==================== uart_tx
[src/rtl/uart_tx.sv]
// ---------------------------------------------------------------------------
// uart_tx -- parallel-to-serial UART transmitter with optional parity.
//
// Frame layout on TX_OUT, LSB first:
//   start(0) | DATA_WIDTH data bits | [parity] | stop(1)
// Every bit is held for max(Prescale,1) clock cycles.
//
// Ports
//   clk         in   system clock, rising edge
//   rst         in   synchronous reset, active low
//   P_DATA      in   DATA_WIDTH   byte to transmit
//   Data_Valid  in   send request, looked at only while idle
//   PAR_EN      in   1 = append a parity bit
//   PAR_TYP     in   0 = even parity, 1 = odd parity
//   Prescale    in   PRESCALE_WIDTH clocks per bit (0 behaves as 1)
//   TX_OUT      out  serial line, registered, idles high
//   Busy        out  registered, high from start bit through stop bit
// ---------------------------------------------------------------------------
module uart_tx #(
  parameter int DATA_WIDTH     = 8,
  parameter int PRESCALE_WIDTH = 6
) (
  input  logic                      clk,
  input  logic                      rst,
  input  logic [DATA_WIDTH-1:0]     P_DATA,
  input  logic                      Data_Valid,
  input  logic                      PAR_EN,
  input  logic                      PAR_TYP,
  input  logic [PRESCALE_WIDTH-1:0] Prescale,
  output logic                      TX_OUT,
  output logic                      Busy
);

  localparam int IDX_W = (DATA_WIDTH > 1) ? $clog2(DATA_WIDTH) : 1;

  typedef enum logic [2:0] {
    IDLE   = 3'd0,
    START  = 3'd1,
    DATA   = 3'd2,
    PARITY = 3'd3,
    STOP   = 3'd4
  } state_e;

  state_e                    state_q,   state_d;
  logic                      tx_q,      tx_d;
  logic                      busy_q,    busy_d;
  logic [DATA_WIDTH-1:0]     data_q,    data_d;
  logic                      par_en_q,  par_en_d;
  logic                      par_typ_q, par_typ_d;
  logic [PRESCALE_WIDTH-1:0] presc_q,   presc_d;
  logic [PRESCALE_WIDTH-1:0] cnt_q,     cnt_d;
  logic [IDX_W-1:0]          idx_q,     idx_d;

  logic             bit_done;
  logic             par_bit;
  logic [IDX_W-1:0] idx_nxt;

  // presc_q is never zero outside IDLE (zero is folded to one at capture),
  // so the subtraction cannot underflow while it matters.
  assign bit_done = (cnt_q == (presc_q - PRESCALE_WIDTH'(1)));
  assign par_bit  = (^data_q) ^ par_typ_q;
  assign idx_nxt  = idx_q + IDX_W'(1);

  // Next-state and next-output logic. TX_OUT/Busy are computed one cycle
  // ahead so they can come straight out of flops.
  always_comb begin
    state_d   = state_q;
    tx_d      = tx_q;
    busy_d    = busy_q;
    data_d    = data_q;
    par_en_d  = par_en_q;
    par_typ_d = par_typ_q;
    presc_d   = presc_q;
    idx_d     = idx_q;
    cnt_d     = bit_done ? '0 : cnt_q + PRESCALE_WIDTH'(1);

    case (state_q)
      IDLE: begin
        tx_d   = 1'b1;
        busy_d = 1'b0;
        cnt_d  = '0;
        idx_d  = '0;
        if (Data_Valid) begin
          // Snapshot everything so later input changes cannot touch the frame.
          data_d    = P_DATA;
          par_en_d  = PAR_EN;
          par_typ_d = PAR_TYP;
          presc_d   = (Prescale == '0) ? PRESCALE_WIDTH'(1) : Prescale;
          state_d   = START;
          tx_d      = 1'b0;
          busy_d    = 1'b1;
        end
      end

      START: begin
        if (bit_done) begin
          state_d = DATA;
          idx_d   = '0;
          tx_d    = data_q[0];
        end
      end

      DATA: begin
        if (bit_done) begin
          if (idx_q == IDX_W'(DATA_WIDTH - 1)) begin
            if (par_en_q) begin
              state_d = PARITY;
              tx_d    = par_bit;
            end else begin
              state_d = STOP;
              tx_d    = 1'b1;
            end
          end else begin
            idx_d = idx_nxt;
            tx_d  = data_q[idx_nxt];
          end
        end
      end

      PARITY: begin
        if (bit_done) begin
          state_d = STOP;
          tx_d    = 1'b1;
        end
      end

      STOP: begin
        tx_d = 1'b1;
        if (bit_done) begin
          // One mandatory IDLE cycle follows, which is where the next
          // request gets sampled.
          state_d = IDLE;
          busy_d  = 1'b0;
        end
      end

      default: begin
        state_d = IDLE;
        tx_d    = 1'b1;
        busy_d  = 1'b0;
        cnt_d   = '0;
        idx_d   = '0;
      end
    endcase
  end

  always_ff @(posedge clk) begin
    if (!rst) begin
      state_q   <= IDLE;
      tx_q      <= 1'b1;
      busy_q    <= 1'b0;
      data_q    <= '0;
      par_en_q  <= 1'b0;
      par_typ_q <= 1'b0;
      presc_q   <= '0;
      cnt_q     <= '0;
      idx_q     <= '0;
    end else begin
      state_q   <= state_d;
      tx_q      <= tx_d;
      busy_q    <= busy_d;
      data_q    <= data_d;
      par_en_q  <= par_en_d;
      par_typ_q <= par_typ_d;
      presc_q   <= presc_d;
      cnt_q     <= cnt_d;
      idx_q     <= idx_d;
    end
  end

  assign TX_OUT = tx_q;
  assign Busy   = busy_q;

endmodule
[config.mk]
export PLATFORM = sky130hd
export DESIGN_NAME = uart_tx
export DESIGN_NICKNAME = d
export VERILOG_FILES = /design/src/rtl/uart_tx.sv
export SDC_FILE = /design/constraint.sdc
export NUM_CORES = 1
export LEC_CHECK = 0
export ABC_CLOCK_PERIOD_IN_PS = 3300
export CORE_ASPECT_RATIO = 1.1
export CORE_UTILIZATION = 40
export DETAILED_ROUTE_END_ITERATION = 10
export GPL_TIMING_DRIVEN = 0
export PLACE_DENSITY = 0.67
export REMOVE_ABC_BUFFERS = 1
export SYNTH_ARGS = -nofsm -noshare
export SYNTH_HDL_FRONTEND = slang
export SYNTH_SLANG_ARGS = --single-unit
[constraint.sdc]
create_clock -name clk -period 3.3 [get_ports clk]
set_input_delay 0.33 -clock clk [delete_from_list [all_inputs] [get_ports clk]]
set_output_delay 0.33 -clock clk [all_outputs]
set_load 0.05 [all_outputs]
==================== key_input_conditioner
<file path="src/rtl/car_sim_pkg.sv">
// -----------------------------------------------------------------------------
// car_sim_pkg
// Shared definitions for the keypad input conditioner.
//   NUM_KEYS_DEFAULT : default number of key lanes
//   KEY_IDX_*        : lane index of each physical key in the key vectors
//   key_state_e      : per-key conditioning state
//   state_level()    : debounced level implied by a cell state
// -----------------------------------------------------------------------------
package car_sim_pkg;

  localparam int NUM_KEYS_DEFAULT = 12;

  localparam int KEY_IDX_1     = 0;
  localparam int KEY_IDX_2     = 1;
  localparam int KEY_IDX_3     = 2;
  localparam int KEY_IDX_4     = 3;
  localparam int KEY_IDX_5     = 4;
  localparam int KEY_IDX_6     = 5;
  localparam int KEY_IDX_7     = 6;
  localparam int KEY_IDX_8     = 7;
  localparam int KEY_IDX_9     = 8;
  localparam int KEY_IDX_STAR  = 9;
  localparam int KEY_IDX_0     = 10;
  localparam int KEY_IDX_SHARP = 11;

  typedef enum logic [1:0] {
    IDLE         = 2'd0,
    PRESS_PEND   = 2'd1,
    HELD         = 2'd2,
    RELEASE_PEND = 2'd3
  } key_state_e;

  // The key is logically down while held or while a release is still pending.
  function automatic logic state_level(input key_state_e s);
    return (s == HELD) || (s == RELEASE_PEND);
  endfunction

endpackage

</file>
<file path="src/rtl/key_debounce_cell.sv">
// -----------------------------------------------------------------------------
// key_debounce_cell
// One key lane: two-flop synchroniser, tick-based debounce FSM, hold timer and
// single-cycle press / release / long-press pulses.
// Optional feature macro: KEY_AUTOREPEAT_EN (press re-pulses every
// REPEAT_TICKS ticks after a long press while the key stays held).
// Ports:
//   clk         in   system clock
//   rst         in   synchronous active-high reset
//   i_tick      in   one-clk sample strobe
//   i_raw       in   asynchronous raw key level, 1 = pressed
//   o_level     out  debounced stable level
//   o_level_nxt out  level that o_level takes on the next clk edge
//   o_press     out  one-clk pulse on accepted press (and auto-repeat)
//   o_release   out  one-clk pulse on accepted release
//   o_long      out  one-clk pulse when a hold reaches LONG_TICKS
// -----------------------------------------------------------------------------
module key_debounce_cell
  import car_sim_pkg::*;
#(
  parameter int STABLE_TICKS = 8,
  parameter int LONG_TICKS   = 500,
  parameter int REPEAT_TICKS = 50
) (
  input  logic clk,
  input  logic rst,
  input  logic i_tick,
  input  logic i_raw,
  output logic o_level,
  output logic o_level_nxt,
  output logic o_press,
  output logic o_release,
  output logic o_long
);

  if (STABLE_TICKS < 2 || STABLE_TICKS > 255 || LONG_TICKS <= STABLE_TICKS ||
      LONG_TICKS > 65535 || REPEAT_TICKS < 1 || REPEAT_TICKS > 256) begin : g_param_err
    $error("key_debounce_cell: parameter out of range");
  end

  localparam logic [7:0]  DEB_LAST  = 8'(STABLE_TICKS - 1);
  localparam logic [15:0] HOLD_LAST = 16'(LONG_TICKS - 1);

  logic        r_sync_p0;
  logic        r_sync_p1;
  key_state_e  r_state;
  logic [7:0]  r_deb_cnt;
  logic [15:0] r_hold_cnt;
  logic        r_long_done;
  logic        r_press;
  logic        r_release;
  logic        r_long;

  key_state_e  w_state_nxt;
  logic [7:0]  w_deb_nxt;
  logic [15:0] w_hold_nxt;
  logic        w_long_done_nxt;
  logic        w_press_nxt;
  logic        w_release_nxt;
  logic        w_long_nxt;
  logic        w_level;
  logic        w_differ;

`ifdef KEY_AUTOREPEAT_EN
  localparam logic [7:0] REP_LAST = 8'(REPEAT_TICKS - 1);
  logic [7:0] r_rep_cnt;
  logic [7:0] w_rep_nxt;
`endif

  assign w_level  = state_level(r_state);
  assign w_differ = (r_sync_p1 != w_level);

  always_comb begin
    w_state_nxt     = r_state;
    w_deb_nxt       = r_deb_cnt;
    w_hold_nxt      = r_hold_cnt;
    w_long_done_nxt = r_long_done;
    w_press_nxt     = 1'b0;
    w_release_nxt   = 1'b0;
    w_long_nxt      = 1'b0;
`ifdef KEY_AUTOREPEAT_EN
    w_rep_nxt       = r_rep_cnt;
`endif
    if (i_tick) begin
      // Hold timer runs through RELEASE_PEND so a bounce does not restart it;
      // it parks at HOLD_LAST once the long pulse has been issued.
      if (w_level) begin
        if (r_hold_cnt == HOLD_LAST) begin
          if (!r_long_done) begin
            w_long_nxt      = 1'b1;
            w_long_done_nxt = 1'b1;
          end
        end else begin
          w_hold_nxt = r_hold_cnt + 16'd1;
        end
      end

      if (!w_differ) begin
        w_deb_nxt = 8'd0;
        if (r_state == PRESS_PEND)
          w_state_nxt = IDLE;
        else if (r_state == RELEASE_PEND)
          w_state_nxt = HELD;
      end else if (r_deb_cnt == DEB_LAST) begin
        w_deb_nxt = 8'd0;
        if (w_level) begin
          w_state_nxt     = IDLE;
          w_release_nxt   = 1'b1;
          w_hold_nxt      = 16'd0;
          w_long_done_nxt = 1'b0;
        end else begin
          w_state_nxt = HELD;
          w_press_nxt = 1'b1;
          w_hold_nxt  = 16'd0;
        end
      end else begin
        w_deb_nxt   = r_deb_cnt + 8'd1;
        w_state_nxt = w_level ? RELEASE_PEND : PRESS_PEND;
      end

`ifdef KEY_AUTOREPEAT_EN
      if (r_state == HELD && r_long_done) begin
        if (r_rep_cnt == REP_LAST) begin
          w_press_nxt = 1'b1;
          w_rep_nxt   = 8'd0;
        end else begin
          w_rep_nxt = r_rep_cnt + 8'd1;
        end
      end
      if (w_long_nxt || w_release_nxt)
        w_rep_nxt = 8'd0;
`endif
    end
  end

  // p0/p1: two-flop synchroniser, then state, counters and pulses
  always_ff @(posedge clk) begin
    if (rst) begin
      r_sync_p0   <= 1'b0;
      r_sync_p1   <= 1'b0;
      r_state     <= IDLE;
      r_deb_cnt   <= 8'd0;
      r_hold_cnt  <= 16'd0;
      r_long_done <= 1'b0;
      r_press     <= 1'b0;
      r_release   <= 1'b0;
      r_long      <= 1'b0;
    end else begin
      r_sync_p0   <= i_raw;
      r_sync_p1   <= r_sync_p0;
      r_state     <= w_state_nxt;
      r_deb_cnt   <= w_deb_nxt;
      r_hold_cnt  <= w_hold_nxt;
      r_long_done <= w_long_done_nxt;
      r_press     <= w_press_nxt;
      r_release   <= w_release_nxt;
      r_long      <= w_long_nxt;
    end
  end

`ifdef KEY_AUTOREPEAT_EN
  always_ff @(posedge clk) begin
    if (rst)
      r_rep_cnt <= 8'd0;
    else
      r_rep_cnt <= w_rep_nxt;
  end
`endif

  assign o_level     = w_level;
  assign o_level_nxt = state_level(w_state_nxt);
  assign o_press     = r_press;
  assign o_release   = r_release;
  assign o_long      = r_long;

endmodule

</file>
<file path="src/rtl/key_input_conditioner.sv">
// -----------------------------------------------------------------------------
// key_input_conditioner
// Conditions the raw keypad inputs (KEY_1..KEY_9, KEY_STAR, KEY_0, KEY_SHARP)
// for the power FSM, gear logic, steering and horn: one independent
// key_debounce_cell per lane plus a registered any-key flag.
// Optional feature macro: KEY_AUTOREPEAT_EN (auto-repeat of key_press after a
// long press; see key_debounce_cell).
// Ports:
//   clk          in   system clock
//   rst          in   synchronous active-high reset
//   tick_sample  in   one-clk sample strobe (tick_scan)
//   key_raw      in   [NUM_KEYS] asynchronous raw key levels, 1 = pressed
//   key_level    out  [NUM_KEYS] debounced stable level
//   key_press    out  [NUM_KEYS] one-clk pulse on accepted 0->1
//   key_release  out  [NUM_KEYS] one-clk pulse on accepted 1->0
//   key_long     out  [NUM_KEYS] one-clk pulse when a hold reaches LONG_TICKS
//   any_key      out  OR of key_level, registered
// -----------------------------------------------------------------------------
module key_input_conditioner
  import car_sim_pkg::*;
#(
  parameter int NUM_KEYS     = NUM_KEYS_DEFAULT,
  parameter int STABLE_TICKS = 8,
  parameter int LONG_TICKS   = 500,
  parameter int REPEAT_TICKS = 50
) (
  input  logic                clk,
  input  logic                rst,
  input  logic                tick_sample,
  input  logic [NUM_KEYS-1:0] key_raw,
  output logic [NUM_KEYS-1:0] key_level,
  output logic [NUM_KEYS-1:0] key_press,
  output logic [NUM_KEYS-1:0] key_release,
  output logic [NUM_KEYS-1:0] key_long,
  output logic                any_key
);

  logic [NUM_KEYS-1:0] w_level_nxt;
  logic                r_any_key;

  for (genvar i = 0; i < NUM_KEYS; i++) begin : g_key
    key_debounce_cell #(
      .STABLE_TICKS (STABLE_TICKS),
      .LONG_TICKS   (LONG_TICKS),
      .REPEAT_TICKS (REPEAT_TICKS)
    ) u_cell (
      .clk         (clk),
      .rst         (rst),
      .i_tick      (tick_sample),
      .i_raw       (key_raw[i]),
      .o_level     (key_level[i]),
      .o_level_nxt (w_level_nxt[i]),
      .o_press     (key_press[i]),
      .o_release   (key_release[i]),
      .o_long      (key_long[i])
    );
  end

  // Built from the cells' next levels so any_key moves in the same clk as key_level.
  always_ff @(posedge clk) begin
    if (rst)
      r_any_key <= 1'b0;
    else
      r_any_key <= |w_level_nxt;
  end

  assign any_key = r_any_key;

endmodule

</file>
<file path="config.mk">
export PLATFORM = sky130hd
export DESIGN_NAME = key_input_conditioner
export DESIGN_NICKNAME = d
export VERILOG_FILES = /design/src/rtl/car_sim_pkg.sv /design/src/rtl/key_debounce_cell.sv /design/src/rtl/key_input_conditioner.sv
export SDC_FILE = /design/constraint.sdc
export NUM_CORES = 1
export LEC_CHECK = 0
export CAP_MARGIN = 20
export CORE_UTILIZATION = 45
export DETAILED_ROUTE_END_ITERATION = 16
export HOLD_SLACK_MARGIN = 0.08
export MAX_ROUTING_LAYER = met4
export PLACE_DENSITY_LB_ADDON = 0.1
export SYNTH_ARGS = -nofsm -noshare
export SYNTH_HDL_FRONTEND = slang
export SYNTH_SLANG_ARGS = --single-unit
</file>
<file path="constraint.sdc">
create_clock -name clk -period 2.93 [get_ports clk]
set_input_delay 0.586 -clock clk [delete_from_list [all_inputs] [get_ports clk]]
set_output_delay 0.586 -clock clk [all_outputs]
set_load 0.02 [all_outputs]
</file>

## Gallery

Local utilization.
picture 1
Drawn at 1.5 px/um. 20 x 20 tiles, from white (low) to dark blue (high), 0 to 100% covered.
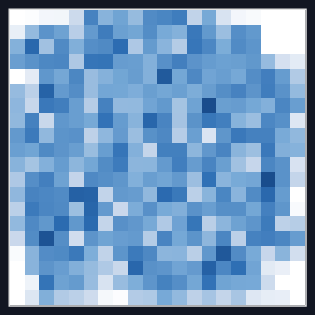
picture 2
Drawn at 4 px/um. 6 x 7 tiles, from white (low) to dark blue (high), 0 to 100% covered.
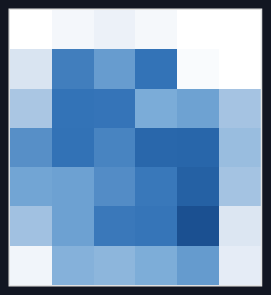
| picture | from |
|---|---|
| picture 2 | uart_tx |
| picture 1 | key_input_conditioner |
The one with the largest die is picture 1.

uart_tx, routed clock nets over the placement:
Drawn at 8 px/um.
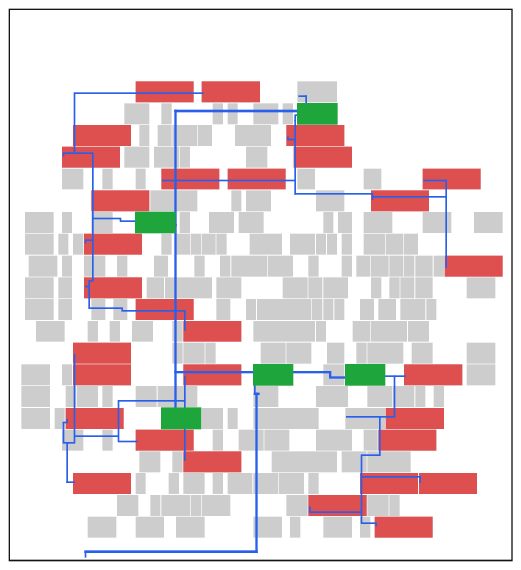
[flip-flops] red | count: 30
[clock wires] blue | length: 373 um
[clock drivers] green | count: 5
routed clock nets: 6
worst-case clock skew: 2.55 ps
clock power share: 37.5%
clock-net power: 340 uW
Late-Pin Clk Latency: 280 ps

==> results.ini, uart_tx <==
[outcome]
status=completed

[yosys]
yosysCellCount=187
ys_seq_share_pct=37.1
edf_count=0
simple_gate_share_pct=20.7
topCellsByArea=dfxtp_1, nand2_1, a21boi_0
synth_top_cell_by_area=dfxtp_1
synth_cell_types=39

[final_layout]
seq_cells=30
diodes=0
comb_area_sq_um=963
area_share_nonclk_buffers_pct=10.2
largest_reg_flops=8
stdcell_area_sq_um=1960
n_all_buffers=20
largest_class=logic gates
mostFrequentLayoutCells=nand2_1, dfxtp_1, clkdlybuf4s50_1

[cts]
numCtsBuffers=5
cts_setup_buffers=0

[floorplanning]
fp_util_pct=42.9
die_h_um=68.7

[sta]
setup_violations=0
rsz0062_at_grt=false
setup_tns_ps=0
slew_headroom_pct=47.5

[pwr]
p_seq_uw=401
power_leakage_uw=0.000730

[route]
drc_errors=0

[job]
warning_count=25

[setup_path]
worstPathCellList=inv_1 > ha_1 > nand2_1 > a21oi_1 > o32ai_2 > o311ai_1 > a311oi_1 > mux2_4

uart_tx: layer usage:
metal | vias to the layer above | track usage [%] | routed length (um)
met5 | - | 0 | 0
met4 | 0 | 7.85 | 57
met3 | 6 | 4.93 | 131
met2 | 35 | 26.6 | 1270
met1 | 596 | 18.8 | 1440
li1 | 685 | - | -
uart_tx: worst paths after layout:
path | startpoint | end | slack (ps) | cells past startpoint
setup / recovery | presc_q[0] | idx_q[0] | 1020 | 8
hold / removal | cnt_q[0] | cnt_q[0] | 470 | 1
setup reg to reg | presc_q[0] | idx_q[0] | 1020 | 8
hold reg to reg | cnt_q[0] | cnt_q[0] | 470 | 1
key_input_conditioner, metal 4:
Drawn at 2 px/um.
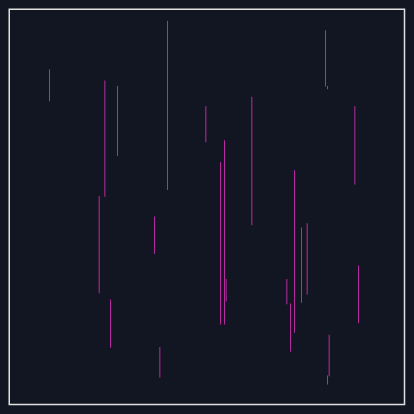
longest straight run: 91.8 um
share of all routed wire: 2.4%
wire length on this layer: 874 um
main direction: vertical
nets with wire on the layer: 10
via count: 13.8k
final wirelength: 36.2 mm

key_input_conditioner, routed clock nets over the placement:
Drawn at 3 px/um.
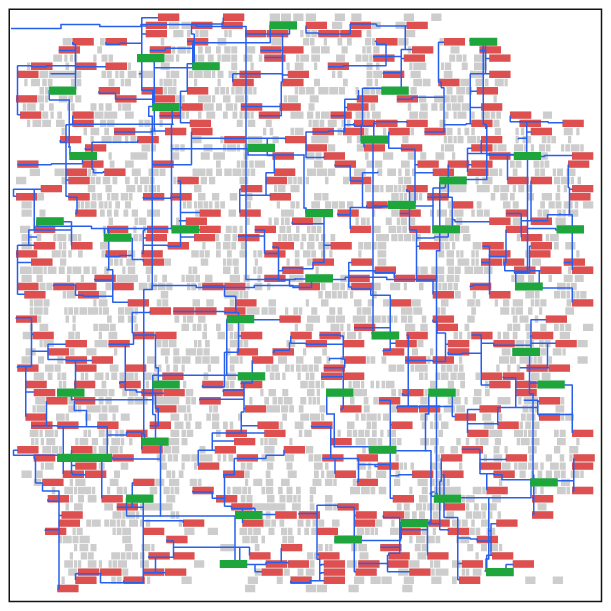
[clock wires] blue | length: 5,020 um
[flip-flops] red | count: 373
[clock drivers] green | count: 42
routed clock nets: 43
flops lie: widely spread
clock-net power: 5330 uW
Late-Pin Clk Latency: 560 ps
worst-case clock skew: 16.1 ps

==> results.ini, key_input_conditioner <==
[outcome]
status=completed

[global_route]
antenna_found_initial=0
grt_pass1_vias=13100
grt_use_met1_pct=24.9
grt_busiest_layer=met2

[yosys]
top_area_share_pct=43.7
netlist_area_sq_um=17100
yosysCellCount=2010
syn_avg_cell_area_sq_um=8.50
simple_gate_share_pct=29.4
ys_top_logic_family=simple AND/OR/NAND/NOR gates
ys_area_sq_um=17100
synth_top_cell_by_area=dfxtp_1

[pwr]
combPwrFrac_pct=2.5
clkPwrFrac_pct=49.8

[final_layout]
layout-drive-gt1-share_pct=5.97
stdcell_area_sq_um=19300
mostFrequentLayoutCells=dfxtp_1, nor2_1, nand2_1
area_growth_pct=13.0

[route]
drc_errors=0

[cts]
cts_max_level=2
cts_resized=0

[hold_path]
hold_path_class=input port to register

[sta]
setup_tns_ps=0

[setup_path]
cp_num_buf_inv=1
path_max_fanout=11

[floorplanning]
core_area_sq_um=37500
die_h_um=197

[key_input_conditioner: worst paths after layout]
check	startpoint	end	slack, ps	cells after the start
min reg2reg	g_key[1].u_cell.r_long_done	g_key[1].u_cell.o_long	410	1
max	g_key[4].u_cell.r_state[1]	key_level[4]	520	1
max reg2reg	g_key[9].u_cell.r_deb_cnt[3]	any_key	690	6
min	rst	g_key[4].u_cell.r_sync_p1	360	2
[key_input_conditioner: area by class of cell]
cell class	count	area [sq um]
inverter	33	124
multi-input combinational	1464	8760
clock inverter	10	125
clock buffer	65	1290
fill	3623	18200
timing repair buffer	98	900
sequential	373	7470
tap	511	639

==================== ps2_key_decoder
ps2_key_decoder, routed clock nets over the placement:
Drawn at 6 px/um.
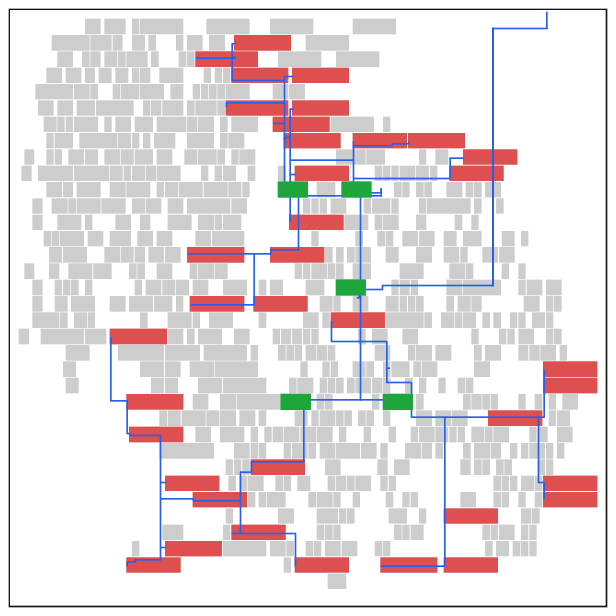

`src/rtl/ps2_key_decoder.sv`:
```
// ---------------------------------------------------------------------------
// ps2_key_decoder
//
// Purpose:
//   Turns the raw PS/2 byte stream (scan_code / scan_code_valid) into clean
//   one-cycle move requests for the game logic.
//   - Understands the E0 (extended) and F0 (break) prefixes.
//   - Tracks which keys are held, so typematic auto-repeat produces no new
//     pulses.
//   - Maps WASD and the arrow keys onto one shared held bit per action.
//
// Ports:
//   CLOCK_50         in   1  system clock
//   resetn           in   1  asynchronous active-low reset (released synchronously)
//   scan_code        in   8  received byte, qualified by scan_code_valid
//   scan_code_valid  in   1  one strobe per received byte (each high cycle = one byte)
//   left_pulse       out  1  one-cycle left request
//   right_pulse      out  1  one-cycle right request
//   rot_pulse        out  1  one-cycle rotate request
//   drop_pulse       out  1  one-cycle drop request
//   held             out  4  {drop,rot,right,left} currently-held flags
//   proto_err        out  1  one-cycle strobe on prefix timeout or malformed prefix
// ---------------------------------------------------------------------------
module ps2_key_decoder #(
  parameter logic [7:0]  KEY_LEFT   = 8'h1C,
  parameter logic [7:0]  KEY_RIGHT  = 8'h23,
  parameter logic [7:0]  KEY_ROT    = 8'h1D,
  parameter logic [7:0]  KEY_DROP   = 8'h1B,
  parameter logic [7:0]  EXT_LEFT   = 8'h6B,
  parameter logic [7:0]  EXT_RIGHT  = 8'h74,
  parameter logic [7:0]  EXT_ROT    = 8'h75,
  parameter logic [7:0]  EXT_DROP   = 8'h72,
  parameter logic [23:0] PREFIX_TO  = 24'd500000,
  parameter bit          REPEAT_SUP = 1'b1
) (
  input  logic       CLOCK_50,
  input  logic       resetn,
  input  logic [7:0] scan_code,
  input  logic       scan_code_valid,
  output logic       left_pulse,
  output logic       right_pulse,
  output logic       rot_pulse,
  output logic       drop_pulse,
  output logic [3:0] held,
  output logic       proto_err
);

  localparam logic [7:0]  CODE_E0  = 8'hE0;
  localparam logic [7:0]  CODE_F0  = 8'hF0;
  localparam logic [23:0] CNT_MAX  = 24'hFF_FFFF;
  // The timeout fires on the cycle the counter has already reached this value.
  localparam logic [23:0] TO_LAST  = PREFIX_TO - 24'd1;

  // Action order matches the held vector: bit0 left .. bit3 drop.
  localparam logic [31:0] NORM_CODES = {KEY_DROP, KEY_ROT, KEY_RIGHT, KEY_LEFT};
  localparam logic [31:0] EXT_CODES  = {EXT_DROP, EXT_ROT, EXT_RIGHT, EXT_LEFT};

  typedef enum logic [1:0] {
    IDLE     = 2'd0,
    GOT_E0   = 2'd1,
    GOT_F0   = 2'd2,
    GOT_E0F0 = 2'd3
  } state_t;

  // -------------------------------------------------------------------------
  // Reset synchroniser: assertion reaches the core immediately, release is
  // aligned to the clock so no flop sees a release near its edge.
  // -------------------------------------------------------------------------
  logic rst_meta_q;
  logic rst_sync_q;

  always_ff @(posedge CLOCK_50 or negedge resetn) begin
    if (!resetn) begin
      rst_meta_q <= 1'b0;
      rst_sync_q <= 1'b0;
    end else begin
      rst_meta_q <= 1'b1;
      rst_sync_q <= rst_meta_q;
    end
  end

  // -------------------------------------------------------------------------
  // Code lookup
  // -------------------------------------------------------------------------
  logic [3:0] norm_match;
  logic [3:0] ext_match;
  logic [3:0] norm_sel;
  logic [3:0] ext_sel;
  logic       norm_hit;
  logic       ext_hit;
  logic       is_e0;
  logic       is_f0;

  for (genvar gi = 0; gi < 4; gi++) begin : g_match
    assign norm_match[gi] = (scan_code == NORM_CODES[gi*8 +: 8]);
    assign ext_match[gi]  = (scan_code == EXT_CODES[gi*8 +: 8]);
  end

  // Keep only the lowest matching action, so even a parameter set with
  // duplicate codes can never raise two pulses at once.
  assign norm_sel = norm_match & (~norm_match + 4'd1);
  assign ext_sel  = ext_match  & (~ext_match  + 4'd1);
  assign norm_hit = |norm_match;
  assign ext_hit  = |ext_match;
  assign is_e0    = (scan_code == CODE_E0);
  assign is_f0    = (scan_code == CODE_F0);

  // -------------------------------------------------------------------------
  // State
  // -------------------------------------------------------------------------
  state_t      state_q,  state_d;
  logic [23:0] cnt_q,    cnt_d;
  logic [3:0]  held_q,   held_d;
  logic [3:0]  pulse_q,  pulse_d;
  logic        err_q,    err_d;

  always_ff @(posedge CLOCK_50 or negedge rst_sync_q) begin
    if (!rst_sync_q) begin
      state_q <= IDLE;
      cnt_q   <= '0;
      held_q  <= '0;
      pulse_q <= '0;
      err_q   <= 1'b0;
    end else begin
      state_q <= state_d;
      cnt_q   <= cnt_d;
      held_q  <= held_d;
      pulse_q <= pulse_d;
      err_q   <= err_d;
    end
  end

  // A make pulses only when the action is not already held (auto-repeat
  // suppression); the held bit is set either way.
  function automatic logic [3:0] make_pulse(input logic [3:0] sel, input logic [3:0] cur_held);
    if (REPEAT_SUP) begin
      return sel & ~cur_held;
    end
    return sel;
  endfunction

  always_comb begin
    state_d = state_q;
    cnt_d   = cnt_q;
    held_d  = held_q;
    pulse_d = '0;
    err_d   = 1'b0;

    if (scan_code_valid) begin
      // Every byte restarts the prefix timeout, including a repeated E0.
      cnt_d = '0;
      unique case (state_q)
        IDLE: begin
          if (is_e0) begin
            state_d = GOT_E0;
          end else if (is_f0) begin
            state_d = GOT_F0;
          end else if (norm_hit) begin
            pulse_d = make_pulse(norm_sel, held_q);
            held_d  = held_q | norm_sel;
          end
        end

        GOT_E0: begin
          if (is_f0) begin
            state_d = GOT_E0F0;
          end else if (is_e0) begin
            state_d = GOT_E0;
          end else begin
            state_d = IDLE;
            if (ext_hit) begin
              pulse_d = make_pulse(ext_sel, held_q);
              held_d  = held_q | ext_sel;
            end
          end
        end

        GOT_F0: begin
          state_d = IDLE;
          if (is_e0 || is_f0) begin
            err_d = 1'b1;
          end else if (norm_hit) begin
            held_d = held_q & ~norm_sel;
          end
        end

        GOT_E0F0: begin
          state_d = IDLE;
          if (is_e0 || is_f0) begin
            err_d = 1'b1;
          end else if (ext_hit) begin
            held_d = held_q & ~ext_sel;
          end
        end
      endcase
    end else if (state_q != IDLE) begin
      // Waiting for the byte that completes a prefix.
      if (cnt_q == TO_LAST) begin
        state_d = IDLE;
        err_d   = 1'b1;
        cnt_d   = '0;
      end else if (cnt_q != CNT_MAX) begin
        cnt_d = cnt_q + 24'd1;
      end
    end
  end

  assign left_pulse  = pulse_q[0];
  assign right_pulse = pulse_q[1];
  assign rot_pulse   = pulse_q[2];
  assign drop_pulse  = pulse_q[3];
  assign held        = held_q;
  assign proto_err   = err_q;

endmodule
```
`config.mk`:
```
export PLATFORM = sky130hd
export DESIGN_NAME = ps2_key_decoder
export DESIGN_NICKNAME = d
export VERILOG_FILES = /design/src/rtl/ps2_key_decoder.sv
export SDC_FILE = /design/constraint.sdc
export NUM_CORES = 1
export LEC_CHECK = 0
export ABC_AREA = 1
export CAP_MARGIN = 25
export CORE_UTILIZATION = 30
export DETAILED_ROUTE_END_ITERATION = 7
export MAX_ROUTING_LAYER = met4
export PLACE_DENSITY = 0.56
export SLEW_MARGIN = 10
export SYNTH_ARGS = -nofsm -noshare
export SYNTH_HDL_FRONTEND = slang
export SYNTH_SLANG_ARGS = --single-unit
```
`constraint.sdc`:
```
create_clock -name CLOCK_50 -period 1.04 [get_ports CLOCK_50]
set_input_delay 0.208 -clock CLOCK_50 [delete_from_list [all_inputs] [get_ports CLOCK_50]]
set_output_delay 0.208 -clock CLOCK_50 [all_outputs]
set_load 0.1 [all_outputs]
```
==================== bank_cmd_arbiter
$ cat src/rtl/bank_cmd_arbiter.sv
// Bank command arbiter: picks one bank request per cycle by priority with a
// round-robin tie-break, broadcasts it one cycle later and enforces tRRD/tFAW on ACTs.
module bank_cmd_arbiter #(
   parameter int NUM_BANKS      = 16,
   parameter int PRIO_W         = 2,
   parameter int ROW_ADDR_WIDTH = 16,
   parameter int ROW_W          = ROW_ADDR_WIDTH,
   localparam int BK_ADDR_WIDTH = $clog2(NUM_BANKS),
   localparam int CMD_W         = 3
) (
   input  logic                       clk,
   input  logic                       rst,
   input  logic [3:0]                 cfg_trrd,
   input  logic [5:0]                 cfg_tfaw,
   input  logic [NUM_BANKS-1:0]       bke_req,
   input  logic [NUM_BANKS*PRIO_W-1:0] bke_prio,
   input  logic [NUM_BANKS*CMD_W-1:0] bke_cmd,
   input  logic [NUM_BANKS*ROW_W-1:0] bke_row,
   output logic [NUM_BANKS-1:0]       bkarb_ack,
   output logic [CMD_W-1:0]           bkarb_cmd,
   output logic [BK_ADDR_WIDTH-1:0]   bkarb_cmd_bk,
   output logic [ROW_W-1:0]           bkarb_cmd_row,
   output logic                       bkarb_cmd_valid
);

   typedef enum logic [2:0] {
      NOP1  = 3'd0,
      ACT   = 3'd1,
      RD    = 3'd2,
      WDM   = 3'd3,
      PREPB = 3'd4,
      PREAB = 3'd5,
      REFPB = 3'd6
   } cmd_t;

   logic [BK_ADDR_WIDTH-1:0] rr_ptr;
   logic [BK_ADDR_WIDTH-1:0] win_idx;
   logic [BK_ADDR_WIDTH-1:0] scan_idx;
   logic [PRIO_W-1:0]        win_prio;
   logic [PRIO_W-1:0]        scan_prio;
   logic                     found;
   logic [NUM_BANKS-1:0]     eligible;
   logic                     act_gate_open;
   logic [CMD_W-1:0]         win_cmd;
   logic [ROW_W-1:0]         win_row;
   logic                     act_issue;
   logic [3:0]               trrd_cnt;
   logic [3:0]               trrd_load;
   logic [5:0]               faw_cnt [4];
   logic [5:0]               faw_load_val;
   logic [3:0]               faw_load;
   logic                     faw_taken;

   // Counters hold the number of cycles the gate must still stay shut, so a
   // setting of 0 or 1 loads nothing; a bank just granted is skipped as stale.
   always_comb begin
      act_gate_open = (trrd_cnt == 4'd0) &&
                      ((faw_cnt[0] == 6'd0) || (faw_cnt[1] == 6'd0) ||
                       (faw_cnt[2] == 6'd0) || (faw_cnt[3] == 6'd0));
      for (int i = 0; i < NUM_BANKS; i++) begin
         eligible[i] = bke_req[i] && !bkarb_ack[i] &&
                       (bke_cmd[i*CMD_W +: CMD_W] != NOP1) &&
                       ((bke_cmd[i*CMD_W +: CMD_W] != ACT) || act_gate_open);
      end
   end

   // Scanning from rr_ptr and only replacing on strictly higher priority
   // leaves the first eligible bank in rotation order as the tie winner.
   always_comb begin
      found     = 1'b0;
      win_idx   = '0;
      win_prio  = '0;
      scan_idx  = '0;
      scan_prio = '0;
      for (int k = 0; k < NUM_BANKS; k++) begin
         scan_idx  = rr_ptr + BK_ADDR_WIDTH'(k);
         scan_prio = bke_prio[scan_idx*PRIO_W +: PRIO_W];
         if (eligible[scan_idx] && (!found || (scan_prio > win_prio))) begin
            found    = 1'b1;
            win_idx  = scan_idx;
            win_prio = scan_prio;
         end
      end
   end

   always_comb begin
      win_cmd      = bke_cmd[win_idx*CMD_W +: CMD_W];
      win_row      = bke_row[win_idx*ROW_W +: ROW_W];
      act_issue    = found && (win_cmd == ACT);
      trrd_load    = (cfg_trrd > 4'd1) ? cfg_trrd - 4'd1 : 4'd0;
      faw_load_val = (cfg_tfaw > 6'd1) ? cfg_tfaw - 6'd1 : 6'd0;
      faw_load     = '0;
      faw_taken    = 1'b0;
      for (int j = 0; j < 4; j++) begin
         if ((faw_cnt[j] == 6'd0) && !faw_taken) begin
            faw_load[j] = 1'b1;
            faw_taken   = 1'b1;
         end
      end
   end

   always_ff @(posedge clk) begin
      if (!rst) begin
         bkarb_ack       <= '0;
         bkarb_cmd_valid <= 1'b0;
         bkarb_cmd       <= NOP1;
         bkarb_cmd_bk    <= '0;
         bkarb_cmd_row   <= '0;
         rr_ptr          <= '0;
         trrd_cnt        <= '0;
         for (int j = 0; j < 4; j++) faw_cnt[j] <= '0;
      end else begin
         bkarb_ack       <= '0;
         bkarb_cmd_valid <= found;
         bkarb_cmd       <= NOP1;
         if (found) begin
            bkarb_ack[win_idx] <= 1'b1;
            bkarb_cmd          <= win_cmd;
            bkarb_cmd_bk       <= win_idx;
            bkarb_cmd_row      <= win_row;
            rr_ptr             <= win_idx + BK_ADDR_WIDTH'(1);
         end
         if (act_issue)
            trrd_cnt <= trrd_load;
         else if (trrd_cnt != 4'd0)
            trrd_cnt <= trrd_cnt - 4'd1;
         for (int j = 0; j < 4; j++) begin
            if (act_issue && faw_load[j])
               faw_cnt[j] <= faw_load_val;
            else if (faw_cnt[j] != 6'd0)
               faw_cnt[j] <= faw_cnt[j] - 6'd1;
         end
      end
   end

endmodule

$ cat config.mk
export PLATFORM = sky130hd
export DESIGN_NAME = bank_cmd_arbiter
export DESIGN_NICKNAME = d
export VERILOG_FILES = /design/src/rtl/bank_cmd_arbiter.sv
export SDC_FILE = /design/constraint.sdc
export NUM_CORES = 1
export LEC_CHECK = 0
export CAP_MARGIN = 20
export CORE_MARGIN = 2
export CORE_UTILIZATION = 28
export CTS_CLUSTER_SIZE = 28
export DETAILED_ROUTE_END_ITERATION = 7
export HOLD_SLACK_MARGIN = 0.05
export SLEW_MARGIN = 0
export SYNTH_ARGS = -nofsm -noshare
export SYNTH_HDL_FRONTEND = slang
export SYNTH_SLANG_ARGS = --single-unit
$ cat constraint.sdc
create_clock -name clk -period 25.3 [get_ports clk]
set_input_delay 3.795 -clock clk [delete_from_list [all_inputs] [get_ports clk]]
set_output_delay 3.795 -clock clk [all_outputs]
set_load 0.01 [all_outputs]

==> layout pictures side by side <==
Local utilization.
image #1
Drawn at 3 px/um. 10 x 10 tiles, from white (low) to dark blue (high), 0 to 100% covered.
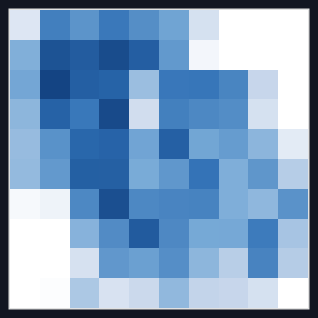
image #2
Drawn at 1.5 px/um. 21 x 21 tiles, from white (low) to dark blue (high), 0 to 100% covered.
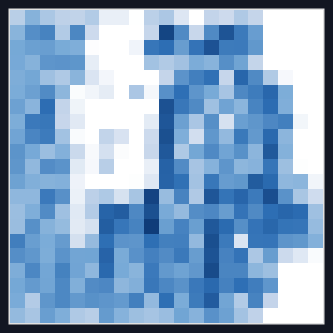
The one with the largest die is image #2.
Image #2 is bank_cmd_arbiter.
Image #1 is ps2_key_decoder.

bank_cmd_arbiter, metal 4:
Drawn at 2 px/um.
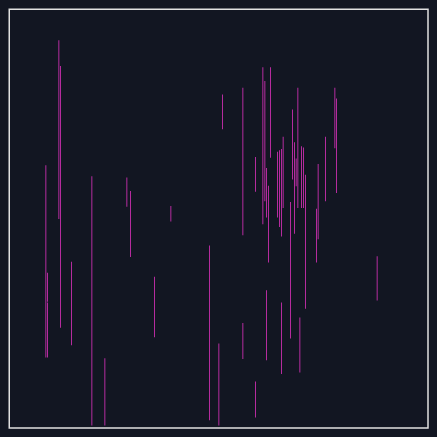
wire length on this layer: 1,950 um
nets with wire on the layer: 44
final wirelength: 55.4 mm
via count: 13.8k

==> results.ini, bank_cmd_arbiter <==
[hold_path]
min_from=bkarb_cmd_bk[1]
hold_end=bkarb_cmd_bk[1]

[cts]
clock-sinks=72
cts_setup_buffers=6
numCtsBuffers=9
cts_resized=25

[yosys]
mux_share_pct=29.8
edf_count=24
yosysWarnings=0
netlist_area_sq_um=11700
syn_avg_cell_area_sq_um=8.25

[sta]
clock_skew_ps=24.8

[route]
drc_errors=0
ant_nets=0

[final_layout]
seq_cells=72
final_common_cell=clkdlybuf4s50_1
diodes=7
area_share_nonclk_buffers_pct=30.3
flop_area_sq_um=1690
nFillCells=4029

[place]
gp_congestion=0.970

[setup_path]
cp_common_cell=o21ai_2
reg2reg_slack_ps=2170
worst-setup-path-type=input port to register
cp.required_ps=25320

[global_route]
grt_busiest_layer=met2

[outcome]
status=completed

[bank_cmd_arbiter: sequential cells by signal, indices dropped and copies added, names as in the netlist]
signal and cells:
faw_cnt 24, bkarb_ack 16, bkarb_cmd_row 16, bkarb_cmd_bk 4, rr_ptr 4, trrd_cnt 4, bkarb_cmd 3, bkarb_cmd_valid 1
[bank_cmd_arbiter: worst max-delay path: cells and delay by family]
kind / cells / cell delay, ps
buffers and inverters: 11 / 1160
adder cells (fa/ha/maj): 16 / 4170
AND/OR/NAND/NOR: 32 / 5360
multiplexers: 11 / 3020
AND-OR/OR-AND: 45 / 7170
ps2_key_decoder, power grid:
Drawn at 4 px/um. Pins as bars on the die edge.
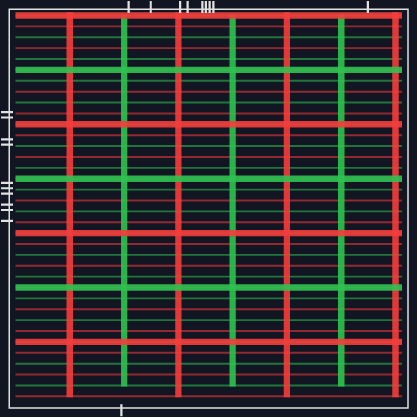
[VDD] green
[VSS] red
rows: 35
met5 straps: 7
signal pins: 20

About 'routed clock nets over the placement' of ps2_key_decoder:
[clock drivers] green | count: 5
[flip-flops] red | count: 37
[clock wires] blue | length: 574 um
flops lie: widely spread
routed clock nets: 6

==> results.ini, ps2_key_decoder <==
[outcome]
status=complete, but fails checks
failed_checks=setup timing

[sta]
fin_ws_ps=-638
whs_ps=70.5
hold_viol_final=0
setup_violations=44

[yosys]
yosysCellCount=452
top_area_share_pct=32.6
compound_area_share_pct=4.23
netlist_top_cells_count=nand2_1, nor2_1, inv_1
topCellsByArea=dfrtp_1, nand2_1, nor2_1
adder_share_pct=0.441
top_cell=nand2_1

[global_route]
use_met2_pct=33.0
grt_busiest_layer=met2
grt_pass1_wl_mm=14.7

[hold_path]
hold_path_class=input port to async pin

[floorplanning]
fp_util_pct=30.9

[setup_path]
crit_slowest_cell=dfrtp_1
reg2reg_slack_ps=-640
slowest_delay_ps=390
cp.required_ps=1270
r2r_end=cnt_q[5]
cp_num_buf_inv=1

[place]
dp.cells=668
portBuffers=19

[final_layout]
nNetsFinal=594
stdcell_count=694
nFillCells=908
comb_cells=366
area_share_nonclk_buffers_pct=25.3

[route]
highest_layer=met4
vias=3244
post_drt_wl_per_cell_um=12.6
via_per_inst=4.67
first_pass_iters=4

[job]
warning_count=29

-- ps2_key_decoder: worst max path at each step --
stage	from	end	slack, ps	cells past startpoint
floorplan	cnt_q[1]	cnt_q[0]	-570	10
global placement	scan_code[3]	pulse_q[0]	-710	7
detailed placement	scan_code[1]	pulse_q[0]	-760	7
CTS	cnt_q[1]	cnt_q[2]	-640	10
global route	cnt_q[1]	cnt_q[20]	-740	11
finish	cnt_q[1]	cnt_q[5]	-640	11

==================== audio_serial_rx
audio_serial_rx, signal wires by layer:
Drawn at 4 px/um. Two of the layers only.
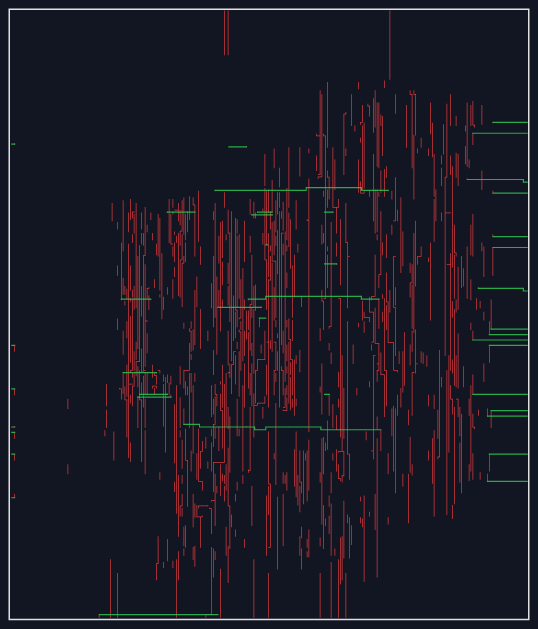

===== config.mk =====
export PLATFORM = sky130hd
export DESIGN_NAME = audio_serial_rx
export DESIGN_NICKNAME = d
export VERILOG_FILES = /design/src/rtl/audio_rx_pkg.sv /design/src/rtl/audio_rx_fifo.sv /design/src/rtl/audio_serial_rx.sv
export SDC_FILE = /design/constraint.sdc
export NUM_CORES = 1
export LEC_CHECK = 0
export CAP_MARGIN = 25
export CORE_ASPECT_RATIO = 1.2
export CORE_MARGIN = 8
export CORE_UTILIZATION = 35
export DETAILED_ROUTE_END_ITERATION = 12
export PLACE_DENSITY = 0.59
export SLEW_MARGIN = 5
export SYNTH_ARGS = -nofsm -noshare
export SYNTH_HDL_FRONTEND = slang
export SYNTH_SLANG_ARGS = --single-unit

===== constraint.sdc =====
create_clock -name clk_i -period 2.4 [get_ports clk_i]
set_input_delay 0.48 -clock clk_i [delete_from_list [all_inputs] [get_ports clk_i]]
set_output_delay 0.48 -clock clk_i [all_outputs]
set_load 0.05 [all_outputs]

===== src/rtl/audio_rx_pkg.sv =====
// Shared constants and types for the serial audio receiver.
// Holds the sample width default, drop counter width and FSM states.
package audio_rx_pkg;

  localparam int DATA_W_DEF = 16;
  localparam int CNT_W = 8;

  typedef enum logic {
    IDLE,
    SHIFT
  } state_t;

endpackage


===== src/rtl/audio_rx_fifo.sv =====
// Small synchronous FIFO feeding the DAC sample port.
// A pop on a full FIFO frees the slot for a push in the same cycle.
module audio_rx_fifo #(
  parameter int W     = 16,
  parameter int DEPTH = 4
) (
  input  logic                     clk,
  input  logic                     rst,
  input  logic                     push,
  input  logic [W-1:0]             din,
  input  logic                     pop,
  output logic [W-1:0]             dout,
  output logic                     full,
  output logic                     empty,
  output logic [$clog2(DEPTH):0]   level,
  output logic                     drop
);

  localparam int PW = $clog2(DEPTH);
  localparam int LW = PW + 1;

  logic [W-1:0]  mem [DEPTH];
  logic [PW-1:0] wr_ptr;
  logic [PW-1:0] rd_ptr;
  logic [LW-1:0] cnt;
  logic          pop_ok;
  logic          push_ok;

  assign empty   = (cnt == '0);
  assign full    = (cnt == LW'(DEPTH));
  assign pop_ok  = pop & ~empty;
  assign push_ok = push & (~full | pop_ok);
  assign drop    = push & full & ~pop_ok;
  assign level   = cnt;
  assign dout    = empty ? '0 : mem[rd_ptr];

  // Pointer and occupancy bookkeeping; pointers wrap by width.
  always_ff @(posedge clk or posedge rst) begin
    if (rst) begin
      wr_ptr <= '0;
      rd_ptr <= '0;
      cnt    <= '0;
    end else begin
      if (push_ok) wr_ptr <= wr_ptr + PW'(1);
      if (pop_ok)  rd_ptr <= rd_ptr + PW'(1);
      if (push_ok && !pop_ok)      cnt <= cnt + LW'(1);
      else if (pop_ok && !push_ok) cnt <= cnt - LW'(1);
    end
  end

  // Storage needs no reset; the head is masked while empty.
  always_ff @(posedge clk) begin
    if (push_ok) mem[wr_ptr] <= din;
  end

endmodule


===== src/rtl/audio_serial_rx.sv =====
// Left-justified serial audio receiver buffering one channel for the DAC.
// Drop counter present only when AUDIO_RX_OVR_CNT_EN is defined.
module audio_serial_rx
  import audio_rx_pkg::*;
#(
  parameter int DATA_W = DATA_W_DEF,
  parameter int DEPTH  = 4
) (
  input  logic                   clk_i,
  input  logic                   rst_i,
  input  logic                   en_i,
  input  logic                   ch_sel_i,
  input  logic                   clr_i,
  input  logic                   sck_i,
  input  logic                   ws_i,
  input  logic                   sd_i,
  output logic [DATA_W-1:0]      sample_o,
  output logic                   sample_rdy_o,
  input  logic                   sample_ack_i,
  output logic [$clog2(DEPTH):0] level_o,
  output logic                   overrun_o,
  output logic [CNT_W-1:0]       ovr_cnt_o
);

  localparam int CW = $clog2(DATA_W + 1);

  logic [2:0] s1;
  logic [2:0] s2;
  logic       sck_q;
  logic       ws_q;
  logic       sck_rise;
  logic       ws_edge;
  logic       ws_s;
  logic       sd_s;

  state_t            state, state_n;
  logic [DATA_W-1:0] sh, sh_n;
  logic [CW-1:0]     cnt, cnt_n;
  logic              slot, slot_n;
  logic              push_n;
  logic [DATA_W-1:0] word_n;
  logic              push_q;
  logic [DATA_W-1:0] word_q;

  logic fifo_full;
  logic fifo_empty;
  logic ovr_evt;

  // Two-stage synchronizers plus previous-value registers.
  always_ff @(posedge clk_i or posedge rst_i) begin
    if (rst_i) begin
      s1    <= '0;
      s2    <= '0;
      sck_q <= 1'b0;
      ws_q  <= 1'b0;
    end else begin
      s1    <= {sck_i, ws_i, sd_i};
      s2    <= s1;
      sck_q <= s2[2];
      ws_q  <= s2[1];
    end
  end

  assign ws_s     = s2[1];
  assign sd_s     = s2[0];
  assign sck_rise = s2[2] & ~sck_q;
  assign ws_edge  = ws_s ^ ws_q;

  // Deserializer state and commit pipeline registers.
  always_ff @(posedge clk_i or posedge rst_i) begin
    if (rst_i) begin
      state  <= IDLE;
      sh     <= '0;
      cnt    <= '0;
      slot   <= 1'b0;
      push_q <= 1'b0;
      word_q <= '0;
    end else begin
      state  <= state_n;
      sh     <= sh_n;
      cnt    <= cnt_n;
      slot   <= slot_n;
      push_q <= push_n;
      word_q <= word_n;
    end
  end

  // Slot tracking: a ws edge commits then restarts before any bit shift.
  always_comb begin
    state_n = state;
    sh_n    = sh;
    cnt_n   = cnt;
    slot_n  = slot;
    push_n  = 1'b0;
    word_n  = sh << (CW'(DATA_W) - cnt);
    unique case (state)
      IDLE: begin
        if (en_i && ws_edge) begin
          state_n = SHIFT;
          sh_n    = '0;
          cnt_n   = '0;
          slot_n  = ws_s;
        end
      end
      SHIFT: begin
        if (!en_i) begin
          state_n = IDLE;
        end else if (ws_edge) begin
          push_n = (slot == ch_sel_i) && (cnt != '0);
          sh_n   = '0;
          cnt_n  = '0;
          slot_n = ws_s;
        end
      end
    endcase
    if (state_n == SHIFT && sck_rise && cnt_n < CW'(DATA_W)) begin
      sh_n  = {sh_n[DATA_W-2:0], sd_s};
      cnt_n = cnt_n + CW'(1);
    end
  end

  audio_rx_fifo #(
    .W     (DATA_W),
    .DEPTH (DEPTH)
  ) u_fifo (
    .clk   (clk_i),
    .rst   (rst_i),
    .push  (push_q),
    .din   (word_q),
    .pop   (sample_ack_i),
    .dout  (sample_o),
    .full  (fifo_full),
    .empty (fifo_empty),
    .level (level_o),
    .drop  (ovr_evt)
  );

  assign sample_rdy_o = ~fifo_empty;

  // Sticky overrun flag; a new drop beats a coincident clear.
  always_ff @(posedge clk_i or posedge rst_i) begin
    if (rst_i)        overrun_o <= 1'b0;
    else if (ovr_evt) overrun_o <= 1'b1;
    else if (clr_i)   overrun_o <= 1'b0;
  end

`ifdef AUDIO_RX_OVR_CNT_EN
  logic [CNT_W-1:0] ovr_cnt;

  // Saturating drop counter; clear then count when coincident.
  always_ff @(posedge clk_i or posedge rst_i) begin
    if (rst_i) begin
      ovr_cnt <= '0;
    end else if (ovr_evt) begin
      if (clr_i)             ovr_cnt <= CNT_W'(1);
      else if (~&ovr_cnt)    ovr_cnt <= ovr_cnt + CNT_W'(1);
    end else if (clr_i) begin
      ovr_cnt <= '0;
    end
  end

  assign ovr_cnt_o = ovr_cnt;
`else
  assign ovr_cnt_o = '0;
`endif

  logic unused_full;
  assign unused_full = fifo_full;

endmodule


==================== tdm_demux_2ch
## config.mk

```make
export PLATFORM = sky130hd
export DESIGN_NAME = tdm_demux_2ch
export DESIGN_NICKNAME = d
export VERILOG_FILES = /design/src/rtl/tdm_pkg.sv /design/src/rtl/tdm_demux_2ch.sv
export SDC_FILE = /design/constraint.sdc
export NUM_CORES = 1
export LEC_CHECK = 0
export CORE_AREA = 3 3 55 57
export CTS_BUF_LIST = sky130_fd_sc_hd__clkbuf_16
export DETAILED_ROUTE_END_ITERATION = 10
export DIE_AREA = 0 0 58 60
export HOLD_SLACK_MARGIN = 0.03
export PLACE_DENSITY_LB_ADDON = 0.15
export SKIP_CTS_REPAIR_TIMING = 1
export SYNTH_ARGS = -nofsm -noshare
export SYNTH_HDL_FRONTEND = slang
export SYNTH_SLANG_ARGS = --single-unit
```

## constraint.sdc

```tcl
create_clock -name clk -period 3.5 [get_ports clk]
set_input_delay 0.525 -clock clk [delete_from_list [all_inputs] [get_ports clk]]
set_output_delay 0.525 -clock clk [all_outputs]
set_load 0.02 [all_outputs]
```

## src/rtl/tdm_pkg.sv

```systemverilog
// Shared definitions for the 2-channel TDM mux/demux pair: slot-tracking
// state encoding and the default sample/counter widths both sides agree on.
package tdm_pkg;

   localparam int TDM_WIDTH = 8;
   localparam int TDM_CNT_W = 8;

   typedef enum logic [1:0] {
      HUNT   = 2'b00,
      WANT_B = 2'b01,
      WANT_A = 2'b10
   } tdm_state_t;

endpackage

```

## src/rtl/tdm_demux_2ch.sv

```systemverilog
// Splits an interleaved A/B sample stream back into two registered channels,
// using the sync flag on A slots to acquire and police slot alignment.
module tdm_demux_2ch
   import tdm_pkg::*;
#(
   parameter int WIDTH      = TDM_WIDTH,
   parameter int CNT_W      = TDM_CNT_W,
   parameter bit SYNC_EVERY = 1'b1
) (
   input  logic             clk,
   input  logic             rst_n,
   input  logic [WIDTH-1:0] din,
   input  logic             din_valid,
   input  logic             sync,
   output logic [WIDTH-1:0] a,
   output logic [WIDTH-1:0] b,
   output logic             a_valid,
   output logic             b_valid,
   output logic             pair_valid,
   output logic             sync_err,
   output logic [CNT_W-1:0] frame_cnt,
   output logic             locked
);

   tdm_state_t state;

   always_ff @(posedge clk or negedge rst_n) begin
      if (!rst_n) begin
         state      <= HUNT;
         locked     <= 1'b0;
         a          <= '0;
         b          <= '0;
         a_valid    <= 1'b0;
         b_valid    <= 1'b0;
         pair_valid <= 1'b0;
         sync_err   <= 1'b0;
         frame_cnt  <= '0;
      end else begin
         a_valid    <= 1'b0;
         b_valid    <= 1'b0;
         pair_valid <= 1'b0;
         sync_err   <= 1'b0;
         if (din_valid) begin
            case (state)
               HUNT: begin
                  // Non-sync samples while hunting are silently discarded.
                  if (sync) begin
                     a       <= din;
                     a_valid <= 1'b1;
                     state   <= WANT_B;
                     locked  <= 1'b1;
                  end
               end
               WANT_B: begin
                  if (sync) begin
                     // A arrived twice: realign onto the newer A, no pair counted.
                     sync_err <= 1'b1;
                     a        <= din;
                     a_valid  <= 1'b1;
                  end else begin
                     b          <= din;
                     b_valid    <= 1'b1;
                     pair_valid <= 1'b1;
                     frame_cnt  <= frame_cnt + CNT_W'(1);
                     state      <= WANT_A;
                  end
               end
               WANT_A: begin
                  if (sync || !SYNC_EVERY) begin
                     a       <= din;
                     a_valid <= 1'b1;
                     state   <= WANT_B;
                  end else begin
                     sync_err <= 1'b1;
                     state    <= HUNT;
                     locked   <= 1'b0;
                  end
               end
               default: begin
                  state  <= HUNT;
                  locked <= 1'b0;
               end
            endcase
         end
      end
   end

endmodule

```

==================== axis_video_pattern_gen
==> src/rtl/video_pkg.sv <==
// video_pkg: pattern-mode codes, FSM state encoding and component packing helper
// No ports; imported by axis_pattern_pixel and axis_video_pattern_gen.
package video_pkg;
  localparam logic [1:0] PAT_CNT = 2'd0;
  localparam logic [1:0] PAT_BARS = 2'd1;
  localparam logic [1:0] PAT_RAMP = 2'd2;
  localparam logic [1:0] PAT_SOLID = 2'd3;
  typedef enum logic [1:0] {S_IDLE, S_ACTIVE, S_LGAP, S_FGAP} state_t;
  function automatic logic [7:0] comp_pack(input logic [7:0] v, input int w);
    return v << (8 - w);
  endfunction
endpackage

==> src/rtl/axis_pattern_pixel.sv <==
// axis_pattern_pixel: combinational pixel formatter for the pattern generator
// Ports: mode_i (pattern select), x_i (pixel column), pcnt_i (running pixel count),
//        color_i (solid colour bytes), tdata_o (packed pixel, ch0 in LSBs).
module axis_pattern_pixel
  import video_pkg::*;
#(
  parameter int H_ACTIVE = 640,
  parameter int CH = 3,
  parameter int COMP_W = 6,
  parameter int XW = 10
) (
  input  logic [1:0]         mode_i,
  input  logic [XW-1:0]      x_i,
  input  logic [CH*COMP_W-1:0] pcnt_i,
  input  logic [8*CH-1:0]    color_i,
  output logic [8*CH-1:0]    tdata_o
);
  logic [2:0] bar;
  logic [7:0] ones;
  logic [7:0] ramp;
  always_comb begin
    tdata_o = '0;
    bar = 3'((32'(x_i) * 8) / H_ACTIVE);
    ones = comp_pack(8'((1 << COMP_W) - 1), COMP_W);
    ramp = comp_pack(8'(32'(x_i) % (1 << COMP_W)), COMP_W);
    for (int k = 0; k < CH; k++)
      tdata_o[8*k +: 8] = mode_i == PAT_CNT  ? comp_pack(8'(pcnt_i[k*COMP_W +: COMP_W]), COMP_W) :
                          mode_i == PAT_BARS ? (((32'(bar) >> k) & 32'd1) != 0 ? ones : 8'd0) :
                          mode_i == PAT_RAMP ? ramp : color_i[8*k +: 8];
  end
endmodule

==> src/rtl/axis_video_pattern_gen.sv <==
// axis_video_pattern_gen: AXI4-Stream video test-pattern source with blanking gaps and backpressure
// Ports: clk, rstn (async active-low); start/enable run control; cfg_mode/cfg_frames/cfg_color
//        latched at run start; m_axis_video_* stream master; busy, frame_done, frame_cnt status.
// Optional build macro PATGEN_THROTTLE_EN: ON_CYC-pixel bursts separated by OFF_CYC idle cycles.
module axis_video_pattern_gen
  import video_pkg::*;
#(
  parameter int H_ACTIVE = 640,
  parameter int V_ACTIVE = 480,
  parameter int CH = 3,
  parameter int COMP_W = 6,
  parameter int LINE_GAP = 1750,
  parameter int FRAME_GAP = 500000,
  parameter int ON_CYC = 4,
  parameter int OFF_CYC = 3
) (
  input  logic            clk,
  input  logic            rstn,
  input  logic            start,
  input  logic            enable,
  input  logic [1:0]      cfg_mode,
  input  logic [15:0]     cfg_frames,
  input  logic [8*CH-1:0] cfg_color,
  output logic [8*CH-1:0] m_axis_video_tdata,
  output logic            m_axis_video_tvalid,
  input  logic            m_axis_video_tready,
  output logic            m_axis_video_tuser,
  output logic            m_axis_video_tlast,
  output logic            busy,
  output logic            frame_done,
  output logic [15:0]     frame_cnt
);
  localparam int XW = $clog2(H_ACTIVE);
  localparam int YW = V_ACTIVE > 1 ? $clog2(V_ACTIVE) : 1;
  localparam int PW = CH * COMP_W;
  localparam int GM = LINE_GAP > FRAME_GAP ? (LINE_GAP > OFF_CYC ? LINE_GAP : OFF_CYC)
                                           : (FRAME_GAP > OFF_CYC ? FRAME_GAP : OFF_CYC);
  localparam int GW = $clog2(GM + 2);
  localparam int BW = $clog2(ON_CYC + 1);
`ifdef PATGEN_THROTTLE_EN
  localparam bit THR = 1'b1;
`else
  localparam bit THR = 1'b0;
`endif
  state_t state_q, state_d;
  logic [XW-1:0] x_q, x_d;
  logic [YW-1:0] y_q, y_d;
  logic [GW-1:0] gap_q, gap_d;
  logic [PW-1:0] pcnt_q, pcnt_d;
  logic [BW-1:0] bc_q, bc_d;
  logic off_q, off_d;
  logic [1:0] mode_q, mode_d;
  logic [15:0] frames_q, frames_d, fcnt_q, fcnt_d, fcnt_inc;
  logic [8*CH-1:0] color_q, color_d, tdata_q, pix;
  logic tvalid_q, tuser_q, tlast_q, fdone_q, fdone_d;
  logic xfer, last_x, last_y, more_now, more_gap, run_d;
  always_comb begin
    state_d = state_q;
    x_d = x_q;
    y_d = y_q;
    gap_d = gap_q;
    pcnt_d = pcnt_q;
    bc_d = bc_q;
    off_d = off_q;
    mode_d = mode_q;
    frames_d = frames_q;
    color_d = color_q;
    fcnt_d = fcnt_q;
    fdone_d = 1'b0;
    xfer = tvalid_q && m_axis_video_tready;
    last_x = x_q == XW'(H_ACTIVE - 1);
    last_y = y_q == YW'(V_ACTIVE - 1);
    fcnt_inc = fcnt_q + 16'd1;
    more_now = enable && (frames_q == '0 || fcnt_inc != frames_q);
    more_gap = enable && (frames_q == '0 || fcnt_q != frames_q);
    case (state_q)
      S_IDLE: if (start && enable) begin
        state_d = S_ACTIVE;
        mode_d = cfg_mode;
        frames_d = cfg_frames;
        color_d = cfg_color;
        fcnt_d = '0;
        x_d = '0;
        y_d = '0;
        pcnt_d = '0;
        gap_d = '0;
        bc_d = '0;
        off_d = 1'b0;
      end
      S_ACTIVE: if (off_q) begin
        gap_d = gap_q == GW'(OFF_CYC - 1) ? '0 : gap_q + 1'b1;
        off_d = gap_q != GW'(OFF_CYC - 1);
      end else if (xfer) begin
        pcnt_d = pcnt_q + 1'b1;
        bc_d = bc_q == BW'(ON_CYC - 1) ? '0 : bc_q + 1'b1;
        off_d = THR && OFF_CYC != 0 && bc_q == BW'(ON_CYC - 1);
        x_d = last_x ? '0 : x_q + 1'b1;
        if (last_x) begin
          // every line restarts the burst pattern; the line/frame gap replaces any OFF phase
          bc_d = '0;
          off_d = 1'b0;
          if (last_y) begin
            y_d = '0;
            fcnt_d = fcnt_inc;
            fdone_d = 1'b1;
            state_d = FRAME_GAP != 0 ? S_FGAP : more_now ? S_ACTIVE : S_IDLE;
          end else begin
            y_d = y_q + 1'b1;
            state_d = LINE_GAP != 0 ? S_LGAP : S_ACTIVE;
          end
        end
      end
      S_LGAP: begin
        gap_d = gap_q == GW'(LINE_GAP - 1) ? '0 : gap_q + 1'b1;
        state_d = gap_q == GW'(LINE_GAP - 1) ? S_ACTIVE : S_LGAP;
      end
      S_FGAP: begin
        gap_d = gap_q == GW'(FRAME_GAP - 1) ? '0 : gap_q + 1'b1;
        state_d = gap_q != GW'(FRAME_GAP - 1) ? S_FGAP : more_gap ? S_ACTIVE : S_IDLE;
      end
      default: state_d = S_IDLE;
    endcase
    run_d = state_d != S_IDLE;
  end
  // outputs are registered from next-state values so they describe the pixel being offered
  axis_pattern_pixel #(.H_ACTIVE(H_ACTIVE), .CH(CH), .COMP_W(COMP_W), .XW(XW)) u_pix (
    .mode_i(mode_d), .x_i(x_d), .pcnt_i(pcnt_d), .color_i(color_d), .tdata_o(pix)
  );
  always_ff @(posedge clk or negedge rstn)
    if (!rstn) begin
      state_q <= S_IDLE;
      x_q <= '0;
      y_q <= '0;
      gap_q <= '0;
      pcnt_q <= '0;
      bc_q <= '0;
      off_q <= 1'b0;
      mode_q <= '0;
      frames_q <= '0;
      color_q <= '0;
      fcnt_q <= '0;
      tdata_q <= '0;
      tvalid_q <= 1'b0;
      tuser_q <= 1'b0;
      tlast_q <= 1'b0;
      fdone_q <= 1'b0;
    end else begin
      state_q <= state_d;
      x_q <= x_d;
      y_q <= y_d;
      gap_q <= gap_d;
      pcnt_q <= pcnt_d;
      bc_q <= bc_d;
      off_q <= off_d;
      mode_q <= mode_d;
      frames_q <= frames_d;
      color_q <= color_d;
      fcnt_q <= fcnt_d;
      tdata_q <= run_d ? pix : '0;
      tvalid_q <= state_d == S_ACTIVE && !off_d;
      tuser_q <= run_d && x_d == '0 && y_d == '0;
      tlast_q <= run_d && x_d == XW'(H_ACTIVE - 1);
      fdone_q <= fdone_d;
    end
  assign m_axis_video_tdata = tdata_q;
  assign m_axis_video_tvalid = tvalid_q;
  assign m_axis_video_tuser = tuser_q;
  assign m_axis_video_tlast = tlast_q;
  assign busy = state_q != S_IDLE;
  assign frame_done = fdone_q;
  assign frame_cnt = fcnt_q;
endmodule
==> config.mk <==
export PLATFORM = sky130hd
export DESIGN_NAME = axis_video_pattern_gen
export DESIGN_NICKNAME = d
export VERILOG_FILES = /design/src/rtl/video_pkg.sv /design/src/rtl/axis_pattern_pixel.sv /design/src/rtl/axis_video_pattern_gen.sv
export SDC_FILE = /design/constraint.sdc
export NUM_CORES = 1
export LEC_CHECK = 0
export CAP_MARGIN = 30
export CORE_UTILIZATION = 40
export DETAILED_ROUTE_END_ITERATION = 8
export GPL_ROUTABILITY_DRIVEN = 1
export PLACE_DENSITY_LB_ADDON = 0.12
export SYNTH_ARGS = -nofsm -noshare
export SYNTH_HDL_FRONTEND = slang
export SYNTH_HIERARCHICAL = 1
export SYNTH_SLANG_ARGS = --single-unit
==> constraint.sdc <==
create_clock -name clk -period 3.99 [get_ports clk]
set_input_delay 0.5985 -clock clk [delete_from_list [all_inputs] [get_ports clk]]
set_output_delay 0.5985 -clock clk [all_outputs]
set_load 0.02 [all_outputs]
axis_video_pattern_gen, power grid:
Drawn at 3 px/um. Pins as bars on the die edge.
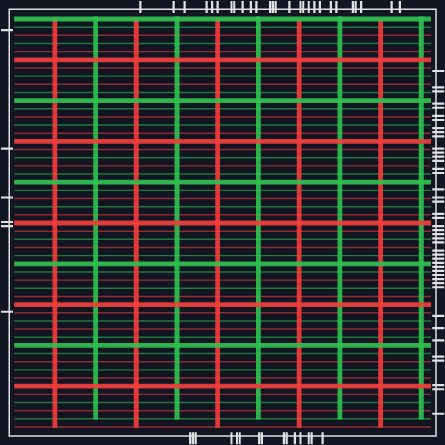
[VSS] red
[VDD] green
met1 rails: 51
met5 straps: 10
VDD IR max: 284 uV
Core ar.: 18,900 sq um
die extent in y: 142 um
Die Wd: 142 um

==> results.ini, axis_video_pattern_gen <==
[setup_path]
cp_top_family=simple AND/OR/NAND/NOR gates
path_max_fanout=6
worstPathCellList=ha_1 > nand3_1 > nor4_2 > nand2b_1 > nor2b_1 > o21a_1 > nor2_4 > inv_1 > ha_1 > nand2b_1 > o21ai_2 > nand2_1 > mux4_2 > and2_1
reg2reg_slack_ps=310
cp.required_ps=4310
crit_path_end=m_axis_video_tdata[22]

[sta]
setup_tns_ps=0
slew_violations=0
worstMarginPinSlew_ps=871

[pwr]
power_leakage_uw=0.00432
combPwrFrac_pct=5.2
power_uw=3280
clkPwrFrac_pct=48.8

[global_route]
grt_max_degree=94

[yosys]
synthFlopType=dfrtp_1
ys_seq_share_pct=46.5
netlist_top_cells_count=nand2_1, dfrtp_1, nor2_1
synth-seq-cells=145
yosysWarnings=6
edf_count=0
ys_area_sq_um=7810
xor_share_pct=4.37

[job]
maxCapViolCount=0

[route]
via_per_inst=5.32
drt_wl_total_mm=20.0

[outcome]
status=completed

[place]
pre_cts_ws_ps=29.9

[cts]
hold_buffers=0
numCtsBuffers=17

[final_layout]
comb_cells=662

-- axis_video_pattern_gen: power by group through the flow --
stage	clock, uW	sequential, uW	combinational, uW
2_1_floorplan	0	1550	51.7
3_3_place_gp	0	1540	173
3_5_place_dp	0	1540	174
4_1_cts	1630	1510	175
5_1_grt	1700	1510	190
6_report	1600	1510	171
-- axis_video_pattern_gen: per-layer routing --
metal  vias to the layer above  share of wire (%)  GRT usage [%]
met1                      3135                 50           31.1
li1                       3280                  -              -
met3                        15                4.4           3.61
met5                         -                  0              0
met2                       150                 45           32.0
met4                         0               0.95           6.17
audio_serial_rx, local utilization:
Drawn at 2 px/um. 13 x 15 tiles, from white (low) to dark blue (high), 0 to 100% covered.
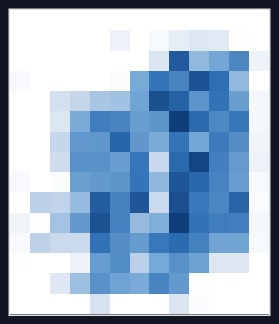
fullest tile: 94%
mean over tiles: 32%
tiles over 75% full: 9.7%
densest ninth of the die: center
nearly empty tiles: 34%
emptiest ninth of the die: upper left
Core ar.: 15,400 sq um
post-layout util: 42.9%
FP Util: 35.2%

## Picture notes: 'signal wires by layer' of audio_serial_rx
[metal 3] green | wire length: 404 um
[metal 2] red | wire length: 5,260 um
WL/cell: 15.6 um
GRT Overall Usage: 10.7%
via count: 3,108

==> results.ini, audio_serial_rx <==
[cts]
clk_latency_ps=400
clock-sinks=120
clkTransAtPathRegs_ps=60

[setup_path]
r2r_cells=6
cp.required_ps=1920
path_max_fanout=8
critical_path_depth=4
cp-startpoint=u_fifo.rd_ptr[0]
critPathArrivalTime_ps=1850

[yosys]
syn_inst=374
compound_area_share_pct=6.04
xor_share_pct=2.75
top_area_share_pct=35.5
ys_area_sq_um=5410

[sta]
worstMarginPinSlew_ps=625
hold_viol_final=0

[global_route]
grt_busiest_layer=met2

[final_layout]
nNetsFinal=439
final_common_cell=edfxtp_1
top_register=u_fifo.mem
reg.largest.list=u_fifo.mem: 64 flops, sh: 16 flops, word_q: 16 flops

[route]
highest_layer=met4

[pwr]
top_power_group=combinational cells
p_int_uw=4900
power.share.sequential_pct=32.0

[place]
pre_cts_ws_ps=-88.6

[floorplanning]
die_h_um=152

[outcome]
status=completed

[audio_serial_rx: area by class of cell]
type / instances / area [sq um]
timing repair buffer: 51 / 485
clock buffer: 17 / 425
sequential: 120 / 3320
fill: 1433 / 8790
clock inverter: 15 / 168
tap: 208 / 260
multi-input combinational: 220 / 1890
inverter: 11 / 41.3
[audio_serial_rx: what timing repair did]
item	in CTS	in global routing
resized	1	8
hold buffers	0	0
pin swaps	0	0
setup buffers	1	0
gates cloned	0	1
setup endpoints to repair	2	12
tdm_demux_2ch, power grid:
Drawn at 8 px/um. Pins as bars on the die edge.
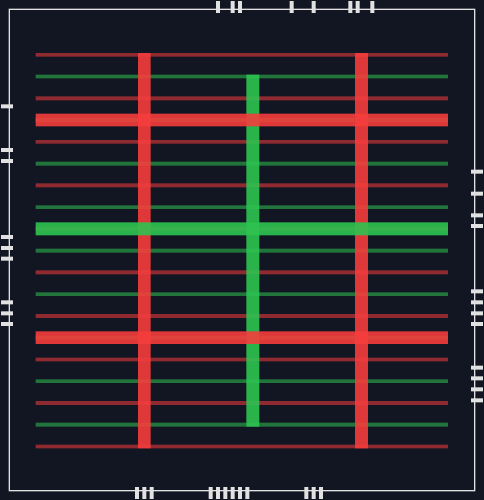
[VSS] red
[VDD] green
signal pins: 41
met5 straps: 3
met1 rails: 19

==> results.ini, tdm_demux_2ch <==
[outcome]
status=completed

[sta]
slew_violations=0
fmax_mhz=483
clock_skew_ps=5.60
setup_tns_ps=0
rsz0062_at_grt=false
finalClockPeriodUsage_pct=59.1

[yosys]
netlist_area_sq_um=1190
synthFlopType=dfrtp_1
adder_share_pct=1.05
mux_share_pct=16.4
syn-num-nets=93

[route]
drt_wl_total_mm=2.37
drt_iter0_markers=20
ant_nets=0
met1_length_um=982

[setup_path]
reg2reg_slack_ps=1780
crit-reg2reg-launch=state[1]
crit_path_end=b[7]
worstPathCellList=clkdlybuf4s50_1 > and4bb_1 > mux2_2
crit_path_start_kind=input port
critPathArrivalTime_ps=2220

[hold_path]
hold_end=frame_cnt[7]

[pwr]
p_int_uw=866
top_power_group=sequential cells

[final_layout]
area_share_nonclk_buffers_pct=23.5
seq_cells=30
mostFrequentLayoutCells=clkdlybuf4s50_1, dfrtp_1, mux2_2
inverters=2
nNetsFinal=138
comb_area_sq_um=392

[cts]
clock-sinks=30

[global_route]
grt_max_degree=31
grt_use_met3_pct=7.13
antenna_found_initial=0
grt_busiest_layer=met2

[job]
warning_count=26

[floorplanning]
core_area_sq_um=2520
die_h_um=60

==> tdm_demux_2ch: per-stage QoR <==
| step | instance area [sq um] | total power [uW] | std cells | util [%] | worst slack, ps |
|---|---|---|---|---|---|
| after detailed placement | 1600 | 829 | 148 | 63.2 | 1140 |
| after global routing | 1740 | 1280 | 156 | 68.8 | 1280 |
| final | 1740 | 1230 | 156 | 68.8 | 1430 |
| after global placement | 1600 | 818 | 148 | 63.2 | 1180 |
| after floorplan | 1190 | 647 | 80 | - | 2050 |
| after CTS | 1740 | 1240 | 156 | 68.8 | 1400 |

==> screenshots <==
Track usage over the die.
(a)
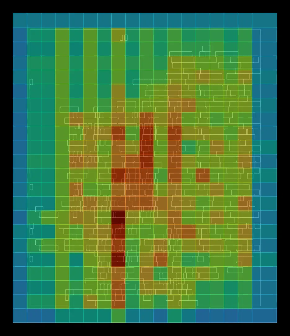
(b)
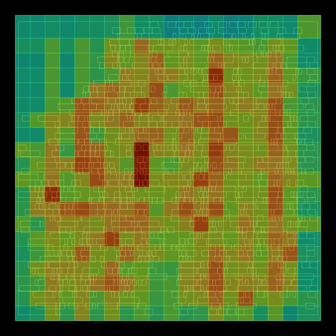
(c)
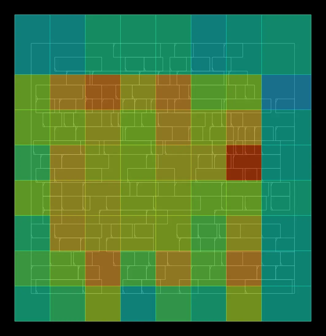
| from | picture |
|---|---|
| tdm_demux_2ch | (c) |
| audio_serial_rx | (a) |
| axis_video_pattern_gen | (b) |


==================== mc_ctrl
mc_ctrl, routed clock nets over the placement:
Drawn at 6 px/um.
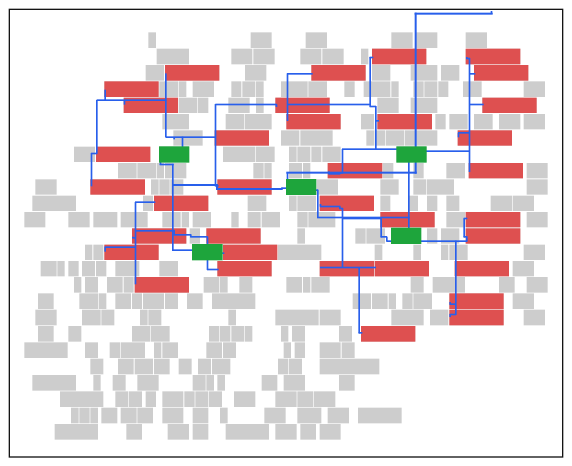

File: config.mk
export PLATFORM = sky130hd
export DESIGN_NAME = mc_ctrl
export DESIGN_NICKNAME = d
export VERILOG_FILES = /design/src/rtl/mc_ctrl.sv
export SDC_FILE = /design/constraint.sdc
export NUM_CORES = 1
export LEC_CHECK = 0
export CORE_ASPECT_RATIO = 0.8
export CORE_MARGIN = 2
export CORE_UTILIZATION = 35
export CTS_CLUSTER_DIAMETER = 150
export DETAILED_ROUTE_END_ITERATION = 8
export PLACE_DENSITY = 0.61
export SKIP_CTS_REPAIR_TIMING = 1
export SLEW_MARGIN = 15
export SYNTH_ARGS = -nofsm -noshare
export SYNTH_HDL_FRONTEND = slang
export SYNTH_SLANG_ARGS = --single-unit
File: constraint.sdc
create_clock -name clk -period 3.5 [get_ports clk]
set_clock_uncertainty 0.2 [all_clocks]
set_input_delay 0.35 -clock clk [delete_from_list [all_inputs] [get_ports clk]]
set_output_delay 0.35 -clock clk [all_outputs]
set_load 0.1 [all_outputs]
File: src/rtl/mc_ctrl.sv
// Multi-cycle MIPS-lite control FSM: sequences fetch/decode/execute/memory/writeback,
// drives npc selects and datapath controls, and counts retired instructions.
module mc_ctrl #(
  parameter bit HALT_ON_ILLEGAL = 1'b1,
  parameter bit MEM_WAIT_EN     = 1'b1
) (
  input  logic        clk,
  input  logic        reset,
  input  logic [5:0]  opcode,
  input  logic [5:0]  funct,
  input  logic        zero,
  input  logic        dayuling,
  input  logic        mem_ready,
  output logic        ir_we,
  output logic        pc_we,
  output logic        ifbeq,
  output logic        ifbgtz,
  output logic        j,
  output logic        jal,
  output logic        jr,
  output logic        reg_we,
  output logic [1:0]  regdst,
  output logic [1:0]  memtoreg,
  output logic        alusrc,
  output logic [2:0]  aluop,
  output logic        extop,
  output logic        mem_we,
  output logic        halt,
  output logic [31:0] instr_cnt
);

  typedef enum logic [2:0] {
    S_IDLE, S_FETCH, S_DECODE, S_EXEC, S_MEM, S_WB, S_HALT
  } state_t;

  state_t      r_state;
  logic [31:0] r_instr_cnt;

  logic w_rtype, w_addu, w_subu, w_nop, w_jr, w_ori, w_lui, w_lw, w_sw;
  logic w_beq, w_bgtz, w_j, w_jal, w_illegal, w_active, w_ready;
  logic w_unused;

  // The branch outcome is resolved inside npc; the FSM timing does not depend on it.
  assign w_unused = zero ^ dayuling;

  assign w_rtype   = (opcode == 6'b000000);
  assign w_addu    = w_rtype && (funct == 6'b100001);
  assign w_subu    = w_rtype && (funct == 6'b100011);
  assign w_nop     = w_rtype && (funct == 6'b000000);
  assign w_jr      = w_rtype && (funct == 6'b001000);
  assign w_ori     = (opcode == 6'b001101);
  assign w_lui     = (opcode == 6'b001111);
  assign w_lw      = (opcode == 6'b100011);
  assign w_sw      = (opcode == 6'b101011);
  assign w_beq     = (opcode == 6'b000100);
  assign w_bgtz    = (opcode == 6'b000111);
  assign w_j       = (opcode == 6'b000010);
  assign w_jal     = (opcode == 6'b000011);
  assign w_illegal = !(w_addu || w_subu || w_nop || w_jr || w_ori || w_lui || w_lw ||
                       w_sw || w_beq || w_bgtz || w_j || w_jal);
  assign w_ready   = MEM_WAIT_EN ? mem_ready : 1'b1;
  assign w_active  = (r_state == S_DECODE) || (r_state == S_EXEC) ||
                     (r_state == S_MEM) || (r_state == S_WB);

  always_comb begin
    ir_we    = 1'b0;
    pc_we    = 1'b0;
    reg_we   = 1'b0;
    mem_we   = 1'b0;
    halt     = 1'b0;
    ifbeq    = 1'b0;
    ifbgtz   = 1'b0;
    j        = 1'b0;
    jal      = 1'b0;
    jr       = 1'b0;
    regdst   = 2'b00;
    memtoreg = 2'b00;
    alusrc   = 1'b0;
    aluop    = 3'b000;
    extop    = 1'b0;
    case (r_state)
      S_FETCH:  ir_we = 1'b1;
      S_DECODE: pc_we = w_j || w_jr || w_nop || (w_illegal && !HALT_ON_ILLEGAL);
      S_EXEC:   pc_we = w_beq || w_bgtz;
      S_MEM: begin
        mem_we = w_sw;
        pc_we  = w_sw && w_ready;
      end
      S_WB: begin
        reg_we = 1'b1;
        pc_we  = 1'b1;
      end
      S_HALT:   halt = 1'b1;
      default:  ;
    endcase
    // Selects and ALU controls stay stable for the whole instruction after decode.
    if (w_active) begin
      ifbeq    = w_beq;
      ifbgtz   = w_bgtz;
      j        = w_j;
      jal      = w_jal;
      jr       = w_jr;
      regdst   = (w_addu || w_subu) ? 2'b01 : (w_jal ? 2'b10 : 2'b00);
      memtoreg = w_lw ? 2'b01 : (w_jal ? 2'b10 : 2'b00);
      alusrc   = w_ori || w_lui || w_lw || w_sw;
      extop    = w_lw || w_sw;
      if (w_subu || w_beq || w_bgtz) aluop = 3'b001;
      else if (w_ori)                aluop = 3'b010;
      else if (w_lui)                aluop = 3'b011;
    end
  end

  always_ff @(posedge clk or negedge reset) begin
    if (!reset) begin
      r_state     <= S_IDLE;
      r_instr_cnt <= 32'd0;
    end else begin
      if (pc_we) r_instr_cnt <= r_instr_cnt + 32'd1;
      case (r_state)
        S_IDLE:  r_state <= S_FETCH;
        S_FETCH: r_state <= S_DECODE;
        S_DECODE: begin
          if (w_j || w_jr || w_nop)    r_state <= S_FETCH;
          else if (w_jal)              r_state <= S_WB;
          else if (w_illegal)          r_state <= HALT_ON_ILLEGAL ? S_HALT : S_FETCH;
          else                         r_state <= S_EXEC;
        end
        S_EXEC: begin
          if (w_beq || w_bgtz)         r_state <= S_FETCH;
          else if (w_lw || w_sw)       r_state <= S_MEM;
          else                         r_state <= S_WB;
        end
        S_MEM: begin
          if (w_ready)                 r_state <= w_sw ? S_FETCH : S_WB;
        end
        S_WB:    r_state <= S_FETCH;
        S_HALT:  r_state <= S_HALT;
        default: r_state <= S_IDLE;
      endcase
    end
  end

  assign instr_cnt = r_instr_cnt;

endmodule

==================== pc_sequencer
===== src/rtl/pc_sequencer.sv =====
// pc_sequencer: fetch-stage program counter for the 5-stage core.
// Picks the next PC each cycle from the sequential, jump and branch sources.
// Raises IF/ID and ID/EX squashes on redirects and sequences BOOT/RUN/HALT.
// Also keeps saturating branch and taken counters for the debug register file.
module pc_sequencer #(
    parameter int unsigned ADDR_W    = 8,
    parameter logic [ADDR_W-1:0] RESET_VEC = '0,
    parameter int unsigned CNT_W     = 16
) (
    input  logic              clk,
    input  logic              rst_n,
    input  logic              stall_i,
    input  logic              halt_i,
    input  logic              jump_i,
    input  logic [ADDR_W-1:0] jt_i,
    input  logic              branch_i,
    input  logic              branch_taken_i,
    input  logic [ADDR_W-1:0] bt_i,
    output logic [ADDR_W-1:0] pc_o,
    output logic [ADDR_W-1:0] pc_plus1_o,
    output logic              fetch_valid_o,
    output logic              flush_ifid_o,
    output logic              flush_idex_o,
    output logic              halted_o,
    output logic [CNT_W-1:0]  branch_cnt_o,
    output logic [CNT_W-1:0]  taken_cnt_o
);

    typedef enum logic [1:0] {BOOT, RUN, HALT} state_e;

    localparam logic [CNT_W-1:0] CNT_MAX = '1;

    state_e            state_q;
    logic [ADDR_W-1:0] pc_q, pc_d;
    logic              fetch_valid_q, halted_q;
    logic [CNT_W-1:0]  bcnt_q, tcnt_q;
    logic              run, take_br, do_halt, do_jump;

    // Next-PC selection; a taken branch in EX outranks everything younger.
    always_comb begin
        run     = (state_q == RUN);
        take_br = run & branch_i & branch_taken_i;
        do_halt = run & ~take_br & halt_i & ~stall_i;
        do_jump = run & ~take_br & ~halt_i & jump_i & ~stall_i;
        pc_d    = pc_q;
        if (take_br)
            pc_d = bt_i;
        else if (do_jump)
            pc_d = jt_i;
        else if (run & ~halt_i & ~stall_i)
            pc_d = pc_q + ADDR_W'(1);
    end

    // State, PC, registered status outputs and saturating counters.
    always_ff @(posedge clk or negedge rst_n) begin
        if (!rst_n) begin
            state_q       <= BOOT;
            pc_q          <= RESET_VEC;
            fetch_valid_q <= 1'b0;
            halted_q      <= 1'b0;
            bcnt_q        <= '0;
            tcnt_q        <= '0;
        end else begin
            case (state_q)
                BOOT: begin
                    state_q       <= RUN;
                    fetch_valid_q <= 1'b1;
                end
                RUN: begin
                    pc_q <= pc_d;
                    // EX keeps moving during load-use stalls, so stall does not gate counting
                    if (branch_i && bcnt_q != CNT_MAX)
                        bcnt_q <= bcnt_q + CNT_W'(1);
                    if (branch_i && branch_taken_i && tcnt_q != CNT_MAX)
                        tcnt_q <= tcnt_q + CNT_W'(1);
                    if (do_halt) begin
                        state_q       <= HALT;
                        fetch_valid_q <= 1'b0;
                        halted_q      <= 1'b1;
                    end
                end
                HALT: begin
                    // frozen until reset
                end
                default: begin
                    state_q       <= BOOT;
                    fetch_valid_q <= 1'b0;
                    halted_q      <= 1'b0;
                end
            endcase
        end
    end

    // Flushes follow the current inputs but only while running.
    always_comb begin
        flush_ifid_o = take_br | do_jump;
        flush_idex_o = take_br;
    end

    assign pc_o          = pc_q;
    assign pc_plus1_o    = pc_q + ADDR_W'(1);
    assign fetch_valid_o = fetch_valid_q;
    assign halted_o      = halted_q;
    assign branch_cnt_o  = bcnt_q;
    assign taken_cnt_o   = tcnt_q;

endmodule


===== config.mk =====
export PLATFORM = sky130hd
export DESIGN_NAME = pc_sequencer
export DESIGN_NICKNAME = d
export VERILOG_FILES = /design/src/rtl/pc_sequencer.sv
export SDC_FILE = /design/constraint.sdc
export NUM_CORES = 1
export LEC_CHECK = 0
export ABC_AREA = 1
export CORE_ASPECT_RATIO = 1.2
export CORE_MARGIN = 2
export CORE_UTILIZATION = 45
export CTS_BUF_LIST = sky130_fd_sc_hd__clkbuf_8
export CTS_CLUSTER_SIZE = 10
export DETAILED_ROUTE_END_ITERATION = 8
export PLACE_DENSITY = 0.75
export SYNTH_ARGS = -nofsm -noshare
export SYNTH_HDL_FRONTEND = slang
export SYNTH_SLANG_ARGS = --single-unit
export TNS_END_PERCENT = 50

===== constraint.sdc =====
create_clock -name clk -period 1.65 [get_ports clk]
set_input_delay 0.33 -clock clk [delete_from_list [all_inputs] [get_ports clk]]
set_output_delay 0.33 -clock clk [all_outputs]
set_load 0.005 [all_outputs]

==================== tt_lut_engine
### src/rtl/tt_lut_pkg.sv
// Shared types and sizing helpers for the truth-table LUT engine.
package tt_lut_pkg;

  typedef enum logic [1:0] {
    CFG_IDLE,
    CFG_LOAD,
    CFG_DROP
  } cfg_state_e;

  localparam int unsigned CNT_W = 16;

  function automatic int unsigned tt_w(input int unsigned n);
    return 32'd1 << n;
  endfunction

  function automatic int unsigned nbeat(input int unsigned n, input int unsigned cfg_w);
    return tt_w(n) / cfg_w;
  endfunction

endpackage

### src/rtl/tt_cfg_loader.sv
// Chunked table loader: collects config beats into a shadow table and flags commit/length error.
module tt_cfg_loader
  import tt_lut_pkg::*;
#(
  parameter int unsigned N_IN  = 4,
  parameter int unsigned CFG_W = 8
) (
  input  logic                    clk,
  input  logic                    rst,
  input  logic                    cfg_valid,
  input  logic [CFG_W-1:0]        cfg_data,
  input  logic                    cfg_last,
  output logic                    cfg_ready,
  output logic                    cfg_err,
  output logic                    commit,
  output logic [tt_w(N_IN)-1:0]   shadow
);

  localparam int unsigned TT_W   = tt_w(N_IN);
  localparam int unsigned NBEAT  = nbeat(N_IN, CFG_W);
  localparam int unsigned CNT_BW = (NBEAT < 1) ? 1 : $clog2(NBEAT + 1);
  localparam logic [CNT_BW-1:0] NBEAT_C = CNT_BW'(NBEAT);
  localparam logic [CNT_BW-1:0] LAST_C  = CNT_BW'(NBEAT - 1);

  cfg_state_e        state_q, state_d;
  logic [CNT_BW-1:0] cnt_q, cnt_d;
  logic [TT_W-1:0]   shadow_q, shadow_d;
  logic              rdy_q;
  logic              err_q, err_d;

  always_comb begin
    state_d  = state_q;
    cnt_d    = cnt_q;
    shadow_d = shadow_q;
    err_d    = 1'b0;
    commit   = 1'b0;
    if (cfg_valid && rdy_q) begin
      unique case (state_q)
        CFG_IDLE, CFG_LOAD: begin
          for (int unsigned b = 0; b < NBEAT; b++) begin
            if (cnt_q == CNT_BW'(b)) begin
              shadow_d[b*CFG_W +: CFG_W] = cfg_data;
            end
          end
          if (cfg_last) begin
            cnt_d   = '0;
            state_d = CFG_IDLE;
            if (cnt_q == LAST_C) begin
              commit = 1'b1;
            end else begin
              err_d = 1'b1;
            end
          end else if (cnt_q == NBEAT_C) begin
            // Overlong load: swallow the rest until cfg_last, then report it.
            state_d = CFG_DROP;
          end else begin
            cnt_d   = cnt_q + 1'b1;
            state_d = CFG_LOAD;
          end
        end
        CFG_DROP: begin
          if (cfg_last) begin
            cnt_d   = '0;
            err_d   = 1'b1;
            state_d = CFG_IDLE;
          end
        end
        default: state_d = CFG_IDLE;
      endcase
    end
  end

  always_ff @(posedge clk) begin
    if (rst) begin
      state_q  <= CFG_IDLE;
      cnt_q    <= '0;
      shadow_q <= '0;
      rdy_q    <= 1'b0;
      err_q    <= 1'b0;
    end else begin
      state_q  <= state_d;
      cnt_q    <= cnt_d;
      shadow_q <= shadow_d;
      rdy_q    <= 1'b1;
      err_q    <= err_d;
    end
  end

  assign cfg_ready = rdy_q;
  assign cfg_err   = err_q;
  // Merged view so the final chunk lands in the same edge as the commit.
  assign shadow    = shadow_d;

endmodule

### src/rtl/tt_lut_engine.sv
// Runtime-loadable N-input truth-table evaluator with a one-deep output register.
// Optional handshake ones counter enabled by defining TT_LUT_COUNT_EN.
module tt_lut_engine
  import tt_lut_pkg::*;
#(
  parameter int unsigned            N_IN     = 4,
  parameter int unsigned            CFG_W    = 8,
  parameter logic [tt_w(N_IN)-1:0]  TT_RESET = 16'h429B
) (
  input  logic                    clk,
  input  logic                    rst,
  input  logic                    in_valid,
  output logic                    in_ready,
  input  logic [N_IN-1:0]         in_data,
  output logic                    out_valid,
  input  logic                    out_ready,
  output logic                    out_data,
  input  logic                    cfg_valid,
  output logic                    cfg_ready,
  input  logic [CFG_W-1:0]        cfg_data,
  input  logic                    cfg_last,
  output logic                    cfg_err,
`ifdef TT_LUT_COUNT_EN
  output logic [CNT_W-1:0]        ones_cnt,
`endif
  output logic [tt_w(N_IN)-1:0]   tt_active
);

  localparam int unsigned TT_W = tt_w(N_IN);

  logic            commit;
  logic [TT_W-1:0] shadow;
  logic [TT_W-1:0] tt_q;
  logic            out_valid_q;
  logic            out_data_q;
  logic            accept;

  tt_cfg_loader #(
    .N_IN  (N_IN),
    .CFG_W (CFG_W)
  ) u_loader (
    .clk       (clk),
    .rst       (rst),
    .cfg_valid (cfg_valid),
    .cfg_data  (cfg_data),
    .cfg_last  (cfg_last),
    .cfg_ready (cfg_ready),
    .cfg_err   (cfg_err),
    .commit    (commit),
    .shadow    (shadow)
  );

  assign in_ready = ~out_valid_q | out_ready;
  assign accept   = in_valid & in_ready;

  // Eval reads tt_q before the commit edge updates it, so a same-cycle commit sees the old table.
  always_ff @(posedge clk) begin
    if (rst) begin
      out_valid_q <= 1'b0;
      out_data_q  <= 1'b0;
      tt_q        <= TT_RESET;
    end else begin
      if (accept) begin
        out_valid_q <= 1'b1;
        out_data_q  <= tt_q[in_data];
      end else if (out_ready) begin
        out_valid_q <= 1'b0;
      end
      if (commit) begin
        tt_q <= shadow;
      end
    end
  end

  assign out_valid = out_valid_q;
  assign out_data  = out_data_q;
  assign tt_active = tt_q;

`ifdef TT_LUT_COUNT_EN
  logic [CNT_W-1:0] ones_q;

  always_ff @(posedge clk) begin
    if (rst) begin
      ones_q <= '0;
    end else if (commit) begin
      ones_q <= '0;
    end else if (out_valid_q && out_ready && out_data_q && (ones_q != '1)) begin
      ones_q <= ones_q + 1'b1;
    end
  end

  assign ones_cnt = ones_q;
`endif

endmodule

### config.mk
export PLATFORM = sky130hd
export DESIGN_NAME = tt_lut_engine
export DESIGN_NICKNAME = d
export VERILOG_FILES = /design/src/rtl/tt_lut_pkg.sv /design/src/rtl/tt_cfg_loader.sv /design/src/rtl/tt_lut_engine.sv
export SDC_FILE = /design/constraint.sdc
export NUM_CORES = 1
export LEC_CHECK = 0
export CORE_ASPECT_RATIO = 1.1
export CORE_MARGIN = 10
export CORE_UTILIZATION = 49
export DETAILED_ROUTE_END_ITERATION = 8
export PLACE_DENSITY = 0.9
export SKIP_LAST_GASP = 1
export SLEW_MARGIN = 5
export SYNTH_ARGS = -nofsm -noshare
export SYNTH_HDL_FRONTEND = slang
export SYNTH_SLANG_ARGS = --single-unit
### constraint.sdc
create_clock -name clk -period 2.4 [get_ports clk]
set_clock_uncertainty 0.05 [all_clocks]
set_input_delay 0.48 -clock clk [delete_from_list [all_inputs] [get_ports clk]]
set_output_delay 0.48 -clock clk [all_outputs]
set_load 0.005 [all_outputs]
==================== squat_anim_seq
--- src/rtl/squat_pkg.sv ---
// Shared types and constants for the squat animation and its display-side consumers.
// Contents: anim_state_t (the phase encoding), raster defaults, the phase width,
// rectangle/line primitives for videoGen, and a small max helper used for counter sizing.
package squat_pkg;

  localparam int unsigned HACTIVE_DEF  = 640;
  localparam int unsigned VACTIVE_DEF  = 480;
  localparam int unsigned ANIM_PHASE_W = 3;

  // Phase values are visible on the phase output and shared with scoreboard logic.
  typedef enum logic [ANIM_PHASE_W-1:0] {
    ST_IDLE     = 3'd0,
    ST_DESCEND  = 3'd1,
    ST_HOLD_BOT = 3'd2,
    ST_ASCEND   = 3'd3,
    ST_HOLD_TOP = 3'd4
  } anim_state_t;

  typedef struct packed {
    logic [9:0] x0;
    logic [9:0] y0;
    logic [9:0] x1;
    logic [9:0] y1;
  } rect_t;

  typedef struct packed {
    logic [9:0] x0;
    logic [9:0] y0;
    logic [9:0] x1;
    logic [9:0] y1;
  } line_t;

  function automatic int unsigned max3(input int unsigned a,
                                       input int unsigned b,
                                       input int unsigned c);
    int unsigned m;
    m = (a > b) ? a : b;
    return (m > c) ? m : c;
  endfunction

endpackage

--- src/rtl/squat_anim_seq_frame_tick_gen.sv ---
// frame_tick_gen: detects the first pixel of vertical blanking and emits a registered
// one-cycle tick on the following cycle.
// Ports:
//   i_clk  - pixel clock
//   i_rst  - asynchronous active-high reset
//   i_x    - current pixel column
//   i_y    - current pixel row
//   o_tick - one-cycle pulse, the cycle after x==0 && y==VACTIVE is sampled
module frame_tick_gen
  import squat_pkg::*;
#(
  parameter int unsigned HACTIVE = HACTIVE_DEF,
  parameter int unsigned VACTIVE = VACTIVE_DEF
) (
  input  logic       i_clk,
  input  logic       i_rst,
  input  logic [9:0] i_x,
  input  logic [9:0] i_y,
  output logic       o_tick
);

  // A raster that does not fit the 10-bit counters can never reach blank start.
  localparam bit GEOM_OK = (HACTIVE <= 1024) && (VACTIVE < 1024);

  logic w_blank_start;

  assign w_blank_start = GEOM_OK && (i_x == 10'd0) && (i_y == 10'(VACTIVE));

  // Registered tick.
  always_ff @(posedge i_clk or posedge i_rst) begin
    if (i_rst) begin
      o_tick <= 1'b0;
    end else begin
      o_tick <= w_blank_start;
    end
  end

endmodule

--- src/rtl/squat_anim_seq.sv ---
// squat_anim_seq: frame-synchronous squat pose sequencer driving videoGen's frame select.
// Cycles descend -> hold bottom -> ascend -> hold top for a requested number of reps;
// all state and frame_idx changes happen on frame_tick so they land in vertical blanking.
// Optional feature macro: SQUAT_PAUSE_EN adds the pause input (freezes animation at ticks).
// Ports:
//   vgaclk, reset     - pixel clock, asynchronous active-high reset
//   x, y              - raster position from vgaController
//   start, abort      - one-cycle requests, may arrive on any cycle
//   pause             - level freeze (SQUAT_PAUSE_EN only)
//   rep_target        - reps to perform, latched on an accepted start
//   frame_idx         - pose frame select (0 = standing, NFRAMES-1 = bottom)
//   phase             - anim_state_t encoding
//   rep_count         - completed reps (saturating)
//   busy, done        - not-idle level, set-complete pulse
//   frame_tick        - one-cycle pulse per video frame
module squat_anim_seq
  import squat_pkg::*;
#(
  parameter int unsigned NFRAMES     = 4,
  parameter int unsigned HOLD_FRAMES = 15,
  parameter int unsigned BOTTOM_HOLD = 30,
  parameter int unsigned TOP_HOLD    = 30,
  parameter int unsigned HACTIVE     = HACTIVE_DEF,
  parameter int unsigned VACTIVE     = VACTIVE_DEF,
  parameter int unsigned REP_W       = 8
) (
  input  logic                       vgaclk,
  input  logic                       reset,
  input  logic [9:0]                 x,
  input  logic [9:0]                 y,
  input  logic                       start,
  input  logic                       abort,
`ifdef SQUAT_PAUSE_EN
  input  logic                       pause,
`endif
  input  logic [REP_W-1:0]           rep_target,
  output logic [$clog2(NFRAMES)-1:0] frame_idx,
  output logic [ANIM_PHASE_W-1:0]    phase,
  output logic [REP_W-1:0]           rep_count,
  output logic                       busy,
  output logic                       done,
  output logic                       frame_tick
);

  localparam int unsigned FRAME_W  = $clog2(NFRAMES);
  localparam int unsigned HCNT_RAW = $clog2(max3(HOLD_FRAMES, BOTTOM_HOLD, TOP_HOLD));
  localparam int unsigned HCNT_W   = (HCNT_RAW == 0) ? 1 : HCNT_RAW;

  anim_state_t        r_state, w_state_nxt;
  logic [FRAME_W-1:0] r_frame, w_frame_nxt;
  logic [HCNT_W-1:0]  r_hcnt, w_hcnt_nxt;
  logic [REP_W-1:0]   r_rep, w_rep_nxt;
  logic [REP_W-1:0]   r_target, w_target_nxt;
  logic               r_start_pend, w_start_pend_nxt;
  logic               r_abort_pend, w_abort_pend_nxt;
  logic               r_done, w_done_nxt;
  logic               r_busy;

  logic               w_tick;
  logic               w_abort;
  logic               w_start_acc;
  logic               w_paused;
  logic [FRAME_W-1:0] w_frame_inc;
  logic [FRAME_W-1:0] w_frame_dec;
  logic [REP_W-1:0]   w_rep_sat;

  frame_tick_gen #(
    .HACTIVE (HACTIVE),
    .VACTIVE (VACTIVE)
  ) u_frame_tick_gen (
    .i_clk  (vgaclk),
    .i_rst  (reset),
    .i_x    (x),
    .i_y    (y),
    .o_tick (w_tick)
  );

`ifdef SQUAT_PAUSE_EN
  assign w_paused = pause;
`else
  assign w_paused = 1'b0;
`endif

  // A request on the tick cycle itself is acted on at that tick.
  assign w_abort     = abort | r_abort_pend;
  assign w_start_acc = start && (r_state == ST_IDLE) && (rep_target != '0) && !w_abort;
  assign w_frame_inc = r_frame + FRAME_W'(1);
  assign w_frame_dec = r_frame - FRAME_W'(1);
  assign w_rep_sat   = (r_rep == '1) ? r_rep : r_rep + REP_W'(1);

  // State and datapath registers.
  always_ff @(posedge vgaclk or posedge reset) begin
    if (reset) begin
      r_state      <= ST_IDLE;
      r_frame      <= '0;
      r_hcnt       <= '0;
      r_rep        <= '0;
      r_target     <= '0;
      r_start_pend <= 1'b0;
      r_abort_pend <= 1'b0;
      r_done       <= 1'b0;
      r_busy       <= 1'b0;
    end else begin
      r_state      <= w_state_nxt;
      r_frame      <= w_frame_nxt;
      r_hcnt       <= w_hcnt_nxt;
      r_rep        <= w_rep_nxt;
      r_target     <= w_target_nxt;
      r_start_pend <= w_start_pend_nxt;
      r_abort_pend <= w_abort_pend_nxt;
      r_done       <= w_done_nxt;
      r_busy       <= (w_state_nxt != ST_IDLE);
    end
  end

  // Next-state and datapath logic; nothing but the pending flags moves off-tick.
  always_comb begin
    w_state_nxt      = r_state;
    w_frame_nxt      = r_frame;
    w_hcnt_nxt       = r_hcnt;
    w_rep_nxt        = r_rep;
    w_target_nxt     = r_target;
    w_start_pend_nxt = r_start_pend;
    w_abort_pend_nxt = r_abort_pend | abort;
    w_done_nxt       = 1'b0;

    if (w_start_acc) begin
      w_start_pend_nxt = 1'b1;
      w_target_nxt     = rep_target;
    end
    if (w_abort) begin
      w_start_pend_nxt = 1'b0;
    end

    if (w_tick) begin
      w_abort_pend_nxt = 1'b0;
      if (w_abort) begin
        // Abort beats start and a completing rep; rep_count is left as is.
        w_state_nxt = ST_IDLE;
        w_frame_nxt = '0;
        w_hcnt_nxt  = '0;
      end else if (!w_paused) begin
        case (r_state)
          ST_IDLE: begin
            if (r_start_pend || w_start_acc) begin
              w_state_nxt      = ST_DESCEND;
              w_frame_nxt      = '0;
              w_hcnt_nxt       = '0;
              w_rep_nxt        = '0;
              w_start_pend_nxt = 1'b0;
            end
          end
          ST_DESCEND: begin
            if (r_hcnt == HCNT_W'(HOLD_FRAMES - 1)) begin
              w_hcnt_nxt  = '0;
              w_frame_nxt = w_frame_inc;
              if (w_frame_inc == FRAME_W'(NFRAMES - 1)) begin
                w_state_nxt = ST_HOLD_BOT;
              end
            end else begin
              w_hcnt_nxt = r_hcnt + HCNT_W'(1);
            end
          end
          ST_HOLD_BOT: begin
            if (r_hcnt == HCNT_W'(BOTTOM_HOLD - 1)) begin
              w_state_nxt = ST_ASCEND;
              w_hcnt_nxt  = '0;
            end else begin
              w_hcnt_nxt = r_hcnt + HCNT_W'(1);
            end
          end
          ST_ASCEND: begin
            if (r_hcnt == HCNT_W'(HOLD_FRAMES - 1)) begin
              w_hcnt_nxt  = '0;
              w_frame_nxt = w_frame_dec;
              if (w_frame_dec == '0) begin
                w_rep_nxt = w_rep_sat;
                if (w_rep_sat == r_target) begin
                  w_state_nxt = ST_IDLE;
                  w_done_nxt  = 1'b1;
                end else begin
                  w_state_nxt = ST_HOLD_TOP;
                end
              end
            end else begin
              w_hcnt_nxt = r_hcnt + HCNT_W'(1);
            end
          end
          ST_HOLD_TOP: begin
            if (r_hcnt == HCNT_W'(TOP_HOLD - 1)) begin
              w_state_nxt = ST_DESCEND;
              w_hcnt_nxt  = '0;
            end else begin
              w_hcnt_nxt = r_hcnt + HCNT_W'(1);
            end
          end
          default: begin
            w_state_nxt = ST_IDLE;
            w_frame_nxt = '0;
            w_hcnt_nxt  = '0;
          end
        endcase
      end
    end
  end

  assign frame_idx  = r_frame;
  assign phase      = r_state;
  assign rep_count  = r_rep;
  assign busy       = r_busy;
  assign done       = r_done;
  assign frame_tick = w_tick;

endmodule

--- config.mk ---
export PLATFORM = sky130hd
export DESIGN_NAME = squat_anim_seq
export DESIGN_NICKNAME = d
export VERILOG_FILES = /design/src/rtl/squat_pkg.sv /design/src/rtl/squat_anim_seq_frame_tick_gen.sv /design/src/rtl/squat_anim_seq.sv
export SDC_FILE = /design/constraint.sdc
export NUM_CORES = 1
export LEC_CHECK = 0
export CORE_ASPECT_RATIO = 1.75
export CORE_MARGIN = 4
export CORE_UTILIZATION = 31
export DETAILED_ROUTE_END_ITERATION = 8
export REMOVE_ABC_BUFFERS = 1
export SLEW_MARGIN = 15
export SYNTH_ARGS = -nofsm -noshare
export SYNTH_HDL_FRONTEND = slang
export SYNTH_SLANG_ARGS = --single-unit
--- constraint.sdc ---
create_clock -name vgaclk -period 2.7 [get_ports vgaclk]
set_input_delay 0.54 -clock vgaclk [delete_from_list [all_inputs] [get_ports vgaclk]]
set_output_delay 0.54 -clock vgaclk [all_outputs]
set_load 0.005 [all_outputs]
pc_sequencer, metal 4:
Drawn at 4 px/um.
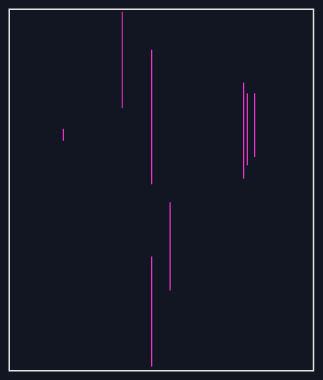
share of all routed wire: 2.1%
nets with wire on the layer: 8
longest straight run: 33.3 um
main direction: vertical
wire length on this layer: 166 um
final wirelength: 7.74 mm
via count: 3,004

==> results.ini, pc_sequencer <==
[outcome]
status=complete, but fails checks
failed_checks=setup timing

[yosys]
ys_top_logic_family=simple AND/OR/NAND/NOR gates
ys_async_sr_fraction_pct=100
top_area_share_pct=38.8
synth-seq-cells=43

[sta]
fin_ws_ps=-132
setup_violations=6
whs_ps=483

[route]
drt_iter0_markers=139
via_per_inst=4.95

[place]
dp_hpwl_mm=5.28

[global_route]
grt_usage_pct=22.3
grt_busiest_layer=met2
grt_pass1_vias=2784
use_met2_pct=38.1

[final_layout]
largest_class=logic gates
diodes=0
nNetsFinal=550
clk_share_pct=3.04

[cts]
clk_latency_ps=300
cts_tree=done

[setup_path]
cp-startpoint=pc_o[0]

## pc_sequencer: flip-flops by register name (all words and copies together), names as in the netlist
register	count
pc_o	8
state_q	1
branch_cnt_o	16
fetch_valid_o	1
halted_o	1
taken_cnt_o	16
## pc_sequencer: power breakdown
group	switching [uW]	total, uW	internal, uW
clock network	385	984	599
registers	350	1710	1360
logic	1290	2910	1620
## pc_sequencer: timing repair
item | 4_1_cts | 5_1_grt
hold buffers | 1 | 0
pin swaps | 12 | 10
endpoints found under the setup margin | 32 | 51
setup buffers | 11 | 7
cloned | 1 | 1
gates resized | 65 | 55
endpoints found under the hold margin | 22 | 0
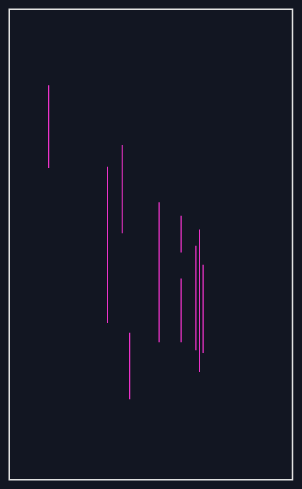
squat_anim_seq: metal 4
Drawn at 4 px/um.
longest straight run: 38.8 um
main direction: vertical
wire length on this layer: 239 um
share of all routed wire: 4.0%
nets with wire on the layer: 10
via count: 2,081
final wirelength: 5.93 mm

==> results.ini, squat_anim_seq <==
[outcome]
status=completed

[cts]
clk_latency_ps=280

[yosys]
xor_share_pct=1.66
ys_top_logic_family=AND-OR/OR-AND gates
compound_area_share_pct=24.3
syn_avg_cell_area_sq_um=8.95
synth_cell_types=57
yosysWarnings=0

[setup_path]
cp-end-kind=register
crit_path_start_kind=input port
cp_top_family=AND-OR/OR-AND gates
cp_num_buf_inv=2
worstPathCellList=clkdlybuf4s50_1 > or3b_2 > a211oi_1 > a21oi_1 > buf_4 > a21oi_4 > o21ai_1 > mux2_2

[pwr]
swShare_pct=21.9

[final_layout]
mostFrequentLayoutCells=clkdlybuf4s50_1, dfrtp_1, nand2_1
layout-drive-gt1-share_pct=11.3
diodes=0

[sta]
worstMarginPinSlew_ps=458
clock_skew_ps=5.88
fin_ws_ps=370
finalCriticalPeriod_ps=2330

[job]
maxCapViolCount=0
warning_count=28

[global_route]
grt_use_met3_pct=2.14
use_met2_pct=28.9

[hold_path]
min_path_cells=1

[floorplanning]
dieArea_sq_um=8250

[route]
post_drt_wl_per_cell_um=15.9

[squat_anim_seq: final cells by class]
class	count	area, sq um	share of cell area (%)
Sequential cell	31	776	27.1
Clock buffer	5	125	4.36
Timing Repair Buffer	61	576	20.1
Clock inverter	3	15.0	0.524
Tap cell	82	103	3.58
Inverter	10	37.5	1.31
Multi-Input combinational cell	181	1230	43.1
[squat_anim_seq: state kept, by name, summed over array words and instances (netlist names), 2 cells and up]
signal	cells
r_target	8
frame_idx	2
phase	3
r_hcnt	5
rep_count	8
mc_ctrl, local utilization:
Drawn at 3 px/um. 9 x 7 tiles, from white (low) to dark blue (high), 0 to 100% covered.
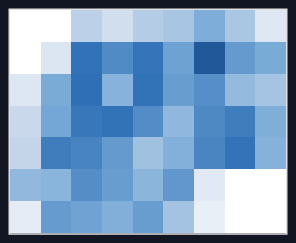
fullest tile: 84%
emptiest ninth of the die: lower right
nearly empty tiles: 11%
mean over tiles: 43%

mc_ctrl, signal wires by layer:
Drawn at 6 px/um. Two of the layers only.
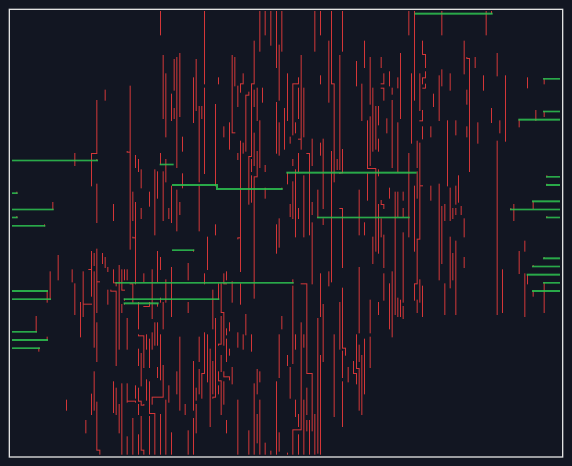
[metal 2] red | wire length: 2,240 um
[metal 3] green | wire length: 227 um
WL/cell: 13.9 um
GRT Overall Usage: 16.1%
final wirelength: 5.11 mm

Notes on 'routed clock nets over the placement' of mc_ctrl above:
[clock drivers] green | count: 5
[clock wires] blue | length: 445 um
[flip-flops] red | count: 35
routed clock nets: 6

==> results.ini, mc_ctrl <==
[cts]
numCtsBuffers=5
cts_tree=done
clk_latency_ps=280

[yosys]
compound_area_share_pct=6.76
syn_avg_cell_area_sq_um=9.76
synth_top_cell_by_area=dfrtp_1
syn-num-nets=240
synth_cell_types=47
adder_share_pct=0.577
netlist_top_cells_count=dfrtp_1, xor2_1, nor2_1
ys_async_sr_fraction_pct=100
yosysWarnings=0
ys_area_sq_um=2170

[hold_path]
min_from=instr_cnt[31]

[final_layout]
stdcell_area_sq_um=3050
final_common_cell=clkdlybuf4s50_1
layout-drive-gt1-share_pct=19.5

[setup_path]
r2r_end=instr_cnt[24]
worst-setup-path-type=input port to output port
crit-reg2reg-launch=instr_cnt[11]
cp_num_buf_inv=3
critPathArrivalTime_ps=2500
reg2reg_slack_ps=890

[sta]
whs_ps=265
slew_violations=0

[route]
vias=1839
drt_iter0_markers=89
ant_nets=0
highest_layer=met4

[place]
pre_cts_ws_ps=416
dp_hpwl_mm=3.80

[global_route]
antenna_found_initial=0

[pwr]
p_seq_uw=529
power_uw=1620
clkPwrFrac_pct=17.9
peakVddDrop_uv=620

[floorplanning]
dieArea_sq_um=6840

[job]
maxCapViolCount=0

[outcome]
status=completed

[mc_ctrl: worst max path at each step]
stage          cells past startpoint        from    end
2_1_floorplan                      4  r_state[1]  ifbeq
3_3_place_gp                       6   opcode[3]  pc_we
3_5_place_dp                       6   opcode[3]  pc_we
4_1_cts                            6   opcode[3]  pc_we
5_1_grt                            6   opcode[3]  pc_we
6_report                           6   opcode[3]  pc_we
[mc_ctrl: area by class of cell]
cell class	instances	area share [%]
sequential	35	28.7
timing repair buffer	72	25.2
inverter	5	0.616
tap	81	3.33
clock buffer	6	2.71
clock inverter	1	0.164
multi-input combinational	168	39.2
tt_lut_engine, power grid:
Drawn at 6 px/um. Pins as bars on the die edge.
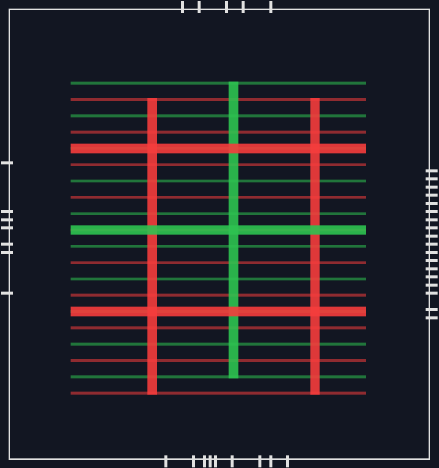
[VDD] green
[VSS] red
signal pins: 39
met5 straps: 3
met4 straps: 3

==> results.ini, tt_lut_engine <==
[outcome]
status=completed

[yosys]
ys_top_logic_family=simple AND/OR/NAND/NOR gates
syn_inst=141
ys_async_sr_fraction_pct=0
synth_cell_types=29
yosysWarnings=0
ys_seq_share_pct=48.0
top_area_share_pct=48.0
top_cell=dfxtp_1

[pwr]
power_leakage_uw=0.000754
p_per_area_nw_per_um2=596

[place]
pre_cts_ws_ps=9.01
dp.cells=206
portBuffers=38

[sta]
setup_violations=0
whs_ps=434

[final_layout]
area_growth_pct=36.7
flop_area_sq_um=641
nFillCells=191

[cts]
clk_latency_ps=340
cts_setup_buffers=0

[hold_path]
min_from=tt_active[8]

[job]
maxCapViolCount=0

[setup_path]
cp-startpoint=out_ready

[floorplanning]
die_w_um=69.8

[route]
drt_iter0_markers=59
drc_errors=0

[global_route]
antenna_found_initial=0

==> tt_lut_engine: report_power, final <==
group	total, uW	switching (uW)	internal (uW)
Clock	417	200	217
Combinational	118	51.9	66.5
Sequential	554	7.71	546
Total	1090	259	829
==> tt_lut_engine: state kept, by name, summed over array words and instances (netlist names) <==
signal	flops
tt_active	16
u_loader.shadow_q	8
u_loader.cnt_q	2
u_loader.cfg_err	1
u_loader.state_q	2
u_loader.cfg_ready	1
out_data	1
out_valid	1
==> tt_lut_engine: per-layer routing <==
layer  up-vias  track usage (%)
met5         -                0
met4         0             5.92
met3         8             5.39
met2        50             24.6
met1       562             15.2
li1        576                -

==> gallery <==
Routed clock nets over the placement.
panel A
Drawn at 6 px/um.
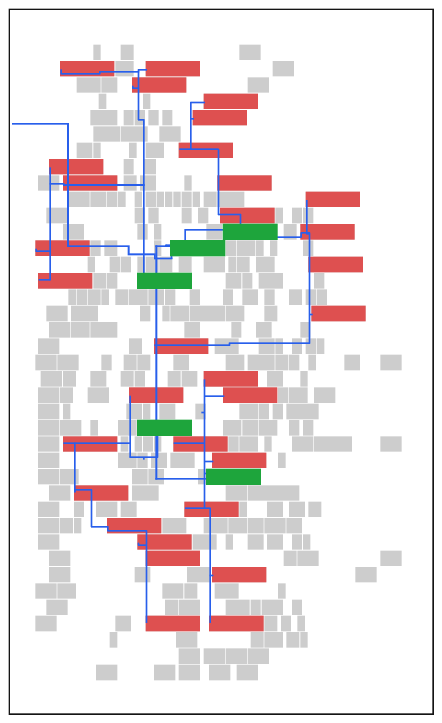
panel B
Drawn at 8 px/um.
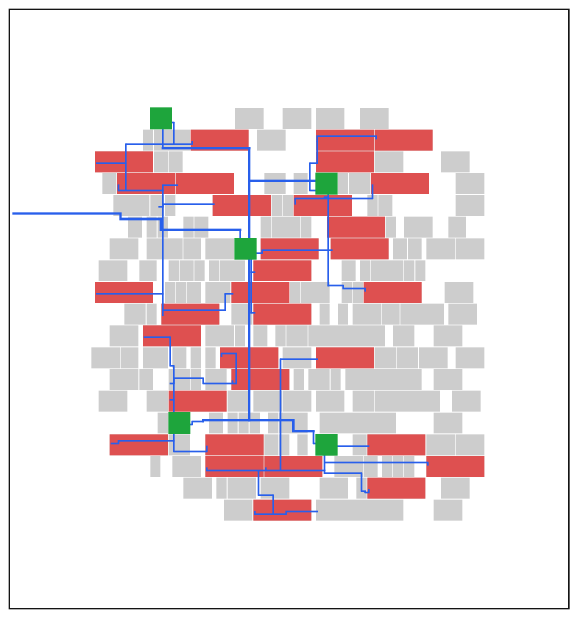
panel C
Drawn at 6 px/um.
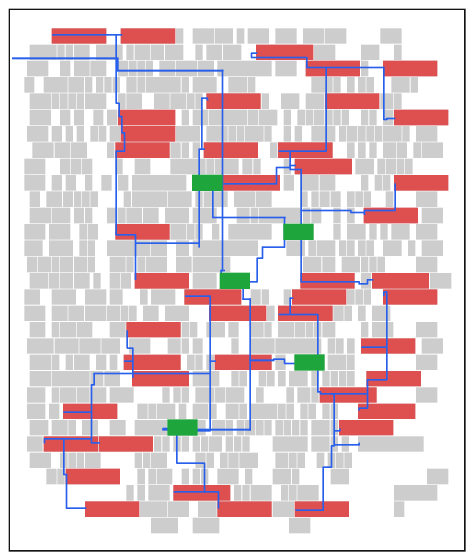
- smallest die: panel B
- largest die: panel A
Panel C is pc_sequencer.
Panel B is tt_lut_engine.
Panel A is squat_anim_seq.

Key to panel C:
[clock wires] blue | length: 612 um
[clock drivers] green | count: 5
[flip-flops] red | count: 43
routed clock nets: 6


==================== uart_rx
uart_rx, signal wires by layer:
Drawn at 8 px/um. Two of the layers only.
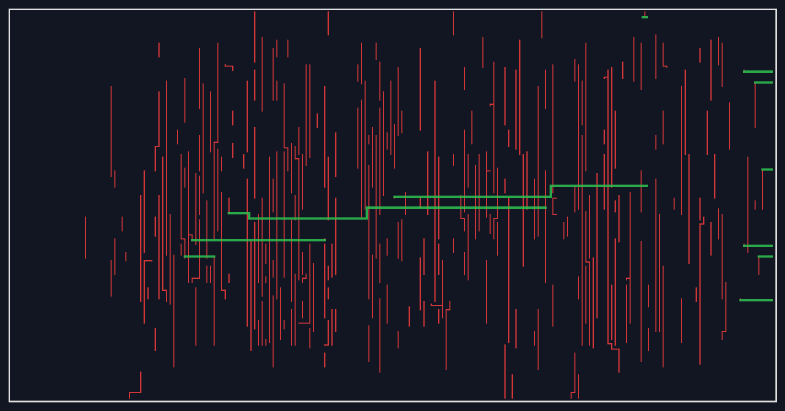

File: src/rtl/uart_pkg.sv
`default_nettype none
// ============================================================================
// Module      : uart_pkg
// Description : Shared UART constants and the receiver FSM state encoding.
// Revision    : 1.0 - initial release
// ============================================================================
package uart_pkg;

  // Frame payload width; the receiver datapath is built around 8-bit bytes.
  localparam int c_DATA_BITS    = 8;

  // Default oversampling ratio, shared with the transmitter.
  localparam int c_CLKS_PER_BIT = 256;

  // Receiver frame-tracking states.
  typedef enum logic [1:0] {
    IDLE  = 2'd0,
    START = 2'd1,
    DATA  = 2'd2,
    STOP  = 2'd3
  } rx_state_t;

endpackage
`default_nettype wire

File: src/rtl/rx_sync.sv
`default_nettype none
// ============================================================================
// Module      : rx_sync
// Description : Two-flop synchronizer for an idle-high asynchronous input.
//               Both stages reset high so a quiet line never looks like a
//               start-bit edge coming out of reset.
// Revision    : 1.0 - initial release
// ============================================================================
module rx_sync (
  input  logic clk,
  input  logic rst_n,
  input  logic d,
  output logic q
);

  logic r_s1;
  logic r_s2;

  // Two back-to-back flops to resolve metastability on the raw line.
  always_ff @(posedge clk or negedge rst_n) begin
    if (!rst_n) begin
      r_s1 <= 1'b1;
      r_s2 <= 1'b1;
    end else begin
      r_s1 <= d;
      r_s2 <= r_s1;
    end
  end

  assign q = r_s2;

endmodule
`default_nettype wire

File: src/rtl/uart_rx.sv
`default_nettype none
// ============================================================================
// Module      : uart_rx
// Description : 8N1 asynchronous serial receiver. Oversamples the line,
//               samples each bit at mid-bit, and hands bytes out through a
//               valid/ready holding register. Framing errors and overruns
//               are reported as single-cycle pulses.
// Revision    : 1.0 - initial release
// ============================================================================
module uart_rx
  import uart_pkg::*;
#(
  parameter int CLKS_PER_BIT = c_CLKS_PER_BIT,
  parameter int DATA_BITS    = c_DATA_BITS
) (
  input  logic                 clk,
  input  logic                 rst_n,
  input  logic                 rxd,
  output logic [DATA_BITS-1:0] rx_data,
  output logic                 rx_valid,
  input  logic                 rx_ready,
  output logic                 frame_err,
  output logic                 overrun,
  output logic                 busy
);

  localparam int                c_CW        = $clog2(CLKS_PER_BIT);
  // Start bit is checked half a bit in, so data bits land at mid-bit.
  localparam logic [c_CW-1:0]   c_HALF_LOAD = c_CW'(CLKS_PER_BIT / 2 - 1);
  localparam logic [c_CW-1:0]   c_FULL_LOAD = c_CW'(CLKS_PER_BIT - 1);
  localparam logic [c_CW-1:0]   c_ONE       = c_CW'(1);
  localparam logic [2:0]        c_LAST_BIT  = 3'(DATA_BITS - 1);

  logic                 w_rs;
  logic                 r_prev;
  rx_state_t            r_state;
  rx_state_t            w_state_next;
  logic [c_CW-1:0]      r_cnt;
  logic [c_CW-1:0]      w_cnt_next;
  logic [2:0]           r_bit_idx;
  logic [2:0]           w_bit_idx_next;
  logic [DATA_BITS-1:0] r_shift;
  logic [DATA_BITS-1:0] w_shift_next;
  logic                 w_tick;
  logic                 w_commit;
  logic                 w_stop_bad;
  logic                 w_accept;
  logic [DATA_BITS-1:0] r_rx_data;
  logic                 r_rx_valid;
  logic                 r_frame_err;
  logic                 r_overrun;

  rx_sync u_rx_sync (
    .clk   (clk),
    .rst_n (rst_n),
    .d     (rxd),
    .q     (w_rs)
  );

  assign w_tick   = (r_cnt == '0);
  assign w_accept = r_rx_valid && rx_ready;

  // Previous synchronized sample, used for start-edge detection.
  always_ff @(posedge clk or negedge rst_n) begin
    if (!rst_n) begin
      r_prev <= 1'b1;
    end else begin
      r_prev <= w_rs;
    end
  end

  // FSM state, bit timer, bit index and shift register.
  always_ff @(posedge clk or negedge rst_n) begin
    if (!rst_n) begin
      r_state   <= IDLE;
      r_cnt     <= '0;
      r_bit_idx <= '0;
      r_shift   <= '0;
    end else begin
      r_state   <= w_state_next;
      r_cnt     <= w_cnt_next;
      r_bit_idx <= w_bit_idx_next;
      r_shift   <= w_shift_next;
    end
  end

  // Next-state, timer reload and mid-bit sampling decisions.
  always_comb begin
    w_state_next   = r_state;
    w_cnt_next     = r_cnt;
    w_bit_idx_next = r_bit_idx;
    w_shift_next   = r_shift;
    w_commit       = 1'b0;
    w_stop_bad     = 1'b0;
    case (r_state)
      IDLE: begin
        // Only a high-to-low transition starts a frame; a held-low line does not.
        if (r_prev && !w_rs) begin
          w_state_next = START;
          w_cnt_next   = c_HALF_LOAD;
        end
      end
      START: begin
        if (w_tick) begin
          if (!w_rs) begin
            w_state_next   = DATA;
            w_bit_idx_next = '0;
            w_cnt_next     = c_FULL_LOAD;
          end else begin
            w_state_next = IDLE;
          end
        end else begin
          w_cnt_next = r_cnt - c_ONE;
        end
      end
      DATA: begin
        if (w_tick) begin
          w_shift_next[r_bit_idx] = w_rs;
          w_cnt_next              = c_FULL_LOAD;
          if (r_bit_idx == c_LAST_BIT) begin
            w_state_next = STOP;
          end else begin
            w_bit_idx_next = r_bit_idx + 3'd1;
          end
        end else begin
          w_cnt_next = r_cnt - c_ONE;
        end
      end
      STOP: begin
        // Returning to IDLE at the stop-bit midpoint leaves half a bit of
        // margin to catch a back-to-back start edge.
        if (w_tick) begin
          w_state_next = IDLE;
          if (w_rs) begin
            w_commit = 1'b1;
          end else begin
            w_stop_bad = 1'b1;
          end
        end else begin
          w_cnt_next = r_cnt - c_ONE;
        end
      end
      default: begin
        w_state_next = IDLE;
      end
    endcase
  end

  // Holding register with overrun detection; rx_data never changes while valid.
  always_ff @(posedge clk or negedge rst_n) begin
    if (!rst_n) begin
      r_rx_data   <= '0;
      r_rx_valid  <= 1'b0;
      r_frame_err <= 1'b0;
      r_overrun   <= 1'b0;
    end else begin
      r_frame_err <= w_stop_bad;
      r_overrun   <= w_commit && r_rx_valid && !w_accept;
      if (w_commit && (!r_rx_valid || w_accept)) begin
        r_rx_data  <= r_shift;
        r_rx_valid <= 1'b1;
      end else if (w_accept) begin
        r_rx_valid <= 1'b0;
      end
    end
  end

  assign rx_data   = r_rx_data;
  assign rx_valid  = r_rx_valid;
  assign frame_err = r_frame_err;
  assign overrun   = r_overrun;
  assign busy      = (r_state != IDLE);

endmodule
`default_nettype wire

File: config.mk
export PLATFORM = sky130hd
export DESIGN_NAME = uart_rx
export DESIGN_NICKNAME = d
export VERILOG_FILES = /design/src/rtl/uart_pkg.sv /design/src/rtl/rx_sync.sv /design/src/rtl/uart_rx.sv
export SDC_FILE = /design/constraint.sdc
export NUM_CORES = 1
export LEC_CHECK = 0
export CAP_MARGIN = 20
export CELL_PAD_IN_SITES_DETAIL_PLACEMENT = 1
export CELL_PAD_IN_SITES_GLOBAL_PLACEMENT = 2
export CORE_ASPECT_RATIO = 0.5
export CORE_UTILIZATION = 40
export DETAILED_ROUTE_END_ITERATION = 12
export PLACE_DENSITY = 0.87
export SYNTH_ARGS = -nofsm -noshare
export SYNTH_HDL_FRONTEND = slang
export SYNTH_HIERARCHICAL = 1
export SYNTH_SLANG_ARGS = --single-unit
File: constraint.sdc
create_clock -name clk -period 3.6 [get_ports clk]
set_input_delay 0.9 -clock clk [delete_from_list [all_inputs] [get_ports clk]]
set_output_delay 0.9 -clock clk [all_outputs]
set_load 0.02 [all_outputs]
==================== ps2_keyboard
--- src/rtl/ps2_keyboard.sv ---
// PS/2 keyboard front end: pin synchronizer, 11-bit frame deframer with idle timeout,
// scancode FIFO with ready/nextdata_n pop, and a make/break decoder for key events.
module ps2_keyboard #(
    parameter int unsigned FIFO_DEPTH = 8,
    parameter logic [15:0] TIMEOUT    = 16'd50000
) (
    input  logic       clk,
    input  logic       rst,
    input  logic       ps2_clk,
    input  logic       ps2_data,
    input  logic       nextdata_n,
    output logic [7:0] data,
    output logic       ready,
    output logic       overflow,
    output logic       frame_err,
    output logic       key_we,
    output logic [7:0] key_code,
    output logic [7:0] key_cnt
);

    localparam int unsigned AW = $clog2(FIFO_DEPTH);
    localparam int unsigned PW = AW + 1;

    localparam logic [7:0] CODE_BREAK = 8'hF0;
    localparam logic [7:0] CODE_EXT   = 8'hE0;

    // Pin synchronizers; idle-high reset values avoid a false edge after reset.
    logic [2:0] clk_sync;
    logic [1:0] dat_sync;

    always_ff @(posedge clk) begin
        if (rst) begin
            clk_sync <= 3'b111;
            dat_sync <= 2'b11;
        end else begin
            clk_sync <= {clk_sync[1:0], ps2_clk};
            dat_sync <= {dat_sync[0], ps2_data};
        end
    end

    logic fall_c;
    assign fall_c = (clk_sync[2:1] == 2'b10);

    // Deframer: shift register holds the previous ten bits, newest at the top.
    logic [3:0]  bit_cnt;
    logic [9:0]  shift;
    logic [15:0] idle_cnt;

    logic [10:0] frame_c;
    logic        last_bit_c;
    logic        frame_ok_c;
    logic        frame_valid_c;
    logic [7:0]  code_c;

    assign frame_c       = {dat_sync[1], shift};
    assign last_bit_c    = fall_c && (bit_cnt == 4'd10);
    assign frame_ok_c    = !frame_c[0] && frame_c[10] && (^frame_c[9:1]);
    assign frame_valid_c = last_bit_c && frame_ok_c;
    assign code_c        = frame_c[8:1];

    always_ff @(posedge clk) begin
        if (rst) begin
            bit_cnt  <= 4'd0;
            shift    <= 10'd0;
            idle_cnt <= 16'd0;
        end else if (fall_c) begin
            idle_cnt <= 16'd0;
            shift    <= frame_c[10:1];
            bit_cnt  <= last_bit_c ? 4'd0 : bit_cnt + 4'd1;
        end else begin
            if (idle_cnt != TIMEOUT) begin
                idle_cnt <= idle_cnt + 16'd1;
            end
            // Stalled partial frame: drop it silently.
            if ((idle_cnt == TIMEOUT) && (bit_cnt != 4'd0)) begin
                bit_cnt <= 4'd0;
            end
        end
    end

    always_ff @(posedge clk) begin
        if (rst) begin
            frame_err <= 1'b0;
        end else if (last_bit_c && !frame_ok_c) begin
            frame_err <= 1'b1;
        end
    end

    // Scancode FIFO with one extra pointer bit to tell full from empty.
    logic [7:0]    mem [FIFO_DEPTH];
    logic [PW-1:0] wr_ptr;
    logic [PW-1:0] rd_ptr;

    logic empty_c;
    logic full_c;
    logic pop_c;
    logic push_c;

    assign empty_c = (wr_ptr == rd_ptr);
    assign full_c  = (wr_ptr[AW] != rd_ptr[AW]) && (wr_ptr[AW-1:0] == rd_ptr[AW-1:0]);
    assign pop_c   = !nextdata_n && !empty_c;
    assign push_c  = frame_valid_c && (!full_c || pop_c);

    assign ready = !empty_c;
    assign data  = mem[rd_ptr[AW-1:0]];

    always_ff @(posedge clk) begin
        if (rst) begin
            wr_ptr <= '0;
            rd_ptr <= '0;
            for (int unsigned i = 0; i < FIFO_DEPTH; i++) begin
                mem[i] <= 8'h00;
            end
        end else begin
            if (push_c) begin
                mem[wr_ptr[AW-1:0]] <= code_c;
                wr_ptr              <= wr_ptr + PW'(1);
            end
            if (pop_c) begin
                rd_ptr <= rd_ptr + PW'(1);
            end
        end
    end

    always_ff @(posedge clk) begin
        if (rst) begin
            overflow <= 1'b0;
        end else if (frame_valid_c && full_c && !pop_c) begin
            overflow <= 1'b1;
        end
    end

    // Make/break decoder: one event per fresh key press, repeats of the held key suppressed.
    logic       break_pend;
    logic       held;
    logic [7:0] held_code;

    always_ff @(posedge clk) begin
        if (rst) begin
            break_pend <= 1'b0;
            held       <= 1'b0;
            held_code  <= 8'h00;
            key_we     <= 1'b0;
            key_code   <= 8'h00;
            key_cnt    <= 8'h00;
        end else begin
            key_we <= 1'b0;
            if (frame_valid_c) begin
                if (code_c == CODE_BREAK) begin
                    break_pend <= 1'b1;
                end else if (code_c == CODE_EXT) begin
                    break_pend <= break_pend;
                end else if (break_pend) begin
                    break_pend <= 1'b0;
                    if (code_c == held_code) begin
                        held <= 1'b0;
                    end
                end else if (!(held && (code_c == held_code))) begin
                    held_code <= code_c;
                    held      <= 1'b1;
                    key_code  <= code_c;
                    key_cnt   <= key_cnt + 8'd1;
                    key_we    <= 1'b1;
                end
            end
        end
    end

endmodule

--- config.mk ---
export PLATFORM = sky130hd
export DESIGN_NAME = ps2_keyboard
export DESIGN_NICKNAME = d
export VERILOG_FILES = /design/src/rtl/ps2_keyboard.sv
export SDC_FILE = /design/constraint.sdc
export NUM_CORES = 1
export LEC_CHECK = 0
export CAP_MARGIN = 10
export CORE_ASPECT_RATIO = 1.25
export CORE_MARGIN = 2
export CORE_UTILIZATION = 60
export CTS_CLUSTER_SIZE = 14
export DETAILED_ROUTE_END_ITERATION = 10
export PLACE_DENSITY_LB_ADDON = 0.08
export SKIP_LAST_GASP = 1
export SLEW_MARGIN = 25
export SYNTH_ARGS = -nofsm -noshare
export SYNTH_HDL_FRONTEND = slang
export SYNTH_SLANG_ARGS = --single-unit
--- constraint.sdc ---
create_clock -name clk -period 3.7 [get_ports clk]
set_clock_uncertainty 0.2 [all_clocks]
set_input_delay 0.555 -clock clk [delete_from_list [all_inputs] [get_ports clk]]
set_output_delay 0.555 -clock clk [all_outputs]
set_load 0.02 [all_outputs]
==================== mem_arbiter_flat
File: config.mk
export PLATFORM = sky130hd
export DESIGN_NAME = mem_arbiter_flat
export DESIGN_NICKNAME = d
export VERILOG_FILES = /design/src/rtl/mem_arbiter_pkg.sv /design/src/rtl/mem_arbiter_if.sv /design/src/rtl/mem_arbiter_rr2.sv /design/src/rtl/mem_arbiter.sv /design/src/flat_wrapper.sv
export SDC_FILE = /design/constraint.sdc
export NUM_CORES = 1
export LEC_CHECK = 0
export ABC_AREA = 1
export CORE_MARGIN = 2
export CORE_UTILIZATION = 32
export CTS_CLUSTER_SIZE = 40
export DETAILED_ROUTE_END_ITERATION = 7
export GPL_TIMING_DRIVEN = 0
export PLACE_DENSITY = 0.77
export RECOVER_POWER = 50
export SLEW_MARGIN = 20
export SYNTH_ARGS = -nofsm -noshare
export SYNTH_HDL_FRONTEND = slang
export SYNTH_SLANG_ARGS = --single-unit
File: constraint.sdc
create_clock -name clk -period 1.5 [get_ports clk]
set_input_delay 0.45 -clock clk [delete_from_list [all_inputs] [get_ports clk]]
set_output_delay 0.45 -clock clk [all_outputs]
set_load 0.01 [all_outputs]
File: src/rtl/mem_arbiter_pkg.sv
// mem_arb_pkg: shared types for the memory-port arbiter.
//   arb_state_e       - arbiter FSM state (IDLE / ADDR / DATA)
//   arb_owner_e       - which requester owns the memory port
//   BURST_LEN_DEFAULT - default beats per line refill
package mem_arb_pkg;

  typedef enum logic [1:0] {IDLE, ADDR, DATA} arb_state_e;
  typedef enum logic {OWN_I, OWN_D} arb_owner_e;

  localparam int BURST_LEN_DEFAULT = 4;

endpackage

File: src/rtl/mem_arbiter_if.sv
// mem_arbiter_if: bundles the I-side, D-side, pipeline-stall and memory-port
// signals of the arbiter.
//   slave  - the arbiter's view (takes requests and memory responses,
//            drives beats/dones to requesters and commands to memory)
//   master - the surrounding environment (requesters + memory model)
interface mem_arbiter_if #(
  parameter int ADDR_W = 32,
  parameter int DATA_W = 32
);
  // I-side
  logic              i_req;
  logic [ADDR_W-1:0] i_addr;
  logic              i_rvalid;
  logic [DATA_W-1:0] i_rdata;
  logic              i_done;
  logic              flush_if;
  // D-side
  logic              d_req;
  logic              d_we;
  logic              d_burst;
  logic [ADDR_W-1:0] d_addr;
  logic [DATA_W-1:0] d_wdata;
  logic              d_rvalid;
  logic [DATA_W-1:0] d_rdata;
  logic              d_done;
  logic              stall_from_memory;
  // memory port
  logic              mem_req;
  logic              mem_we;
  logic [7:0]        mem_len;
  logic [ADDR_W-1:0] mem_addr;
  logic [DATA_W-1:0] mem_wdata;
  logic              mem_addr_ok;
  logic              mem_data_ok;
  logic [DATA_W-1:0] mem_rdata;

  modport slave (
    input  i_req, i_addr, flush_if,
    input  d_req, d_we, d_burst, d_addr, d_wdata,
    input  mem_addr_ok, mem_data_ok, mem_rdata,
    output i_rvalid, i_rdata, i_done,
    output d_rvalid, d_rdata, d_done, stall_from_memory,
    output mem_req, mem_we, mem_len, mem_addr, mem_wdata
  );

  modport master (
    output i_req, i_addr, flush_if,
    output d_req, d_we, d_burst, d_addr, d_wdata,
    output mem_addr_ok, mem_data_ok, mem_rdata,
    input  i_rvalid, i_rdata, i_done,
    input  d_rvalid, d_rdata, d_done, stall_from_memory,
    input  mem_req, mem_we, mem_len, mem_addr, mem_wdata
  );
endinterface

File: src/rtl/mem_arbiter_rr2.sv
// arb_rr2: two-input round-robin picker.
//   req_i, req_d - request from I-side / D-side
//   last_grant   - side granted most recently
//   gnt_vld      - some request present
//   gnt          - chosen side; on a tie, the side opposite last_grant
module arb_rr2
  import mem_arb_pkg::*;
(
  input  logic       req_i,
  input  logic       req_d,
  input  arb_owner_e last_grant,
  output logic       gnt_vld,
  output arb_owner_e gnt
);

  always_comb begin
    gnt_vld = req_i | req_d;
    if (req_i && req_d) gnt = (last_grant == OWN_I) ? OWN_D : OWN_I;
    else                gnt = req_d ? OWN_D : OWN_I;
  end

endmodule

File: src/rtl/mem_arbiter.sv
// mem_arbiter: shares one memory port between the I-fetch miss path and the
// D-side memory stage. One transaction in flight; beats are steered to the
// owner combinationally.
//   clk, rst - clock, synchronous active-high reset
//   bus      - mem_arbiter_if.slave: requester sides, flush_if,
//              stall_from_memory and the memory command/response port
module mem_arbiter
  import mem_arb_pkg::*;
#(
  parameter int ADDR_W    = 32,
  parameter int DATA_W    = 32,
  parameter int BURST_LEN = BURST_LEN_DEFAULT
) (
  input logic          clk,
  input logic          rst,
  mem_arbiter_if.slave bus
);

  localparam int         CNT_W    = $clog2(BURST_LEN) + 1;
  localparam logic [7:0] LINE_LEN = 8'(BURST_LEN - 1);

  arb_state_e        state_q, state_d;
  arb_owner_e        owner_q, last_grant_q, gnt;
  logic              gnt_vld;
  logic [CNT_W-1:0]  cnt_q;
  logic              cancel_q;
  logic [ADDR_W-1:0] addr_q;
  logic [DATA_W-1:0] wdata_q;
  logic              we_q;
  logic [7:0]        len_q;
  logic              beat, last_beat, own_i;

  // A flush in IDLE withholds the I grant for that cycle.
  arb_rr2 u_rr (
    .req_i      (bus.i_req & ~bus.flush_if),
    .req_d      (bus.d_req),
    .last_grant (last_grant_q),
    .gnt_vld    (gnt_vld),
    .gnt        (gnt)
  );

  // A beat counts in DATA, or in ADDR when accept and data coincide.
  assign beat      = bus.mem_data_ok &
                     ((state_q == DATA) || (state_q == ADDR && bus.mem_addr_ok));
  assign last_beat = beat && (cnt_q == len_q[CNT_W-1:0]);
  assign own_i     = (owner_q == OWN_I);

  // state register
  always_ff @(posedge clk) begin
    if (rst) state_q <= IDLE;
    else     state_q <= state_d;
  end

  // next state
  always_comb begin
    state_d = state_q;
    case (state_q)
      IDLE: if (gnt_vld) state_d = ADDR;
      ADDR: if (bus.mem_addr_ok) state_d = last_beat ? IDLE : DATA;
      DATA: if (last_beat) state_d = IDLE;
      default: state_d = IDLE;
    endcase
  end

  // outputs
  always_comb begin
    bus.mem_req   = (state_q == ADDR);
    bus.mem_we    = we_q;
    bus.mem_len   = len_q;
    bus.mem_addr  = addr_q;
    bus.mem_wdata = wdata_q;
    // A flush arriving with a beat already hides that beat.
    bus.i_rvalid  = beat && own_i && !cancel_q && !bus.flush_if;
    bus.i_rdata   = bus.i_rvalid ? bus.mem_rdata : '0;
    bus.i_done    = last_beat && own_i;
    bus.d_rvalid  = beat && !own_i && !we_q;
    bus.d_rdata   = bus.d_rvalid ? bus.mem_rdata : '0;
    bus.d_done    = last_beat && !own_i;
    bus.stall_from_memory = bus.d_req && !bus.d_done;
  end

  // transaction registers, beat counter, cancel flag
  always_ff @(posedge clk) begin
    if (rst) begin
      owner_q      <= OWN_I;
      last_grant_q <= OWN_I;
      cnt_q        <= '0;
      cancel_q     <= 1'b0;
      addr_q       <= '0;
      wdata_q      <= '0;
      we_q         <= 1'b0;
      len_q        <= '0;
    end else begin
      if (state_q == IDLE && gnt_vld) begin
        owner_q      <= gnt;
        last_grant_q <= gnt;
        if (gnt == OWN_D) begin
          addr_q  <= bus.d_addr;
          wdata_q <= bus.d_wdata;
          we_q    <= bus.d_we;
          len_q   <= (!bus.d_we && bus.d_burst) ? LINE_LEN : 8'd0;
        end else begin
          addr_q  <= bus.i_addr;
          wdata_q <= '0;
          we_q    <= 1'b0;
          len_q   <= LINE_LEN;
        end
      end
      if (last_beat) begin
        cnt_q    <= '0;
        cancel_q <= 1'b0;
      end else begin
        if (beat) cnt_q <= cnt_q + 1'b1;
        if (bus.flush_if && own_i && state_q != IDLE) cancel_q <= 1'b1;
      end
    end
  end

endmodule

File: src/flat_wrapper.sv
// flat-port wrapper written by rule: the top's interface ports become plain ports
module mem_arbiter_flat import mem_arb_pkg::*;
#(
  parameter int ADDR_W    = 32,
  parameter int DATA_W    = 32,
  parameter int BURST_LEN = BURST_LEN_DEFAULT
)
  (clk, rst, bus_i_req, bus_i_addr, bus_flush_if, bus_d_req, bus_d_we, bus_d_burst, bus_d_addr, bus_d_wdata, bus_mem_addr_ok, bus_mem_data_ok, bus_mem_rdata, bus_i_rvalid, bus_i_rdata, bus_i_done, bus_d_rvalid, bus_d_rdata, bus_d_done, bus_stall_from_memory, bus_mem_req, bus_mem_we, bus_mem_len, bus_mem_addr, bus_mem_wdata);
  mem_arbiter_if #(.ADDR_W(ADDR_W), .DATA_W(DATA_W)) bus_i ();
  input logic clk;
  input logic rst;
  input wire logic [$bits(bus_i.i_req)-1:0] bus_i_req;
  input wire logic [$bits(bus_i.i_addr)-1:0] bus_i_addr;
  input wire logic [$bits(bus_i.flush_if)-1:0] bus_flush_if;
  input wire logic [$bits(bus_i.d_req)-1:0] bus_d_req;
  input wire logic [$bits(bus_i.d_we)-1:0] bus_d_we;
  input wire logic [$bits(bus_i.d_burst)-1:0] bus_d_burst;
  input wire logic [$bits(bus_i.d_addr)-1:0] bus_d_addr;
  input wire logic [$bits(bus_i.d_wdata)-1:0] bus_d_wdata;
  input wire logic [$bits(bus_i.mem_addr_ok)-1:0] bus_mem_addr_ok;
  input wire logic [$bits(bus_i.mem_data_ok)-1:0] bus_mem_data_ok;
  input wire logic [$bits(bus_i.mem_rdata)-1:0] bus_mem_rdata;
  output wire logic [$bits(bus_i.i_rvalid)-1:0] bus_i_rvalid;
  output wire logic [$bits(bus_i.i_rdata)-1:0] bus_i_rdata;
  output wire logic [$bits(bus_i.i_done)-1:0] bus_i_done;
  output wire logic [$bits(bus_i.d_rvalid)-1:0] bus_d_rvalid;
  output wire logic [$bits(bus_i.d_rdata)-1:0] bus_d_rdata;
  output wire logic [$bits(bus_i.d_done)-1:0] bus_d_done;
  output wire logic [$bits(bus_i.stall_from_memory)-1:0] bus_stall_from_memory;
  output wire logic [$bits(bus_i.mem_req)-1:0] bus_mem_req;
  output wire logic [$bits(bus_i.mem_we)-1:0] bus_mem_we;
  output wire logic [$bits(bus_i.mem_len)-1:0] bus_mem_len;
  output wire logic [$bits(bus_i.mem_addr)-1:0] bus_mem_addr;
  output wire logic [$bits(bus_i.mem_wdata)-1:0] bus_mem_wdata;
  assign bus_i.i_req = bus_i_req;
  assign bus_i.i_addr = bus_i_addr;
  assign bus_i.flush_if = bus_flush_if;
  assign bus_i.d_req = bus_d_req;
  assign bus_i.d_we = bus_d_we;
  assign bus_i.d_burst = bus_d_burst;
  assign bus_i.d_addr = bus_d_addr;
  assign bus_i.d_wdata = bus_d_wdata;
  assign bus_i.mem_addr_ok = bus_mem_addr_ok;
  assign bus_i.mem_data_ok = bus_mem_data_ok;
  assign bus_i.mem_rdata = bus_mem_rdata;
  assign bus_i_rvalid = bus_i.i_rvalid;
  assign bus_i_rdata = bus_i.i_rdata;
  assign bus_i_done = bus_i.i_done;
  assign bus_d_rvalid = bus_i.d_rvalid;
  assign bus_d_rdata = bus_i.d_rdata;
  assign bus_d_done = bus_i.d_done;
  assign bus_stall_from_memory = bus_i.stall_from_memory;
  assign bus_mem_req = bus_i.mem_req;
  assign bus_mem_we = bus_i.mem_we;
  assign bus_mem_len = bus_i.mem_len;
  assign bus_mem_addr = bus_i.mem_addr;
  assign bus_mem_wdata = bus_i.mem_wdata;
  mem_arbiter #(.ADDR_W(ADDR_W), .DATA_W(DATA_W), .BURST_LEN(BURST_LEN)) u_core (.clk(clk), .rst(rst), .bus(bus_i));
endmodule
==================== mem_arbiter
$ cat config.mk
export PLATFORM = sky130hd
export DESIGN_NAME = mem_arbiter
export DESIGN_NICKNAME = d
export VERILOG_FILES = /design/src/rtl/arb_pkg.sv /design/src/rtl/mem_arbiter.sv
export SDC_FILE = /design/constraint.sdc
export NUM_CORES = 1
export LEC_CHECK = 0
export CAP_MARGIN = 15
export CORE_MARGIN = 10
export CORE_UTILIZATION = 35
export DETAILED_ROUTE_END_ITERATION = 7
export GPL_TIMING_DRIVEN = 0
export PLACE_DENSITY_LB_ADDON = 0.12
export RECOVER_POWER = 100
export SLEW_MARGIN = 10
export SYNTH_ARGS = -nofsm -noshare
export SYNTH_HDL_FRONTEND = slang
export SYNTH_SLANG_ARGS = --single-unit
$ cat constraint.sdc
create_clock -name CLK -period 3.9 [get_ports CLK]
set_clock_uncertainty 0.15 [all_clocks]
set_input_delay 0.585 -clock CLK [delete_from_list [all_inputs] [get_ports CLK]]
set_output_delay 0.585 -clock CLK [all_outputs]
set_load 0.01 [all_outputs]
$ cat src/rtl/arb_pkg.sv
// rtl/arb_pkg.sv - shared types and default widths for the memory arbiter
package arb_pkg;

  typedef enum logic [2:0] {
    S_IDLE,
    S_ISSUE_D,
    S_WAIT_D,
    S_RESP_D,
    S_ISSUE_I,
    S_WAIT_I,
    S_RESP_I
  } arb_state_t;

  typedef enum logic {
    PORT_IF,
    PORT_DM
  } arb_port_t;

  localparam int ADDR_W_DEF     = 32;
  localparam int DATA_W_DEF     = 32;
  localparam int STARVE_MAX_DEF = 3;

endpackage

$ cat src/rtl/mem_arbiter.sv
// rtl/mem_arbiter.sv - single-port memory arbiter between fetch and load/store ports
module mem_arbiter
  import arb_pkg::*;
#(
  parameter int ADDR_W     = ADDR_W_DEF,
  parameter int DATA_W     = DATA_W_DEF,
  parameter int STARVE_MAX = STARVE_MAX_DEF
) (
  input  logic              CLK,
  input  logic              reset,
  input  logic              if_req,
  input  logic [ADDR_W-1:0] if_addr,
  output logic [DATA_W-1:0] if_rdata,
  output logic              if_ready,
  input  logic              dm_req,
  input  logic              dm_we,
  input  logic [ADDR_W-1:0] dm_addr,
  input  logic [DATA_W-1:0] dm_wdata,
  output logic [DATA_W-1:0] dm_rdata,
  output logic              dm_ready,
  output logic              m_req,
  output logic              m_we,
  output logic [ADDR_W-1:0] m_addr,
  output logic [DATA_W-1:0] m_wdata,
  input  logic [DATA_W-1:0] m_rdata,
  input  logic              m_valid,
  output logic              stall_if,
  output logic              stall_dm
);

  localparam int SW = $clog2(STARVE_MAX + 1);
  localparam logic [SW-1:0] STARVE_TOP = SW'(STARVE_MAX);

  arb_state_t    state;
  logic [SW-1:0] starve_cnt;
  logic          grant_any;
  arb_port_t     grant_port;

  // Data wins ties unless fetch has already waited through STARVE_MAX data grants.
  always_comb begin
    grant_any  = (state == S_IDLE) && (if_req || dm_req);
    grant_port = PORT_DM;
    if (if_req && (!dm_req || starve_cnt == STARVE_TOP))
      grant_port = PORT_IF;
  end

  assign stall_if = if_req & ~if_ready;
  assign stall_dm = dm_req & ~dm_ready;

  always_ff @(posedge CLK or negedge reset) begin
    if (!reset) begin
      state      <= S_IDLE;
      starve_cnt <= '0;
      m_req      <= 1'b0;
      m_we       <= 1'b0;
      m_addr     <= '0;
      m_wdata    <= '0;
      if_rdata   <= '0;
      dm_rdata   <= '0;
      if_ready   <= 1'b0;
      dm_ready   <= 1'b0;
    end else begin
      m_req    <= 1'b0;
      if_ready <= 1'b0;
      dm_ready <= 1'b0;

      case (state)
        S_IDLE: begin
          if (grant_any) begin
            m_req <= 1'b1;
            if (grant_port == PORT_IF) begin
              state  <= S_ISSUE_I;
              m_addr <= if_addr;
              m_we   <= 1'b0;
            end else begin
              state   <= S_ISSUE_D;
              m_addr  <= dm_addr;
              m_we    <= dm_we;
              m_wdata <= dm_wdata;
            end
          end
        end
        S_ISSUE_D: state <= S_WAIT_D;
        S_ISSUE_I: state <= S_WAIT_I;
        S_WAIT_D: begin
          if (m_valid) begin
            state    <= S_RESP_D;
            dm_ready <= 1'b1;
            if (!m_we) dm_rdata <= m_rdata;
          end
        end
        S_WAIT_I: begin
          if (m_valid) begin
            state    <= S_RESP_I;
            if_ready <= 1'b1;
            if_rdata <= m_rdata;
          end
        end
        S_RESP_D: state <= S_IDLE;
        S_RESP_I: state <= S_IDLE;
        default:  state <= S_IDLE;
      endcase

      // Counts data grants that overtook a waiting fetch.
      if (!if_req || (grant_any && grant_port == PORT_IF))
        starve_cnt <= '0;
      else if (grant_any && grant_port == PORT_DM && starve_cnt != STARVE_TOP)
        starve_cnt <= starve_cnt + SW'(1);
    end
  end

endmodule


==> layout pictures side by side <==
Track usage over the die.
shot_01.png
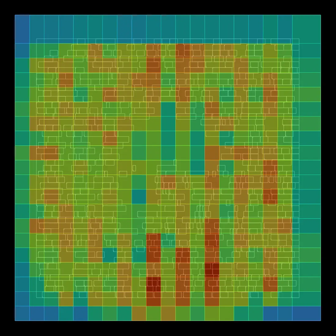
shot_02.png
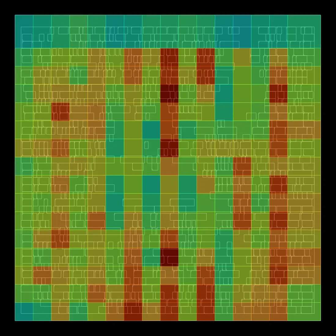
shot_03.png
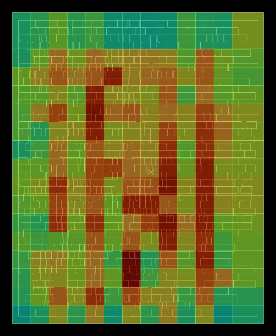
mem_arbiter -> shot_01.png
mem_arbiter_flat -> shot_02.png
ps2_keyboard -> shot_03.png
- least wire per cell: shot_02.png
- highest track usage: shot_03.png

uart_rx, power grid:
Drawn at 6 px/um. Pins as bars on the die edge.
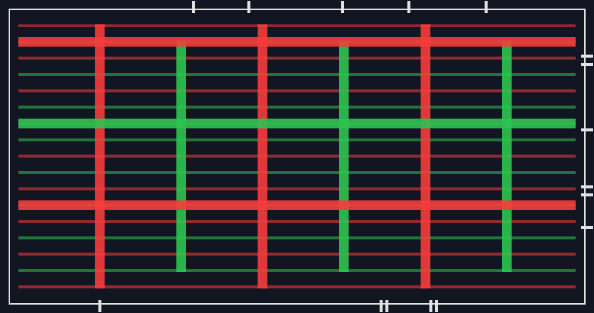
[VDD] green
[VSS] red
met4 straps: 6
met1 rails: 17

## Picture notes: 'signal wires by layer' of uart_rx
[metal 2] red | wire length: 1,850 um
[metal 3] green | wire length: 111 um
GRT Overall Usage: 18.2%
via count: 1,239
final wirelength: 3.69 mm
WL/cell: 16.1 um

==> results.ini, uart_rx <==
[hold_path]
hold_end=u_rx_sync/q

[route]
dr_wl_met3_um=110
drt_iter0_markers=27

[pwr]
power_uw=1400
p_sw_uw=529
combPwrFrac_pct=37.9
clkPwrFrac_pct=25.3

[setup_path]
path_max_fanout=4
crit_slowest_cell=clkdlybuf4s50_1
crit-reg2reg-launch=r_cnt[0]
cp_common_cell=inv_1

[sta]
finalClockPeriodUsage_pct=72.0
whs_ps=362

[cts]
hold_buffers=0
clkTransAtPathRegs_ps=80

[outcome]
status=completed

[floorplanning]
fp_util_pct=43.4
io_pins=16
core_area_sq_um=4040
fp-row-count=16
die_h_um=48.8

[yosys]
top_area_share_pct=45.6
syn-num-nets=166
edf_count=0
syn_inst=154
synth_cell_types=36

[place]
dp_hpwl_mm=2.63
gp_congestion=0.758

[global_route]
grt_use_met1_pct=23.0
grt_max_degree=36

[final_layout]
comb_area_sq_um=818
mostFrequentLayoutCells=dfrtp_1, mux2_2, nor2_1, clkdlybuf4s50_1, a21oi_1
diodes=0
final_util_pct=51.1
area_growth_pct=17.7

uart_rx: final cells by class:
cell class              instances  share of cell area, %
inverters                       8                   1.45
multi-input cells             108                   39.6
repair buffers                 16                   7.63
well taps                      54                   3.27
clock buffers                   5                   3.33
flip-flops and latches         35                   42.6
clock inverters                 3                   2.12
uart_rx: state kept, by name (all words and copies together), names as in the netlist, named ones only:
signal	cells
frame_err	1
u_rx_sync/q	1
rx_valid	1
r_bit_idx	3
rx_data	8
overrun	1
u_rx_sync/r_s1	1
r_prev	1
r_shift	8
r_cnt	8
r_state	1
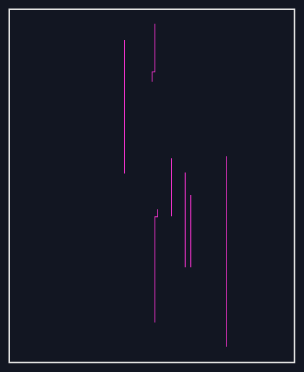
ps2_keyboard: metal 4
Drawn at 3 px/um.
wire length on this layer: 240 um
longest straight run: 63.2 um
share of all routed wire: 1.8%

==> results.ini, ps2_keyboard <==
[outcome]
status=complete, but fails checks
failed_checks=DRC

[final_layout]
inverters=17
nFillCells=760
comb_area_sq_um=2680
largest_reg_flops=64
final_util_pct=72.2
stdcell_area_sq_um=7250

[hold_path]
min_path_cells=1

[pwr]
p_seq_uw=1560
clkPwrFrac_pct=51.1

[cts]
clk_latency_ps=420
clock-sinks=131
clkTransAtPathRegs_ps=60
cts_resized=0
cts_tree=done

[floorplanning]
fp-row-count=41

[setup_path]
slowest_delay_ps=630
crit-reg2reg-launch=shift[5]
cp_top_family=XOR/XNOR gates
path_max_fanout=12
cp.required_ps=3540
crit_path_end=mem[4][7]
cp-startpoint=shift[5]

[yosys]
synthFlopType=dfxtp_1
xor_share_pct=4.61
synth_cell_types=48
ys_top_logic_family=simple AND/OR/NAND/NOR gates
top_cell=dfxtp_1
yosysWarnings=0
netlist_area_sq_um=6150

[global_route]
grt_max_degree=51
grt.overflow.total=0

[route]
drc_errors=1

[sta]
fmax_mhz=291
finalCriticalPeriod_ps=3440
fin_ws_ps=260
rsz0062_at_grt=false

[ps2_keyboard: layer usage]
metal	wire [um]	share of wire, %	global-route usage, %	up-vias
li1	-	-	-	2122
met1	5370	40	30.6	2150
met2	7240	54	47.9	126
met3	573	4.3	6.27	18
met4	239	1.8	8.99	0
met5	0	0	0	-
[ps2_keyboard: worst register-to-register path, delay by kind of cell (launching register included)]
kind,cells,cell delay [ps]
adder cells (fa/ha/maj),1,320
buffers and inverters,1,90
AND/OR/NAND/NOR,2,630
flip-flops,1,540
XOR/XNOR,2,650
AND-OR/OR-AND,1,630
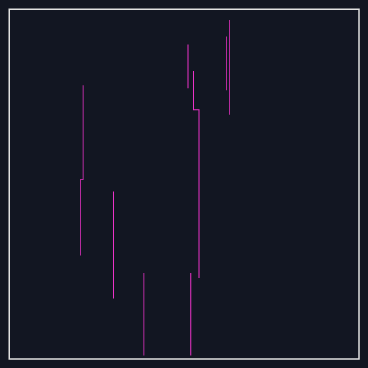
mem_arbiter_flat: metal 4
Drawn at 3 px/um.
longest straight run: 55.9 um
main direction: vertical
final wirelength: 15.4 mm
via count: 4,900

==> results.ini, mem_arbiter_flat <==
[outcome]
status=complete, but fails checks
failed_checks=setup timing

[place]
gp_congestion=0.801

[final_layout]
mostFrequentLayoutCells=clkdlybuf4s50_1, nand2_1, inv_1
comb_area_sq_um=2160
area_share_nonclk_buffers_pct=41.2
n_all_buffers=337
inverters=115
comb_cells=385
comb_share_pct=27.6

[sta]
rsz0062_at_grt=true
fin_ws_ps=-620
setup_tns_ps=-39130
setup_violations=102

[yosys]
synth_top_cell_by_area=dfxtp_1
xor_share_pct=0
synth-seq-cells=73
top_area_share_pct=36.4
mux_share_pct=0

[route]
drt_iter0_markers=151
via_per_inst=4.49
post_drt_wl_per_cell_um=14.1
first_pass_iters=4
highest_layer=met4

[cts]
clk_latency_ps=330
hold_buffers=0
cts_max_level=3

[setup_path]
critical_path_depth=9

[global_route]
grt_busiest_layer=met2
use_met2_pct=41.1
antenna_found_initial=0

[hold_path]
hold_end=u_core.bus.mem_wdata[29]

[floorplanning]
core_area_sq_um=12100

-- mem_arbiter_flat: registers in the layout, indices dropped and copies added (netlist names) --
register,count
u_core.bus.mem_wdata,32
u_core.cnt_q,3
u_core.bus.mem_addr,32
u_core.bus.mem_we,1
u_core.cancel_q,1
u_core.last_grant_q,1
u_core.state_q,2
u_core.bus.mem_len,1
-- mem_arbiter_flat: power by group --
group          internal (uW)  switching (uW)  total, uW  leakage (uW)
clock network           1400             796       2200      0.000147
registers               2130             105       2230      0.000604
logic                    914             917       1830       0.00309
mem_arbiter, routed clock nets over the placement:
Drawn at 4 px/um.
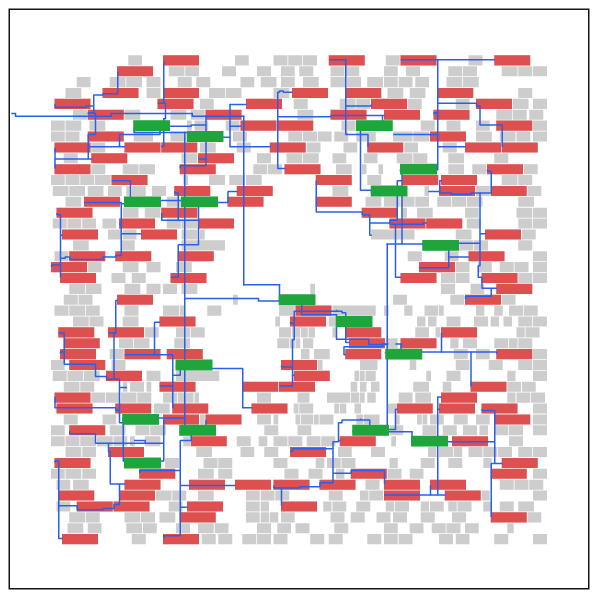
[clock drivers] green | count: 17
[clock wires] blue | length: 1,700 um
[flip-flops] red | count: 137
routed clock nets: 18
flops lie: widely spread
clock power share: 24.6%
Late-Pin Clk Latency: 400 ps
clock-net power: 1680 uW

mem_arbiter, metal 4:
Drawn at 2 px/um.
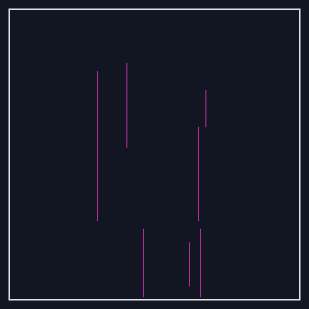
nets with wire on the layer: 5
share of all routed wire: 1.6%
main direction: vertical

==> results.ini, mem_arbiter <==
[outcome]
status=complete, but fails checks
failed_checks=hold timing, capacitance limit, slew limit

[sta]
finalCriticalPeriod_ps=2890
finalClockPeriodUsage_pct=74.2
hold_viol_final=6
slew_violations=78
whs_ps=-20.6

[setup_path]
cp_num_buf_inv=2
reg2reg_slack_ps=1100

[place]
portBuffers=267

[job]
maxCapViolCount=1

[yosys]
synth_cell_types=34
ys_seq_share_pct=63.2
yosysWarnings=0

[cts]
hold_buffers=0

[global_route]
use_met2_pct=26.1

[floorplanning]
fp-row-count=45

## mem_arbiter: how the worst max path moves through the flow
stage	start	slack, ps	end	cells after the start
finish	dm_req	1010	m_wdata[6]	5
global route	state[1]	740	m_addr[25]	5
CTS	if_req	1060	stall_if	4
detailed placement	if_req	1060	stall_if	4
global placement	reset	-3330	dm_rdata[8]	1
floorplan	state[0]	2160	dm_rdata[11]	5


==> gallery <==
Power grid.
Plate I
Drawn at 3 px/um. Pins as bars on the die edge.
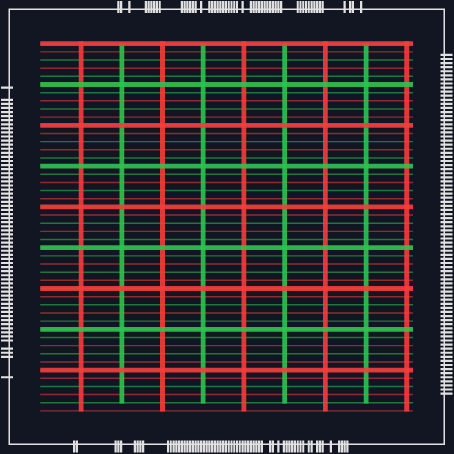
Plate II
Drawn at 2 px/um. Pins as bars on the die edge.
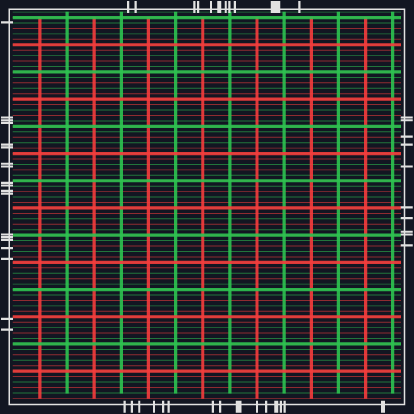
Plate III
Drawn at 4 px/um. Pins as bars on the die edge.
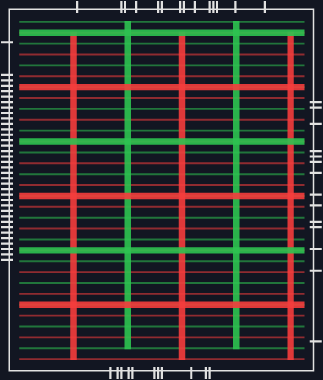
Plate IV
Drawn at 4 px/um. Pins as bars on the die edge.
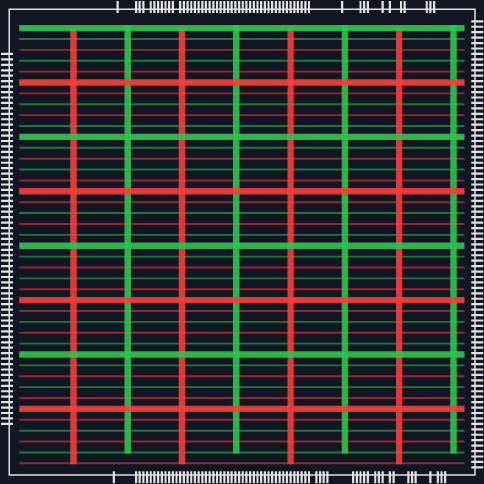
Plate V
Drawn at 4 px/um. Pins as bars on the die edge.
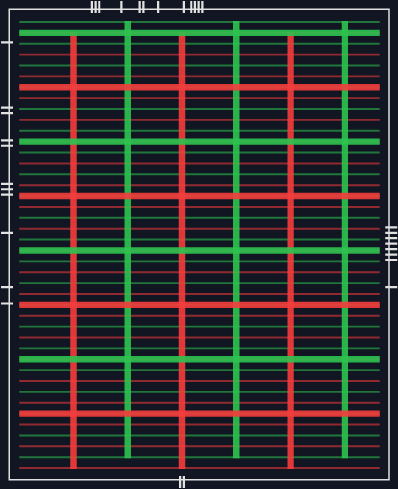
Plate VI
Drawn at 2 px/um. Pins as bars on the die edge.
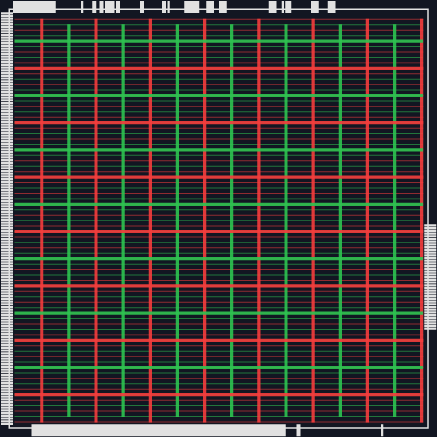
The one with the smallest die is Plate III.
key_input_conditioner: Plate II
pc_sequencer: Plate III
bank_cmd_arbiter: Plate VI
mem_arbiter: Plate I
ps2_keyboard: Plate V
mem_arbiter_flat: Plate IV


==> screenshots <==
Track usage over the die.
panel A
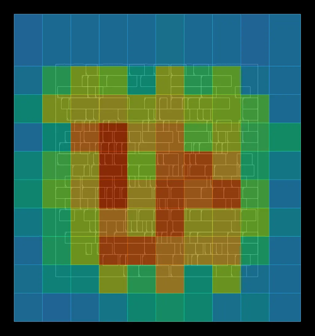
panel B
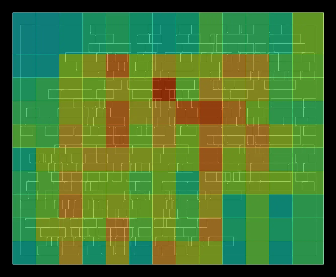
panel C
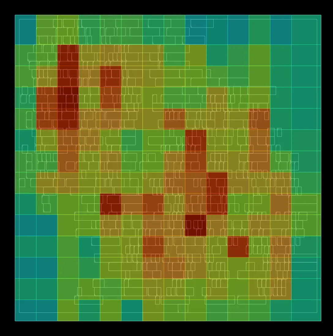
panel D
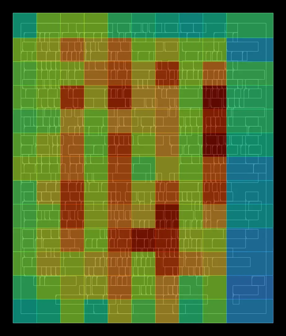
panel E
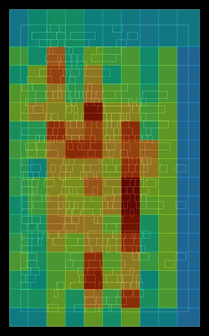
panel F
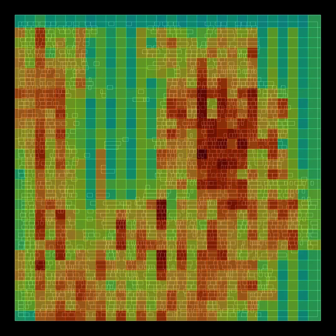
tt_lut_engine -> panel A
squat_anim_seq -> panel E
mc_ctrl -> panel B
ps2_key_decoder -> panel C
pc_sequencer -> panel D
bank_cmd_arbiter -> panel F
- most wire per cell: panel F

Power and IR drop assume default switching activity.
